# ---- block 1 ----
Block 1, I/O nets highlighted:
Drawn at 1 px/um.
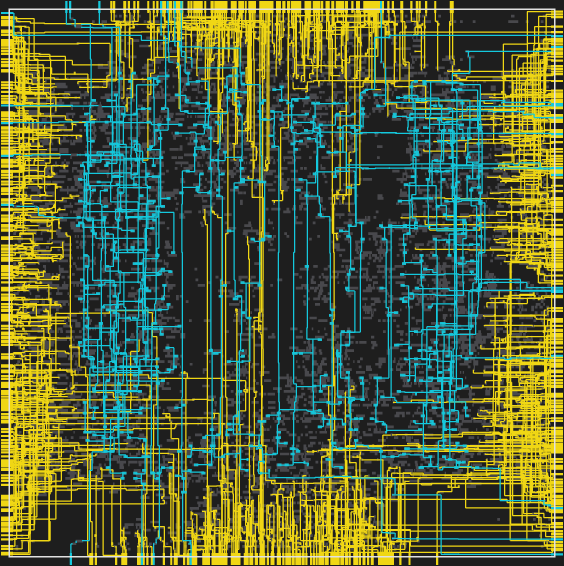

## src/rtl/tile_cfg_pkg.sv

```systemverilog
// Shared types and size helpers for the tile configuration shadow memory.
// Holds the controller state encoding and the frame-count derivations.
package tile_cfg_pkg;

   typedef enum logic [1:0] {
      ST_IDLE    = 2'd0,
      ST_LOADING = 2'd1,
      ST_COMMIT  = 2'd2
   } cfg_state_e;

   // Frames needed to hold a given number of config bits (rounded up).
   function automatic int num_frames_f(
      input int bits,
      input int fbits
   );
      return (bits + fbits - 1) / fbits;
   endfunction

   // Index width for a frame count, never narrower than one bit.
   function automatic int fidx_w_f(
      input int n
   );
      return (n <= 1) ? 1 : $clog2(n);
   endfunction

endpackage

```

## src/rtl/tile_config_mem_shadow_bank.sv

```systemverilog
// Frame-organised storage bank: per-frame writes or whole-bank load.
// Reset loads the supplied image asynchronously.
module cfg_frame_bank #(
   parameter int            NF   = 20,
   parameter int            FB   = 32,
   parameter logic [NF*FB-1:0] INIT = '0
) (
   input  logic             i_clk,
   input  logic             i_rst_n,
   input  logic [NF-1:0]    i_we,
   input  logic [FB-1:0]    i_wdata,
   input  logic             i_load,
   input  logic [NF*FB-1:0] i_load_data,
   output logic [NF*FB-1:0] o_data
);

   logic [NF*FB-1:0] r_mem;

   // Whole-bank load wins over frame writes; otherwise update enabled frames.
   always_ff @(posedge i_clk or negedge i_rst_n) begin
      if (!i_rst_n) begin
         r_mem <= INIT;
      end else if (i_load) begin
         r_mem <= i_load_data;
      end else begin
         for (int f = 0; f < NF; f++) begin
            if (i_we[f]) begin
               r_mem[f*FB +: FB] <= i_wdata;
            end
         end
      end
   end

   assign o_data = r_mem;

endmodule

```

## src/rtl/tile_config_mem_shadow.sv

```systemverilog
// Double-buffered tile configuration memory with frame loading,
// atomic shadow-to-active commit and single-cycle readback.
module tile_config_mem_shadow
   import tile_cfg_pkg::*;
#(
   parameter int MAX_FRAMES_PER_COL = 20,
   parameter int FRAME_BITS_PER_ROW = 32,
   parameter int NO_CONFIG_BITS     = 640,
   parameter logic [MAX_FRAMES_PER_COL*FRAME_BITS_PER_ROW-1:0]
                 EMULATE_BITSTREAM  = '0,
   localparam int FIDX_W = fidx_w_f(MAX_FRAMES_PER_COL)
) (
   input  logic                          CLK,
   input  logic                          resetn,
   input  logic [FRAME_BITS_PER_ROW-1:0] FrameData,
   input  logic [MAX_FRAMES_PER_COL-1:0] FrameStrobe,
   input  logic                          commit_req,
   input  logic                          rb_req,
   input  logic                          rb_sel,
   input  logic [FIDX_W-1:0]             rb_frame,
   output logic [NO_CONFIG_BITS-1:0]     ConfigBits,
   output logic [NO_CONFIG_BITS-1:0]     ConfigBits_N,
   output logic                          commit_done,
   output logic                          rb_valid,
   output logic [FRAME_BITS_PER_ROW-1:0] rb_data,
   output logic                          err
);

   localparam int FB = FRAME_BITS_PER_ROW;
   localparam int NF = num_frames_f(NO_CONFIG_BITS, FB);
   localparam int BW = NF * FB;
   localparam logic [BW-1:0] INIT = EMULATE_BITSTREAM[BW-1:0];

   cfg_state_e r_state;
   cfg_state_e w_state_nx;

   logic [NF-1:0] r_dirty;
   logic [NF-1:0] w_wr_mask;
   logic [NF-1:0] w_dirty_nx;
   logic [MAX_FRAMES_PER_COL-1:0] w_strb_m1;
   logic          w_multi;
   logic          w_any_strb;
   logic          w_wr_any;
   logic          w_full;
   logic          w_fsm_err;
   logic          w_rb_oob;
   logic          w_err;
   logic          w_commit;
   logic [BW-1:0] w_shadow;
   logic [BW-1:0] w_active;
   logic [FB-1:0] w_sh_frame;
   logic [FB-1:0] w_act_frame;

   logic          r_commit_done;
   logic          r_err;
   logic          r_rb_valid;
   logic [FB-1:0] r_rb_data;

   // A strobe word with two or more bits set is rejected outright.
   assign w_strb_m1  = FrameStrobe - MAX_FRAMES_PER_COL'(1);
   assign w_multi    = |(FrameStrobe & w_strb_m1);
   assign w_any_strb = |FrameStrobe;
   assign w_commit   = (r_state == ST_COMMIT);

   // Shadow is frozen while the copy is in flight.
   assign w_wr_mask  = (!w_multi && !w_commit) ?
                       FrameStrobe[NF-1:0] : '0;
   assign w_wr_any   = |w_wr_mask;
   assign w_dirty_nx = r_dirty | w_wr_mask;
   assign w_full     = &w_dirty_nx;

   cfg_frame_bank #(
      .NF   (NF),
      .FB   (FB),
      .INIT (INIT)
   ) u_shadow (
      .i_clk       (CLK),
      .i_rst_n     (resetn),
      .i_we        (w_wr_mask),
      .i_wdata     (FrameData),
      .i_load      (1'b0),
      .i_load_data ('0),
      .o_data      (w_shadow)
   );

   cfg_frame_bank #(
      .NF   (NF),
      .FB   (FB),
      .INIT (INIT)
   ) u_active (
      .i_clk       (CLK),
      .i_rst_n     (resetn),
      .i_we        ('0),
      .i_wdata     ('0),
      .i_load      (w_commit),
      .i_load_data (w_shadow),
      .o_data      (w_active)
   );

   // Controller state register.
   always_ff @(posedge CLK or negedge resetn) begin
      if (!resetn) begin
         r_state <= ST_IDLE;
      end else begin
         r_state <= w_state_nx;
      end
   end

   // Next-state and protocol-error decode.
   always_comb begin
      w_state_nx = r_state;
      w_fsm_err  = 1'b0;
      unique case (r_state)
         ST_IDLE: begin
            if (w_wr_any) w_state_nx = ST_LOADING;
            if (commit_req) w_fsm_err = 1'b1;
         end
         ST_LOADING: begin
            if (commit_req) begin
               if (w_full) w_state_nx = ST_COMMIT;
               else        w_fsm_err  = 1'b1;
            end
         end
         ST_COMMIT: begin
            w_state_nx = ST_IDLE;
            if (commit_req || w_any_strb) w_fsm_err = 1'b1;
         end
         default: begin
            w_state_nx = ST_IDLE;
         end
      endcase
   end

   // Dirty flags track frames loaded since the last commit.
   always_ff @(posedge CLK or negedge resetn) begin
      if (!resetn) begin
         r_dirty <= '0;
      end else if (w_commit) begin
         r_dirty <= '0;
      end else begin
         r_dirty <= w_dirty_nx;
      end
   end

   // Frame select for readback; shadow forwards a same-edge write.
   always_comb begin
      w_rb_oob    = (int'(rb_frame) >= NF);
      w_sh_frame  = '0;
      w_act_frame = '0;
      for (int f = 0; f < NF; f++) begin
         if (int'(rb_frame) == f) begin
            w_act_frame = w_active[f*FB +: FB];
            w_sh_frame  = w_wr_mask[f] ? FrameData
                                       : w_shadow[f*FB +: FB];
         end
      end
   end

   assign w_err = w_multi | w_fsm_err | (rb_req & w_rb_oob);

   // Registered status pulses and readback data.
   always_ff @(posedge CLK or negedge resetn) begin
      if (!resetn) begin
         r_commit_done <= 1'b0;
         r_err         <= 1'b0;
         r_rb_valid    <= 1'b0;
         r_rb_data     <= '0;
      end else begin
         r_commit_done <= w_commit;
         r_err         <= w_err;
         r_rb_valid    <= rb_req;
         if (rb_req && !w_rb_oob) begin
            r_rb_data <= rb_sel ? w_sh_frame : w_act_frame;
         end else begin
            r_rb_data <= '0;
         end
      end
   end

   assign ConfigBits   = w_active[NO_CONFIG_BITS-1:0];
   assign ConfigBits_N = ~w_active[NO_CONFIG_BITS-1:0];
   assign commit_done  = r_commit_done;
   assign err          = r_err;
   assign rb_valid     = r_rb_valid;
   assign rb_data      = r_rb_data;

endmodule

```

## config.mk

```make
export PLATFORM = sky130hd
export DESIGN_NAME = tile_config_mem_shadow
export DESIGN_NICKNAME = d
export VERILOG_FILES = /design/src/rtl/tile_cfg_pkg.sv /design/src/rtl/tile_config_mem_shadow_bank.sv /design/src/rtl/tile_config_mem_shadow.sv
export SDC_FILE = /design/constraint.sdc
export NUM_CORES = 2
export LEC_CHECK = 0
export CAP_MARGIN = 20
export CORE_AREA = 3 3 541 543
export CTS_BUF_LIST = sky130_fd_sc_hd__clkbuf_8
export CTS_CLUSTER_DIAMETER = 60
export DETAILED_ROUTE_END_ITERATION = 8
export DIE_AREA = 0 0 544 546
export PLACE_DENSITY = 0.38
export SLEW_MARGIN = 40
export SYNTH_ARGS = -nofsm -noshare
export SYNTH_HDL_FRONTEND = slang
export SYNTH_SLANG_ARGS = --single-unit
```

## constraint.sdc

```tcl
create_clock -name CLK -period 3.5 [get_ports CLK]
set_input_delay 0.875 -clock CLK [delete_from_list [all_inputs] [get_ports CLK]]
set_output_delay 0.875 -clock CLK [all_outputs]
set_load 0.1 [all_outputs]
```

# ---- block 2 ----
==> src/rtl/dmem_pkg.sv <==
// dmem_pkg: shared word/lane layout for the data-memory read and write paths.
package dmem_pkg;
    localparam int DATA_W = 32;
    localparam int LANES  = 6;
    localparam int ADDR_W = 32;
    localparam int DEPTH  = 256;
    localparam int VEC_W  = LANES * DATA_W;
    localparam int CNT_W  = $clog2(LANES + 1);
    typedef enum logic {ST_IDLE, ST_WRITE} st_e;
    // Out-of-range lane indices read as zero rather than X.
    function automatic logic [DATA_W-1:0] lane_sel(input logic [VEC_W-1:0] v, input logic [CNT_W-1:0] i);
        return (i < CNT_W'(LANES)) ? v[i*DATA_W +: DATA_W] : '0;
    endfunction
endpackage

==> src/rtl/dmem_store_unit_if.sv <==
// dmem_store_unit_if: store-request handshake plus the one-word RAM write port.
interface dmem_store_unit_if;
    import dmem_pkg::*;
    logic              req_valid;
    logic              req_ready;
    logic              isVector;
    logic [ADDR_W-1:0] address;
    logic [VEC_W-1:0]  wd;
    logic              mem_we;
    logic [ADDR_W-1:0] mem_addr;
    logic [DATA_W-1:0] mem_wd;
    logic              done;
    logic              err;
    modport master (output req_valid, isVector, address, wd, input req_ready, mem_we, mem_addr, mem_wd, done, err);
    modport slave  (input req_valid, isVector, address, wd, output req_ready, mem_we, mem_addr, mem_wd, done, err);
endinterface

==> src/rtl/dmem_lane_mux.sv <==
// dmem_lane_mux: picks lane sel out of the captured store vector.
module dmem_lane_mux
    import dmem_pkg::*;
(
    input  logic [VEC_W-1:0]  vec,
    input  logic [CNT_W-1:0]  sel,
    output logic [DATA_W-1:0] lane
);
    assign lane = lane_sel(vec, sel);
endmodule

==> src/rtl/dmem_store_unit.sv <==
// dmem_store_unit: serializes scalar/vector stores into one-word RAM writes,
// rejecting requests whose last word falls outside the RAM.
module dmem_store_unit
    import dmem_pkg::*;
(
    input logic         clk,
    input logic         rst,
    dmem_store_unit_if.slave bus
);
    st_e               state;
    logic [VEC_W-1:0]  vec;
    logic [CNT_W-1:0]  k, n, n_req;
    logic [DATA_W-1:0] lane;
    logic [ADDR_W:0]   last;
    logic              accept;

    assign bus.req_ready = rst && state == ST_IDLE;
    assign accept        = bus.req_valid && bus.req_ready;
    assign n_req         = bus.isVector ? CNT_W'(LANES) : CNT_W'(1);
    // One extra bit so addresses near the top cannot wrap back into range.
    assign last          = {1'b0, bus.address} + (ADDR_W+1)'(bus.isVector ? LANES - 1 : 0);

    dmem_lane_mux u_mux (.vec(vec), .sel(k), .lane(lane));

    // Lane 0 is written straight from the request; later lanes come from vec.
    always_ff @(posedge clk) begin
        if (!rst) begin
            state        <= ST_IDLE;
            vec          <= '0;
            k            <= '0;
            n            <= '0;
            bus.mem_we   <= 1'b0;
            bus.mem_addr <= '0;
            bus.mem_wd   <= '0;
            bus.done     <= 1'b0;
            bus.err      <= 1'b0;
        end else if (state == ST_IDLE) begin
            bus.mem_we <= 1'b0;
            bus.done   <= 1'b0;
            bus.err    <= 1'b0;
            if (accept && last >= (ADDR_W+1)'(DEPTH)) begin
                bus.err <= 1'b1;
            end else if (accept) begin
                state        <= ST_WRITE;
                vec          <= bus.wd;
                n            <= n_req;
                k            <= CNT_W'(1);
                bus.mem_we   <= 1'b1;
                bus.mem_addr <= bus.address;
                bus.mem_wd   <= bus.wd[DATA_W-1:0];
                bus.done     <= !bus.isVector;
            end
        end else if (k == n) begin
            state      <= ST_IDLE;
            k          <= '0;
            bus.mem_we <= 1'b0;
            bus.done   <= 1'b0;
        end else begin
            k            <= k + CNT_W'(1);
            bus.mem_addr <= bus.mem_addr + ADDR_W'(1);
            bus.mem_wd   <= lane;
            bus.done     <= k == n - CNT_W'(1);
        end
    end
endmodule

==> src/flat_wrapper.sv <==
// flat-port wrapper written by rule: the top's interface ports become plain ports
module dmem_store_unit_flat import dmem_pkg::*;
  (clk, rst, bus_req_valid, bus_isVector, bus_address, bus_wd, bus_req_ready, bus_mem_we, bus_mem_addr, bus_mem_wd, bus_done, bus_err);
  dmem_store_unit_if bus_i ();
  input logic clk;
  input logic rst;
  input wire logic [$bits(bus_i.req_valid)-1:0] bus_req_valid;
  input wire logic [$bits(bus_i.isVector)-1:0] bus_isVector;
  input wire logic [$bits(bus_i.address)-1:0] bus_address;
  input wire logic [$bits(bus_i.wd)-1:0] bus_wd;
  output wire logic [$bits(bus_i.req_ready)-1:0] bus_req_ready;
  output wire logic [$bits(bus_i.mem_we)-1:0] bus_mem_we;
  output wire logic [$bits(bus_i.mem_addr)-1:0] bus_mem_addr;
  output wire logic [$bits(bus_i.mem_wd)-1:0] bus_mem_wd;
  output wire logic [$bits(bus_i.done)-1:0] bus_done;
  output wire logic [$bits(bus_i.err)-1:0] bus_err;
  assign bus_i.req_valid = bus_req_valid;
  assign bus_i.isVector = bus_isVector;
  assign bus_i.address = bus_address;
  assign bus_i.wd = bus_wd;
  assign bus_req_ready = bus_i.req_ready;
  assign bus_mem_we = bus_i.mem_we;
  assign bus_mem_addr = bus_i.mem_addr;
  assign bus_mem_wd = bus_i.mem_wd;
  assign bus_done = bus_i.done;
  assign bus_err = bus_i.err;
  dmem_store_unit u_core (.clk(clk), .rst(rst), .bus(bus_i));
endmodule
==> config.mk <==
export PLATFORM = sky130hd
export DESIGN_NAME = dmem_store_unit_flat
export DESIGN_NICKNAME = d
export VERILOG_FILES = /design/src/rtl/dmem_pkg.sv /design/src/rtl/dmem_store_unit_if.sv /design/src/rtl/dmem_lane_mux.sv /design/src/rtl/dmem_store_unit.sv /design/src/flat_wrapper.sv
export SDC_FILE = /design/constraint.sdc
export NUM_CORES = 1
export LEC_CHECK = 0
export CORE_ASPECT_RATIO = 0.7
export CORE_MARGIN = 2
export CORE_UTILIZATION = 30
export CTS_CLUSTER_SIZE = 25
export DETAILED_ROUTE_END_ITERATION = 7
export MAX_ROUTING_LAYER = met4
export PLACE_DENSITY = 0.58
export SYNTH_ARGS = -nofsm -noshare
export SYNTH_HDL_FRONTEND = slang
export SYNTH_SLANG_ARGS = --single-unit
==> constraint.sdc <==
create_clock -name clk -period 8.6 [get_ports clk]
set_input_delay 0.86 -clock clk [delete_from_list [all_inputs] [get_ports clk]]
set_output_delay 0.86 -clock clk [all_outputs]
set_load 0.05 [all_outputs]
# ---- block 3 ----
### src/rtl/switch_toggle_bank.sv
// Multi-channel switch front end: synchronise, debounce, edge-detect, then drive
// a toggle/follow LED and a wrapping event counter per channel.
module switch_toggle_bank #(
   parameter int unsigned         CHANNELS        = 4,
   parameter int unsigned         DEBOUNCE_CYCLES = 250000,
   parameter int unsigned         EDGE            = 0,
   parameter int unsigned         COUNT_WIDTH     = 4,
   parameter logic [CHANNELS-1:0] LED_INIT        = '0
) (
   input  logic                            i_clk,
   input  logic                            i_rst,
   input  logic [CHANNELS-1:0]             i_switch,
   input  logic [1:0]                      i_mode,
   input  logic                            i_clear,
   output logic [CHANNELS-1:0]             o_led,
   output logic [CHANNELS-1:0]             o_event,
   output logic [CHANNELS*COUNT_WIDTH-1:0] o_count
);

   localparam int unsigned    DBW     = (DEBOUNCE_CYCLES > 1) ? $clog2(DEBOUNCE_CYCLES) : 1;
   localparam logic [DBW-1:0] DB_LAST = DBW'(DEBOUNCE_CYCLES - 1);

   // Reserved mode encodings fall through to toggle behaviour.
   logic follow_c;
   assign follow_c = (i_mode == 2'b01);

   for (genvar n = 0; n < CHANNELS; n++) begin : g_ch
      logic                   sync1;
      logic                   s;
      logic                   d;
      logic                   d_q;
      logic [DBW-1:0]         c;
      logic                   evt_c;
      logic                   led_q;
      logic                   evt_q;
      logic [COUNT_WIDTH-1:0] cnt_q;

      always_ff @(posedge i_clk or posedge i_rst) begin
         if (i_rst) begin
            sync1 <= 1'b0;
            s     <= 1'b0;
         end else begin
            sync1 <= i_switch[n];
            s     <= sync1;
         end
      end

      // Any cycle where s agrees with d restarts the debounce window.
      always_ff @(posedge i_clk or posedge i_rst) begin
         if (i_rst) begin
            d   <= 1'b0;
            d_q <= 1'b0;
            c   <= '0;
         end else begin
            d_q <= d;
            if (s == d) begin
               c <= '0;
            end else if (c == DB_LAST) begin
               d <= s;
               c <= '0;
            end else begin
               c <= c + DBW'(1);
            end
         end
      end

      assign evt_c = (EDGE != 0) ? (~d_q & d) : (d_q & ~d);

      // Clear wins over an event for LED and counter, but the event pulse still goes out.
      always_ff @(posedge i_clk or posedge i_rst) begin
         if (i_rst) begin
            led_q <= LED_INIT[n];
            evt_q <= 1'b0;
            cnt_q <= '0;
         end else begin
            evt_q <= evt_c;
            if (i_clear) begin
               led_q <= LED_INIT[n];
               cnt_q <= '0;
            end else begin
               if (follow_c) begin
                  led_q <= d;
               end else if (evt_c) begin
                  led_q <= ~led_q;
               end
               if (evt_c) begin
                  cnt_q <= cnt_q + COUNT_WIDTH'(1);
               end
            end
         end
      end

      assign o_led[n]                             = led_q;
      assign o_event[n]                           = evt_q;
      assign o_count[n*COUNT_WIDTH +: COUNT_WIDTH] = cnt_q;
   end

endmodule

### config.mk
export PLATFORM = sky130hd
export DESIGN_NAME = switch_toggle_bank
export DESIGN_NICKNAME = d
export VERILOG_FILES = /design/src/rtl/switch_toggle_bank.sv
export SDC_FILE = /design/constraint.sdc
export NUM_CORES = 1
export LEC_CHECK = 0
export CAP_MARGIN = 0
export CORE_ASPECT_RATIO = 1.75
export CORE_MARGIN = 5
export CORE_UTILIZATION = 64
export DETAILED_ROUTE_END_ITERATION = 10
export PLACE_DENSITY = 0.85
export SYNTH_ARGS = -nofsm -noshare
export SYNTH_HDL_FRONTEND = slang
export SYNTH_SLANG_ARGS = --single-unit
export TNS_END_PERCENT = 10
### constraint.sdc
create_clock -name i_clk -period 7.1 [get_ports i_clk]
set_clock_uncertainty 0.2 [all_clocks]
set_input_delay 1.42 -clock i_clk [delete_from_list [all_inputs] [get_ports i_clk]]
set_output_delay 1.42 -clock i_clk [all_outputs]
set_load 0.005 [all_outputs]
Block 3, I/O nets highlighted:
Drawn at 4 px/um.
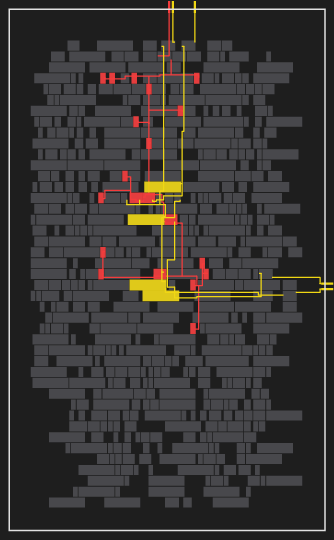
legend:
  `i_clear`:
    colour: red
    bits: 1
    direction: input
    end_cells: 20
    buffers: 1
    wire: 191 um
  `o_led`:
    colour: yellow
    bits: 4
    direction: output
    end_cells: 4
    buffers: 4
    wire: 249 um
io pins: 33
Buffers on Ports: 32

==> changes_impl.md, block 3 <==
### Physical design

- Slew HR: 0.186
- Pin count of the biggest net entering global routing: 72
- Inserted Clock Buffers: 9
- Flop area: 2800 sq um
- Resize count post-CTS: 0
- Inst Count DP: 602
- Ant. Diodes: 0
- Clock latency (worst-skew pair): 0.35 ns
- Final std cells w/o fill: 618
- Non-clk buf share: 0.0554
- CP max stage cell: clkdlybuf4s50_1
- Placed Area: 5580 sq um
- Status: finished, final reports clean
- Final Cycle Share: 0.418
- Nature of the critical path startpoint: flip-flop
- DIE WIDTH: 78.5 um
- Routed wire per std cell: 16.3 um
- FF-to-FF End: g_ch[1].c[6]
- Overall Power: 0.00125 W
[block 3: synth_stat cells]
| library cell | instances |
|---|---|
| nor4b_1 | 2 |
| buf_2 | 4 |
| or3_4 | 2 |
| buf_6 | 1 |
| or4_1 | 3 |
| clkbuf_1 | 8 |
| o41ai_4 | 3 |
| buf_4 | 8 |
| xnor2_1 | 49 |
| nor2_1 | 98 |
| nand4_4 | 3 |
| a21oi_1 | 5 |
| a21oi_2 | 2 |
| or3_1 | 2 |
| a2111oi_0 | 4 |
| and4_1 | 5 |
| inv_1 | 14 |
| nand3_1 | 26 |
| and3_1 | 2 |
| mux2_2 | 4 |
| nor4_1 | 22 |
| nand2_1 | 22 |
| or4b_4 | 2 |
| xor2_1 | 24 |
| nand4b_1 | 2 |
| nor3_1 | 18 |
| o31ai_1 | 2 |
| o21ai_0 | 5 |
| nand2b_1 | 1 |
| o21ai_1 | 1 |
| ha_1 | 8 |
| dfrtp_1 | 112 |
| nor2b_1 | 8 |
| nand4_1 | 24 |
| mux2i_1 | 4 |
[block 3: routing by layer]
metal  track usage  vias up  wire length, um
met4        0.0762        0              169
li1              -     1773                -
met5             0        -                0
met3        0.0435       16              277
met2         0.393       62             5490
met1         0.267     1831             4150
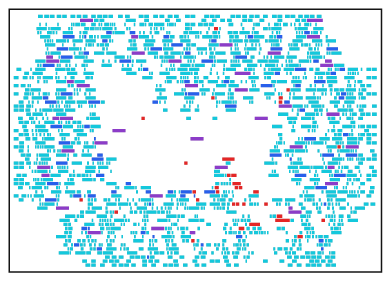
Block 2: cell sizes after repair
Drawn at 1.5 px/um.
legend:
  drive 1 or less:
    colour: cyan
    cells: 1608
    most_used: nand2_1
  drive 6 and up:
    colour: purple
    cells: 40
    most_used: clkbuf_16
  drive 2:
    colour: blue
    cells: 87
  drive 3 to 4:
    colour: red
    cells: 32
    most_used: buf_4
post-route cell area: 16700 sq um
Buffers, non-clock: 314
area grow syn2layout: 34.4%

Block 2, I/O nets highlighted:
Drawn at 1.5 px/um.
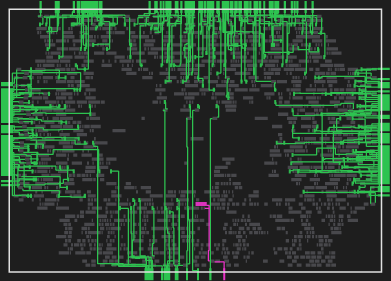
legend:
  `bus_wd`:
    colour: green
    bits: 192
    direction: input
    end_cells: 224
    buffers: 192
    wire: 7130 um
  `bus_mem_we`:
    colour: magenta
    bits: 1
    direction: output
    end_cells: 1
    buffers: 1
    wire: 55.4 um
Buffers on Ports: 295
io pins: 296

==> changes_impl.md, block 2 <==
### Physical design

- Max-area cell share: 0.427
- PD cells: 161 nW/um^2
- Layout clock area frac: 0.0583
- Non-clk buf share: 0.185
- Starting DRT DRC Count: 960
- Crit path DAT: 5.58 ns
- Flop area: 5310 sq um
- Largest register FFs: 192
- Post-DP HPWL: 29700 um
- Status: finished, final reports clean
- Share of cells above drive strength 1: 0.0900
- Top logic family: simple AND/OR/NAND/NOR gates
- Initial antenna violation count: 0
- Antenna-violating nets left: 0
- Flip-flops: 265
- Area reported by Yosys stat: 12400 sq um
- Slew HR: 0.172
- Nature of the critical path startpoint: primary input
- Placed Area: 15700 sq um
- # Taps: 544
- Netlist Area Pre-Place: 12400 sq um
-- block 2: power by group --
group	switching (W)	internal, W
combinational	0.0000778	0.000103
clock	0.000540	0.000734
sequential	0.0000000970	0.00123
-- block 2: worst paths after layout --
path / from / to / slack [ns] / depth (start not counted)
max reg2reg: u_core.bus.mem_addr[1] / u_core.bus.mem_addr[30] / 5.22 / 8
max: bus_isVector / u_core.bus.mem_wd[18] / 3.41 / 13
min: u_core.bus.err / u_core.bus.err / 0.44 / 2
min reg2reg: u_core.bus.err / u_core.bus.err / 0.44 / 2
-- block 2: layer usage --
layer,vias up,share of wire,track usage
met1,5889,0.48,0.298
met3,62,0.065,0.0354
met4,0,0.017,0.0442
met2,410,0.44,0.303
li1,5907,-,-
met5,-,0,-
-- block 2: cells by family (layout without fill, tap and decap cells) --
group,Yosys count,after routing
AND/OR/NAND/NOR,666,666
AND-OR/OR-AND,371,371
flip-flops,265,265
buffers and inverters,146,384
multiplexers,70,70
adder cells (fa/ha/maj),6,6
XOR/XNOR,5,5
-- block 2: tightest hold or removal path, stage by stage (launching register included) --
cell and delay (ns):
dfxtp_1 0.31, nand2_1 0.05, nand2_1 0.04
Block 1, cell placement:
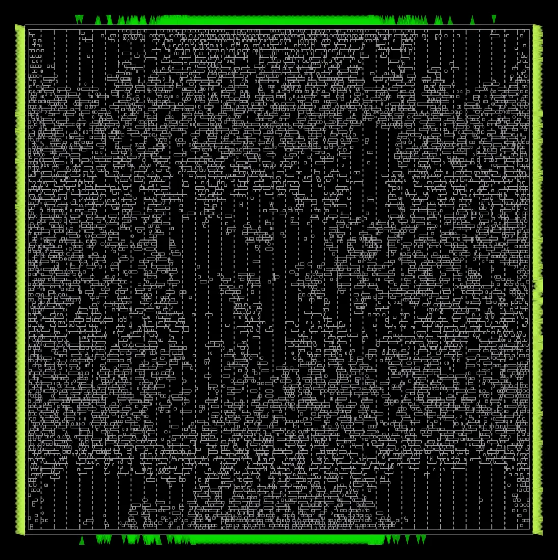
final std cells w/o fill: 12000
sequential cell area share: 0.375
fin util: 0.310

Block 1, the metal 1 layer:
Drawn at 1 px/um. Supply wires on this layer in grey.
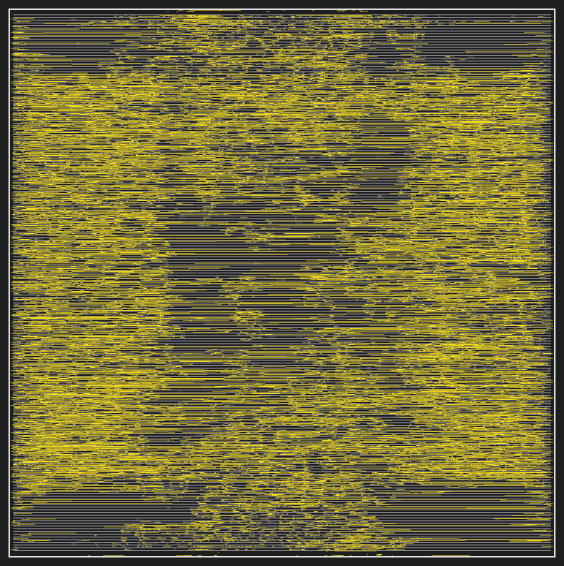
nets with wire on the layer: 7258
longest straight run: 219 um
wire length on this layer: 186 mm
share of all routed wire: 39%
WL final: 483000 um
routing usage on met1: 0.371

Notes on 'I/O nets highlighted' of block 1 above:
legend:
  `ConfigBits_N`:
    colour: yellow
    bits: 640
    direction: output
    end_cells: 640
    buffers: 643
    wire: 62.6 mm
  `FrameData`:
    colour: cyan
    bits: 32
    direction: input
    end_cells: 650
    buffers: 72
    wire: 23.7 mm
Buffers on Ports: 1376
io pins: 1377

==> changes_impl.md, block 1 <==
### Physical design

- Slew HR: 0.416
- Pwr top: clock
- Crit path DAT: 4.41 ns
- PD cells: 393 nW/um^2
- Inst Count DP: 11400
- Drt pass-1 iters: 6
- # rows: 197
- Die Y: 546 um
- Sequential share of power: 0.443
- WHS Path Cells: 3
- Max-slew violation count: 0
- Final count of negative-setup-slack endpoints: 2
- Maximum vdd drop: 0.241 mV
- Comb pwr: 0.00202 W
- Fin worst setup slack: -0.0189 ns
- Max-cap violations: 0
- Initial antenna violation count: 58
- Clock latency (worst-skew pair): 1.04 ns
- CP max stage cell: nor4_4
- Clock tree sinks: 1337
- Synthesized instance count: 5714
- Critical Path RT: 4.39 ns
- Routed wire per std cell: 40.4 um
- H-tree depth: 5
- Status: finished, violations left
- Slowest cell delay on critical path: 0.45 ns
- Final Wtd Congestion: 0.919
- Drt drc: 0
- Worst Hold Launch: rb_sel
- Net switching power: 0.00959 W
- CTS clk-pin slew, worst paths: 0.05 ns
- Post-synth EDFFs: 0
- First-pass GRT wire length: 619000 um
- Worst path most repeated cell: buf_12
- Yosys warning count: 0
- Share of total power in the clock network: 0.499
- Endpoint, Worst Hold: rb_data[6]
- FF-to-FF End: rb_data[0]
- GRT met3 Usage: 0.0479
- Area reported by Yosys stat: 59200 sq um
- Clk pwr: 0.0175 W
- DIE WIDTH: 544 um
- Vias in the first global route: 61500
- Share of cells above drive strength 1: 0.430
- Failing checks: setup timing
## block 1: critical path, delay by kind of cell
family                     cells  cell delay, ns
AOI/OAI and AO/OA              5            0.99
buffers and inverters          7            0.98
and+or+nand+nor                3            0.93
muxes                          1            0.31
adders and majority gates      1            0.29
## block 1: area by class of cell
cell class	instances	area (sq um)	area share
Sequential cell	1337	33500	0.375
Clock buffer	344	4730	0.0530
Timing Repair Buffer	2387	20400	0.228
Antenna cell	17	42.5	0.000477
Tap cell	3781	4730	0.0530
Clock inverter	145	921	0.0103
Inverter	671	2530	0.0283
Multi-Input combinational cell	3276	22500	0.252
## block 1: kinds of logic after synthesis
family	count (synthesis)	share of synthesized area
and+or+nand+nor	1177	0.0881
DFF	1337	0.565
adders and majority gates	1	0.000169
buffers and inverters	1101	0.0714
muxes	650	0.123
AOI/OAI and AO/OA	1448	0.152
## block 1: through the flow
step	total power, W	TNS [ns]	hold slack [ns]	area, sq um
after CTS	0.0355	0	0.267	88900
final	0.0351	-0.0236	0.406	89300
after detailed placement	0.0178	-366.53	0.465	82400
after global placement	0.0178	-426.29	0.458	82200
after floorplan	0.0163	-2.26	0.433	59400
after global routing	0.0362	-0.0876	0.363	89200

# ---- block 4 ----
Block 4, cell placement:
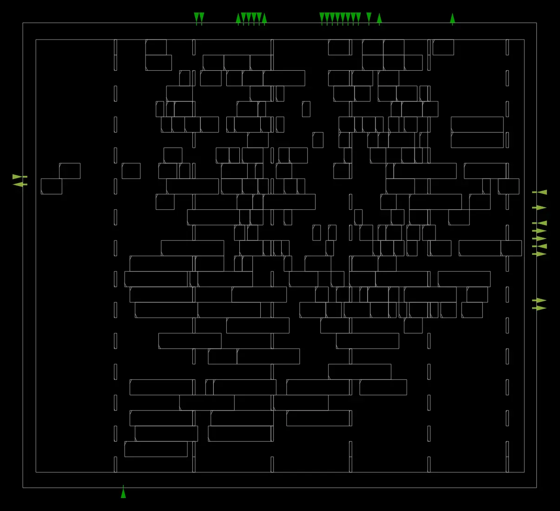

## config.mk

```make
export PLATFORM = sky130hd
export DESIGN_NAME = program_sequencer_flat
export DESIGN_NICKNAME = d
export VERILOG_FILES = /design/src/rtl/program_sequencer_if.sv /design/src/rtl/program_sequencer.sv /design/src/flat_wrapper.sv
export SDC_FILE = /design/constraint.sdc
export NUM_CORES = 1
export LEC_CHECK = 0
export CORE_ASPECT_RATIO = 0.9
export CORE_MARGIN = 2
export CORE_UTILIZATION = 25
export DETAILED_ROUTE_END_ITERATION = 7
export GPL_TIMING_DRIVEN = 1
export PLACE_DENSITY = 0.42
export SYNTH_ARGS = -nofsm -noshare
export SYNTH_HDL_FRONTEND = slang
export SYNTH_SLANG_ARGS = --single-unit
```

## constraint.sdc

```tcl
create_clock -name Clock -period 2.45 [get_ports Clock]
set_input_delay 0.49 -clock Clock [delete_from_list [all_inputs] [get_ports Clock]]
set_output_delay 0.49 -clock Clock [all_outputs]
set_load 0.05 [all_outputs]
```

## src/rtl/program_sequencer_if.sv

```systemverilog
// Decoder-to-sequencer bus: control strobes and branch operands in, PC and
// return-stack status out.
interface program_sequencer_if #(
  parameter int PC_W  = 5,
  parameter int DEPTH = 4
);
  localparam int SP_W = $clog2(DEPTH) + 1;

  logic                   stall;
  logic                   bran;
  logic                   rel;
  logic                   call;
  logic                   ret;
  logic                   is_hold;
  logic                   sw;
  logic                   condition;
  logic        [PC_W-1:0] target;
  logic signed [PC_W-1:0] offset;
  logic        [PC_W-1:0] pc;
  logic        [SP_W-1:0] sp;
  logic                   stack_full;
  logic                   stack_empty;
  logic                   err;

  modport master (
    output stall, bran, rel, call, ret, is_hold, sw, condition, target, offset,
    input  pc, sp, stack_full, stack_empty, err
  );

  modport slave (
    input  stall, bran, rel, call, ret, is_hold, sw, condition, target, offset,
    output pc, sp, stack_full, stack_empty, err
  );
endinterface

```

## src/rtl/program_sequencer.sv

```systemverilog
// Instruction-ROM address generator: increment, absolute/relative branch,
// switch-qualified hold, stall, and a call/return stack with sticky error.
module program_sequencer #(
  parameter int                PC_W         = 5,
  parameter int                DEPTH        = 4,
  parameter logic [PC_W-1:0]   RESET_VECTOR = '0
) (
  input logic               Clock,
  input logic               Reset,
  program_sequencer_if.slave bus
);
  localparam int SP_W = $clog2(DEPTH) + 1;
  localparam int AW   = $clog2(DEPTH);
  localparam logic [PC_W-1:0] PC_ONE = PC_W'(1);
  localparam logic [SP_W-1:0] SP_ONE = SP_W'(1);
  localparam logic [SP_W-1:0] SP_MAX = SP_W'(DEPTH);

  logic [PC_W-1:0] pc_q, pc_d;
  logic [SP_W-1:0] sp_q, sp_d;
  logic            err_q, err_d;
  logic [PC_W-1:0] stack_q [DEPTH];

  logic            push_en;
  logic [PC_W-1:0] pc_inc;
  logic [PC_W-1:0] pc_rel;
  logic [SP_W-1:0] sp_m1;
  logic [AW-1:0]   push_idx;
  logic [AW-1:0]   pop_idx;
  logic            full, empty;

  // Two's-complement add that wraps silently at PC_W bits.
  function automatic logic [PC_W-1:0] wrap_add(input logic [PC_W-1:0] a,
                                               input logic signed [PC_W-1:0] b);
    return a + $unsigned(b);
  endfunction

  assign pc_inc   = pc_q + PC_ONE;
  assign pc_rel   = wrap_add(pc_q, bus.offset);
  assign sp_m1    = sp_q - SP_ONE;
  assign push_idx = sp_q[AW-1:0];
  assign pop_idx  = sp_m1[AW-1:0];
  assign full     = (sp_q == SP_MAX);
  assign empty    = (sp_q == '0);

  always_comb begin
    pc_d    = pc_q;
    sp_d    = sp_q;
    err_d   = err_q;
    push_en = 1'b0;
    if (!bus.stall) begin
      if (bus.ret) begin
        if (empty) begin
          pc_d  = pc_inc;
          err_d = 1'b1;
        end else begin
          pc_d = stack_q[pop_idx];
          sp_d = sp_m1;
        end
      end else if (bus.call) begin
        // Overflowing call still jumps; only the push is dropped.
        pc_d = bus.target;
        if (full) begin
          err_d = 1'b1;
        end else begin
          push_en = 1'b1;
          sp_d    = sp_q + SP_ONE;
        end
      end else if (bus.bran) begin
        pc_d = bus.target;
      end else if (bus.rel) begin
        pc_d = pc_rel;
      end else if (bus.is_hold) begin
        if (bus.sw == bus.condition) pc_d = pc_inc;
      end else begin
        pc_d = pc_inc;
      end
    end
  end

  always_ff @(posedge Clock or posedge Reset) begin
    if (Reset) begin
      pc_q  <= RESET_VECTOR;
      sp_q  <= '0;
      err_q <= 1'b0;
    end else begin
      pc_q  <= pc_d;
      sp_q  <= sp_d;
      err_q <= err_d;
    end
  end

  // Stack contents are don't-care after reset; only sp qualifies them.
  always_ff @(posedge Clock) begin
    if (push_en) stack_q[push_idx] <= pc_inc;
  end

  assign bus.pc          = pc_q;
  assign bus.sp          = sp_q;
  assign bus.err         = err_q;
  assign bus.stack_full  = full;
  assign bus.stack_empty = empty;
endmodule

```

## src/flat_wrapper.sv

```systemverilog
// flat-port wrapper written by rule: the top's interface ports become plain ports
module program_sequencer_flat 
#(
  parameter int                PC_W         = 5,
  parameter int                DEPTH        = 4,
  parameter logic [PC_W-1:0]   RESET_VECTOR = '0
)
  (Clock, Reset, bus_stall, bus_bran, bus_rel, bus_call, bus_ret, bus_is_hold, bus_sw, bus_condition, bus_target, bus_offset, bus_pc, bus_sp, bus_stack_full, bus_stack_empty, bus_err);
  program_sequencer_if #(.PC_W(PC_W), .DEPTH(DEPTH)) bus_i ();
  input logic Clock;
  input logic Reset;
  input wire logic [$bits(bus_i.stall)-1:0] bus_stall;
  input wire logic [$bits(bus_i.bran)-1:0] bus_bran;
  input wire logic [$bits(bus_i.rel)-1:0] bus_rel;
  input wire logic [$bits(bus_i.call)-1:0] bus_call;
  input wire logic [$bits(bus_i.ret)-1:0] bus_ret;
  input wire logic [$bits(bus_i.is_hold)-1:0] bus_is_hold;
  input wire logic [$bits(bus_i.sw)-1:0] bus_sw;
  input wire logic [$bits(bus_i.condition)-1:0] bus_condition;
  input wire logic [$bits(bus_i.target)-1:0] bus_target;
  input wire logic [$bits(bus_i.offset)-1:0] bus_offset;
  output wire logic [$bits(bus_i.pc)-1:0] bus_pc;
  output wire logic [$bits(bus_i.sp)-1:0] bus_sp;
  output wire logic [$bits(bus_i.stack_full)-1:0] bus_stack_full;
  output wire logic [$bits(bus_i.stack_empty)-1:0] bus_stack_empty;
  output wire logic [$bits(bus_i.err)-1:0] bus_err;
  assign bus_i.stall = bus_stall;
  assign bus_i.bran = bus_bran;
  assign bus_i.rel = bus_rel;
  assign bus_i.call = bus_call;
  assign bus_i.ret = bus_ret;
  assign bus_i.is_hold = bus_is_hold;
  assign bus_i.sw = bus_sw;
  assign bus_i.condition = bus_condition;
  assign bus_i.target = bus_target;
  assign bus_i.offset = bus_offset;
  assign bus_pc = bus_i.pc;
  assign bus_sp = bus_i.sp;
  assign bus_stack_full = bus_i.stack_full;
  assign bus_stack_empty = bus_i.stack_empty;
  assign bus_err = bus_i.err;
  program_sequencer #(.PC_W(PC_W), .DEPTH(DEPTH), .RESET_VECTOR(RESET_VECTOR)) u_core (.Clock(Clock), .Reset(Reset), .bus(bus_i));
endmodule
```

# ---- block 5 ----
==> config.mk <==
export PLATFORM = sky130hd
export DESIGN_NAME = ram_arbiter
export DESIGN_NICKNAME = d
export VERILOG_FILES = /design/src/rtl/ram_arbiter.sv
export SDC_FILE = /design/constraint.sdc
export NUM_CORES = 1
export LEC_CHECK = 0
export CORE_UTILIZATION = 35
export DETAILED_ROUTE_END_ITERATION = 8
export MAX_ROUTING_LAYER = met4
export PLACE_DENSITY = 0.73
export SLEW_MARGIN = 20
export SYNTH_ARGS = -nofsm -noshare
export SYNTH_HDL_FRONTEND = slang
export SYNTH_SLANG_ARGS = --single-unit
==> constraint.sdc <==
create_clock -name i_clk -period 4.7 [get_ports i_clk]
set_clock_uncertainty 0.15 [all_clocks]
set_input_delay 1.175 -clock i_clk [delete_from_list [all_inputs] [get_ports i_clk]]
set_output_delay 1.175 -clock i_clk [all_outputs]
set_load 0.01 [all_outputs]
==> src/rtl/ram_arbiter.sv <==
`default_nettype none
// ============================================================================
//  Module   : ram_arbiter
//  Purpose  : Two-port (CPU / DMA) arbiter onto an asynchronous SRAM with a
//             four-phase IDLE/SETUP/STROBE/DONE access cycle.
//  Option   : RAM_ARBITER_FIXED_PRIO_EN - CPU always wins ties (else round-robin)
//  Revision : 1.0  initial release
// ============================================================================
module ram_arbiter #(
   parameter int ADDR_W = 15,
   parameter int DATA_W = 8
) (
   input  logic              i_clk,
   input  logic              reset,
   // CPU requester
   input  logic              cpu_req,
   input  logic              cpu_we,
   input  logic [ADDR_W-1:0] cpu_addr,
   input  logic [DATA_W-1:0] cpu_wdata,
   output logic [DATA_W-1:0] cpu_rdata,
   output logic              cpu_ack,
   // DMA requester
   input  logic              dma_req,
   input  logic              dma_we,
   input  logic [ADDR_W-1:0] dma_addr,
   input  logic [DATA_W-1:0] dma_wdata,
   output logic [DATA_W-1:0] dma_rdata,
   output logic              dma_ack,
   // RAM
   output logic [ADDR_W-1:0] ram_addr,
   output logic [DATA_W-1:0] ram_wdata,
   input  logic [DATA_W-1:0] ram_rdata,
   output logic              ram_cs_n,
   output logic              ram_oe_n,
   output logic              ram_we_n,
   output logic              busy
);

   typedef enum logic [1:0] {
      IDLE   = 2'd0,
      SETUP  = 2'd1,
      STROBE = 2'd2,
      DONE   = 2'd3
   } state_t;

   state_t              r_state;
   state_t              w_next;
   logic                r_we;
   logic                r_gnt_dma;
   logic [ADDR_W-1:0]   r_addr;
   logic [DATA_W-1:0]   r_wdata;
   logic [DATA_W-1:0]   r_cpu_rdata;
   logic [DATA_W-1:0]   r_dma_rdata;
   logic                w_any_req;
   logic                w_pick_dma;
   logic                w_grant;

   assign w_any_req = cpu_req | dma_req;
   assign w_grant   = (r_state == IDLE) && w_any_req;

`ifdef RAM_ARBITER_FIXED_PRIO_EN
   assign w_pick_dma = dma_req & ~cpu_req;
`else
   // Round-robin: on a tie, the side that did not win last time goes first.
   logic r_last_dma;

   assign w_pick_dma = dma_req & (~cpu_req | ~r_last_dma);

   always_ff @(posedge i_clk) begin
      if (reset) begin
         r_last_dma <= 1'b0;
      end else if (w_grant) begin
         r_last_dma <= w_pick_dma;
      end
   end
`endif

   always_ff @(posedge i_clk) begin
      if (reset) begin
         r_state <= IDLE;
      end else begin
         r_state <= w_next;
      end
   end

   always_comb begin
      w_next   = r_state;
      ram_cs_n = 1'b1;
      ram_oe_n = 1'b1;
      ram_we_n = 1'b1;
      cpu_ack  = 1'b0;
      dma_ack  = 1'b0;
      case (r_state)
         IDLE: begin
            if (w_any_req) begin
               w_next = SETUP;
            end
         end
         SETUP: begin
            w_next   = STROBE;
            ram_cs_n = 1'b0;
            ram_oe_n = r_we;
         end
         STROBE: begin
            w_next   = DONE;
            ram_cs_n = 1'b0;
            ram_oe_n = r_we;
            ram_we_n = ~r_we;
         end
         DONE: begin
            w_next  = IDLE;
            cpu_ack = ~r_gnt_dma;
            dma_ack = r_gnt_dma;
         end
         default: begin
            w_next = IDLE;
         end
      endcase
   end

   // Request latch and read-data capture; only the granted side's rdata moves.
   always_ff @(posedge i_clk) begin
      if (reset) begin
         r_we        <= 1'b0;
         r_gnt_dma   <= 1'b0;
         r_addr      <= '0;
         r_wdata     <= '0;
         r_cpu_rdata <= '0;
         r_dma_rdata <= '0;
      end else begin
         if (w_grant) begin
            r_gnt_dma <= w_pick_dma;
            r_we      <= w_pick_dma ? dma_we    : cpu_we;
            r_addr    <= w_pick_dma ? dma_addr  : cpu_addr;
            r_wdata   <= w_pick_dma ? dma_wdata : cpu_wdata;
         end
         if ((r_state == STROBE) && !r_we) begin
            if (r_gnt_dma) begin
               r_dma_rdata <= ram_rdata;
            end else begin
               r_cpu_rdata <= ram_rdata;
            end
         end
      end
   end

   assign ram_addr  = r_addr;
   assign ram_wdata = r_wdata;
   assign cpu_rdata = r_cpu_rdata;
   assign dma_rdata = r_dma_rdata;
   assign busy      = (r_state != IDLE);

endmodule
`default_nettype wire

# ---- block 6 ----
<file path="src/rtl/fifo_pkg.sv">
// Shared FIFO sizing and data word type, used by the FIFO, its read-side
// stream engine and the benches that drive them.
package fifo_pkg;

  localparam int FIFO_WIDTH = 16;
  localparam int FIFO_DEPTH = 8;

  typedef logic [FIFO_WIDTH-1:0] fifo_word_t;

  // Circular pointer increment for buffers whose depth need not be a power of two.
  function automatic int unsigned ptr_wrap_inc(input int unsigned ptr, input int unsigned depth);
    return (ptr == depth - 1) ? 0 : ptr + 1;
  endfunction

endpackage

</file>
<file path="src/rtl/fifo_rd_stream_if.sv">
// Bundles the FIFO read port, the downstream valid/ready stream and the
// status outputs of fifo_rd_stream.
interface fifo_rd_stream_if
  import fifo_pkg::*;
#(
  parameter int CNT_WIDTH = 16
);

  logic                 en;
  logic                 fifo_empty;
  fifo_word_t           fifo_data_out;
  logic                 fifo_underflow;
  logic                 fifo_rd_en;
  logic                 m_valid;
  logic                 m_ready;
  fifo_word_t           m_data;
  logic [CNT_WIDTH-1:0] rd_count;
  logic                 err_underflow;

  // The drain engine drives the FIFO read request and the stream.
  modport master (
    input  en,
    input  fifo_empty,
    input  fifo_data_out,
    input  fifo_underflow,
    input  m_ready,
    output fifo_rd_en,
    output m_valid,
    output m_data,
    output rd_count,
    output err_underflow
  );

  // FIFO plus consumer side of the same bundle.
  modport slave (
    output en,
    output fifo_empty,
    output fifo_data_out,
    output fifo_underflow,
    output m_ready,
    input  fifo_rd_en,
    input  m_valid,
    input  m_data,
    input  rd_count,
    input  err_underflow
  );

endinterface

</file>
<file path="src/rtl/fifo_rd_stream_skid_buf.sv">
// Small circular skid buffer that holds words returned by the FIFO until the
// downstream consumer accepts them; m_data is forced to zero while empty.
module fifo_rd_skid_buf
  import fifo_pkg::*;
#(
  parameter  int BUF_DEPTH = 3,
  localparam int PTR_W     = (BUF_DEPTH > 1) ? $clog2(BUF_DEPTH) : 1,
  localparam int OCC_W     = $clog2(BUF_DEPTH + 1)
) (
  input  logic             clk,
  input  logic             rst_n,
  input  logic             push,
  input  fifo_word_t       push_data,
  input  logic             ready,
  output logic [OCC_W-1:0] occ,
  output logic             valid,
  output logic             pop,
  output fifo_word_t       data
);

  fifo_word_t       mem [BUF_DEPTH];
  logic [PTR_W-1:0] head;
  logic [PTR_W-1:0] tail;

  function automatic logic [PTR_W-1:0] next_ptr(input logic [PTR_W-1:0] p);
    return PTR_W'(ptr_wrap_inc(32'(p), BUF_DEPTH));
  endfunction

  // No bypass: a word pushed this cycle becomes visible only once occ counts it.
  assign valid = rst_n & (occ != '0);
  assign pop   = valid & ready;
  assign data  = valid ? mem[head] : '0;

  always_ff @(posedge clk) begin
    if (!rst_n) begin
      occ  <= '0;
      head <= '0;
      tail <= '0;
    end else begin
      if (push) begin
        tail <= next_ptr(tail);
      end
      if (pop) begin
        head <= next_ptr(head);
      end
      case ({push, pop})
        2'b10:   occ <= occ + 1'b1;
        2'b01:   occ <= occ - 1'b1;
        default: occ <= occ;
      endcase
      // The issue logic reserves space before reading, so a push into a full buffer is a bug.
      assert (!(push && !pop && occ == OCC_W'(BUF_DEPTH)));
    end
  end

  always_ff @(posedge clk) begin
    if (push) begin
      mem[tail] <= push_data;
    end
  end

endmodule

</file>
<file path="src/rtl/fifo_rd_stream.sv">
// Read-side drain engine: issues FIFO reads only when the skid buffer has room
// for every outstanding word, and presents the words as a valid/ready stream.
module fifo_rd_stream
  import fifo_pkg::*;
#(
  parameter int BUF_DEPTH = 3,
  parameter int CNT_WIDTH = 16
) (
  input logic              clk,
  input logic              rst_n,
  fifo_rd_stream_if.master bus
);

  localparam int OCC_W = $clog2(BUF_DEPTH + 1);

  logic [OCC_W-1:0]     occ;
  logic                 inflight;
  logic                 space;
  logic                 rd_en;
  logic                 push;
  logic                 pop;
  logic                 m_valid;
  fifo_word_t           m_data;
  logic [CNT_WIDTH-1:0] rd_count;
  logic                 err_underflow;

  // Registered occupancy plus the outstanding read must leave a free slot;
  // m_ready is deliberately kept out of this path.
  assign space = (32'(occ) + 32'(inflight)) < 32'(BUF_DEPTH);
  assign rd_en = rst_n & bus.en & ~bus.fifo_empty & space;
  assign push  = inflight & ~bus.fifo_underflow;

  fifo_rd_skid_buf #(
    .BUF_DEPTH (BUF_DEPTH)
  ) u_buf (
    .clk       (clk),
    .rst_n     (rst_n),
    .push      (push),
    .push_data (bus.fifo_data_out),
    .ready     (bus.m_ready),
    .occ       (occ),
    .valid     (m_valid),
    .pop       (pop),
    .data      (m_data)
  );

  always_ff @(posedge clk) begin
    if (!rst_n) begin
      inflight      <= 1'b0;
      rd_count      <= '0;
      err_underflow <= 1'b0;
    end else begin
      inflight <= rd_en;
      if (inflight && bus.fifo_underflow) begin
        err_underflow <= 1'b1;
      end
      if (pop) begin
        rd_count <= rd_count + 1'b1;
      end
    end
  end

  assign bus.fifo_rd_en    = rd_en;
  assign bus.m_valid       = m_valid;
  assign bus.m_data        = m_data;
  assign bus.rd_count      = rd_count;
  assign bus.err_underflow = err_underflow;

endmodule
</file>
<file path="src/flat_wrapper.sv">
// flat-port wrapper written by rule: the top's interface ports become plain ports
module fifo_rd_stream_flat import fifo_pkg::*;
#(
  parameter int BUF_DEPTH = 3,
  parameter int CNT_WIDTH = 16
)
  (clk, rst_n, bus_en, bus_fifo_empty, bus_fifo_data_out, bus_fifo_underflow, bus_m_ready, bus_fifo_rd_en, bus_m_valid, bus_m_data, bus_rd_count, bus_err_underflow);
  fifo_rd_stream_if #(.CNT_WIDTH(CNT_WIDTH)) bus_i ();
  input logic clk;
  input logic rst_n;
  input wire logic [$bits(bus_i.en)-1:0] bus_en;
  input wire logic [$bits(bus_i.fifo_empty)-1:0] bus_fifo_empty;
  input wire logic [$bits(bus_i.fifo_data_out)-1:0] bus_fifo_data_out;
  input wire logic [$bits(bus_i.fifo_underflow)-1:0] bus_fifo_underflow;
  input wire logic [$bits(bus_i.m_ready)-1:0] bus_m_ready;
  output wire logic [$bits(bus_i.fifo_rd_en)-1:0] bus_fifo_rd_en;
  output wire logic [$bits(bus_i.m_valid)-1:0] bus_m_valid;
  output wire logic [$bits(bus_i.m_data)-1:0] bus_m_data;
  output wire logic [$bits(bus_i.rd_count)-1:0] bus_rd_count;
  output wire logic [$bits(bus_i.err_underflow)-1:0] bus_err_underflow;
  assign bus_i.en = bus_en;
  assign bus_i.fifo_empty = bus_fifo_empty;
  assign bus_i.fifo_data_out = bus_fifo_data_out;
  assign bus_i.fifo_underflow = bus_fifo_underflow;
  assign bus_i.m_ready = bus_m_ready;
  assign bus_fifo_rd_en = bus_i.fifo_rd_en;
  assign bus_m_valid = bus_i.m_valid;
  assign bus_m_data = bus_i.m_data;
  assign bus_rd_count = bus_i.rd_count;
  assign bus_err_underflow = bus_i.err_underflow;
  fifo_rd_stream #(.BUF_DEPTH(BUF_DEPTH), .CNT_WIDTH(CNT_WIDTH)) u_core (.clk(clk), .rst_n(rst_n), .bus(bus_i));
endmodule
</file>
<file path="config.mk">
export PLATFORM = sky130hd
export DESIGN_NAME = fifo_rd_stream_flat
export DESIGN_NICKNAME = d
export VERILOG_FILES = /design/src/rtl/fifo_pkg.sv /design/src/rtl/fifo_rd_stream_if.sv /design/src/rtl/fifo_rd_stream_skid_buf.sv /design/src/rtl/fifo_rd_stream.sv /design/src/flat_wrapper.sv
export SDC_FILE = /design/constraint.sdc
export NUM_CORES = 1
export LEC_CHECK = 0
export CORE_ASPECT_RATIO = 0.6
export CORE_UTILIZATION = 55
export DETAILED_ROUTE_END_ITERATION = 10
export MAX_ROUTING_LAYER = met4
export PLACE_DENSITY = 0.95
export SLEW_MARGIN = 20
export SYNTH_ARGS = -nofsm -noshare
export SYNTH_HDL_FRONTEND = slang
export SYNTH_SLANG_ARGS = --single-unit
</file>
<file path="constraint.sdc">
create_clock -name clk -period 8.3 [get_ports clk]
set_clock_uncertainty 0.2 [all_clocks]
set_input_delay 2.49 -clock clk [delete_from_list [all_inputs] [get_ports clk]]
set_output_delay 2.49 -clock clk [all_outputs]
set_load 0.01 [all_outputs]
</file>
# ---- block 7 ----
$ cat src/rtl/key_schedule_ctrl.sv
// key_schedule_ctrl: iterative AES-128 key expansion, one round key per clock.
// A single 4-lane S-box bank is shared across all 10 expansion rounds.
// Ports:
//   clk, rst       - system clock, synchronous active-high reset
//   start, key     - expansion request and 128-bit cipher key (sampled on accept)
//   busy, done     - registered status (expansion running / all keys valid)
//   round_key_flat - all 11 round keys, key r at [r*128 +: 128]
//   rk_idx         - read index 0..10
//   rk_data        - round key rk_idx (combinational), 0 for idx > 10
//   rk_valid       - done and rk_idx <= 10

// sbox: AES forward substitution for one byte lane.
module sbox (
  input  logic [7:0] endereco,
  output logic [7:0] dado
);

  localparam logic [0:255][7:0] SBOX_TABLE = {
    128'h637c777bf26b6fc53001672bfed7ab76,
    128'hca82c97dfa5947f0add4a2af9ca472c0,
    128'hb7fd9326363ff7cc34a5e5f171d83115,
    128'h04c723c31896059a071280e2eb27b275,
    128'h09832c1a1b6e5aa0523bd6b329e32f84,
    128'h53d100ed20fcb15b6acbbe394a4c58cf,
    128'hd0efaafb434d338545f9027f503c9fa8,
    128'h51a3408f929d38f5bcb6da2110fff3d2,
    128'hcd0c13ec5f974417c4a77e3d645d1973,
    128'h60814fdc222a908846eeb814de5e0bdb,
    128'he0323a0a4906245cc2d3ac629195e479,
    128'he7c8376d8dd54ea96c56f4ea657aae08,
    128'hba78252e1ca6b4c6e8dd741f4bbd8b8a,
    128'h703eb5664803f60e613557b986c11d9e,
    128'he1f8981169d98e949b1e87e9ce5528df,
    128'h8ca1890dbfe6426841992d0fb054bb16
  };

  assign dado = SBOX_TABLE[endereco];

endmodule

module key_schedule_ctrl (
  input  logic          clk,
  input  logic          rst,
  input  logic          start,
  input  logic [127:0]  key,
  output logic          busy,
  output logic          done,
  output logic [1407:0] round_key_flat,
  input  logic [3:0]    rk_idx,
  output logic [127:0]  rk_data,
  output logic          rk_valid
);

  localparam int unsigned KEY_W  = 128;
  localparam int unsigned WORD_W = 32;
  localparam int unsigned NUM_RK = 11;
  localparam int unsigned CNT_W  = 4;
  localparam logic [CNT_W-1:0] LAST_RND = CNT_W'(NUM_RK - 1);

  typedef enum logic [1:0] {
    IDLE   = 2'd0,
    EXPAND = 2'd1,
    DONE   = 2'd2
  } state_t;

  state_t             state_q, state_d;
  logic [CNT_W-1:0]   cnt_q, cnt_d;
  logic [7:0]         rcon_q, rcon_d;
  logic               busy_q, busy_d;
  logic               done_q, done_d;

  logic               rk_we;
  logic [CNT_W-1:0]   rk_wsel;
  logic [KEY_W-1:0]   rk_wdata;
  logic [KEY_W-1:0]   rk [0:NUM_RK-1];

  logic [KEY_W-1:0]   prev;
  logic [WORD_W-1:0]  w0, w1, w2, w3;
  logic [WORD_W-1:0]  rot_w3;
  logic [WORD_W-1:0]  sbox_in, sbox_out;
  logic [WORD_W-1:0]  t_word;
  logic [WORD_W-1:0]  n0, n1, n2, n3;
  logic [7:0]         rcon_next;

  // Previous round key rk[cnt-1]
  always_comb begin
    prev = '0;
    for (int i = 0; i < int'(NUM_RK); i++) begin
      if (CNT_W'(i) == cnt_q - CNT_W'(1)) prev = rk[i];
    end
  end

  assign w0     = prev[127:96];
  assign w1     = prev[95:64];
  assign w2     = prev[63:32];
  assign w3     = prev[31:0];
  assign rot_w3 = {w3[23:0], w3[31:24]};

  // S-box inputs are parked at zero outside EXPAND to avoid needless toggling
  assign sbox_in = (state_q == EXPAND) ? rot_w3 : '0;

  for (genvar g = 0; g < 4; g++) begin : g_sbox
    sbox u_sbox (
      .endereco (sbox_in[g*8 +: 8]),
      .dado     (sbox_out[g*8 +: 8])
    );
  end

  assign t_word = sbox_out ^ {rcon_q, 24'h0};
  assign n0     = w0 ^ t_word;
  assign n1     = w1 ^ n0;
  assign n2     = w2 ^ n1;
  assign n3     = w3 ^ n2;

  // xtime in GF(2^8)
  assign rcon_next = {rcon_q[6:0], 1'b0} ^ (rcon_q[7] ? 8'h1b : 8'h00);

  // Next-state and datapath control
  always_comb begin
    state_d  = state_q;
    cnt_d    = cnt_q;
    rcon_d   = rcon_q;
    busy_d   = busy_q;
    done_d   = done_q;
    rk_we    = 1'b0;
    rk_wsel  = '0;
    rk_wdata = '0;

    unique case (state_q)
      IDLE, DONE: begin
        if (start) begin
          rk_we    = 1'b1;
          rk_wsel  = '0;
          rk_wdata = key;
          rcon_d   = 8'h01;
          cnt_d    = CNT_W'(1);
          busy_d   = 1'b1;
          done_d   = 1'b0;
          state_d  = EXPAND;
        end
      end
      EXPAND: begin
        rk_we    = 1'b1;
        rk_wsel  = cnt_q;
        rk_wdata = {n0, n1, n2, n3};
        cnt_d    = cnt_q + CNT_W'(1);
        rcon_d   = rcon_next;
        if (cnt_q == LAST_RND) begin
          busy_d  = 1'b0;
          done_d  = 1'b1;
          state_d = DONE;
        end
      end
      default: begin
        state_d = IDLE;
        busy_d  = 1'b0;
        done_d  = 1'b0;
      end
    endcase
  end

  // State, control and round-key storage
  always_ff @(posedge clk) begin
    if (rst) begin
      state_q <= IDLE;
      cnt_q   <= '0;
      rcon_q  <= 8'h01;
      busy_q  <= 1'b0;
      done_q  <= 1'b0;
      for (int i = 0; i < int'(NUM_RK); i++) rk[i] <= '0;
    end else begin
      state_q <= state_d;
      cnt_q   <= cnt_d;
      rcon_q  <= rcon_d;
      busy_q  <= busy_d;
      done_q  <= done_d;
      if (rk_we) begin
        for (int i = 0; i < int'(NUM_RK); i++) begin
          if (rk_wsel == CNT_W'(i)) rk[i] <= rk_wdata;
        end
      end
    end
  end

  for (genvar g = 0; g < int'(NUM_RK); g++) begin : g_flat
    assign round_key_flat[g*KEY_W +: KEY_W] = rk[g];
  end

  // Indexed read port; indices past the last round key read as zero
  always_comb begin
    rk_data = '0;
    for (int i = 0; i < int'(NUM_RK); i++) begin
      if (rk_idx == CNT_W'(i)) rk_data = rk[i];
    end
  end

  assign rk_valid = done_q && (rk_idx <= LAST_RND);
  assign busy     = busy_q;
  assign done     = done_q;

endmodule

$ cat config.mk
export PLATFORM = sky130hd
export DESIGN_NAME = key_schedule_ctrl
export DESIGN_NICKNAME = d
export VERILOG_FILES = /design/src/rtl/key_schedule_ctrl.sv
export SDC_FILE = /design/constraint.sdc
export NUM_CORES = 2
export LEC_CHECK = 0
export CORE_AREA = 5 5 643 645
export CTS_CLUSTER_DIAMETER = 120
export DETAILED_ROUTE_END_ITERATION = 10
export DIE_AREA = 0 0 648 650
export PLACE_DENSITY = 0.39
export SYNTH_ARGS = -nofsm -noshare
export SYNTH_HDL_FRONTEND = slang
export SYNTH_SLANG_ARGS = --single-unit
$ cat constraint.sdc
create_clock -name clk -period 19.19 [get_ports clk]
set_input_delay 1.919 -clock clk [delete_from_list [all_inputs] [get_ports clk]]
set_output_delay 1.919 -clock clk [all_outputs]
set_load 0.02 [all_outputs]
Block 6, cell density map:
Drawn at 4 px/um. 10 x 6 tiles, from dark blue (low) to red (high), 0 to 100% covered.
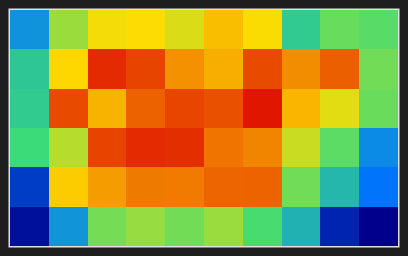
mean over tiles: 66%
emptiest ninth of the die: south-east
densest ninth of the die: centre
tiles over 75% full: 45%
fullest tile: 98%
fin util: 0.749
Core Area: 5130 sq um

Block 6, cell sizes after repair:
Drawn at 4 px/um.
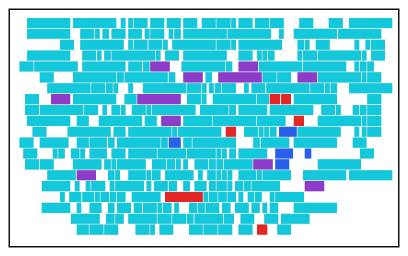
legend:
  drive 2:
    colour: blue
    cells: 5
    most_used: nor3b_2
  drive 6 and up:
    colour: purple
    cells: 11
    most_used: clkbuf_8
  drive 1 or less:
    colour: cyan
    cells: 293
    most_used: clkdlybuf4s50_1
  drive 3 to 4:
    colour: red
    cells: 6
    most_used: buf_4
post-route cell area: 3840 sq um
Buffers, non-clock: 60
area grow syn2layout: 29.0%
fin worst setup slack: 1.23 ns

==> changes_impl.md, block 6 <==
### Physical design

- Status: finished, final reports clean
- Post-synth EDFFs: 48
- Worst min path class: reg -> reg
- Worst-path fanout max: 14
- Largest Register: u_core.u_buf.mem
- Int Power: 0.000579 W
- Switching part of the total: 0.203
- CP max stage cell: clkdlybuf4s50_1
- CTS clk-pin slew, worst paths: 0.07 ns
- Tmin final: 7.07 ns
- Endpoint, Worst Hold: u_core.bus.rd_count[15]
- Fin nets: 336
- Starting DRT DRC Count: 262
- DIE AREA: 5720 sq um
- Peak Freq: 141 MHz
- WHS Path Cells: 1
- Slowest cell delay on critical path: 0.63 ns
- Met3 Routed Length: 460 um
- Comb pwr: 0.0000351 W
- Synth cell types: 27
- Largest register FFs: 48
- Post-route setup TNS: 0 ns
- Pwr top: registers
- RSZ-0062 raised after global routing: false
- Multi-In Gates: 159
- Crit path launch: rst_n
- Overflow after GRT: 0
- Ant. Diodes: 0
- # Cells Yosys: 248
- Synthesized instance count: 248
- Largest regs: u_core.u_buf.mem: 48 flops, u_core.bus.rd_count: 16 flops
- Resize count post-CTS: 0
- Main area contributors: edfxtp_1 48%, dfxtp_1 17%, mux2i_1 7.1%
- H-tree depth: 3
- Slew @ Worst Pin: 1.04 ns
- Async S/R FF share, synth: 0
- Synth mux share: 0.0706
- Non-clk buf share: 0.154
- Post-DP HPWL: 4280 um
[block 6: worst max-delay path, delay by kind of cell]
| kind | cells | cell delay [ns] |
|---|---|---|
| simple gates | 1 | 0.10 |
| compound gates | 1 | 0.46 |
| buf+inv | 3 | 1.33 |
[block 6: layer usage]
metal / vias to the layer above / global-route usage
li1: 1012 / -
met1: 1040 / 0.298
met2: 107 / 0.414
met3: 11 / 0.0790
met4: 0 / 0.0448
met5: - / -
[block 6: cells in the final DEF, fill, tap and decap left out, types with 2 or more instances in the layout]
cell type,instances
nor3b_2,2
a2111oi_0,2
xnor2_1,7
nand2b_1,2
clkinv_1,3
nor2_1,44
bufinv_16,2
mux2i_1,21
or3_1,7
clkdlybuf4s50_1,56
nor4_1,2
nor3_1,4
edfxtp_1,48
o21ai_0,5
nand2_1,14
buf_4,4
xor2_1,2
inv_1,6
a21oi_1,23
clkbuf_8,9
dfxtp_1,26
and2_1,4
nand4_1,5
ha_1,4
nand3_1,5
[block 6: through the flow]
step                worst slack [ns]  cell area (sq um)  total power (W)
detailed placement              1.12               3630         0.000441
CTS                             1.10               3840         0.000727
finish                          1.23               3840         0.000726
global route                    1.12               3840         0.000749
global placement                1.24               3630         0.000440
floorplan                       2.12               2980         0.000420
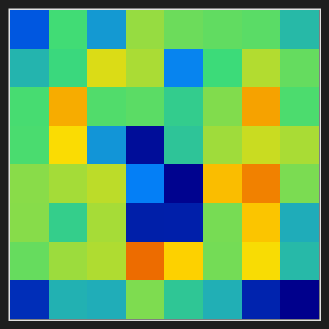
Block 5: cell density map
Drawn at 4 px/um. 8 x 8 tiles, from dark blue (low) to red (high), 0 to 100% covered.
tiles over 75% full: 11%
emptiest ninth of the die: centre
mean over tiles: 50%
nearly empty tiles: 3.1%
densest ninth of the die: east
fullest tile: 88%
fin util: 0.566
floorplan utilization: 0.363
Core Area: 5470 sq um

==> changes_impl.md, block 5 <==
### Physical design

- Yosys top cell by area: dfxtp_1
- Area fraction in xor and xnor cells: 0
- First-pass GRT wire length: 7760 um
- Post-CTS Setup Bufs: 0
- Int Power: 0.000941 W
- Synth cell types: 23
- Final Cycle Share: 0.645
- GRT Total Usage: 0.168
- Crit end category: flip-flop
- Tool warnings: 28
- Drt pass-1 iters: 6
- Failing checks: DRC
- Clock buf count: 5
- Initial antenna violation count: 0
- Status: finished, violations left
- Vias per cell: 4.77
- Sequential area share after synthesis: 0.433
- Overflow after GRT: 0
- Max-slew violation count: 0
- Layout clock area frac: 0.0299
- Async S/R FF share, synth: 0
- Largest class: non-clock buffers
- Max-area cell share: 0.433
- Drt drc: 2
- Slew @ Worst Pin: 1.06 ns
- # Taps: 72
- Sequential cell area share: 0.278
-- block 5: worst max-delay path, cell delays in order --
cell	delay, ns
clkdlybuf4s50_1	0.61
o21a_2	0.88
nor2_1	0.12
a311oi_2	0.27
-- block 5: path summary, 6_finish.rpt --
path	from	endpoint	slack [ns]	cells after the start
worst max-delay path	cpu_req	ram_addr[2]	1.67	4
worst min-delay path	ram_wdata[0]	ram_wdata[0]	0.35	2
worst max register to register	r_state[0]	ram_addr[2]	2.43	5
worst min register to register	ram_wdata[0]	ram_wdata[0]	0.35	2
-- block 5: stage by stage --
step / std cells / total power, W / setup WS (ns) / instance area, sq um
final: 379 / 0.00147 / 1.67 / 3100
after global routing: 379 / 0.00158 / 1.52 / 3100
after CTS: 379 / 0.00149 / 1.67 / 3100
after detailed placement: 371 / 0.00125 / 1.35 / 3010
after global placement: 371 / 0.00123 / 1.42 / 3010
after floorplan: 212 / 0.000952 / 2.54 / 1990
-- block 5: sequential cells by signal, summed over array words and instances, names as in the netlist --
register   flops
ram_addr      15
cpu_rdata      8
dma_rdata      8
ram_wdata      8
r_state        2
r_gnt_dma      1
r_we           1
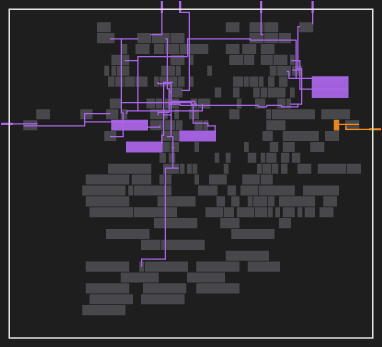
Block 4: I/O nets highlighted
Drawn at 4 px/um.
legend:
  `bus_pc`:
    colour: purple
    bits: 5
    direction: output
    end_cells: 5
    buffers: 7
    wire: 459 um
  `Reset`:
    colour: orange
    bits: 1
    direction: input
    end_cells: 1
    buffers: 1
    wire: 12.6 um
Buffers on Ports: 30
io pins: 31

About 'cell placement' of block 4:
Core Area: 6550 sq um
fin util: 0.344
sequential cell area share: 0.367

==> changes_impl.md, block 4 <==
### Physical design

- Initial antenna violation count: 0
- Vias per cell: 4.46
- Reg-to-reg setup timing slack: 0.36 ns
- Maximum vdd drop: 0.306 mV
- R2R Path Start: u_core.bus.sp[1]
- Critical Path RT: 2.61 ns
- Overflow after GRT: 0
- Sequential share of power: 0.297
- Routing usage on met1: 0.170
- # Taps: 90
- Clock buf count: 5
- Pwr top: combinational cells
- Netlist Area Pre-Place: 1680 sq um
- Max-cap violations: 0
- Flip-flops: 29
- Largest Register: u_core.stack_q
- Via Count: 1230
- Critical path type: in -> reg
- Net switching power: 0.00103 W
- Reg2Reg Depth: 6
- Share of cells above drive strength 1: 0.118
- DIE AREA: 7400 sq um
- Non-clk buf share: 0.166
- WL final: 4060 um
- Non-CTS inverters: 10
- Worst Hold Launch: u_core.bus.err
- # hold bufs at CTS: 0
- Overall Power: 0.00254 W
- Tmin final: 2.31 ns
- Pin count of the biggest net entering global routing: 13
- Worst-path fanout max: 2
- Status: finished, final reports clean
- Layout clock area frac: 0.0489
- H-tree depth: 2
- Starting DRT DRC Count: 58
- Clk pwr: 0.000488 W
==> block 4: how the worst max path moves through the flow <==
stage                                end  slack [ns]
floorplan           u_core.stack_q[3][0]        0.04
global placement        u_core.bus.pc[4]       -0.08
detailed placement      u_core.bus.pc[4]       -0.15
CTS                     u_core.bus.pc[4]        0.13
global route            u_core.bus.pc[4]        0.01
finish                  u_core.bus.pc[4]        0.14
==> block 4: cell usage after synthesis (all sizes together), types with 2 or more instances <==
cell    count
nand3       8
dfrtp       9
and2        5
o21ai       5
nor2       10
nand2      15
buf         2
xnor2       6
nand2b      3
mux4        5
ha         10
o32a        2
o211ai      3
edfxtp     20
xor2        5
a31oi       4
mux2i       2
a21oi       7
inv        10
and3        2
==> block 4: logic make-up (layout without fill, tap and decap cells) <==
| family | count (synthesis) | in the layout | synth area share |
|---|---|---|---|
| DFF | 29 | 29 | 0.491 |
| buffers and inverters | 13 | 55 | 0.0379 |
| AOI/OAI and AO/OA | 26 | 26 | 0.104 |
| adders and majority gates | 11 | 11 | 0.0862 |
| and+or+nand+nor | 47 | 47 | 0.136 |
| xor gates and xnor gates | 11 | 11 | 0.0572 |
| muxes | 7 | 7 | 0.0877 |
Block 7, cell density map:
Drawn at 0.5 px/um. 32 x 32 tiles, from dark blue (low) to red (high), 0 to 100% covered.
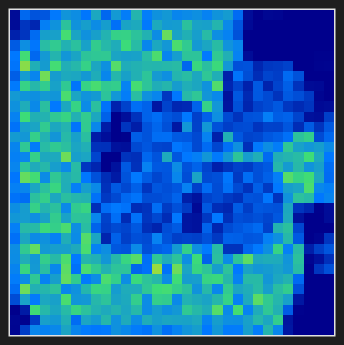
mean over tiles: 26%
nearly empty tiles: 9.6%
fullest tile: 62%
emptiest ninth of the die: north-east
fin util: 0.290
Core Area: 408000 sq um

Block 7, I/O nets highlighted:
Drawn at 1 px/um.
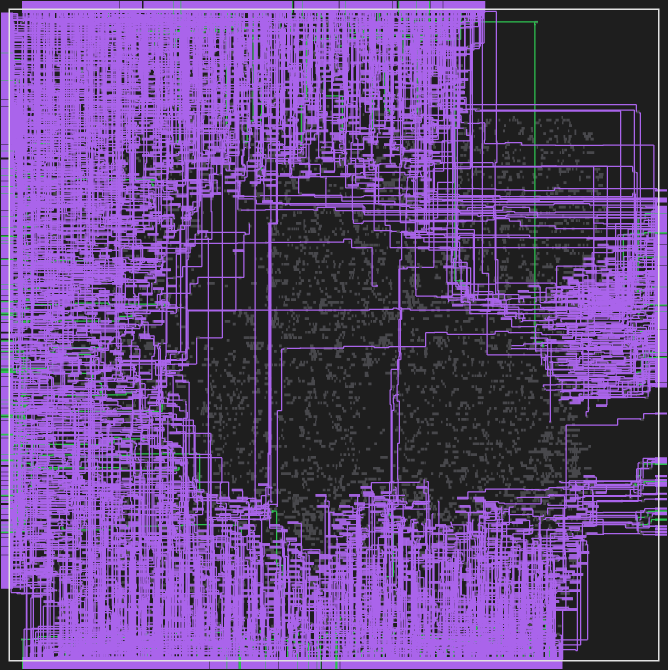
legend:
  `round_key_flat`:
    colour: purple
    bits: 1408
    direction: output
    end_cells: 1408
    buffers: 1409
    wire: 249 mm
  `rk_data`:
    colour: green
    bits: 128
    direction: output
    end_cells: 128
    buffers: 128
    wire: 9880 um
Buffers on Ports: 1673
io pins: 1674

==> changes_impl.md, block 7 <==
### Physical design

- Clock Skew: 0.119 ns
- Status: finished, violations left
- Fin nets: 11200
- Tmin final: 11.87 ns
- # rows: 235
- Tool warnings: 67
- Async S/R FF share, synth: 0
- Comb pwr: 0.00386 W
- Peak Freq: 84.3 MHz
- Reg-to-reg setup timing slack: 7.32 ns
- Int Power: 0.00645 W
- Final Wtd Congestion: 1.01
- Yosys warning count: 0
- Pwr top: registers
- Fillers: 43300
- Area grow syn2layout: 33.7%
- Post-CTS Setup Bufs: 0
- Most used flip-flop cell: edfxtp_1
- Post-route cell area: 118000 sq um
- Synthesized instance count: 9703
- Failing checks: slew limit
- Maximum vdd drop: 0.0870 mV
- Max-slew violation count: 11
- Critical Path RT: 19.78 ns
- Netlist Area Pre-Place: 88400 sq um
- Clock tree sinks: 1423
-- block 7: cells in the mapped netlist (all sizes together) (177+ instances only) --
library cell	count
edfxtp	1408
a221oi	214
nand3	224
o211ai	189
nor2	2089
nor3	202
a211oi	177
clkbuf	600
buf	448
o21ai	557
a22oi	478
a21oi	707
nand2	676
-- block 7: final cells by class --
class	instances	area, sq um	area share
Sequential cell	1423	42600	0.360
Clock inverter	89	703	0.00595
Antenna cell	85	213	0.00180
Inverter	105	402	0.00340
Clock buffer	239	4830	0.0409
Tap cell	5451	6820	0.0577
Multi-Input combinational cell	7127	42000	0.355
Timing Repair Buffer	2160	20600	0.175
-- block 7: state kept, by name, indices dropped and copies added, names as in the netlist --
name and count:
state_q 2, rk 1408, cnt_q 4, rcon_q 8
busy 1
-- block 7: per-layer routing --
layer | part of all wire | GRT usage
met2 | 0.43 | 0.604
met1 | 0.37 | 0.487
met3 | 0.11 | 0.124
met5 | 0.00037 | 0
met4 | 0.095 | 0.305
-- block 7: worst paths after layout --
path,to,cells after the start,start
setup / recovery,rk[9][55],24,cnt_q[0]
hold / removal,busy,2,busy
hold reg to reg,busy,2,busy
setup reg to reg,rk[9][55],24,cnt_q[0]

# ---- block 8 ----
`src/rtl/axi_demux_pkg.sv`:
```
// axi_demux_pkg: shared types, response codes and helpers for the AXI address demux
package axi_demux_pkg;
  typedef struct packed {
    logic [63:0] base;
    logic [63:0] mask;
    logic [3:0]  port;
  } rule_t;
  localparam logic [1:0] RESP_OKAY   = 2'b00;
  localparam logic [1:0] RESP_DECERR = 2'b11;
  typedef enum logic [1:0] {WR_IDLE, WR_DATA, WR_RESP} wr_state_e;
  typedef enum logic {RD_IDLE, RD_DATA} rd_state_e;
  // index width able to address ports 0..n, where n is the internal error port
  function automatic int port_idx_w(input int n);
    return (n < 1) ? 1 : $clog2(n + 1);
  endfunction
endpackage

```
`src/rtl/axi_demux_err_resp.sv`:
```
// axi_demux_err_resp: DECERR slave for unmapped addresses, one write and one read at a time
module axi_demux_err_resp
  import axi_demux_pkg::*;
#(
  parameter int ID_W   = 4,
  parameter int DATA_W = 32
) (
  input  logic              aclk,
  input  logic              areset,
  input  logic [ID_W-1:0]   aw_id,
  input  logic              aw_valid,
  output logic              aw_ready,
  input  logic              w_last,
  input  logic              w_valid,
  output logic              w_ready,
  output logic [ID_W-1:0]   b_id,
  output logic [1:0]        b_resp,
  output logic              b_valid,
  input  logic              b_ready,
  input  logic [ID_W-1:0]   ar_id,
  input  logic [7:0]        ar_len,
  input  logic              ar_valid,
  output logic              ar_ready,
  output logic [ID_W-1:0]   r_id,
  output logic [DATA_W-1:0] r_data,
  output logic [1:0]        r_resp,
  output logic              r_last,
  output logic              r_valid,
  input  logic              r_ready
);
  wr_state_e       wr_state_q, wr_state_d;
  rd_state_e       rd_state_q, rd_state_d;
  logic [ID_W-1:0] aw_id_q, aw_id_d, ar_id_q, ar_id_d;
  logic [7:0]      beats_q, beats_d;

  always_ff @(posedge aclk) begin
    if (areset) begin
      wr_state_q <= WR_IDLE;
      rd_state_q <= RD_IDLE;
      aw_id_q    <= '0;
      ar_id_q    <= '0;
      beats_q    <= '0;
    end else begin
      wr_state_q <= wr_state_d;
      rd_state_q <= rd_state_d;
      aw_id_q    <= aw_id_d;
      ar_id_q    <= ar_id_d;
      beats_q    <= beats_d;
    end
  end

  always_comb begin
    wr_state_d = wr_state_q;
    aw_id_d    = aw_id_q;
    rd_state_d = rd_state_q;
    ar_id_d    = ar_id_q;
    beats_d    = beats_q;
    case (wr_state_q)
      WR_IDLE: if (aw_valid) begin
        wr_state_d = WR_DATA;
        aw_id_d    = aw_id;
      end
      WR_DATA: if (w_valid && w_last) wr_state_d = WR_RESP;
      WR_RESP: if (b_ready) wr_state_d = WR_IDLE;
      default: wr_state_d = WR_IDLE;
    endcase
    if (rd_state_q == RD_IDLE && ar_valid) begin
      rd_state_d = RD_DATA;
      ar_id_d    = ar_id;
      beats_d    = ar_len;
    end else if (rd_state_q == RD_DATA && r_ready) begin
      rd_state_d = (beats_q == '0) ? RD_IDLE : RD_DATA;
      beats_d    = (beats_q == '0) ? beats_q : beats_q - 8'd1;
    end
  end

  always_comb begin
    aw_ready = wr_state_q == WR_IDLE;
    w_ready  = wr_state_q == WR_DATA;
    b_valid  = wr_state_q == WR_RESP;
    b_id     = aw_id_q;
    b_resp   = RESP_DECERR;
    ar_ready = rd_state_q == RD_IDLE;
    r_valid  = rd_state_q == RD_DATA;
    r_last   = (rd_state_q == RD_DATA) && (beats_q == '0);
    r_id     = ar_id_q;
    r_data   = '0;
    r_resp   = RESP_DECERR;
  end
endmodule

```
`src/rtl/axi_addr_demux.sv`:
```
// axi_addr_demux: routes one AXI slave port to NUM_PORTS masters by address rules,
// with a DECERR responder behind unmapped addresses
module axi_addr_demux
  import axi_demux_pkg::*;
#(
  parameter int NUM_PORTS = 8,
  parameter int NUM_RULES = 8,
  parameter int ID_W      = 4,
  parameter int ADDR_W    = 32,
  parameter int DATA_W    = 32,
  parameter int MAX_TRANS = 2,
  parameter rule_t [NUM_RULES-1:0] RULES = '0
) (
  input  logic                                aclk,
  input  logic                                areset,
  input  logic [ID_W-1:0]                     s_aw_id,
  input  logic [ADDR_W-1:0]                   s_aw_addr,
  input  logic [7:0]                          s_aw_len,
  input  logic [2:0]                          s_aw_size,
  input  logic [1:0]                          s_aw_burst,
  input  logic                                s_aw_valid,
  output logic                                s_aw_ready,
  input  logic [DATA_W-1:0]                   s_w_data,
  input  logic [DATA_W/8-1:0]                 s_w_strb,
  input  logic                                s_w_last,
  input  logic                                s_w_valid,
  output logic                                s_w_ready,
  output logic [ID_W-1:0]                     s_b_id,
  output logic [1:0]                          s_b_resp,
  output logic                                s_b_valid,
  input  logic                                s_b_ready,
  input  logic [ID_W-1:0]                     s_ar_id,
  input  logic [ADDR_W-1:0]                   s_ar_addr,
  input  logic [7:0]                          s_ar_len,
  input  logic [2:0]                          s_ar_size,
  input  logic [1:0]                          s_ar_burst,
  input  logic                                s_ar_valid,
  output logic                                s_ar_ready,
  output logic [ID_W-1:0]                     s_r_id,
  output logic [DATA_W-1:0]                   s_r_data,
  output logic [1:0]                          s_r_resp,
  output logic                                s_r_last,
  output logic                                s_r_valid,
  input  logic                                s_r_ready,
  output logic [ID_W-1:0]                     m_aw_id,
  output logic [ADDR_W-1:0]                   m_aw_addr,
  output logic [7:0]                          m_aw_len,
  output logic [2:0]                          m_aw_size,
  output logic [1:0]                          m_aw_burst,
  output logic [NUM_PORTS-1:0]                m_aw_valid,
  input  logic [NUM_PORTS-1:0]                m_aw_ready,
  output logic [DATA_W-1:0]                   m_w_data,
  output logic [DATA_W/8-1:0]                 m_w_strb,
  output logic                                m_w_last,
  output logic [NUM_PORTS-1:0]                m_w_valid,
  input  logic [NUM_PORTS-1:0]                m_w_ready,
  input  logic [NUM_PORTS-1:0][ID_W-1:0]      m_b_id,
  input  logic [NUM_PORTS-1:0][1:0]           m_b_resp,
  input  logic [NUM_PORTS-1:0]                m_b_valid,
  output logic [NUM_PORTS-1:0]                m_b_ready,
  output logic [ID_W-1:0]                     m_ar_id,
  output logic [ADDR_W-1:0]                   m_ar_addr,
  output logic [7:0]                          m_ar_len,
  output logic [2:0]                          m_ar_size,
  output logic [1:0]                          m_ar_burst,
  output logic [NUM_PORTS-1:0]                m_ar_valid,
  input  logic [NUM_PORTS-1:0]                m_ar_ready,
  input  logic [NUM_PORTS-1:0][ID_W-1:0]      m_r_id,
  input  logic [NUM_PORTS-1:0][DATA_W-1:0]    m_r_data,
  input  logic [NUM_PORTS-1:0][1:0]           m_r_resp,
  input  logic [NUM_PORTS-1:0]                m_r_last,
  input  logic [NUM_PORTS-1:0]                m_r_valid,
  output logic [NUM_PORTS-1:0]                m_r_ready
);
  localparam int PW  = port_idx_w(NUM_PORTS);
  localparam int CW  = $clog2(MAX_TRANS + 1);
  localparam int IW  = (MAX_TRANS > 1) ? $clog2(MAX_TRANS) : 1;
  localparam int NP1 = NUM_PORTS + 1;

  logic [PW-1:0]                 aw_sel, ar_sel, w_port;
  logic                          aw_allow, ar_allow, aw_hs, ar_hs, b_hs, r_done, w_pop;
  logic                          wf_empty, wf_full;
  logic [NUM_PORTS:0]            aw_rdy_all, w_rdy_all, b_vld_all, ar_rdy_all, r_vld_all, r_last_all;
  logic [NUM_PORTS:0][ID_W-1:0]  b_id_all, r_id_all;
  logic [NUM_PORTS:0][1:0]       b_resp_all, r_resp_all;
  logic [NUM_PORTS:0][DATA_W-1:0] r_data_all;
  logic                          err_aw_valid, err_aw_ready, err_w_valid, err_w_ready;
  logic [ID_W-1:0]               err_b_id, err_r_id;
  logic [1:0]                    err_b_resp, err_r_resp;
  logic                          err_b_valid, err_b_ready, err_ar_valid, err_ar_ready;
  logic [DATA_W-1:0]             err_r_data;
  logic                          err_r_last, err_r_valid, err_r_ready;
  logic [CW-1:0]                 wr_cnt_q, wr_cnt_d, rd_cnt_q, rd_cnt_d, wf_cnt_q, wf_cnt_d;
  logic [PW-1:0]                 wr_lock_q, wr_lock_d, rd_lock_q, rd_lock_d;
  logic [MAX_TRANS-1:0][PW-1:0]  wf_mem_q, wf_mem_d;
  logic [IW-1:0]                 wf_wr_q, wf_wr_d, wf_rd_q, wf_rd_d;

  // lowest-index matching rule wins; no match selects the error port
  function automatic logic [PW-1:0] decode(input logic [ADDR_W-1:0] a);
    decode = PW'(NUM_PORTS);
    for (int i = NUM_RULES - 1; i >= 0; i--)
      if ((a & ADDR_W'(RULES[i].mask)) == ADDR_W'(RULES[i].base)) decode = PW'(RULES[i].port);
  endfunction

  function automatic logic [IW-1:0] nxt(input logic [IW-1:0] p);
    return (p == IW'(MAX_TRANS - 1)) ? '0 : p + 1'b1;
  endfunction

  assign m_aw_id    = s_aw_id;
  assign m_aw_addr  = s_aw_addr;
  assign m_aw_len   = s_aw_len;
  assign m_aw_size  = s_aw_size;
  assign m_aw_burst = s_aw_burst;
  assign m_w_data   = s_w_data;
  assign m_w_strb   = s_w_strb;
  assign m_w_last   = s_w_last;
  assign m_ar_id    = s_ar_id;
  assign m_ar_addr  = s_ar_addr;
  assign m_ar_len   = s_ar_len;
  assign m_ar_size  = s_ar_size;
  assign m_ar_burst = s_ar_burst;
  assign aw_rdy_all = {err_aw_ready, m_aw_ready};
  assign w_rdy_all  = {err_w_ready, m_w_ready};
  assign b_vld_all  = {err_b_valid, m_b_valid};
  assign b_id_all   = {err_b_id, m_b_id};
  assign b_resp_all = {err_b_resp, m_b_resp};
  assign ar_rdy_all = {err_ar_ready, m_ar_ready};
  assign r_vld_all  = {err_r_valid, m_r_valid};
  assign r_last_all = {err_r_last, m_r_last};
  assign r_id_all   = {err_r_id, m_r_id};
  assign r_data_all = {err_r_data, m_r_data};
  assign r_resp_all = {err_r_resp, m_r_resp};
  assign aw_sel     = decode(s_aw_addr);
  assign ar_sel     = decode(s_ar_addr);
  assign wf_empty   = wf_cnt_q == '0;
  assign wf_full    = wf_cnt_q == CW'(MAX_TRANS);
  assign w_port     = wf_mem_q[wf_rd_q];

  always_comb begin
    aw_allow   = (wr_cnt_q < CW'(MAX_TRANS)) && (wr_cnt_q == '0 || aw_sel == wr_lock_q) && !wf_full;
    ar_allow   = (rd_cnt_q < CW'(MAX_TRANS)) && (rd_cnt_q == '0 || ar_sel == rd_lock_q);
    s_aw_ready = aw_rdy_all[aw_sel] && aw_allow;
    s_ar_ready = ar_rdy_all[ar_sel] && ar_allow;
    s_w_ready  = !wf_empty && w_rdy_all[w_port];
    {err_aw_valid, m_aw_valid} = NP1'(s_aw_valid && aw_allow) << aw_sel;
    {err_ar_valid, m_ar_valid} = NP1'(s_ar_valid && ar_allow) << ar_sel;
    {err_w_valid, m_w_valid}   = NP1'(s_w_valid && !wf_empty) << w_port;
    // responses come only from the locked port, and only while something is outstanding
    {err_b_ready, m_b_ready}   = NP1'(s_b_ready && wr_cnt_q != '0) << wr_lock_q;
    {err_r_ready, m_r_ready}   = NP1'(s_r_ready && rd_cnt_q != '0) << rd_lock_q;
    s_b_valid  = (wr_cnt_q != '0) && b_vld_all[wr_lock_q];
    s_b_id     = b_id_all[wr_lock_q];
    s_b_resp   = b_resp_all[wr_lock_q];
    s_r_valid  = (rd_cnt_q != '0) && r_vld_all[rd_lock_q];
    s_r_id     = r_id_all[rd_lock_q];
    s_r_data   = r_data_all[rd_lock_q];
    s_r_resp   = r_resp_all[rd_lock_q];
    s_r_last   = r_last_all[rd_lock_q];
  end

  always_comb begin
    aw_hs     = s_aw_valid && s_aw_ready;
    ar_hs     = s_ar_valid && s_ar_ready;
    b_hs      = s_b_valid && s_b_ready;
    r_done    = s_r_valid && s_r_ready && s_r_last;
    w_pop     = s_w_valid && s_w_ready && s_w_last;
    wr_cnt_d  = wr_cnt_q + CW'(aw_hs) - CW'(b_hs);
    rd_cnt_d  = rd_cnt_q + CW'(ar_hs) - CW'(r_done);
    wr_lock_d = (aw_hs && wr_cnt_q == '0) ? aw_sel : wr_lock_q;
    rd_lock_d = (ar_hs && rd_cnt_q == '0) ? ar_sel : rd_lock_q;
    wf_mem_d  = wf_mem_q;
    if (aw_hs) wf_mem_d[wf_wr_q] = aw_sel;
    wf_wr_d   = aw_hs ? nxt(wf_wr_q) : wf_wr_q;
    wf_rd_d   = w_pop ? nxt(wf_rd_q) : wf_rd_q;
    wf_cnt_d  = wf_cnt_q + CW'(aw_hs) - CW'(w_pop);
  end

  always_ff @(posedge aclk) begin
    if (areset) begin
      wr_cnt_q  <= '0;
      rd_cnt_q  <= '0;
      wr_lock_q <= '0;
      rd_lock_q <= '0;
      wf_mem_q  <= '0;
      wf_wr_q   <= '0;
      wf_rd_q   <= '0;
      wf_cnt_q  <= '0;
    end else begin
      wr_cnt_q  <= wr_cnt_d;
      rd_cnt_q  <= rd_cnt_d;
      wr_lock_q <= wr_lock_d;
      rd_lock_q <= rd_lock_d;
      wf_mem_q  <= wf_mem_d;
      wf_wr_q   <= wf_wr_d;
      wf_rd_q   <= wf_rd_d;
      wf_cnt_q  <= wf_cnt_d;
    end
  end

  axi_demux_err_resp #(.ID_W(ID_W), .DATA_W(DATA_W)) u_err (
    .aclk     (aclk),
    .areset   (areset),
    .aw_id    (s_aw_id),
    .aw_valid (err_aw_valid),
    .aw_ready (err_aw_ready),
    .w_last   (s_w_last),
    .w_valid  (err_w_valid),
    .w_ready  (err_w_ready),
    .b_id     (err_b_id),
    .b_resp   (err_b_resp),
    .b_valid  (err_b_valid),
    .b_ready  (err_b_ready),
    .ar_id    (s_ar_id),
    .ar_len   (s_ar_len),
    .ar_valid (err_ar_valid),
    .ar_ready (err_ar_ready),
    .r_id     (err_r_id),
    .r_data   (err_r_data),
    .r_resp   (err_r_resp),
    .r_last   (err_r_last),
    .r_valid  (err_r_valid),
    .r_ready  (err_r_ready)
  );
endmodule

```
`config.mk`:
```
export PLATFORM = sky130hd
export DESIGN_NAME = axi_addr_demux
export DESIGN_NICKNAME = d
export VERILOG_FILES = /design/src/rtl/axi_demux_pkg.sv /design/src/rtl/axi_demux_err_resp.sv /design/src/rtl/axi_addr_demux.sv
export SDC_FILE = /design/constraint.sdc
export NUM_CORES = 1
export LEC_CHECK = 0
export CAP_MARGIN = 10
export CORE_AREA = 2 2 296 298
export DETAILED_ROUTE_END_ITERATION = 10
export DIE_AREA = 0 0 298 300
export GPL_TIMING_DRIVEN = 1
export PLACE_DENSITY = 0.3
export SYNTH_ARGS = -nofsm -noshare
export SYNTH_HDL_FRONTEND = slang
export SYNTH_SLANG_ARGS = --single-unit
```
`constraint.sdc`:
```
create_clock -name aclk -period 3.25 [get_ports aclk]
set_clock_uncertainty 0.15 [all_clocks]
set_input_delay 0.4875 -clock aclk [delete_from_list [all_inputs] [get_ports aclk]]
set_output_delay 0.4875 -clock aclk [all_outputs]
set_load 0.03 [all_outputs]
```
# ---- block 9 ----
`src/rtl/wide_add_sequencer_pkg.sv`:
```
// Shared types and sizing helpers for the wide add sequencer.
// Holds the controller state encoding and the slice-index width rule.
// Optional feature macro used by the block: WIDE_ADD_SUB_EN (subtract select).
package wide_add_sequencer_pkg;

  typedef enum logic [1:0] {
    IDLE = 2'd0,
    RUN  = 2'd1,
    DONE = 2'd2
  } state_t;

  localparam int DEF_N     = 4;
  localparam int DEF_WORDS = 4;

  // Slice index needs at least one bit even when a single slice is used.
  function automatic int idx_width(input int words);
    return (words > 1) ? $clog2(words) : 1;
  endfunction

  localparam int IDX_W = idx_width(DEF_WORDS);

endpackage

```
`src/rtl/wide_add_sequencer_cla_slice.sv`:
```
// N-bit carry-lookahead adder slice with full internal carry vector.
// Latency: purely combinational.
// Backpressure: none; the controller decides when the result is captured.
module cla_slice #(
  parameter int N = 4
) (
  input  logic [N-1:0] a,
  input  logic [N-1:0] b,
  input  logic         cin,
  output logic [N-1:0] s,
  output logic [N:0]   c
);

  logic [N-1:0] w_g;
  logic [N-1:0] w_p;

  assign w_g = a & b;
  assign w_p = a ^ b;

  // Each carry is the flattened sum of products of generate/propagate terms.
  always_comb begin
    logic w_term;
    logic w_acc;
    c    = '0;
    c[0] = cin;
    for (int i = 0; i < N; i++) begin
      w_acc = 1'b0;
      for (int j = 0; j <= i; j++) begin
        w_term = w_g[j];
        for (int k = j + 1; k <= i; k++) begin
          w_term = w_term & w_p[k];
        end
        w_acc = w_acc | w_term;
      end
      w_term = cin;
      for (int k = 0; k <= i; k++) begin
        w_term = w_term & w_p[k];
      end
      c[i+1] = w_acc | w_term;
    end
  end

  assign s = w_p ^ c[N-1:0];

endmodule

```
`src/rtl/wide_add_sequencer.sv`:
```
// Adds two N*WORDS-bit operands by reusing one N-bit CLA slice, LSB slice first.
// Latency: WORDS cycles from accept edge to out_valid; accepts spaced >= WORDS+2.
// Backpressure: in_ready only in IDLE; result held in DONE until out_ready. Macro: WIDE_ADD_SUB_EN.
module wide_add_sequencer
  import wide_add_sequencer_pkg::*;
#(
  parameter int N     = DEF_N,
  parameter int WORDS = DEF_WORDS
) (
  input  logic               clk,
  input  logic               rst,
  input  logic               in_valid,
  output logic               in_ready,
  input  logic [N*WORDS-1:0] a,
  input  logic [N*WORDS-1:0] b,
`ifdef WIDE_ADD_SUB_EN
  input  logic               sub,
`endif
  output logic               out_valid,
  input  logic               out_ready,
  output logic [N*WORDS-1:0] sum,
  output logic               cout,
  output logic               ovf
);

  localparam int W  = N * WORDS;
  localparam int IW = idx_width(WORDS);

  state_t          r_state;
  state_t          w_next;
  logic [W-1:0]    r_a;
  logic [W-1:0]    r_b;
  logic [W-1:0]    r_sum;
  logic            r_carry;
  logic [IW-1:0]   r_idx;
  logic            r_cout;
  logic            r_ovf;

  logic [N-1:0]    w_sa;
  logic [N-1:0]    w_sb;
  logic [N-1:0]    w_s;
  logic [N:0]      w_c;
  logic            w_last;
  logic            w_accept;
  logic            w_b_invert;
  logic            w_cin0;
  logic            w_unused_c;

`ifdef WIDE_ADD_SUB_EN
  // Subtraction is a + ~b + 1: invert b at capture and seed the carry.
  assign w_b_invert = sub;
  assign w_cin0     = sub;
`else
  assign w_b_invert = 1'b0;
  assign w_cin0     = 1'b0;
`endif

  assign w_sa       = r_a[int'(r_idx)*N +: N];
  assign w_sb       = r_b[int'(r_idx)*N +: N];
  assign w_last     = (r_idx == IW'(WORDS - 1));
  assign w_accept   = (r_state == IDLE) && in_valid;
  assign w_unused_c = ^w_c;

  cla_slice #(.N(N)) u_slice (
    .a   (w_sa),
    .b   (w_sb),
    .cin (r_carry),
    .s   (w_s),
    .c   (w_c)
  );

  // State register.
  always_ff @(posedge clk) begin
    if (rst) r_state <= IDLE;
    else     r_state <= w_next;
  end

  // Next-state decode: one RUN cycle per slice, DONE holds until consumed.
  always_comb begin
    w_next = r_state;
    case (r_state)
      IDLE:    if (in_valid)  w_next = RUN;
      RUN:     if (w_last)    w_next = DONE;
      DONE:    if (out_ready) w_next = IDLE;
      default: w_next = IDLE;
    endcase
  end

  // Datapath: capture operands on accept, then fold one slice per RUN cycle.
  always_ff @(posedge clk) begin
    if (rst) begin
      r_a     <= '0;
      r_b     <= '0;
      r_sum   <= '0;
      r_carry <= 1'b0;
      r_idx   <= '0;
      r_cout  <= 1'b0;
      r_ovf   <= 1'b0;
    end else if (w_accept) begin
      r_a     <= a;
      r_b     <= w_b_invert ? ~b : b;
      r_carry <= w_cin0;
      r_idx   <= '0;
    end else if (r_state == RUN) begin
      r_sum[int'(r_idx)*N +: N] <= w_s;
      r_carry                   <= w_c[N];
      r_idx                     <= r_idx + 1'b1;
      if (w_last) begin
        r_cout <= w_c[N];
        r_ovf  <= w_c[N] ^ w_c[N-1];
      end
    end
  end

  assign in_ready  = (r_state == IDLE);
  assign out_valid = (r_state == DONE);
  assign sum       = r_sum;
  assign cout      = r_cout;
  assign ovf       = r_ovf;

endmodule
```
`config.mk`:
```
export PLATFORM = sky130hd
export DESIGN_NAME = wide_add_sequencer
export DESIGN_NICKNAME = d
export VERILOG_FILES = /design/src/rtl/wide_add_sequencer_pkg.sv /design/src/rtl/wide_add_sequencer_cla_slice.sv /design/src/rtl/wide_add_sequencer.sv
export SDC_FILE = /design/constraint.sdc
export NUM_CORES = 1
export LEC_CHECK = 0
export CAP_MARGIN = 0
export CORE_ASPECT_RATIO = 1.4
export CORE_MARGIN = 10
export CORE_UTILIZATION = 50
export DETAILED_ROUTE_END_ITERATION = 12
export GPL_ROUTABILITY_DRIVEN = 0
export MAX_ROUTING_LAYER = met4
export PLACE_DENSITY = 0.77
export SKIP_CTS_REPAIR_TIMING = 1
export SYNTH_ARGS = -nofsm -noshare
export SYNTH_HDL_FRONTEND = slang
export SYNTH_SLANG_ARGS = --single-unit
```
`constraint.sdc`:
```
create_clock -name clk -period 3.2 [get_ports clk]
set_clock_uncertainty 0.05 [all_clocks]
set_input_delay 0.64 -clock clk [delete_from_list [all_inputs] [get_ports clk]]
set_output_delay 0.64 -clock clk [all_outputs]
set_load 0.03 [all_outputs]
```
# ---- block 10 ----
`config.mk`:
```
export PLATFORM = sky130hd
export DESIGN_NAME = cpu_vec_dma_flat
export DESIGN_NICKNAME = d
export VERILOG_FILES = /design/src/rtl/cpu_vec_pkg.sv /design/src/rtl/cpu_vec_dma_if.sv /design/src/rtl/cpu_vec_alu.sv /design/src/rtl/cpu_vec_dma.sv /design/src/flat_wrapper.sv
export SDC_FILE = /design/constraint.sdc
export NUM_CORES = 1
export LEC_CHECK = 0
export ABC_CLOCK_PERIOD_IN_PS = 3100
export CORE_UTILIZATION = 64
export CTS_BUF_LIST = sky130_fd_sc_hd__clkbuf_16
export CTS_CLUSTER_SIZE = 40
export DETAILED_ROUTE_END_ITERATION = 12
export DONT_BUFFER_PORTS = 1
export PLACE_DENSITY_LB_ADDON = 0.25
export SYNTH_ARGS = -nofsm -noshare
export SYNTH_HDL_FRONTEND = slang
export SYNTH_HIERARCHICAL = 1
export SYNTH_SLANG_ARGS = --single-unit
```
`constraint.sdc`:
```
create_clock -name clk -period 3.1 [get_ports clk]
set_input_delay 0.465 -clock clk [delete_from_list [all_inputs] [get_ports clk]]
set_output_delay 0.465 -clock clk [all_outputs]
set_load 0.02 [all_outputs]
```
`src/rtl/cpu_vec_pkg.sv`:
```
// cpu_vec_pkg: op codes, FSM states and default widths shared by the vector DMA.
package cpu_vec_pkg;
   localparam int DEF_ADDR_W = 8;
   localparam int DEF_DATA_W = 8;
   typedef enum logic [1:0] {OP_COPY, OP_ADD, OP_SUB, OP_FILL} op_e;
   typedef enum logic [2:0] {IDLE, RD_A, RD_B, WR, DONE} state_e;
endpackage

```
`src/rtl/cpu_vec_dma_if.sv`:
```
// cpu_vec_dma_if: single-port CPU RAM bus.
//   mem_enable: write enable; adress: byte address; din: write data;
//   dout_ram: combinational read data for the driven address.
//   master = initiator (DMA), slave = RAM.
interface cpu_vec_dma_if #(parameter int ADDR_W = 8, parameter int DATA_W = 8);
   logic              mem_enable;
   logic [ADDR_W-1:0] adress;
   logic [DATA_W-1:0] din;
   logic [DATA_W-1:0] dout_ram;
   modport master (output mem_enable, adress, din, input dout_ram);
   modport slave  (input mem_enable, adress, din, output dout_ram);
endinterface

```
`src/rtl/cpu_vec_alu.sv`:
```
// cpu_vec_alu: combinational element operation.
//   op: operation; op_a/op_b: operands; fill: FILL value;
//   result: element result; cy: ADD carry-out or SUB borrow.
module cpu_vec_alu
   import cpu_vec_pkg::*;
#(
   parameter int DATA_W = DEF_DATA_W
) (
   input  op_e               op,
   input  logic [DATA_W-1:0] op_a,
   input  logic [DATA_W-1:0] op_b,
   input  logic [DATA_W-1:0] fill,
   output logic [DATA_W-1:0] result,
   output logic              cy
);
   logic [DATA_W:0] sum, dif;
   assign sum = {1'b0, op_a} + {1'b0, op_b};
   // Top bit of the widened difference is the borrow out.
   assign dif = {1'b0, op_a} - {1'b0, op_b};
   always_comb begin
      result = op == OP_ADD ? sum[DATA_W-1:0] : op == OP_SUB ? dif[DATA_W-1:0] : op == OP_FILL ? fill : op_a;
      cy     = op == OP_ADD ? sum[DATA_W] : op == OP_SUB ? dif[DATA_W] : 1'b0;
   end
endmodule

```
`src/rtl/cpu_vec_dma.sv`:
```
// cpu_vec_dma: vector copy/add/sub/fill engine owning the CPU RAM port while busy.
//   start/op/src_a/src_b/dst/len: command, accepted only in IDLE;
//   busy: not IDLE; done: one-cycle end pulse; carry: sticky carry/borrow;
//   ram: RAM bus (master side). All outputs decode registered state only.
module cpu_vec_dma
   import cpu_vec_pkg::*;
#(
   parameter int ADDR_W = DEF_ADDR_W,
   parameter int DATA_W = DEF_DATA_W
) (
   input  logic              clk,
   input  logic              rst_n,
   input  logic              start,
   input  logic [1:0]        op,
   input  logic [ADDR_W-1:0] src_a,
   input  logic [ADDR_W-1:0] src_b,
   input  logic [ADDR_W-1:0] dst,
   input  logic [7:0]        len,
   output logic              busy,
   output logic              done,
   output logic              carry,
   cpu_vec_dma_if.master     ram
);
   state_e            state_q, state_d;
   op_e               op_q, op_d;
   logic [ADDR_W-1:0] a_ptr_q, a_ptr_d, b_ptr_q, b_ptr_d, d_ptr_q, d_ptr_d;
   logic [7:0]        cnt_q, cnt_d;
   logic [DATA_W-1:0] fill_q, fill_d, op_a_q, op_a_d, op_b_q, op_b_d;
   logic              carry_q, carry_d;
   logic [DATA_W-1:0] result;
   logic              cy;

   cpu_vec_alu #(.DATA_W(DATA_W)) u_alu (
      .op(op_q), .op_a(op_a_q), .op_b(op_b_q), .fill(fill_q), .result(result), .cy(cy)
   );

   always_ff @(posedge clk or negedge rst_n) begin
      if (!rst_n) begin
         state_q <= IDLE;
         op_q    <= OP_COPY;
         a_ptr_q <= '0;
         b_ptr_q <= '0;
         d_ptr_q <= '0;
         cnt_q   <= '0;
         fill_q  <= '0;
         op_a_q  <= '0;
         op_b_q  <= '0;
         carry_q <= 1'b0;
      end else begin
         state_q <= state_d;
         op_q    <= op_d;
         a_ptr_q <= a_ptr_d;
         b_ptr_q <= b_ptr_d;
         d_ptr_q <= d_ptr_d;
         cnt_q   <= cnt_d;
         fill_q  <= fill_d;
         op_a_q  <= op_a_d;
         op_b_q  <= op_b_d;
         carry_q <= carry_d;
      end
   end

   always_comb begin
      state_d = state_q;
      op_d    = op_q;
      a_ptr_d = a_ptr_q;
      b_ptr_d = b_ptr_q;
      d_ptr_d = d_ptr_q;
      cnt_d   = cnt_q;
      fill_d  = fill_q;
      op_a_d  = op_a_q;
      op_b_d  = op_b_q;
      carry_d = carry_q;
      case (state_q)
         IDLE: if (start) begin
            op_d    = op_e'(op);
            a_ptr_d = src_a;
            b_ptr_d = src_b;
            d_ptr_d = dst;
            cnt_d   = len;
            fill_d  = DATA_W'(src_a);
            carry_d = 1'b0;
            state_d = len == 8'd0 ? DONE : op_e'(op) == OP_FILL ? WR : RD_A;
         end
         RD_A: begin
            op_a_d  = ram.dout_ram;
            state_d = (op_q == OP_ADD || op_q == OP_SUB) ? RD_B : WR;
         end
         RD_B: begin
            op_b_d  = ram.dout_ram;
            state_d = WR;
         end
         WR: begin
            carry_d = carry_q | cy;
            a_ptr_d = a_ptr_q + 1'b1;
            b_ptr_d = b_ptr_q + 1'b1;
            d_ptr_d = d_ptr_q + 1'b1;
            cnt_d   = cnt_q - 8'd1;
            state_d = cnt_q == 8'd1 ? DONE : op_q == OP_FILL ? WR : RD_A;
         end
         default: state_d = IDLE;
      endcase
   end

   assign busy           = state_q != IDLE;
   assign done           = state_q == DONE;
   assign carry          = carry_q;
   assign ram.mem_enable = state_q == WR;
   assign ram.adress     = state_q == RD_A ? a_ptr_q : state_q == RD_B ? b_ptr_q : state_q == WR ? d_ptr_q : '0;
   assign ram.din        = state_q == WR ? result : '0;
endmodule
```
`src/flat_wrapper.sv`:
```
// flat-port wrapper written by rule: the top's interface ports become plain ports
module cpu_vec_dma_flat import cpu_vec_pkg::*;
#(
   parameter int ADDR_W = DEF_ADDR_W,
   parameter int DATA_W = DEF_DATA_W
)
  (clk, rst_n, start, op, src_a, src_b, dst, len, busy, done, carry, ram_mem_enable, ram_adress, ram_din, ram_dout_ram);
  cpu_vec_dma_if #(.ADDR_W(ADDR_W), .DATA_W(DATA_W)) ram_i ();
  input  logic clk;
  input  logic rst_n;
  input  logic start;
  input  logic [1:0] op;
  input  logic [ADDR_W-1:0] src_a;
  input  logic [ADDR_W-1:0] src_b;
  input  logic [ADDR_W-1:0] dst;
  input  logic [7:0] len;
  output logic busy;
  output logic done;
  output logic carry;
  output wire logic [$bits(ram_i.mem_enable)-1:0] ram_mem_enable;
  output wire logic [$bits(ram_i.adress)-1:0] ram_adress;
  output wire logic [$bits(ram_i.din)-1:0] ram_din;
  input wire logic [$bits(ram_i.dout_ram)-1:0] ram_dout_ram;
  assign ram_mem_enable = ram_i.mem_enable;
  assign ram_adress = ram_i.adress;
  assign ram_din = ram_i.din;
  assign ram_i.dout_ram = ram_dout_ram;
  cpu_vec_dma #(.ADDR_W(ADDR_W), .DATA_W(DATA_W)) u_core (.clk(clk), .rst_n(rst_n), .start(start), .op(op), .src_a(src_a), .src_b(src_b), .dst(dst), .len(len), .busy(busy), .done(done), .carry(carry), .ram(ram_i));
endmodule
```
Block 8, cell density map:
Drawn at 1 px/um. 30 x 30 tiles, from dark blue (low) to red (high), 0 to 100% covered.
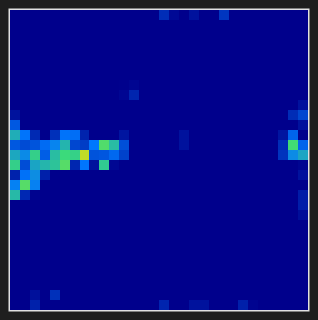
nearly empty tiles: 91%
fullest tile: 67%
densest ninth of the die: west
emptiest ninth of the die: north-west
mean over tiles: 1.9%
fin util: 0.0369
Core Area: 86200 sq um
floorplan utilization: 0.0301

==> changes_impl.md, block 8 <==
### Physical design

- Drt drc: 0
- Ant. Diodes: 1
- Slew HR: 0.627
- Crit. path cell count: 7
- Pin count of the biggest net entering global routing: 12
- Post-route cell area: 3180 sq um
- Post-Route M1 WL: 4360 um
- Fin Hold WS: 0.312 ns
- Yosys warning count: 0
- Share of cells above drive strength 1: 0.134
- Comb/total area: 0.237
- Crit end category: output port
- Reg-to-reg setup timing slack: 0.25 ns
- Buffers, non-clock: 49
- Status: finished, final reports clean
- Clock root buffer: clkbuf_16
- R2R Path Start: wf_rd_q
- Most numerous logic cell after layout: clkdlybuf4s50_1
- Aoi share: 0.0593
- Overall Power: 0.000836 W
- Nature of the critical path startpoint: flip-flop
- Maximum vdd drop: 0.227 mV
- Crit path capture: s_w_ready
- GRT met3 Usage: 0.0448
- Comb area: 753 sq um
- # Cells Yosys: 333
- Routed wl met2: 4730 um
- Fin worst setup slack: 0.218 ns
==> block 8: sequential cells by signal (all words and copies together) (netlist names) <==
name	count
wf_mem_q	8
rd_cnt_q	2
wf_cnt_q	2
wr_cnt_q	2
wf_rd_q	1
wf_wr_q	1
==> block 8: synthesized netlist by cell type (all sizes together) <==
master   instances
o211ai           2
a211oi           1
xnor2            4
o21ai            1
o31a             1
inv             10
nor3b            1
ha               6
nor3             9
o2111ai          1
conb             1
xor2             3
clkbuf           2
nor2b            7
a2bb2oi          1
and2            11
dfxtp           16
o22ai            1
nand2b           3
a21o             1
nand2           10
or2              2
buf            210
mux2i            5
nor2             6
and3b            1
a21oi            8
or3              1
o21a             5
mux2             1
a211o            1
and3             1
==> block 8: where the power goes <==
part           leakage [nW]  total (W)  switching (W)  internal [W]
Combinational         0.631   0.000333       0.000192      0.000142
Clock                0.0442   0.000263      0.0000764      0.000187
Sequential            0.130   0.000239      0.0000231      0.000216
==> block 8: cell families after synthesis <==
family / after synthesis
buffers and inverters: 222
AND/OR/NAND/NOR: 52
AND-OR/OR-AND: 23
flip-flops: 16
XOR/XNOR: 7
adder cells (fa/ha/maj): 6
multiplexers: 6
other: 1
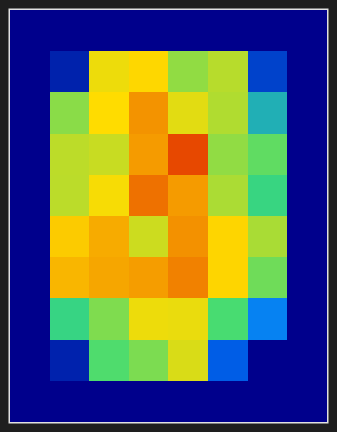
Block 9: cell density map
Drawn at 4 px/um. 8 x 10 tiles, from dark blue (low) to red (high), 0 to 100% covered.
nearly empty tiles: 41%
mean over tiles: 37%
emptiest ninth of the die: south-east
tiles over 75% full: 19%
densest ninth of the die: centre
Core Area: 4800 sq um
fin util: 0.650

Block 9, I/O nets highlighted:
Drawn at 4 px/um.
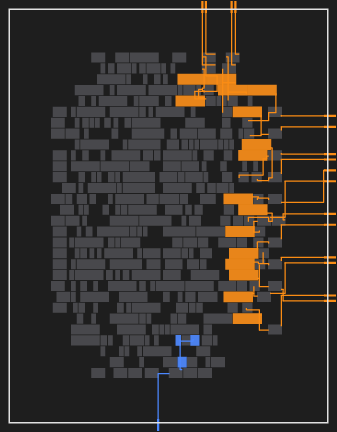
legend:
  `sum`:
    colour: orange
    bits: 16
    direction: output
    end_cells: 16
    buffers: 16
    wire: 408 um
  `in_valid`:
    colour: blue
    bits: 1
    direction: input
    end_cells: 3
    buffers: 1
    wire: 26.3 um
Buffers on Ports: 55
io pins: 56

==> changes_impl.md, block 9 <==
### Physical design

- Status: finished, final reports clean
- Share of cells above drive strength 1: 0.0779
- Main area contributors: dfxtp_1 45%, nand2_1 11%, a21oi_1 7.9%
- Slowest cell delay on critical path: 0.66 ns
- Inserted Clock Buffers: 5
- Crit. path cell count: 7
- Clock root buffer: clkbuf_8
- Clock latency (worst-skew pair): 0.31 ns
- # Cells Yosys: 272
- CTS clk-pin slew, worst paths: 0.10 ns
- Post-DP HPWL: 4350 um
- Drt drc: 0
- Floorplan utilization: 0.512
- PD cells: 435 nW/um^2
- FF-to-FF End: sum[7]
- Critical Path RT: 3.32 ns
- Post-synth top cells: 71 x nand2_1, 55 x dfxtp_1, 39 x a21oi_1
- Sequential area share after synthesis: 0.448
- Aoi share: 0.151
- Maximum vdd drop: 0.246 mV
- DIE AREA: 8170 sq um
- Fillers: 466
- Buf+Inv Stages, Crit Path: 0
- Initial antenna violation count: 0
- Synthesized instance count: 272
- Comb area: 1260 sq um
- Final std cells w/o fill: 385
- Via Count: 2047
- Crit path launch: r_idx[1]
- Post-route cell area: 3120 sq um
- Crit path DAT: 2.77 ns
- Synth mux share: 0.0773
- Fin nets: 368
- First-pass GRT wire length: 9420 um
- Overflow after GRT: 0
- Worst min path class: reg -> reg
- Starting DRT DRC Count: 108
- Max-area cell share: 0.448
- GR peak layer: met2
- Fin worst setup slack: 0.547 ns
- AND/OR/NAND/NOR Cells, Area Fraction: 0.205
- Max-slew violation count: 0
- Async S/R FF share, synth: 0
- Post-Route M1 WL: 2310 um
block 9: final cells by class:
type	instances	area share
Clock buffer	6	0.0264
Clock inverter	2	0.00521
Inverter	3	0.00360
Multi-Input combinational cell	196	0.402
Sequential cell	55	0.352
Tap cell	64	0.0256
Timing Repair Buffer	59	0.184
block 9: how the worst min path moves through the flow:
stage | startpoint | to | slack, ns | cells past startpoint
final | r_b[3] | r_b[3] | 0.41 | 2
after global routing | r_b[14] | r_b[14] | 0.44 | 2
after CTS | r_b[3] | r_b[3] | 0.41 | 2
after detailed placement | r_b[3] | r_b[3] | 0.40 | 2
after global placement | r_b[3] | r_b[3] | 0.39 | 2
after floorplan | r_a[5] | r_a[5] | 0.38 | 2
block 9: power by group through the flow:
| stage | Clock, W | Combinational [W] | Sequential (W) |
|---|---|---|---|
| finish | 0.000404 | 0.000219 | 0.000737 |
| global route | 0.000432 | 0.000242 | 0.000741 |
| CTS | 0.000409 | 0.000220 | 0.000737 |
| detailed placement | 0 | 0.000218 | 0.000753 |
| global placement | 0 | 0.000212 | 0.000752 |
| floorplan | 0 | 0.000139 | 0.000750 |
Block 10, cell sizes after repair:
Drawn at 4 px/um.
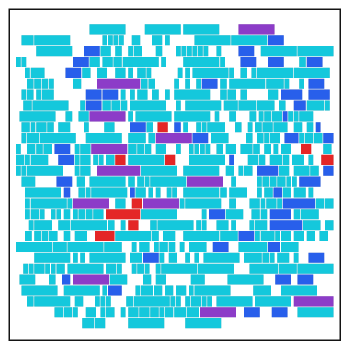
legend:
  drive 1 or less:
    colour: cyan
    cells: 394
    most_used: nand2_1
  drive 3 to 4:
    colour: red
    cells: 9
    most_used: buf_4
  drive 6 and up:
    colour: purple
    cells: 12
    most_used: clkbuf_16
  drive 2:
    colour: blue
    cells: 48
    most_used: mux2_2
post-route cell area: 4530 sq um
fin worst setup slack: 0.0895 ns
Buffers, non-clock: 7
area grow syn2layout: 9.54%

==> changes_impl.md, block 10 <==
### Physical design

- Slew HR: 0.482
- Crit path launch: u_core/op_b_q[0]
- Floorplan utilization: 0.682
- Core Area: 6060 sq um
- Via Count: 3584
- Starting DRT DRC Count: 306
- Routed wire per std cell: 19.1 um
- DIE AREA: 6780 sq um
- Share of cells above drive strength 1: 0.149
- Most frequent cells in the layout: 66 x nand2_1, 62 x dfrtp_1, 41 x nor2_1
- Slew @ Worst Pin: 0.775 ns
- Status: finished, final reports clean
- Overflow after GRT: 0
- Largest class: logic gates
- CTS clk-pin slew, worst paths: 0.05 ns
block 10: where the power goes:
part / internal [W] / leakage [nW] / switching, W / total, W
logic: 0.00142 / 1.10 / 0.00192 / 0.00334
clock network: 0.000691 / 0.159 / 0.000342 / 0.00103
registers: 0.00120 / 0.729 / 0.000533 / 0.00173
total: 0.00331 / 1.99 / 0.00279 / 0.00610
block 10: routing by layer:
metal  global-route usage  share of wire
met2                0.560           0.51
met4                0.153          0.014
met3               0.0758          0.086
met5                    0              0
met1                0.394           0.39
block 10: cell families (layout without fill, tap and decap cells):
group / Yosys count / count (layout)
simple gates: 179 / 179
compound gates: 115 / 115
flops: 62 / 62
buf+inv: 50 / 50
mux: 29 / 29
fa+ha+maj: 25 / 25
xor+xnor: 3 / 3
block 10: worst max-delay path, delay by kind of cell (launching register included):
family,cells,cell delay [ns]
compound gates,4,0.65
fa+ha+maj,2,0.60
buf+inv,1,0.06
flops,1,0.39
simple gates,3,0.54

==> screenshots <==
Cell placement.
picture 1
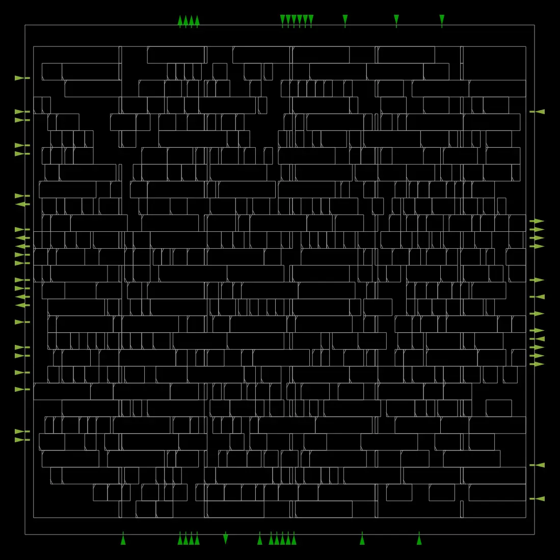
picture 2
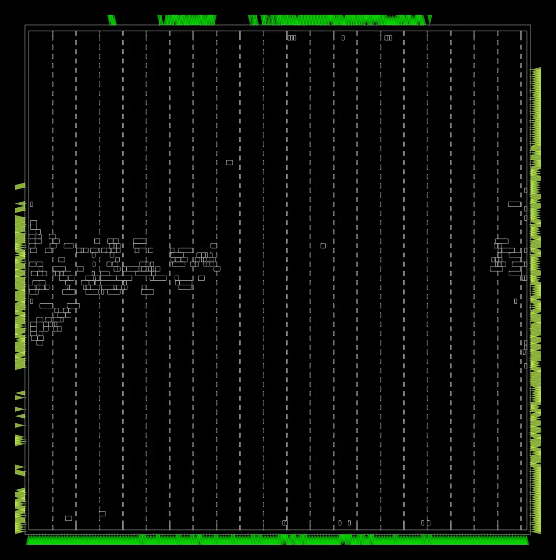
picture 3
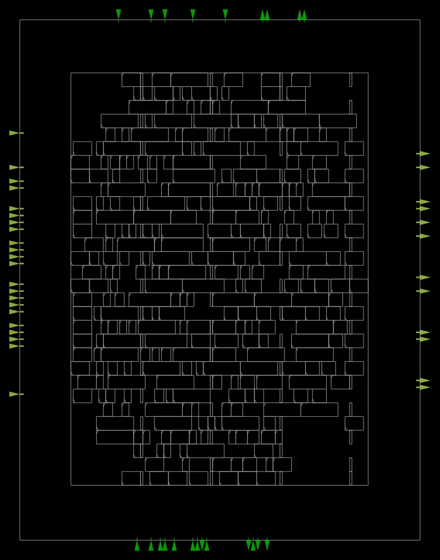
Of these, most cells: picture 2
Of these, fewest sequential cells: picture 2
For block 9, see picture 3.
For block 10, see picture 1.
For block 8, see picture 2.


# ---- block 11 ----
Block 11, cell sizes after repair:
Drawn at 6 px/um.
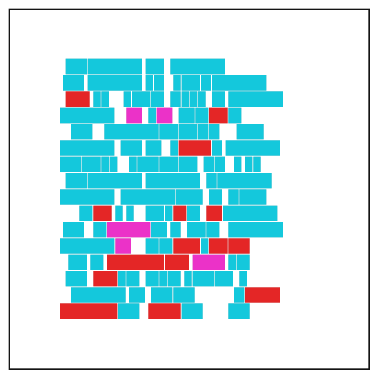

## src/rtl/mux4_sel_pkg.sv

```systemverilog
// Shared types, constants and helpers for the 4:1 mux round-robin select controller.
package mux4_sel_pkg;

    localparam int IDX_W = 2;
    localparam int CNT_W = 8;

    localparam logic [IDX_W-1:0] PTR_RST = 2'd3;

    typedef enum logic [1:0] {
        IDLE = 2'd0,
        OWN  = 2'd1,
        GAP  = 2'd2
    } state_t;

    // One-hot encode a mux input index.
    function automatic logic [3:0] onehot4(input logic [IDX_W-1:0] idx);
        logic [3:0] oh;
        oh      = 4'b0000;
        oh[idx] = 1'b1;
        return oh;
    endfunction

    // Increment that sticks at all-ones instead of wrapping.
    function automatic logic [CNT_W-1:0] sat_inc(input logic [CNT_W-1:0] v);
        logic [CNT_W-1:0] r;
        if (v == {CNT_W{1'b1}}) begin
            r = v;
        end else begin
            r = v + {{(CNT_W-1){1'b0}}, 1'b1};
        end
        return r;
    endfunction

endpackage

```

## src/rtl/rr_pick4.sv

```systemverilog
// Combinational rotating-priority picker: finds the first set request bit
// searching upward from (ptr+1) mod 4 with wrap-around.
module rr_pick4
    import mux4_sel_pkg::*;
(
    input  logic [3:0]       req,
    input  logic [IDX_W-1:0] ptr,
    output logic [IDX_W-1:0] idx,
    output logic             valid
);

    logic [IDX_W-1:0] cand_s;

    // Scan from the farthest candidate down so the nearest set bit after ptr wins.
    always_comb begin
        idx    = 2'd0;
        valid  = 1'b0;
        cand_s = 2'd0;
        for (int k = 3; k >= 0; k--) begin
            cand_s = ptr + 2'd1 + k[1:0];
            if (req[cand_s]) begin
                idx   = cand_s;
                valid = 1'b1;
            end else begin
                idx   = idx;
                valid = valid;
            end
        end
    end

endmodule

```

## src/rtl/mux4_rr_sel.sv

```systemverilog
// Round-robin select controller for a 4:1 data mux.
// Optional feature: define MUX4_SEL_TIMEOUT_EN to force a release after
// TIMEOUT cycles of ownership (pulsing `timeout`); otherwise `timeout` stays 0.
module mux4_rr_sel
    import mux4_sel_pkg::*;
#(
    parameter int MIN_HOLD = 2,
    parameter int TIMEOUT  = 16
)(
    input  logic       clk,
    input  logic       rst,
    input  logic [3:0] req,
    input  logic       done,
    output logic [3:0] gnt,
    output logic       s0,
    output logic       s1,
    output logic       busy,
    output logic       timeout
);

    if (MIN_HOLD < 1 || MIN_HOLD > 255 || TIMEOUT < MIN_HOLD || TIMEOUT > 255) begin : g_cfg_check
        $error("mux4_rr_sel: MIN_HOLD/TIMEOUT out of range");
    end

    localparam logic [CNT_W-1:0] MIN_M1 = CNT_W'(MIN_HOLD - 1);

    state_t           state_r, state_nxt_s;
    logic [IDX_W-1:0] ptr_r, ptr_nxt_s;
    logic [CNT_W-1:0] hold_cnt_r, hold_cnt_nxt_s;
    logic             pend_r, pend_nxt_s;
    logic [3:0]       gnt_r, gnt_nxt_s;
    logic [IDX_W-1:0] sel_r, sel_nxt_s;
    logic             busy_r, busy_nxt_s;
    logic             timeout_r, timeout_nxt_s;

    logic [IDX_W-1:0] pick_idx_s;
    logic             pick_valid_s;
    logic             min_met_s;
    logic             rel_req_s;
    logic             to_hit_s;

    rr_pick4 u_pick (
        .req   (req),
        .ptr   (ptr_r),
        .idx   (pick_idx_s),
        .valid (pick_valid_s)
    );

    // A release is wanted on done, on the owner dropping its request, or on an
    // earlier such event that arrived before the minimum dwell was met.
    assign min_met_s = (hold_cnt_r >= MIN_M1);
    assign rel_req_s = done | ~req[ptr_r] | pend_r;

`ifdef MUX4_SEL_TIMEOUT_EN
    localparam logic [CNT_W-1:0] TO_M1 = CNT_W'(TIMEOUT - 1);
    assign to_hit_s = (hold_cnt_r >= TO_M1);
`else
    assign to_hit_s = 1'b0;
`endif

    // Next-state and next-output logic for the IDLE/OWN/GAP arbiter.
    always_comb begin
        state_nxt_s    = state_r;
        ptr_nxt_s      = ptr_r;
        hold_cnt_nxt_s = hold_cnt_r;
        pend_nxt_s     = pend_r;
        gnt_nxt_s      = gnt_r;
        sel_nxt_s      = sel_r;
        busy_nxt_s     = busy_r;
        timeout_nxt_s  = 1'b0;
        case (state_r)
            IDLE, GAP: begin
                if (pick_valid_s) begin
                    state_nxt_s    = OWN;
                    gnt_nxt_s      = onehot4(pick_idx_s);
                    sel_nxt_s      = pick_idx_s;
                    ptr_nxt_s      = pick_idx_s;
                    hold_cnt_nxt_s = 8'd0;
                    pend_nxt_s     = 1'b0;
                    busy_nxt_s     = 1'b1;
                end else begin
                    state_nxt_s = IDLE;
                    gnt_nxt_s   = 4'b0000;
                    busy_nxt_s  = 1'b0;
                end
            end
            OWN: begin
                hold_cnt_nxt_s = sat_inc(hold_cnt_r);
                if (min_met_s && rel_req_s) begin
                    state_nxt_s = GAP;
                    gnt_nxt_s   = 4'b0000;
                    busy_nxt_s  = 1'b0;
                    pend_nxt_s  = 1'b0;
                end else if (to_hit_s) begin
                    state_nxt_s   = GAP;
                    gnt_nxt_s     = 4'b0000;
                    busy_nxt_s    = 1'b0;
                    pend_nxt_s    = 1'b0;
                    timeout_nxt_s = 1'b1;
                end else begin
                    pend_nxt_s = pend_r | done | ~req[ptr_r];
                end
            end
            default: begin
                state_nxt_s = IDLE;
                gnt_nxt_s   = 4'b0000;
                busy_nxt_s  = 1'b0;
                pend_nxt_s  = 1'b0;
            end
        endcase
    end

    // State and output registers; reset lands immediately in IDLE.
    always_ff @(posedge clk or posedge rst) begin
        if (rst) begin
            state_r    <= IDLE;
            ptr_r      <= PTR_RST;
            hold_cnt_r <= 8'd0;
            pend_r     <= 1'b0;
            gnt_r      <= 4'b0000;
            sel_r      <= 2'd0;
            busy_r     <= 1'b0;
            timeout_r  <= 1'b0;
        end else begin
            state_r    <= state_nxt_s;
            ptr_r      <= ptr_nxt_s;
            hold_cnt_r <= hold_cnt_nxt_s;
            pend_r     <= pend_nxt_s;
            gnt_r      <= gnt_nxt_s;
            sel_r      <= sel_nxt_s;
            busy_r     <= busy_nxt_s;
            timeout_r  <= timeout_nxt_s;
        end
    end

    assign gnt     = gnt_r;
    assign s0      = sel_r[0];
    assign s1      = sel_r[1];
    assign busy    = busy_r;
    assign timeout = timeout_r;

endmodule

```

## config.mk

```make
export PLATFORM = sky130hd
export DESIGN_NAME = mux4_rr_sel
export DESIGN_NICKNAME = d
export VERILOG_FILES = /design/src/rtl/mux4_sel_pkg.sv /design/src/rtl/rr_pick4.sv /design/src/rtl/mux4_rr_sel.sv
export SDC_FILE = /design/constraint.sdc
export NUM_CORES = 1
export LEC_CHECK = 0
export CAP_MARGIN = 5
export CORE_MARGIN = 8
export CORE_UTILIZATION = 60
export CTS_BUF_LIST = sky130_fd_sc_hd__clkbuf_4
export DETAILED_ROUTE_END_ITERATION = 10
export PLACE_DENSITY = 0.95
export SKIP_LAST_GASP = 1
export SLEW_MARGIN = 40
export SYNTH_ARGS = -nofsm -noshare
export SYNTH_HDL_FRONTEND = slang
export SYNTH_SLANG_ARGS = --single-unit
```

## constraint.sdc

```tcl
create_clock -name clk -period 2.85 [get_ports clk]
set_clock_uncertainty 0.1 [all_clocks]
set_input_delay 0.285 -clock clk [delete_from_list [all_inputs] [get_ports clk]]
set_output_delay 0.285 -clock clk [all_outputs]
set_load 0.03 [all_outputs]
```

# ---- block 12 ----
$ cat config.mk
export PLATFORM = sky130hd
export DESIGN_NAME = tcam_lookup_scheduler
export DESIGN_NICKNAME = d
export VERILOG_FILES = /design/src/rtl/tcam_lookup_scheduler.sv
export SDC_FILE = /design/constraint.sdc
export NUM_CORES = 1
export LEC_CHECK = 0
export ABC_AREA = 1
export CAP_MARGIN = 10
export CORE_MARGIN = 3
export CORE_UTILIZATION = 46
export DETAILED_ROUTE_END_ITERATION = 8
export HOLD_SLACK_MARGIN = 0.05
export PLACE_DENSITY = 0.92
export SETUP_SLACK_MARGIN = 0.4
export SLEW_MARGIN = 5
export SYNTH_ARGS = -nofsm -noshare
export SYNTH_HDL_FRONTEND = slang
export SYNTH_SLANG_ARGS = --single-unit
$ cat constraint.sdc
create_clock -name clk -period 5.5 [get_ports clk]
set_clock_uncertainty 0.1 [all_clocks]
set_input_delay 0.55 -clock clk [delete_from_list [all_inputs] [get_ports clk]]
set_output_delay 0.55 -clock clk [all_outputs]
set_load 0.05 [all_outputs]
$ cat src/rtl/tcam_lookup_scheduler.sv
// Arbitrates NREQ lookup requesters and a configuration port onto one TCAM memory port.
// One operation in flight at a time; every output is registered from the next state.
module tcam_lookup_scheduler #(
  parameter int NREQ       = 4,
  parameter int ID_W       = 4,
  parameter int BITS       = 8,
  parameter int ADDR_W     = 4,
  parameter int LOOKUP_LAT = 3
) (
  input  logic                   clk,
  input  logic                   rst_n,
  input  logic [NREQ-1:0]        req_valid,
  input  logic [NREQ*ID_W-1:0]   req_id,
  output logic [NREQ-1:0]        req_ready,
  output logic [NREQ-1:0]        rsp_valid,
  output logic [ID_W-1:0]        rsp_dst,
  input  logic                   cfg_valid,
  input  logic                   cfg_flush,
  input  logic [ADDR_W-1:0]      cfg_addr,
  input  logic [BITS-1:0]        cfg_data,
  input  logic [BITS-1:0]        cfg_mask,
  output logic                   cfg_ready,
  output logic                   mem_cs,
  output logic                   mem_wr,
  output logic                   mem_flush,
  output logic                   mem_vbi,
  output logic [ID_W-1:0]        mem_packet_id,
  output logic [BITS-1:0]        mem_data,
  output logic [BITS-1:0]        mem_mask,
  output logic [ADDR_W-1:0]      mem_addr,
  input  logic [ID_W-1:0]        mem_dst,
  output logic                   busy
);

  localparam int PTR_W = (NREQ > 1) ? $clog2(NREQ) : 1;
  localparam int CNT_W = $clog2(LOOKUP_LAT + 1);

  typedef enum logic [2:0] {IDLE, FLUSH, WRITE, LOOKUP, RESP} state_t;

  state_t            state, state_n;
  logic [PTR_W-1:0]  rr_ptr, rr_n, gnt_idx, gnt_n, pick_idx;
  logic              last_cfg, last_n, pick_found, cfg_ready_d;
  logic [ID_W-1:0]   id_q, id_n, dst_n;
  logic [CNT_W-1:0]  lat_cnt, cnt_n;
  logic [NREQ-1:0]   req_ready_d, rsp_valid_d;

  // First set bit at or after p, wrapping; scanning downwards lets the nearest one win.
  function automatic logic [PTR_W:0] rr_pick(input logic [NREQ-1:0] v,
                                              input logic [PTR_W-1:0] p);
    logic [PTR_W:0] r;
    int j;
    r = '0;
    for (int i = NREQ - 1; i >= 0; i--) begin
      j = (int'(p) + i) % NREQ;
      if (v[j]) r = {1'b1, j[PTR_W-1:0]};
    end
    return r;
  endfunction

  always_comb begin
    state_n     = state;
    rr_n        = rr_ptr;
    last_n      = last_cfg;
    gnt_n       = gnt_idx;
    id_n        = id_q;
    cnt_n       = lat_cnt;
    dst_n       = rsp_dst;
    cfg_ready_d = 1'b0;
    req_ready_d = '0;
    rsp_valid_d = '0;

    case (state)
      IDLE: begin
        if (cfg_ready && cfg_valid) begin
          state_n = cfg_flush ? FLUSH : WRITE;
          last_n  = 1'b1;
        end else if (|(req_valid & req_ready)) begin
          state_n = LOOKUP;
          id_n    = req_id[gnt_idx*ID_W +: ID_W];
          cnt_n   = '0;
        end
      end
      FLUSH, WRITE: state_n = IDLE;
      LOOKUP: begin
        cnt_n = lat_cnt + 1'b1;
        if (lat_cnt == CNT_W'(LOOKUP_LAT - 1)) begin
          state_n = RESP;
          dst_n   = mem_dst;
        end
      end
      RESP: begin
        state_n = IDLE;
        rr_n    = (gnt_idx == PTR_W'(NREQ - 1)) ? '0 : gnt_idx + 1'b1;
        last_n  = 1'b0;
      end
      default: state_n = IDLE;
    endcase

    // The choice for the next IDLE cycle is made here so that its ready strobe is registered.
    {pick_found, pick_idx} = rr_pick(req_valid, rr_n);
    if (state_n == IDLE) begin
      if (cfg_valid && !(last_n && (|req_valid))) begin
        cfg_ready_d = 1'b1;
      end else if (pick_found) begin
        req_ready_d[pick_idx] = 1'b1;
        gnt_n                 = pick_idx;
      end
    end

    if (state_n == RESP) rsp_valid_d[gnt_idx] = 1'b1;
  end

  always_ff @(posedge clk) begin
    if (!rst_n) begin
      state         <= IDLE;
      rr_ptr        <= '0;
      last_cfg      <= 1'b0;
      gnt_idx       <= '0;
      id_q          <= '0;
      lat_cnt       <= '0;
      req_ready     <= '0;
      rsp_valid     <= '0;
      rsp_dst       <= '0;
      cfg_ready     <= 1'b0;
      mem_cs        <= 1'b0;
      mem_wr        <= 1'b0;
      mem_flush     <= 1'b0;
      mem_vbi       <= 1'b0;
      mem_packet_id <= '0;
      mem_data      <= '0;
      mem_mask      <= '0;
      mem_addr      <= '0;
      busy          <= 1'b0;
    end else begin
      state         <= state_n;
      rr_ptr        <= rr_n;
      last_cfg      <= last_n;
      gnt_idx       <= gnt_n;
      id_q          <= id_n;
      lat_cnt       <= cnt_n;
      req_ready     <= req_ready_d;
      rsp_valid     <= rsp_valid_d;
      rsp_dst       <= dst_n;
      cfg_ready     <= cfg_ready_d;
      mem_cs        <= (state_n == FLUSH) || (state_n == WRITE) || (state_n == LOOKUP);
      mem_wr        <= (state_n == WRITE);
      mem_flush     <= (state_n == FLUSH);
      mem_vbi       <= (state_n == WRITE);
      mem_packet_id <= (state_n == LOOKUP) ? id_n : '0;
      mem_data      <= (state_n == WRITE) ? cfg_data : '0;
      mem_mask      <= (state_n == WRITE) ? cfg_mask : '0;
      mem_addr      <= (state_n == WRITE) ? cfg_addr : '0;
      busy          <= (state_n != IDLE);
    end
  end

endmodule

# ---- block 13 ----
## src/rtl/trap_ctrl_pkg.sv

```systemverilog
// Shared constants, state encoding and mstatus update helpers for the trap sequencer.
// Build option TRAP_IRQ_EN (see trap_ctrl.sv) does not change anything in this package.
package trap_ctrl_pkg;

  localparam logic [11:0] CSR_MSTATUS = 12'h300;
  localparam logic [11:0] CSR_MEPC    = 12'h341;
  localparam logic [11:0] CSR_MCAUSE  = 12'h342;

  localparam logic [31:0] CAUSE_EXT_IRQ   = 32'h8000_000B;
  localparam logic [31:0] CAUSE_TIMER_IRQ = 32'h8000_0007;
  localparam logic [31:0] CAUSE_ILLEGAL   = 32'h0000_0002;
  localparam logic [31:0] CAUSE_ECALL     = 32'h0000_000B;

  localparam int MSTATUS_MIE    = 3;
  localparam int MSTATUS_MPIE   = 7;
  localparam int MSTATUS_MPP_LO = 11;
  localparam int MSTATUS_MPP_HI = 12;
  localparam int MIE_MTIE       = 7;
  localparam int MIE_MEIE       = 11;

  typedef enum logic [2:0] {
    ST_IDLE      = 3'd0,
    ST_W_MEPC    = 3'd1,
    ST_W_MCAUSE  = 3'd2,
    ST_W_MSTATUS = 3'd3,
    ST_M_STATUS  = 3'd4,
    ST_JUMP      = 3'd5
  } trap_state_t;

  function automatic logic [31:0] trap_mstatus(input logic [31:0] m);
    logic [31:0] f;
    f = m;
    f[MSTATUS_MPIE] = m[MSTATUS_MIE];
    f[MSTATUS_MIE]  = 1'b0;
    f[MSTATUS_MPP_HI:MSTATUS_MPP_LO] = 2'b11;
    return f;
  endfunction

  function automatic logic [31:0] mret_mstatus(input logic [31:0] m);
    logic [31:0] f;
    f = m;
    f[MSTATUS_MIE]  = m[MSTATUS_MPIE];
    f[MSTATUS_MPIE] = 1'b1;
    return f;
  endfunction

endpackage

```

## src/rtl/trap_ctrl_cause_encoder.sv

```systemverilog
// Priority encoder: ext irq > timer irq > illegal > ecall > mret; irq inputs exist only with TRAP_IRQ_EN.
// Latency: combinational. Backpressure: none, the caller decides when the result is acted on.
// Interrupt terms are already qualified by mstatus.MIE and the per-source mie enables.
module trap_cause_encoder
  import trap_ctrl_pkg::*;
(
  input  logic        ex_valid,
  input  logic        ex_illegal,
  input  logic        ex_ecall,
  input  logic        ex_mret,
`ifdef TRAP_IRQ_EN
  input  logic        irq_ext,
  input  logic        irq_timer,
  input  logic        mstatus_mie,
  input  logic        mie_meie,
  input  logic        mie_mtie,
`endif
  output logic        take_trap,
  output logic        take_mret,
  output logic [31:0] cause
);

  always_comb begin
    take_trap = 1'b0;
    take_mret = 1'b0;
    cause     = 32'h0;
    if (ex_valid) begin
`ifdef TRAP_IRQ_EN
      if (irq_ext && mstatus_mie && mie_meie) begin
        take_trap = 1'b1;
        cause     = CAUSE_EXT_IRQ;
      end else if (irq_timer && mstatus_mie && mie_mtie) begin
        take_trap = 1'b1;
        cause     = CAUSE_TIMER_IRQ;
      end else
`endif
      if (ex_illegal) begin
        take_trap = 1'b1;
        cause     = CAUSE_ILLEGAL;
      end else if (ex_ecall) begin
        take_trap = 1'b1;
        cause     = CAUSE_ECALL;
      end else if (ex_mret) begin
        take_mret = 1'b1;
      end
    end
  end

endmodule

```

## src/rtl/trap_ctrl.sv

```systemverilog
// Machine-mode trap/mret sequencer sharing the CSR write port with WB; TRAP_IRQ_EN adds irq_ext/irq_timer.
// Latency: trap writes mepc/mcause/mstatus at T+1..T+3 and redirects at T+4; mret writes at T+1, redirects at T+2.
// Backpressure: a WB CSR write always wins the port; the colliding write state holds one cycle with stall high.
module trap_ctrl
  import trap_ctrl_pkg::*;
#(
  parameter int   XLEN       = 32,
  parameter logic RESET_IDLE = 1'b1
) (
  input  logic            clk,
  input  logic            rst,
  input  logic            ex_valid,
  input  logic [XLEN-1:0] ex_pc,
  input  logic            ex_illegal,
  input  logic            ex_ecall,
  input  logic            ex_mret,
`ifdef TRAP_IRQ_EN
  input  logic            irq_ext,
  input  logic            irq_timer,
`endif
  input  logic [XLEN-1:0] csr_mstatus,
  input  logic [XLEN-1:0] csr_mie,
  input  logic [XLEN-1:0] csr_mtvec,
  input  logic [XLEN-1:0] csr_mepc,
  input  logic            pipe_csr_we,
  input  logic [11:0]     pipe_csr_addr,
  input  logic [XLEN-1:0] pipe_csr_wdata,
  output logic            csr_we,
  output logic [11:0]     csr_waddr,
  output logic [XLEN-1:0] csr_wdata,
  output logic            stall,
  output logic            flush,
  output logic            redirect_en,
  output logic [XLEN-1:0] redirect_pc,
  output logic            busy
);

  trap_state_t     state, state_nxt;
  logic [XLEN-1:0] epc;
  logic [31:0]     cause_q;
  logic            mret_q;
  logic            take_trap, take_mret;
  logic [31:0]     det_cause;
  logic            unused;

  assign unused = ^{csr_mie, csr_mtvec[1:0], RESET_IDLE};

  trap_cause_encoder u_enc (
    .ex_valid    (ex_valid),
    .ex_illegal  (ex_illegal),
    .ex_ecall    (ex_ecall),
    .ex_mret     (ex_mret),
`ifdef TRAP_IRQ_EN
    .irq_ext     (irq_ext),
    .irq_timer   (irq_timer),
    .mstatus_mie (csr_mstatus[MSTATUS_MIE]),
    .mie_meie    (csr_mie[MIE_MEIE]),
    .mie_mtie    (csr_mie[MIE_MTIE]),
`endif
    .take_trap   (take_trap),
    .take_mret   (take_mret),
    .cause       (det_cause)
  );

  always_ff @(posedge clk) begin
    if (rst) begin
      state   <= ST_IDLE;
      epc     <= '0;
      cause_q <= '0;
      mret_q  <= 1'b0;
    end else begin
      state <= state_nxt;
      if (state == ST_IDLE && (take_trap || take_mret)) begin
        epc     <= ex_pc;
        cause_q <= det_cause;
        mret_q  <= take_mret;
      end
    end
  end

  // Write states only advance in cycles where WB is not using the port.
  always_comb begin
    state_nxt = state;
    case (state)
      ST_IDLE: begin
        if (take_trap)      state_nxt = ST_W_MEPC;
        else if (take_mret) state_nxt = ST_M_STATUS;
      end
      ST_W_MEPC:    if (!pipe_csr_we) state_nxt = ST_W_MCAUSE;
      ST_W_MCAUSE:  if (!pipe_csr_we) state_nxt = ST_W_MSTATUS;
      ST_W_MSTATUS: if (!pipe_csr_we) state_nxt = ST_JUMP;
      ST_M_STATUS:  if (!pipe_csr_we) state_nxt = ST_JUMP;
      ST_JUMP:      state_nxt = ST_IDLE;
      default:      state_nxt = ST_IDLE;
    endcase
  end

  always_comb begin
    csr_we      = pipe_csr_we;
    csr_waddr   = pipe_csr_we ? pipe_csr_addr : 12'h0;
    csr_wdata   = pipe_csr_we ? pipe_csr_wdata : '0;
    stall       = 1'b0;
    flush       = 1'b0;
    redirect_en = 1'b0;
    redirect_pc = '0;
    busy        = (state != ST_IDLE);
    case (state)
      ST_IDLE: begin
        if (take_trap || take_mret) begin
          stall = 1'b1;
          flush = 1'b1;
        end
      end
      ST_W_MEPC: begin
        stall = 1'b1;
        if (!pipe_csr_we) begin
          csr_we    = 1'b1;
          csr_waddr = CSR_MEPC;
          csr_wdata = epc;
        end
      end
      ST_W_MCAUSE: begin
        stall = 1'b1;
        if (!pipe_csr_we) begin
          csr_we    = 1'b1;
          csr_waddr = CSR_MCAUSE;
          csr_wdata = cause_q;
        end
      end
      ST_W_MSTATUS: begin
        stall = 1'b1;
        if (!pipe_csr_we) begin
          csr_we    = 1'b1;
          csr_waddr = CSR_MSTATUS;
          csr_wdata = trap_mstatus(csr_mstatus);
        end
      end
      ST_M_STATUS: begin
        stall = 1'b1;
        if (!pipe_csr_we) begin
          csr_we    = 1'b1;
          csr_waddr = CSR_MSTATUS;
          csr_wdata = mret_mstatus(csr_mstatus);
        end
      end
      ST_JUMP: begin
        flush       = 1'b1;
        redirect_en = 1'b1;
        redirect_pc = mret_q ? csr_mepc : {csr_mtvec[XLEN-1:2], 2'b00};
      end
      default: ;
    endcase
  end

endmodule

```

## config.mk

```make
export PLATFORM = sky130hd
export DESIGN_NAME = trap_ctrl
export DESIGN_NICKNAME = d
export VERILOG_FILES = /design/src/rtl/trap_ctrl_pkg.sv /design/src/rtl/trap_ctrl_cause_encoder.sv /design/src/rtl/trap_ctrl.sv
export SDC_FILE = /design/constraint.sdc
export NUM_CORES = 1
export LEC_CHECK = 0
export CORE_ASPECT_RATIO = 0.9
export CORE_MARGIN = 10
export CORE_UTILIZATION = 33
export DETAILED_ROUTE_END_ITERATION = 6
export PLACE_DENSITY = 0.87
export SLEW_MARGIN = 0
export SYNTH_ARGS = -nofsm -noshare
export SYNTH_HDL_FRONTEND = slang
export SYNTH_SLANG_ARGS = --single-unit
```

## constraint.sdc

```tcl
create_clock -name clk -period 3.8 [get_ports clk]
set_clock_uncertainty 0.05 [all_clocks]
set_input_delay 0.38 -clock clk [delete_from_list [all_inputs] [get_ports clk]]
set_output_delay 0.38 -clock clk [all_outputs]
set_load 0.05 [all_outputs]
```

Block 11, I/O nets highlighted:
Drawn at 6 px/um.
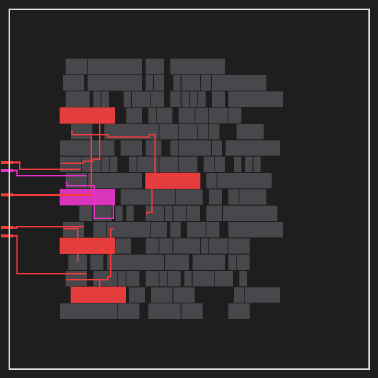
legend:
  `gnt`:
    colour: red
    bits: 4
    direction: output
    end_cells: 4
    buffers: 4
    wire: 155 um
  `busy`:
    colour: magenta
    bits: 1
    direction: output
    end_cells: 1
    buffers: 1
    wire: 29.7 um
io pins: 15
Buffers on Ports: 13

About 'cell sizes after repair' of block 11:
legend:
  drive 1 or less:
    colour: cyan
    cells: 105
    most_used: dfrtp_1
  drive 3 to 4:
    colour: magenta
    cells: 5
    most_used: clkbuf_4
  drive 2:
    colour: red
    cells: 15
    most_used: mux2_2
post-route cell area: 1310 sq um
Buffers, non-clock: 13
fin worst setup slack: 1.03 ns

==> changes_impl.md, block 11 <==
### Physical design

- Status: finished, final reports clean
- Critical path type: reg -> reg
- Flip-flops: 20
- Overall Power: 0.00129 W
- Met2 usage: 0.232
- Uppermost routed layer: met4
- Inserted Clock Buffers: 3
- Family with the most delay on the worst path: AND-OR/OR-AND gates
- Share of cells above drive strength 1: 0.160
- Antenna-violating nets left: 0
- Area reported by Yosys stat: 1150 sq um
- Crit. path cell count: 5
- Avg Inst Size Synth: 10.3 sq um
- Max-slew violation count: 0
- Fillers: 142
- Non-CTS inverters: 7
- Yosys top cell by area: dfrtp_1
- Most numerous logic cell after layout: dfrtp_1
- Maximum vdd drop: 0.698 mV
- Multi-In Gates: 81
- Overflow after GRT: 0
- Buf+Inv Stages, Crit Path: 0
- Routed wl met2: 1100 um
- Crit-path cells: ha_1 > nor4b_2 > nand2_1 > a21oi_2 > a22o_1
- Inst Count DP: 148
- # hold bufs at CTS: 0
- Deepest clock path buffer count: 2
- Critical Path RT: 2.99 ns
- Nature of the critical path startpoint: flip-flop
- Most used flip-flop cell: dfrtp_1
- Comb area: 594 sq um
- Fin util: 0.698
- Resize count post-CTS: 0
- GRT met3 Usage: 0.0301
- RSZ-0062 raised after global routing: false
- Final std cells w/o fill: 152
- CTS clk-pin slew, worst paths: 0.12 ns
- Post-Route M1 WL: 1050 um
- Via Count: 881
- Largest class: logic gates
- Fin nets: 136
- Clock latency (worst-skew pair): 0.30 ns
- Post-CTS Setup Bufs: 0
- # Taps: 27
- Area grow syn2layout: 14.5%
[block 11: kinds of logic after synthesis]
kind of cell / share of synthesized area
compound gates: 0.177
xor+xnor: 0.0229
fa+ha+maj: 0.0327
buf+inv: 0.0436
flops: 0.438
mux: 0.0512
other cells: 0.00327
simple gates: 0.231
[block 11: sequential cells by signal, summed over array words and instances, names as in the netlist]
| name | cells |
|---|---|
| ptr_r | 2 |
| pend_r | 1 |
| state_r | 2 |
| gnt | 4 |
| busy | 1 |
| sel_r | 2 |
| hold_cnt_r | 8 |
[block 11: power breakdown]
| group | internal, W | switching, W |
|---|---|---|
| clock | 0.0000511 | 0.0000881 |
| sequential | 0.000392 | 0.000103 |
| combinational | 0.000301 | 0.000356 |
| total | 0.000744 | 0.000547 |
[block 11: cell usage after synthesis, drive strengths merged, types with 2 or more instances]
cell type / number
dfrtp: 18
nor2: 9
nand2: 8
inv: 7
nand2b: 5
nand3: 5
mux2: 4
o21ai: 4
a22o: 3
buf: 3
ha: 3
nor2b: 3
nor4: 3
xnor2: 3
a21o: 2
a21oi: 2
a31oi: 2
a32oi: 2
and2: 2
dfstp: 2
nand3b: 2
nand4b: 2
nor3: 2
or2: 2
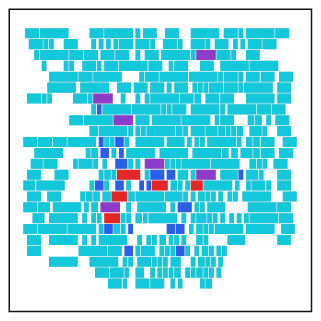
Block 12: cell sizes after repair
Drawn at 4 px/um.
legend:
  drive 3 to 4:
    colour: red
    cells: 5
    most_used: nor2_4
  drive 6 and up:
    colour: purple
    cells: 6
    most_used: clkbuf_8
  drive 2:
    colour: blue
    cells: 20
    most_used: inv_2
  drive 1 or less:
    colour: cyan
    cells: 347
    most_used: clkdlybuf4s50_1
Buffers, non-clock: 89
area grow syn2layout: 46.2%
post-route cell area: 3220 sq um
fin worst setup slack: 3.19 ns

==> changes_impl.md, block 12 <==
### Physical design

- Async S/R FF share, synth: 0
- # Cells Yosys: 286
- Core Area: 4470 sq um
- Drt pass-1 iters: 4
- Status: finished, final reports clean
- Multi-In Gates: 179
- DIE AREA: 5650 sq um
- Netlist Area Pre-Place: 2200 sq um
- Post-synth EDFFs: 0
- Antenna-violating nets left: 0
- Max-area cell share: 0.500
- Buffers on Ports: 89
- Initial antenna violation count: 0
- Io pins: 90
- Area reported by Yosys stat: 2200 sq um
- Post-route setup TNS: 0 ns
- Fin. Hold Viols: 0
- Slew HR: 0.649
==> block 12: cell families after synthesis <==
family	synth area share
and+or+nand+nor	0.293
DFF	0.500
buffers and inverters	0.0955
AOI/OAI and AO/OA	0.0830
adders and majority gates	0.0284
==> block 12: metrics by stage <==
| stage | area (sq um) | total power (W) | std cells | hold slack [ns] |
|---|---|---|---|---|
| CTS | 3220 | 0.000975 | 430 | 0.384 |
| global placement | 3120 | 0.000743 | 422 | 0.352 |
| detailed placement | 3120 | 0.000752 | 422 | 0.363 |
| finish | 3220 | 0.000971 | 430 | 0.386 |
| floorplan | 2200 | 0.000648 | 286 | 0.343 |
| global route | 3220 | 0.00101 | 430 | 0.409 |
==> block 12: worst paths after layout <==
kind	startpoint	endpoint	cells past startpoint
worst min-delay path	rsp_dst[0]	rsp_dst[0]	1
worst max register to register	gnt_idx[0]	gnt_idx[0]	13
worst min register to register	rsp_dst[0]	rsp_dst[0]	1
worst max-delay path	gnt_idx[0]	gnt_idx[0]	13
Block 13, I/O nets highlighted:
Drawn at 3 px/um.
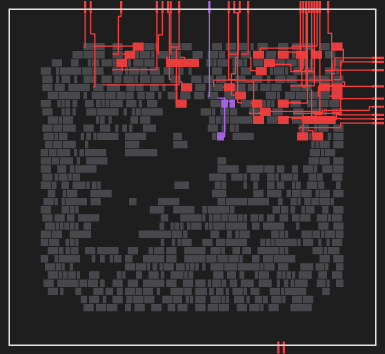
legend:
  `csr_mtvec`:
    colour: red
    bits: 32
    direction: input
    end_cells: 30
    buffers: 30
    wire: 1020 um
  `ex_mret`:
    colour: purple
    bits: 1
    direction: input
    end_cells: 3
    buffers: 1
    wire: 50.3 um
io pins: 292
Buffers on Ports: 257

==> changes_impl.md, block 13 <==
### Physical design

- Status: finished, final reports clean
- Routed wl met2: 7120 um
- Synthesized instance count: 407
- Area grow syn2layout: 84.5%
- TritonCTS clock tree: yes
- Drt drc: 0
- Post-synth EDFFs: 0
- Resize count post-CTS: 0
- RSZ-0062 raised after global routing: false
- Pin count of the biggest net entering global routing: 34
- Flops after synth: 38
- GRT Total Usage: 0.186
- Cell with the most instances after synthesis: nand2_1
- Worst Hold Launch: epc[8]
- Clock root buffer: clkbuf_8
- CTS clk-pin slew, worst paths: 0.09 ns
- DIE WIDTH: 122 um
- Yosys top cell by area: dfxtp_1
block 13: state kept, by name, summed over array words and instances, names as in the netlist:
register  flops
mret_q        1
cause_q       2
epc          32
state         3
block 13: cell type report:
cell class	instances	share of cell area
clock buffers	5	0.0122
flip-flops and latches	38	0.135
well taps	122	0.0270
multi-input cells	326	0.359
repair buffers	265	0.451
inverters	6	0.00398
clock inverters	3	0.0122
block 13: kinds of logic (layout without fill, tap and decap cells):
logic type / count (synthesis) / in the layout / share of synthesized area
multiplexers: 34 / 34 / 0.112
flip-flops: 38 / 38 / 0.248
buffers and inverters: 43 / 279 / 0.0901
XOR/XNOR: 2 / 2 / 0.00816
AND-OR/OR-AND: 116 / 116 / 0.281
AND/OR/NAND/NOR: 174 / 174 / 0.261
block 13: metrics by stage:
stage          total power (W)   util  std cells
2_1_floorplan          0.00122      -        407
3_3_place_gp           0.00155  0.608        757
3_5_place_dp           0.00157  0.608        757
4_1_cts                0.00199  0.623        765
5_1_grt                0.00208  0.623        765
6_report               0.00197  0.623        765
block 13: critical path: stages (launching register included):
cell and delay, ns:
dfxtp_1 0.83, nor2b_4 0.10, nand2_1 0.10, buf_4 0.31, inv_1 0.11, and3_1 0.19, clkdlybuf4s50_1 0.72

# ---- block 14 ----
Block 14, I/O nets highlighted:
Drawn at 2 px/um.
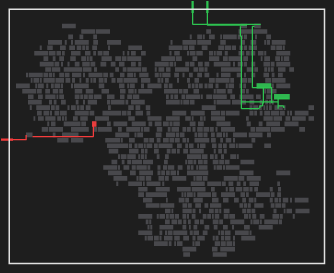

===== src/rtl/set_key_ctrl.sv =====
`default_nettype none
// ============================================================================
// Module      : set_key_ctrl
// Description : Front-panel key controller. Synchronises and debounces the
//               mode/up/down buttons, sequences the set mode and issues the
//               single-cycle step pulses and the stop-clock request.
//               Auto-repeat of held up/down keys is built when the
//               AUTOREPEAT_EN macro is defined.
// Revision    : 1.0 - initial release
// ============================================================================
module set_key_ctrl #(
    parameter int DEB_CYC = 20000,
    parameter int RPT_DLY = 500000,
    parameter int RPT_PER = 100000,
    parameter int TIMEOUT = 10000000,
    parameter int CW      = 24
) (
    input  logic       clk2,
    input  logic       rst,
    input  logic       btn_mode,
    input  logic       btn_up,
    input  logic       btn_down,
    output logic [1:0] mode,
    output logic       stp,
    output logic       increment,
    output logic       decrement
);

    typedef enum logic [1:0] {
        S_RUN  = 2'b00,
        S_HOUR = 2'b01,
        S_MIN  = 2'b10,
        S_SEC  = 2'b11
    } state_t;

    localparam logic [CW-1:0] c_deb_last = CW'(DEB_CYC - 1);
    localparam logic [CW-1:0] c_to_last  = CW'(TIMEOUT - 1);
    localparam logic [CW-1:0] c_cnt_max  = '1;

    // Button order in the packed vectors: [0] mode, [1] up, [2] down.
    logic [2:0]    w_raw;
    logic [2:0]    w_press;
    logic          w_deb_up;
    logic          w_deb_dn;

    state_t        r_state;
    state_t        w_nxt_state;
    logic          r_stp;
    logic          r_inc;
    logic          r_dec;
    logic [CW-1:0] r_idle;
    logic          w_nxt_inc;
    logic          w_nxt_dec;
    logic [CW-1:0] w_nxt_idle;

    logic          w_set;
    logic          w_both;
    logic          w_timeout;
    logic          w_any_press;

    assign w_raw = {btn_down, btn_up, btn_mode};

    for (genvar gi = 0; gi < 3; gi++) begin : g_btn
        logic          r_sync1;
        logic          r_sync2;
        logic          r_deb;
        logic          r_deb_q;
        logic          r_press;
        logic [CW-1:0] r_cnt;

        always_ff @(posedge clk2) begin
            if (!rst) begin
                r_sync1 <= 1'b0;
                r_sync2 <= 1'b0;
                r_deb   <= 1'b0;
                r_deb_q <= 1'b0;
                r_press <= 1'b0;
                r_cnt   <= '0;
            end else begin
                r_sync1 <= w_raw[gi];
                r_sync2 <= r_sync1;
                r_deb_q <= r_deb;
                // Press event is registered once more so all three buttons
                // reach the FSM with the same fixed latency.
                r_press <= r_deb & ~r_deb_q;
                if (r_sync2 == r_deb) begin
                    r_cnt <= '0;
                end else if (r_cnt == c_deb_last) begin
                    r_deb <= ~r_deb;
                    r_cnt <= '0;
                end else if (r_cnt != c_cnt_max) begin
                    r_cnt <= r_cnt + 1'b1;
                end
            end
        end

        assign w_press[gi] = r_press;
    end

    assign w_deb_up    = g_btn[1].r_deb;
    assign w_deb_dn    = g_btn[2].r_deb;
    assign w_set       = (r_state != S_RUN);
    assign w_both      = w_deb_up & w_deb_dn;
    assign w_timeout   = w_set && (r_idle == c_to_last);
    assign w_any_press = |w_press;

`ifdef AUTOREPEAT_EN
    localparam logic [CW-1:0] c_dly_last = CW'(RPT_DLY - 1);
    localparam logic [CW-1:0] c_per_last = CW'(RPT_PER - 1);

    logic          r_rpt_act;
    logic          r_rpt_dn;
    logic          r_rpt_per;
    logic [CW-1:0] r_rpt_cnt;
    logic          w_nxt_rpt_act;
    logic          w_nxt_rpt_dn;
    logic          w_nxt_rpt_per;
    logic [CW-1:0] w_nxt_rpt_cnt;
    logic          w_rpt_held;
    logic          w_rpt_due;

    assign w_rpt_held = r_rpt_dn ? w_deb_dn : w_deb_up;
    assign w_rpt_due  = (r_rpt_cnt == (r_rpt_per ? c_per_last : c_dly_last));
`else
    logic w_unused_rpt;
    assign w_unused_rpt = ^{RPT_DLY, RPT_PER};
`endif

    always_comb begin
        w_nxt_state = r_state;
        w_nxt_inc   = 1'b0;
        w_nxt_dec   = 1'b0;
        w_nxt_idle  = r_idle;
`ifdef AUTOREPEAT_EN
        w_nxt_rpt_act = r_rpt_act;
        w_nxt_rpt_dn  = r_rpt_dn;
        w_nxt_rpt_per = r_rpt_per;
        w_nxt_rpt_cnt = r_rpt_cnt;
`endif

        // Mode press outranks timeout and any step in the same cycle.
        if (w_press[0]) begin
            case (r_state)
                S_RUN:   w_nxt_state = S_HOUR;
                S_HOUR:  w_nxt_state = S_MIN;
                S_MIN:   w_nxt_state = S_SEC;
                S_SEC:   w_nxt_state = S_RUN;
                default: w_nxt_state = S_RUN;
            endcase
`ifdef AUTOREPEAT_EN
            w_nxt_rpt_act = 1'b0;
`endif
        end else if (w_timeout) begin
            w_nxt_state = S_RUN;
`ifdef AUTOREPEAT_EN
            w_nxt_rpt_act = 1'b0;
`endif
        end else if (w_set) begin
            if (w_both) begin
`ifdef AUTOREPEAT_EN
                w_nxt_rpt_act = 1'b0;
`endif
            end else if (w_press[1]) begin
                w_nxt_inc = 1'b1;
`ifdef AUTOREPEAT_EN
                w_nxt_rpt_act = 1'b1;
                w_nxt_rpt_dn  = 1'b0;
                w_nxt_rpt_per = 1'b0;
                w_nxt_rpt_cnt = '0;
`endif
            end else if (w_press[2]) begin
                w_nxt_dec = 1'b1;
`ifdef AUTOREPEAT_EN
                w_nxt_rpt_act = 1'b1;
                w_nxt_rpt_dn  = 1'b1;
                w_nxt_rpt_per = 1'b0;
                w_nxt_rpt_cnt = '0;
`endif
            end
`ifdef AUTOREPEAT_EN
            else if (r_rpt_act) begin
                if (!w_rpt_held) begin
                    w_nxt_rpt_act = 1'b0;
                end else if (w_rpt_due) begin
                    w_nxt_inc     = ~r_rpt_dn;
                    w_nxt_dec     = r_rpt_dn;
                    w_nxt_rpt_per = 1'b1;
                    w_nxt_rpt_cnt = '0;
                end else if (r_rpt_cnt != c_cnt_max) begin
                    w_nxt_rpt_cnt = r_rpt_cnt + 1'b1;
                end
            end
`endif
        end

        if ((w_nxt_state == S_RUN) || w_any_press || w_nxt_inc || w_nxt_dec) begin
            w_nxt_idle = '0;
        end else if (r_idle != c_cnt_max) begin
            w_nxt_idle = r_idle + 1'b1;
        end
    end

    always_ff @(posedge clk2) begin
        if (!rst) begin
            r_state <= S_RUN;
            r_stp   <= 1'b0;
            r_inc   <= 1'b0;
            r_dec   <= 1'b0;
            r_idle  <= '0;
`ifdef AUTOREPEAT_EN
            r_rpt_act <= 1'b0;
            r_rpt_dn  <= 1'b0;
            r_rpt_per <= 1'b0;
            r_rpt_cnt <= '0;
`endif
        end else begin
            r_state <= w_nxt_state;
            r_stp   <= (w_nxt_state != S_RUN);
            r_inc   <= w_nxt_inc;
            r_dec   <= w_nxt_dec;
            r_idle  <= w_nxt_idle;
`ifdef AUTOREPEAT_EN
            r_rpt_act <= w_nxt_rpt_act;
            r_rpt_dn  <= w_nxt_rpt_dn;
            r_rpt_per <= w_nxt_rpt_per;
            r_rpt_cnt <= w_nxt_rpt_cnt;
`endif
        end
    end

    assign mode      = r_state;
    assign stp       = r_stp;
    assign increment = r_inc;
    assign decrement = r_dec;

endmodule
`default_nettype wire


===== config.mk =====
export PLATFORM = sky130hd
export DESIGN_NAME = set_key_ctrl
export DESIGN_NICKNAME = d
export VERILOG_FILES = /design/src/rtl/set_key_ctrl.sv
export SDC_FILE = /design/constraint.sdc
export NUM_CORES = 1
export LEC_CHECK = 0
export CORE_ASPECT_RATIO = 0.8
export CORE_MARGIN = 2
export CORE_UTILIZATION = 30
export CTS_BUF_LIST = sky130_fd_sc_hd__clkbuf_8
export DETAILED_ROUTE_END_ITERATION = 6
export GPL_ROUTABILITY_DRIVEN = 0
export SLEW_MARGIN = 25
export SYNTH_ARGS = -nofsm -noshare
export SYNTH_HDL_FRONTEND = slang
export SYNTH_SLANG_ARGS = --single-unit

===== constraint.sdc =====
create_clock -name clk2 -period 1.85 [get_ports clk2]
set_input_delay 0.555 -clock clk2 [delete_from_list [all_inputs] [get_ports clk2]]
set_output_delay 0.555 -clock clk2 [all_outputs]
set_load 0.02 [all_outputs]

# ---- block 15 ----
<file path="config.mk">
export PLATFORM = sky130hd
export DESIGN_NAME = fc_layer_mac_seq
export DESIGN_NICKNAME = d
export VERILOG_FILES = /design/src/rtl/fc_layer_mac_seq.sv
export SDC_FILE = /design/constraint.sdc
export NUM_CORES = 1
export LEC_CHECK = 0
export ABC_AREA = 1
export CORE_ASPECT_RATIO = 0.75
export CORE_MARGIN = 4
export CORE_UTILIZATION = 30
export DETAILED_ROUTE_END_ITERATION = 12
export HOLD_SLACK_MARGIN = 0.1
export SYNTH_ARGS = -nofsm -noshare
export SYNTH_HDL_FRONTEND = slang
export SYNTH_SLANG_ARGS = --single-unit
export TNS_END_PERCENT = 20
</file>
<file path="constraint.sdc">
create_clock -name clk -period 17.28 [get_ports clk]
set_clock_uncertainty 0.15 [all_clocks]
set_input_delay 5.184 -clock clk [delete_from_list [all_inputs] [get_ports clk]]
set_output_delay 5.184 -clock clk [all_outputs]
set_load 0.01 [all_outputs]
</file>
<file path="src/rtl/fc_layer_mac_seq.sv">
// Sequential fully-connected layer: one signed MAC per cycle, weights/biases in
// internal RAM loaded over a config port, input vector streamed in, results
// streamed out with rescale, optional ReLU and saturation.
module fc_layer_mac_seq #(
    parameter int unsigned N_IN  = 10,
    parameter int unsigned N_OUT = 5,
    parameter int unsigned DW    = 8,
    parameter int unsigned ACC_W = 24,
    parameter int unsigned SHIFT = 0,
    parameter int unsigned RELU  = 0,
    localparam int unsigned AW   = $clog2(N_IN * N_OUT),
    localparam int unsigned OW   = (N_OUT > 1) ? $clog2(N_OUT) : 1
) (
    input  logic                 clk,
    input  logic                 rst,
    input  logic                 cfg_we,
    input  logic                 cfg_sel,
    input  logic [AW-1:0]        cfg_addr,
    input  logic signed [DW-1:0] cfg_data,
    output logic                 busy,
    input  logic                 in_valid,
    output logic                 in_ready,
    input  logic signed [DW-1:0] in_data,
    output logic                 out_valid,
    input  logic                 out_ready,
    output logic signed [DW-1:0] out_data,
    output logic [OW-1:0]        out_idx,
    output logic                 out_last
);

    localparam int unsigned IW = $clog2(N_IN);
    localparam int unsigned PW = 2 * DW;
    localparam logic [IW-1:0] I_LAST = IW'(N_IN - 1);
    localparam logic [OW-1:0] J_LAST = OW'(N_OUT - 1);
    localparam logic signed [ACC_W-1:0] SAT_MAX = ACC_W'((1 << (DW - 1)) - 1);
    localparam logic signed [ACC_W-1:0] SAT_MIN = ~SAT_MAX;

    typedef enum logic [1:0] {
        S_LOAD = 2'd0,
        S_MAC  = 2'd1,
        S_OUT  = 2'd2
    } state_t;

    // Storage: not reset, contents survive reset and aborted vectors
    logic signed [DW-1:0] w_mem [N_IN*N_OUT];
    logic signed [DW-1:0] b_mem [N_OUT];
    logic signed [DW-1:0] x_mem [N_IN];

    state_t                  state_q, state_d;
    logic [IW-1:0]           i_q, i_d;
    logic [OW-1:0]           j_q, j_d;
    logic signed [ACC_W-1:0] acc_q, acc_d;
    logic signed [DW-1:0]    out_data_q, out_data_d;
    logic [OW-1:0]           out_idx_q, out_idx_d;
    logic                    out_last_q, out_last_d;
    logic                    out_valid_q, out_valid_d;
    logic                    in_ready_q, in_ready_d;
    logic                    busy_q, busy_d;

    logic [AW-1:0]           w_rd_addr;
    logic [OW-1:0]           b_rd_idx;
    logic signed [PW-1:0]    prod;
    logic signed [ACC_W-1:0] mac_sum;
    logic signed [ACC_W-1:0] bias_ext;
    logic signed [ACC_W-1:0] shifted;
    logic signed [ACC_W-1:0] relu_val;
    logic signed [DW-1:0]    sat_val;
    logic                    w_addr_ok;
    logic                    b_addr_ok;
    logic                    in_hs;

    assign in_hs     = in_valid && in_ready_q;
    assign w_addr_ok = ({1'b0, cfg_addr} < (AW+1)'(N_IN * N_OUT));
    assign b_addr_ok = ({1'b0, cfg_addr} < (AW+1)'(N_OUT));

    // Config writes (only while idle) and input element capture
    always_ff @(posedge clk) begin
        if (cfg_we && !busy_q) begin
            if (!cfg_sel && w_addr_ok) w_mem[cfg_addr] <= cfg_data;
            if (cfg_sel && b_addr_ok)  b_mem[OW'(cfg_addr)] <= cfg_data;
        end
        if (state_q == S_LOAD && in_hs) x_mem[i_q] <= in_data;
    end

    // MAC datapath: product, running sum, and bias preload for the next row
    always_comb begin
        w_rd_addr = AW'(j_q) * AW'(N_IN) + AW'(i_q);
        prod      = x_mem[i_q] * w_mem[w_rd_addr];
        mac_sum   = acc_q + ACC_W'(prod);
        b_rd_idx  = (state_q == S_OUT && j_q != J_LAST) ? OW'(j_q + OW'(1)) : '0;
        bias_ext  = ACC_W'(b_mem[b_rd_idx]) <<< SHIFT;
    end

    // Rescale (floor shift), optional ReLU, saturate to DW bits
    always_comb begin
        shifted  = mac_sum >>> SHIFT;
        relu_val = shifted;
        if (RELU != 0 && shifted[ACC_W-1]) relu_val = '0;
        if (relu_val > SAT_MAX)      sat_val = DW'(SAT_MAX);
        else if (relu_val < SAT_MIN) sat_val = DW'(SAT_MIN);
        else                         sat_val = DW'(relu_val);
    end

    // State and datapath registers
    always_ff @(posedge clk or posedge rst) begin
        if (rst) begin
            state_q     <= S_LOAD;
            i_q         <= '0;
            j_q         <= '0;
            acc_q       <= '0;
            out_data_q  <= '0;
            out_idx_q   <= '0;
            out_last_q  <= 1'b0;
            out_valid_q <= 1'b0;
            in_ready_q  <= 1'b1;
            busy_q      <= 1'b0;
        end else begin
            state_q     <= state_d;
            i_q         <= i_d;
            j_q         <= j_d;
            acc_q       <= acc_d;
            out_data_q  <= out_data_d;
            out_idx_q   <= out_idx_d;
            out_last_q  <= out_last_d;
            out_valid_q <= out_valid_d;
            in_ready_q  <= in_ready_d;
            busy_q      <= busy_d;
        end
    end

    // Next-state and next-output logic
    always_comb begin
        state_d     = state_q;
        i_d         = i_q;
        j_d         = j_q;
        acc_d       = acc_q;
        out_data_d  = out_data_q;
        out_idx_d   = out_idx_q;
        out_last_d  = out_last_q;
        out_valid_d = out_valid_q;
        in_ready_d  = in_ready_q;

        case (state_q)
            S_LOAD: begin
                in_ready_d  = 1'b1;
                out_valid_d = 1'b0;
                if (in_hs) begin
                    if (i_q == I_LAST) begin
                        state_d    = S_MAC;
                        i_d        = '0;
                        j_d        = '0;
                        acc_d      = bias_ext;
                        in_ready_d = 1'b0;
                    end else begin
                        i_d = i_q + IW'(1);
                    end
                end
            end
            S_MAC: begin
                acc_d = mac_sum;
                if (i_q == I_LAST) begin
                    out_data_d  = sat_val;
                    out_idx_d   = j_q;
                    out_last_d  = (j_q == J_LAST);
                    out_valid_d = 1'b1;
                    i_d         = '0;
                    state_d     = S_OUT;
                end else begin
                    i_d = i_q + IW'(1);
                end
            end
            S_OUT: begin
                if (out_ready) begin
                    out_valid_d = 1'b0;
                    if (j_q == J_LAST) begin
                        state_d    = S_LOAD;
                        j_d        = '0;
                        in_ready_d = 1'b1;
                    end else begin
                        j_d     = j_q + OW'(1);
                        acc_d   = bias_ext;
                        state_d = S_MAC;
                    end
                end
            end
            default: begin
                state_d = S_LOAD;
            end
        endcase

        busy_d = (state_d != S_LOAD) || (i_d != '0);
    end

    assign busy      = busy_q;
    assign in_ready  = in_ready_q;
    assign out_valid = out_valid_q;
    assign out_data  = out_data_q;
    assign out_idx   = out_idx_q;
    assign out_last  = out_last_q;

endmodule

</file>
# ---- block 16 ----
File: config.mk
export PLATFORM = sky130hd
export DESIGN_NAME = imem_loader
export DESIGN_NICKNAME = d
export VERILOG_FILES = /design/src/rtl/imem_loader.sv
export SDC_FILE = /design/constraint.sdc
export NUM_CORES = 1
export LEC_CHECK = 0
export ABC_AREA = 1
export CORE_ASPECT_RATIO = 0.9
export CORE_MARGIN = 4
export CORE_UTILIZATION = 25
export CTS_CLUSTER_DIAMETER = 60
export CTS_CLUSTER_SIZE = 8
export DETAILED_ROUTE_END_ITERATION = 7
export PLACE_DENSITY_LB_ADDON = 0.1
export SETUP_SLACK_MARGIN = 0.5
export SYNTH_ARGS = -nofsm -noshare
export SYNTH_HDL_FRONTEND = slang
export SYNTH_SLANG_ARGS = --single-unit
File: constraint.sdc
create_clock -name clk -period 11.9 [get_ports clk]
set_input_delay 3.57 -clock clk [delete_from_list [all_inputs] [get_ports clk]]
set_output_delay 3.57 -clock clk [all_outputs]
set_load 0.1 [all_outputs]
File: src/rtl/imem_loader.sv
// imem_loader: writer side of the instruction RAM.
// It receives a framed byte stream from the host link and assembles
// 32-bit little-endian words. Each word is written sequentially into
// the instruction RAM. The CPU is held in reset until a complete,
// valid image has been loaded.
// Frame layout: SYNC_BYTE, LEN_LO, LEN_HI, 4*N data bytes, then a CKSUM byte.
// The CKSUM byte is present only when IMEM_LOADER_CKSUM_EN is defined.
// It is the 8-bit sum of all data bytes.
module imem_loader #(
    parameter int          ADDR_WIDTH = 10,
    parameter logic [7:0]  SYNC_BYTE  = 8'hA5
) (
    input  logic                  clk,
    input  logic                  rst,
    input  logic                  restart,
    input  logic                  byte_valid,
    input  logic [7:0]            byte_data,
    output logic                  byte_ready,
    output logic                  wr_en,
    output logic [ADDR_WIDTH-1:0] wr_addr,
    output logic [31:0]           wr_data,
    output logic                  cpu_hold,
    output logic                  done,
    output logic                  error,
    output logic [ADDR_WIDTH:0]   words_written
);

    localparam logic [2:0] S_IDLE      = 3'd0;
    localparam logic [2:0] S_LEN_LO    = 3'd1;
    localparam logic [2:0] S_LEN_HI    = 3'd2;
    localparam logic [2:0] S_DATA      = 3'd3;
`ifdef IMEM_LOADER_CKSUM_EN
    localparam logic [2:0] S_CKSUM     = 3'd4;
`endif
    localparam logic [2:0] S_WAIT_DONE = 3'd5;
    localparam logic [2:0] S_DONE      = 3'd6;
    localparam logic [2:0] S_ERROR     = 3'd7;

    // Largest legal word count, widened so a 16-bit length compares cleanly.
    localparam logic [31:0]           MAX_WORDS = 32'd1 << ADDR_WIDTH;
    localparam logic [ADDR_WIDTH-1:0] ADDR_ONE  = {{(ADDR_WIDTH-1){1'b0}}, 1'b1};
    localparam logic [ADDR_WIDTH:0]   CNT_ONE   = {{ADDR_WIDTH{1'b0}}, 1'b1};

    logic [2:0]            state_q, state_d;
    logic [15:0]           len_q, len_d;
    logic [1:0]            byte_cnt_q, byte_cnt_d;
    logic [15:0]           word_cnt_q, word_cnt_d;
    logic [23:0]           asm_q, asm_d;
    logic                  wr_en_q, wr_en_d;
    logic [ADDR_WIDTH-1:0] wr_addr_q, wr_addr_d;
    logic [31:0]           wr_data_q, wr_data_d;
    logic [ADDR_WIDTH:0]   words_written_q, words_written_d;
`ifdef IMEM_LOADER_CKSUM_EN
    logic [7:0]            cksum_q, cksum_d;
`endif

    logic        accept;
    logic [15:0] len_full;

    // The loader accepts bytes only in the states that consume frame bytes.
    always_comb begin
        byte_ready = 1'b0;
        case (state_q)
            S_IDLE, S_LEN_LO, S_LEN_HI, S_DATA: byte_ready = 1'b1;
`ifdef IMEM_LOADER_CKSUM_EN
            S_CKSUM:                            byte_ready = 1'b1;
`endif
            default:                            byte_ready = 1'b0;
        endcase
    end

    assign accept   = byte_valid && byte_ready;
    assign len_full = {byte_data, len_q[7:0]};

    // Next-state logic for the frame parser, the word assembler and the write port.
    always_comb begin
        // NOTE: every variable gets a default before any branch, so no path can infer a latch.
        state_d         = state_q;
        len_d           = len_q;
        byte_cnt_d      = byte_cnt_q;
        word_cnt_d      = word_cnt_q;
        asm_d           = asm_q;
        wr_en_d         = 1'b0;
        wr_addr_d       = wr_addr_q;
        wr_data_d       = wr_data_q;
        words_written_d = words_written_q;
`ifdef IMEM_LOADER_CKSUM_EN
        cksum_d         = cksum_q;
`endif

        // A write issued last cycle has now committed; advance the address.
        if (wr_en_q) begin
            wr_addr_d       = wr_addr_q + ADDR_ONE;
            words_written_d = words_written_q + CNT_ONE;
        end

        if (restart) begin
            state_d         = S_IDLE;
            wr_en_d         = 1'b0;
            wr_addr_d       = '0;
            words_written_d = '0;
        end else if (accept) begin
            case (state_q)
                S_IDLE: begin
                    if (byte_data == SYNC_BYTE) begin
                        state_d         = S_LEN_LO;
                        byte_cnt_d      = 2'd0;
                        word_cnt_d      = 16'd0;
                        wr_addr_d       = '0;
                        words_written_d = '0;
`ifdef IMEM_LOADER_CKSUM_EN
                        cksum_d         = 8'd0;
`endif
                    end
                end
                S_LEN_LO: begin
                    len_d[7:0] = byte_data;
                    state_d    = S_LEN_HI;
                end
                S_LEN_HI: begin
                    len_d[15:8] = byte_data;
                    if (len_full == 16'd0 || {16'd0, len_full} > MAX_WORDS)
                        state_d = S_ERROR;
                    else
                        state_d = S_DATA;
                end
                S_DATA: begin
`ifdef IMEM_LOADER_CKSUM_EN
                    cksum_d = cksum_q + byte_data;
`endif
                    // Bytes arrive LSB first, so shift right.
                    // After three bytes, asm_q holds {b2, b1, b0}.
                    asm_d      = {byte_data, asm_q[23:8]};
                    byte_cnt_d = byte_cnt_q + 2'd1;
                    if (byte_cnt_q == 2'd3) begin
                        wr_en_d    = 1'b1;
                        wr_data_d  = {byte_data, asm_q};
                        word_cnt_d = word_cnt_q + 16'd1;
                        if (word_cnt_q == len_q - 16'd1) begin
`ifdef IMEM_LOADER_CKSUM_EN
                            state_d = S_CKSUM;
`else
                            state_d = S_WAIT_DONE;
`endif
                        end
                    end
                end
`ifdef IMEM_LOADER_CKSUM_EN
                S_CKSUM: begin
                    state_d = (byte_data == cksum_q) ? S_WAIT_DONE : S_ERROR;
                end
`endif
                default: ;
            endcase
        end else if (state_q == S_WAIT_DONE) begin
            // Byte acceptance is impossible here; this state only lets the final write land.
            state_d = S_DONE;
        end
    end

    // State register; rst discards any partial word and returns to the idle image state.
    always_ff @(posedge clk or posedge rst) begin
        if (rst) begin
            state_q         <= S_IDLE;
            len_q           <= 16'd0;
            byte_cnt_q      <= 2'd0;
            word_cnt_q      <= 16'd0;
            asm_q           <= 24'd0;
            wr_en_q         <= 1'b0;
            wr_addr_q       <= '0;
            wr_data_q       <= 32'd0;
            words_written_q <= '0;
`ifdef IMEM_LOADER_CKSUM_EN
            cksum_q         <= 8'd0;
`endif
        end else begin
            // NOTE: non-blocking assignments keep every register updating from the same pre-edge values.
            state_q         <= state_d;
            len_q           <= len_d;
            byte_cnt_q      <= byte_cnt_d;
            word_cnt_q      <= word_cnt_d;
            asm_q           <= asm_d;
            wr_en_q         <= wr_en_d;
            wr_addr_q       <= wr_addr_d;
            wr_data_q       <= wr_data_d;
            words_written_q <= words_written_d;
`ifdef IMEM_LOADER_CKSUM_EN
            cksum_q         <= cksum_d;
`endif
        end
    end

    assign wr_en         = wr_en_q;
    assign wr_addr       = wr_addr_q;
    assign wr_data       = wr_data_q;
    assign words_written = words_written_q;
    assign done          = (state_q == S_DONE);
    assign error         = (state_q == S_ERROR);
    assign cpu_hold      = (state_q != S_DONE);

endmodule

# ---- block 17 ----
==> src/rtl/irq_ctrl_if.sv <==
// Config bus and interrupt request/claim/complete signals between the core and
// irq_ctrl. Signal names keep the original _i/_o suffixes as seen from the
// controller.
//   slave  : irq_ctrl side (samples config/claim/complete, drives rdata/irq)
//   master : core/CSR side
interface irq_ctrl_if #(
  parameter int NUM_SRC = 8,
  parameter int DW      = 32
);
  localparam int ID_W = $clog2(NUM_SRC);

  logic            cfg_we_i;
  logic [1:0]      cfg_addr_i;
  logic [DW-1:0]   cfg_wdata_i;
  logic [DW-1:0]   cfg_rdata_o;
  logic            irq_o;
  logic [ID_W-1:0] irq_id_o;
  logic            claim_i;
  logic            complete_i;
  logic [ID_W-1:0] complete_id_i;

  modport slave (
    input  cfg_we_i, cfg_addr_i, cfg_wdata_i, claim_i, complete_i, complete_id_i,
    output cfg_rdata_o, irq_o, irq_id_o
  );

  modport master (
    output cfg_we_i, cfg_addr_i, cfg_wdata_i, claim_i, complete_i, complete_id_i,
    input  cfg_rdata_o, irq_o, irq_id_o
  );
endinterface

==> src/rtl/irq_ctrl.sv <==
// Multi-source interrupt controller.
// Synchronises NUM_SRC raw sources, latches them as pending (edge or level
// mode), masks with a software enable, and presents the lowest-index eligible
// source as irq_o/irq_id_o. A claim moves the source from pending to
// in-service; a complete releases it.
// Ports:
//   clk_i  : core clock
//   rst_ni : asynchronous active-low reset
//   src_i  : raw asynchronous interrupt sources
//   bus    : config bus (we/addr/wdata/rdata) and irq/claim/complete handshake
// Config map: 0 ENABLE (RW), 1 MODE (RW, 1=edge), 2 PENDING (R, W1C),
//             3 INSERVICE (RO). Bits above NUM_SRC-1 read as 0.
module irq_ctrl #(
  parameter int NUM_SRC     = 8,
  parameter int DW          = 32,
  parameter int SYNC_STAGES = 2
) (
  input  logic               clk_i,
  input  logic               rst_ni,
  input  logic [NUM_SRC-1:0] src_i,
  irq_ctrl_if.slave          bus
);
  localparam int ID_W = $clog2(NUM_SRC);

  typedef enum logic [1:0] {
    ADDR_ENABLE    = 2'd0,
    ADDR_MODE      = 2'd1,
    ADDR_PENDING   = 2'd2,
    ADDR_INSERVICE = 2'd3
  } cfg_addr_e;

  logic [SYNC_STAGES-1:0][NUM_SRC-1:0] r_sync;
  logic [NUM_SRC-1:0] r_prev;
  logic [NUM_SRC-1:0] r_enable;
  logic [NUM_SRC-1:0] r_mode;
  logic [NUM_SRC-1:0] r_pending;
  logic [NUM_SRC-1:0] r_insvc;

  logic [NUM_SRC-1:0] w_sync;
  logic [NUM_SRC-1:0] w_cfg_wdata;
  logic [NUM_SRC-1:0] w_set;
  logic [NUM_SRC-1:0] w_clr;
  logic [NUM_SRC-1:0] w_elig;
  logic [NUM_SRC-1:0] w_claim_oh;
  logic [NUM_SRC-1:0] w_cpl_oh;
  logic               w_irq;
  logic [ID_W-1:0]    w_irq_id;
  logic               w_claim_ok;
  logic               w_wr_en;
  logic               w_wr_mode;
  logic               w_wr_pend;
  logic [DW-1:0]      w_rdata;
  logic               w_unused_wdata;

  assign w_cfg_wdata    = bus.cfg_wdata_i[NUM_SRC-1:0];
  // Upper data bits have no storage behind them.
  assign w_unused_wdata = ^bus.cfg_wdata_i;

  assign w_wr_en   = bus.cfg_we_i && (cfg_addr_e'(bus.cfg_addr_i) == ADDR_ENABLE);
  assign w_wr_mode = bus.cfg_we_i && (cfg_addr_e'(bus.cfg_addr_i) == ADDR_MODE);
  assign w_wr_pend = bus.cfg_we_i && (cfg_addr_e'(bus.cfg_addr_i) == ADDR_PENDING);

  // Source synchroniser plus one extra sample for edge detection.
  always_ff @(posedge clk_i or negedge rst_ni) begin
    if (!rst_ni) begin
      r_sync <= '0;
      r_prev <= '0;
    end else begin
      r_sync <= {r_sync[SYNC_STAGES-2:0], src_i};
      r_prev <= w_sync;
    end
  end

  assign w_sync = r_sync[SYNC_STAGES-1];

  assign w_elig = r_pending & r_enable & ~r_insvc;
  assign w_irq  = |w_elig;

  // Scan from the top down so the lowest eligible index is the last to land.
  always_comb begin
    w_irq_id = '0;
    for (int unsigned n = NUM_SRC; n > 0; n--) begin
      if (w_elig[n-1]) w_irq_id = ID_W'(n - 1);
    end
  end

  assign w_claim_ok = bus.claim_i && w_irq;

  // IDs at or above NUM_SRC match no channel, so such completes are dropped.
  always_comb begin
    w_claim_oh = '0;
    w_cpl_oh   = '0;
    for (int unsigned n = 0; n < NUM_SRC; n++) begin
      w_claim_oh[n] = w_claim_ok && (w_irq_id == ID_W'(n));
      w_cpl_oh[n]   = bus.complete_i && (bus.complete_id_i == ID_W'(n));
    end
  end

  assign w_set = (r_mode & w_sync & ~r_prev) | (~r_mode & w_sync & ~r_insvc);
  assign w_clr = w_claim_oh | (w_wr_pend ? w_cfg_wdata : '0);

  // Set is ORed in after clear so a coincident event is never lost; claim is
  // ORed in after complete so a same-ID claim keeps the channel in service.
  always_ff @(posedge clk_i or negedge rst_ni) begin
    if (!rst_ni) begin
      r_enable  <= '0;
      r_mode    <= '0;
      r_pending <= '0;
      r_insvc   <= '0;
    end else begin
      if (w_wr_en)   r_enable <= w_cfg_wdata;
      if (w_wr_mode) r_mode   <= w_cfg_wdata;
      r_pending <= (r_pending & ~w_clr) | w_set;
      r_insvc   <= (r_insvc & ~w_cpl_oh) | w_claim_oh;
    end
  end

  always_comb begin
    w_rdata = '0;
    case (cfg_addr_e'(bus.cfg_addr_i))
      ADDR_ENABLE:    w_rdata[NUM_SRC-1:0] = r_enable;
      ADDR_MODE:      w_rdata[NUM_SRC-1:0] = r_mode;
      ADDR_PENDING:   w_rdata[NUM_SRC-1:0] = r_pending;
      ADDR_INSERVICE: w_rdata[NUM_SRC-1:0] = r_insvc;
      default:        w_rdata = '0;
    endcase
  end

  assign bus.cfg_rdata_o = w_rdata;
  assign bus.irq_o       = w_irq;
  assign bus.irq_id_o    = w_irq_id;
endmodule

==> src/flat_wrapper.sv <==
// flat-port wrapper written by rule: the top's interface ports become plain ports
module irq_ctrl_flat 
#(
  parameter int NUM_SRC     = 8,
  parameter int DW          = 32,
  parameter int SYNC_STAGES = 2
)
  (clk_i, rst_ni, src_i, bus_cfg_we_i, bus_cfg_addr_i, bus_cfg_wdata_i, bus_claim_i, bus_complete_i, bus_complete_id_i, bus_cfg_rdata_o, bus_irq_o, bus_irq_id_o);
  irq_ctrl_if #(.NUM_SRC(NUM_SRC), .DW(DW)) bus_i ();
  input  logic clk_i;
  input  logic rst_ni;
  input  logic [NUM_SRC-1:0] src_i;
  input wire logic [$bits(bus_i.cfg_we_i)-1:0] bus_cfg_we_i;
  input wire logic [$bits(bus_i.cfg_addr_i)-1:0] bus_cfg_addr_i;
  input wire logic [$bits(bus_i.cfg_wdata_i)-1:0] bus_cfg_wdata_i;
  input wire logic [$bits(bus_i.claim_i)-1:0] bus_claim_i;
  input wire logic [$bits(bus_i.complete_i)-1:0] bus_complete_i;
  input wire logic [$bits(bus_i.complete_id_i)-1:0] bus_complete_id_i;
  output wire logic [$bits(bus_i.cfg_rdata_o)-1:0] bus_cfg_rdata_o;
  output wire logic [$bits(bus_i.irq_o)-1:0] bus_irq_o;
  output wire logic [$bits(bus_i.irq_id_o)-1:0] bus_irq_id_o;
  assign bus_i.cfg_we_i = bus_cfg_we_i;
  assign bus_i.cfg_addr_i = bus_cfg_addr_i;
  assign bus_i.cfg_wdata_i = bus_cfg_wdata_i;
  assign bus_i.claim_i = bus_claim_i;
  assign bus_i.complete_i = bus_complete_i;
  assign bus_i.complete_id_i = bus_complete_id_i;
  assign bus_cfg_rdata_o = bus_i.cfg_rdata_o;
  assign bus_irq_o = bus_i.irq_o;
  assign bus_irq_id_o = bus_i.irq_id_o;
  irq_ctrl #(.NUM_SRC(NUM_SRC), .DW(DW), .SYNC_STAGES(SYNC_STAGES)) u_core (.clk_i(clk_i), .rst_ni(rst_ni), .src_i(src_i), .bus(bus_i));
endmodule
==> config.mk <==
export PLATFORM = sky130hd
export DESIGN_NAME = irq_ctrl_flat
export DESIGN_NICKNAME = d
export VERILOG_FILES = /design/src/rtl/irq_ctrl_if.sv /design/src/rtl/irq_ctrl.sv /design/src/flat_wrapper.sv
export SDC_FILE = /design/constraint.sdc
export NUM_CORES = 1
export LEC_CHECK = 0
export CAP_MARGIN = 30
export CORE_MARGIN = 5
export CORE_UTILIZATION = 30
export DETAILED_ROUTE_END_ITERATION = 8
export PLACE_DENSITY = 0.58
export SKIP_CTS_REPAIR_TIMING = 1
export SLEW_MARGIN = 0
export SYNTH_ARGS = -nofsm -noshare
export SYNTH_HDL_FRONTEND = slang
export SYNTH_SLANG_ARGS = --single-unit
==> constraint.sdc <==
create_clock -name clk_i -period 3.8 [get_ports clk_i]
set_clock_uncertainty 0.1 [all_clocks]
set_input_delay 0.57 -clock clk_i [delete_from_list [all_inputs] [get_ports clk_i]]
set_output_delay 0.57 -clock clk_i [all_outputs]
set_load 0.05 [all_outputs]
Block 14, the metal 1 layer:
Drawn at 4 px/um. Supply wires on this layer in grey.
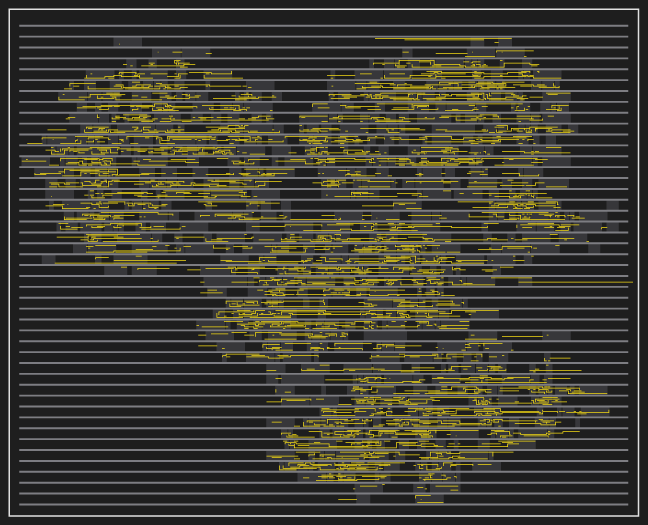
longest straight run: 36.3 um
main direction: horizontal
wire length on this layer: 6880 um
Via Count: 5076
WL final: 12900 um
routing usage on met1: 0.198

Notes on 'I/O nets highlighted' of block 14 above:
legend:
  `mode`:
    colour: green
    bits: 2
    direction: output
    end_cells: 2
    buffers: 2
    wire: 213 um
  `btn_mode`:
    colour: red
    bits: 1
    direction: input
    end_cells: 1
    buffers: 1
    wire: 46.7 um
io pins: 10
Buffers on Ports: 9

==> changes_impl.md, block 14 <==
### Physical design

- Status: finished, violations left
- Failing checks: setup timing
- Buffers, non-clock: 115
- Fin nets: 769
- Most used flip-flop cell: dfxtp_1
- Fin worst setup slack: -0.0879 ns
- Final std cells w/o fill: 1023
- Crit end category: flip-flop
- Flop area: 2330 sq um
- Final count of negative-setup-slack endpoints: 12
- H-tree depth: 4
- Worst Hold Launch: g_btn[0].r_deb_q
- Max-area cell share: 0.414
- Fin Hold WS: 0.381 ns
- Layout clock area frac: 0.0566
- AND/OR/NAND/NOR Cells, Area Fraction: 0.301
## block 14: how the worst max path moves through the flow
stage | start | end | slack, ns
3_5_place_dp | g_btn[0].r_cnt[1] | g_btn[0].r_cnt[21] | -0.12
3_3_place_gp | g_btn[0].r_cnt[1] | g_btn[0].r_cnt[16] | -0.09
4_1_cts | g_btn[0].r_cnt[1] | g_btn[0].r_cnt[21] | -0.08
5_1_grt | g_btn[0].r_cnt[0] | g_btn[0].r_cnt[21] | -0.18
6_report | g_btn[0].r_cnt[0] | g_btn[0].r_cnt[21] | -0.09
2_1_floorplan | mode[0] | r_idle[11] | -0.05
## block 14: timing repair
action | in CTS | in global routing
pin swaps | 7 | 25
gates cloned | 0 | 1
setup buffers | 1 | 4
resized | 11 | 49
setup endpoints to repair | 19 | 72
## block 14: per-stage QoR
step,TNS [ns],area (sq um),setup slack [ns]
floorplan,-1.02,5660,-0.0481
global placement,-0.613,6700,-0.0935
detailed placement,-0.698,6700,-0.119
CTS,-0.333,7140,-0.0763
global route,-1.96,7370,-0.176
finish,-0.501,7370,-0.0879
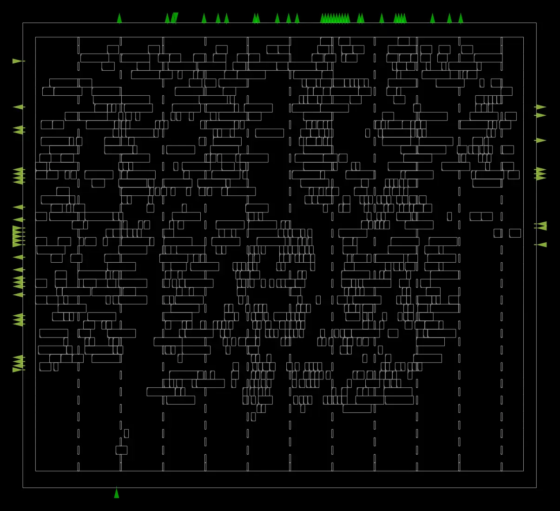
Block 16: cell placement
# Taps: 297
fin util: 0.324
# rows: 52
Fillers: 2370

==> changes_impl.md, block 16 <==
### Physical design

- Status: finished, final reports clean
- Tmin final: 6.23 ns
- Async S/R FF share, synth: 1.00
- Ant. Diodes: 0
- Overflow after GRT: 0
- Comb area: 2500 sq um
- Buffers, non-clock: 71
- Deepest clock path buffer count: 2
- Slowest cell delay on critical path: 0.63 ns
- Comb/total area: 0.342
- Worst-path fanout max: 46
- Initial antenna violation count: 0
- Max-slew violation count: 0
- Post-CTS Setup Bufs: 0
- Fin. Hold Viols: 0
- Met2 usage: 0.177
- Cell with the most instances after synthesis: nand2_1
- Post-synth top cells: 187 x nand2_1, 115 x dfrtp_1, 87 x nor2_1
- Sequential area share after synthesis: 0.503
- Final Wtd Congestion: 0.787
- Main area contributors: dfrtp_1 50%, nand2_1 12%, nor2_1 5.7%
- Mapped Nets: 699
- Layout clock area frac: 0.0799
- GRT met3 Usage: 0.0397
- DIE WIDTH: 168 um
- Netlist Area Pre-Place: 5720 sq um
- Share of cells above drive strength 1: 0.108
- Flops after synth: 115
- Critical path type: in -> reg
- R2R Path Start: state_q[2]
- Crit end category: flip-flop
- Flip-flops: 115
- Multi-In Gates: 481
- Final std cells w/o fill: 1065
- GRT Total Usage: 0.121
- Most used flip-flop cell: dfrtp_1
- Crit path launch: byte_valid
- Post-synth EDFFs: 0
- Floorplan utilization: 0.254
- DIE AREA: 25400 sq um
## block 16: placed cells by master, fill, tap and decap left out, drive strengths merged, types with 10 or more instances in the layout
cell	instances
nand3	29
nor2	95
dfrtp	115
o21ai	44
o31ai	10
a21oi	20
xor2	23
mux2	19
nor3	11
clkdlybuf4s50	69
inv	71
clkbuf	22
nand2	194
## block 16: cell families after synthesis
family	after synthesis	share of synthesized area
AND-OR/OR-AND	76	0.0798
XOR/XNOR	30	0.0459
adder cells (fa/ha/maj)	5	0.0109
buffers and inverters	86	0.0621
flip-flops	115	0.503
multiplexers	19	0.0374
AND/OR/NAND/NOR	351	0.261
## block 16: routing by layer
metal	up-vias	wire length (um)
li1	2325	-
met2	70	6390
met5	-	0
met4	0	141
met1	2152	7530
met3	10	560
## block 16: flip-flops by register name, summed over array words and instances (netlist names)
| signal | flops |
|---|---|
| asm_q | 24 |
| wr_data | 32 |
| wr_en | 1 |
| word_cnt_q | 16 |
| len_q | 16 |
| wr_addr | 10 |
| state_q | 3 |
| words_written | 11 |
| byte_cnt_q | 2 |
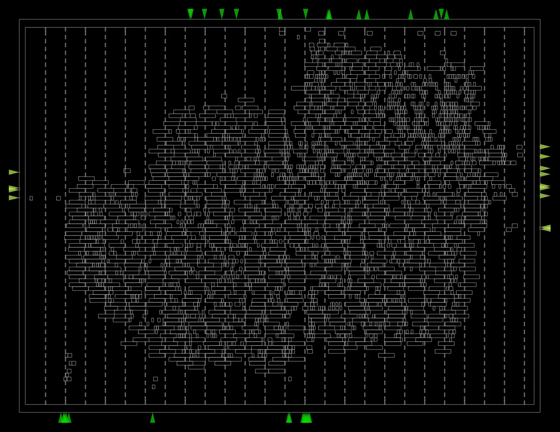
Block 15: cell placement
sequential cell area share: 0.540
# rows: 96

==> changes_impl.md, block 15 <==
### Physical design

- Status: finished, final reports clean
- CP max stage cell: fa_1
- Slew @ Worst Pin: 1.21 ns
- Die Y: 272 um
- Reg-to-reg setup timing slack: 7.05 ns
- Clock root buffer: clkbuf_16
- Largest class: flip-flops and latches
- Post-synth EDFFs: 520
- Most used flip-flop cell: edfxtp_1
- Crit path capture: out_data[3]
- Fin util: 0.339
- Fin nets: 2714
- GRT met3 Usage: 0.0270
- Tmin final: 10.23 ns
- DIE AREA: 98000 sq um
==> block 15: how the worst min path moves through the flow <==
stage / startpoint / end / cells past startpoint
floorplan: in_ready / in_ready / 2
global placement: out_idx[0] / out_idx[0] / 2
detailed placement: out_idx[1] / out_idx[1] / 2
CTS: out_idx[1] / out_idx[1] / 2
global route: out_idx[1] / out_idx[1] / 2
finish: out_idx[1] / out_idx[1] / 2
==> block 15: worst max-delay path: cells and delay by family (launching register included) <==
family,cells,cell delay [ns]
simple gates,13,1.89
buf+inv,8,2.63
flops,1,0.79
fa+ha+maj,6,3.22
compound gates,5,1.37
==> block 15: stage by stage <==
step	setup slack, ns	hold slack [ns]	instances
floorplan	9.16	0.328	2503
global placement	7.18	0.321	3689
detailed placement	7.09	0.324	3689
CTS	7.07	0.340	3786
global route	6.32	0.365	3786
finish	7.05	0.333	3789
Block 17, the metal 1 layer:
Drawn at 6 px/um. Supply wires on this layer in grey.
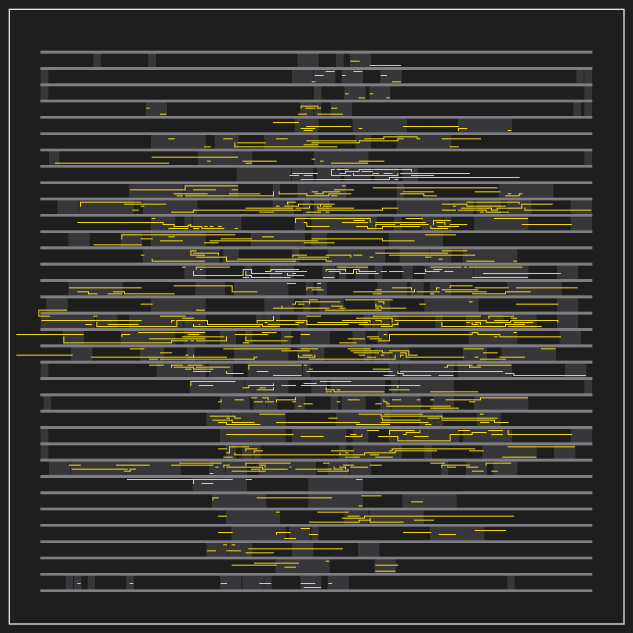
nets with wire on the layer: 212
longest straight run: 24.8 um
wire length on this layer: 2400 um
share of all routed wire: 44%
WL final: 5450 um
Via Count: 1590

==> changes_impl.md, block 17 <==
### Physical design

- Status: finished, final reports clean
- Fin worst setup slack: 0.444 ns
- Fin util: 0.373
- Post-synth top cells: 56 x dfrtp_1, 27 x nand2_1, 24 x buf_4
- Pre-CTS setup slack: 0.417 ns
- Aoi share: 0.0696
- Adder-cell share of the synthesized area: 0
- Vias in the first global route: 1631
- Inserted Clock Buffers: 5
- Top logic family: multiplexers
- Final count of negative-setup-slack endpoints: 0
- Post-Route M1 WL: 2400 um
- Final Cycle Share: 0.883
- Sequential area share after synthesis: 0.549
- Avg Inst Size Synth: 13.1 sq um
- Max-cap violations: 0
- Io pins: 86
- Core Area: 8260 sq um
- Crit-path cells: clkdlybuf4s50_1 > buf_4 > mux4_2 > clkdlybuf4s50_1
- Antenna-violating nets left: 0
- Fin. Hold Viols: 0
- Buf+Inv Stages, Crit Path: 3
- Endpoint, Worst Hold: u_core.w_sync[0]
- Cell with the most instances after synthesis: dfrtp_1
- Post-route setup TNS: 0 ns
- Placed Area: 2970 sq um
- Drt pass-1 iters: 4
- Ant. Diodes: 0
- Crit. path cell count: 4
- Nature of the critical path startpoint: primary input
- DIE AREA: 10400 sq um
- Overflow after GRT: 0
- Die Y: 102 um
- Routed wl met2: 2630 um
- Routing usage on met1: 0.147
- Post-DP HPWL: 4160 um
block 17: final cells by class:
cell class,count,area [sq um],area share
clock inverter,2,35.0,0.0114
multi-input combinational,136,1050,0.339
timing repair buffer,41,395,0.128
clock buffer,6,72.6,0.0235
tap,105,131,0.0426
sequential,56,1400,0.455
block 17: state kept, by name (all words and copies together) (netlist names):
register          flops
u_core.r_prev         8
u_core.r_enable       8
u_core.w_sync         8
u_core.r_mode         8
u_core.r_insvc        8
u_core.r_sync         8
u_core.r_pending      8
block 17: layout by cell type, fill, tap and decap left out, types with 2 or more instances in the layout:
master            n
conb_1           24
mux4_2            7
o21ai_0           8
a32o_1            6
clkbuf_8          5
nor2b_4           2
a21oi_1           3
dfrtp_1          56
and3b_2           2
nand2b_1          6
nor3_1            3
nand3b_1          6
mux2_2           16
mux2i_1           8
nand2_1          27
clkdlybuf4s50_1  36
buf_4             4
o211ai_1          2
nor2_1            3


==> layout pictures side by side <==
Cell placement.
shot_01.png
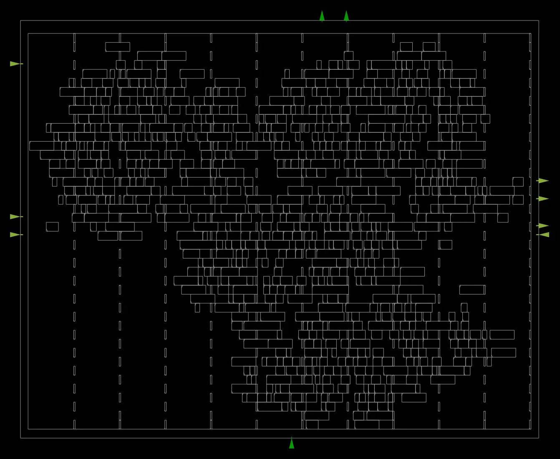
shot_02.png
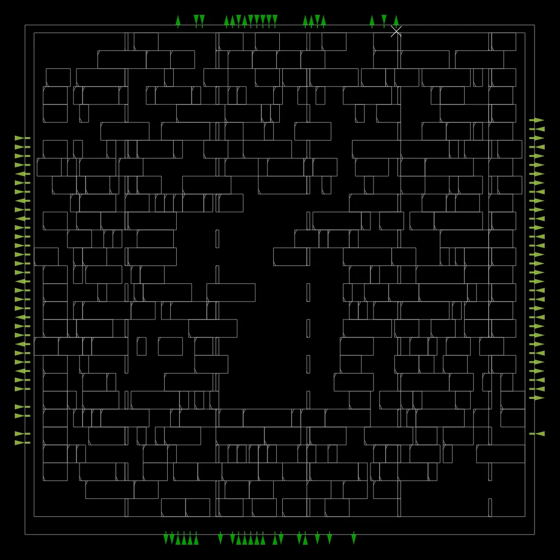
shot_03.png
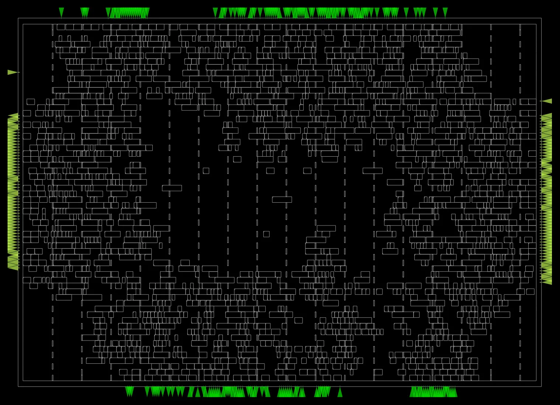
shot_04.png
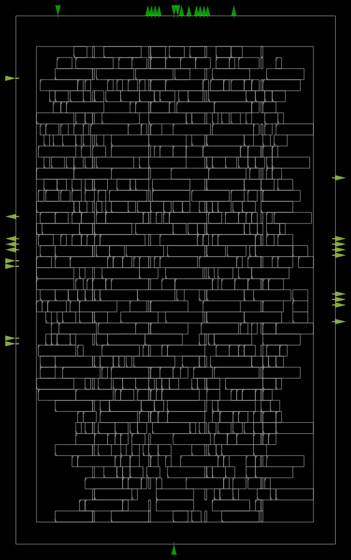
shot_05.png
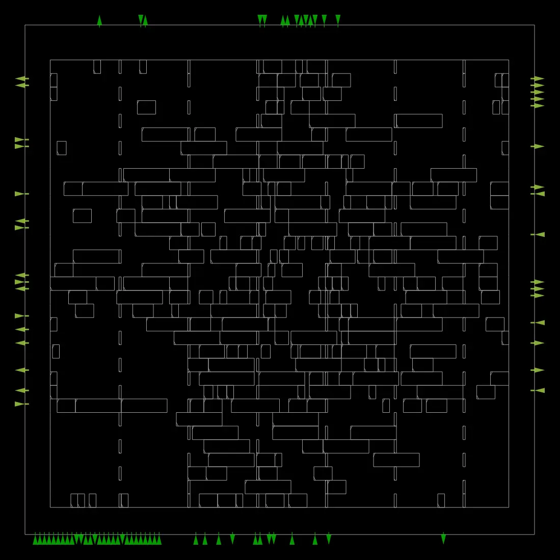
shot_06.png
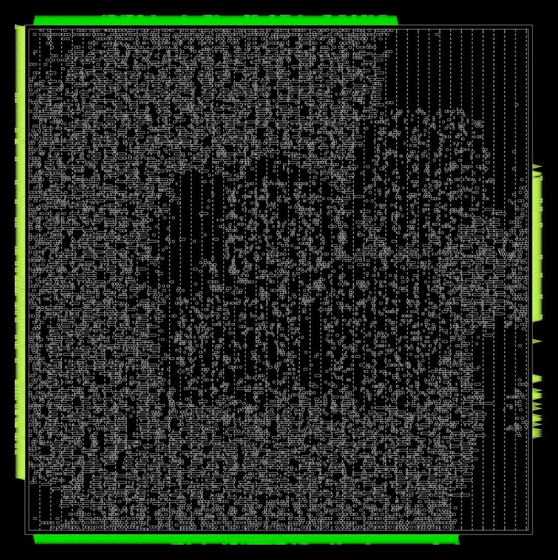
shot_01.png is block 14.
shot_04.png is block 3.
shot_03.png is block 2.
shot_05.png is block 17.
shot_02.png is block 5.
shot_06.png is block 7.


==> notes/layouts.md <==
Pictures saved along the way, in no particular order.

Cell placement.
image #1
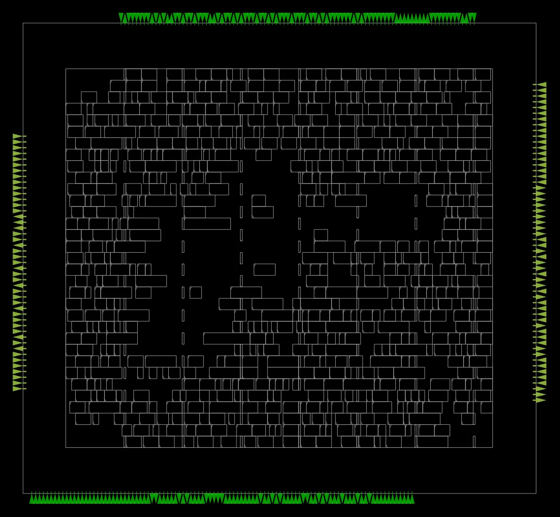
image #2
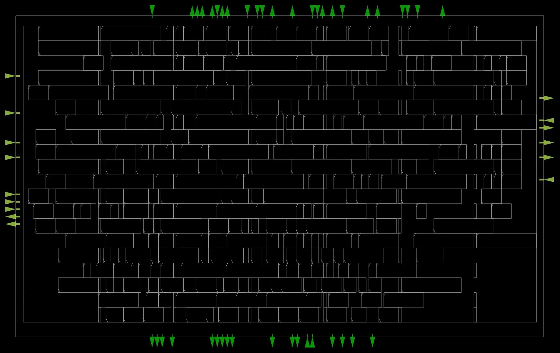
image #3
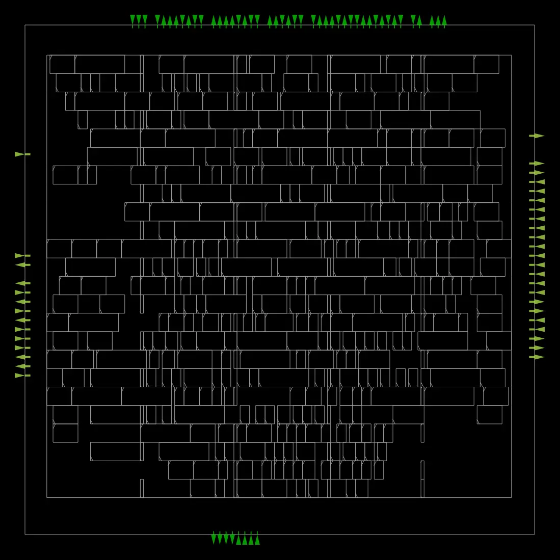
Image #1 comes from block 13.
Image #2 comes from block 6.
Image #3 comes from block 12.
- most sequential cells: image #2
- lowest utilization: image #1

No activity file was given, so power comes from the tool's default toggle rates.
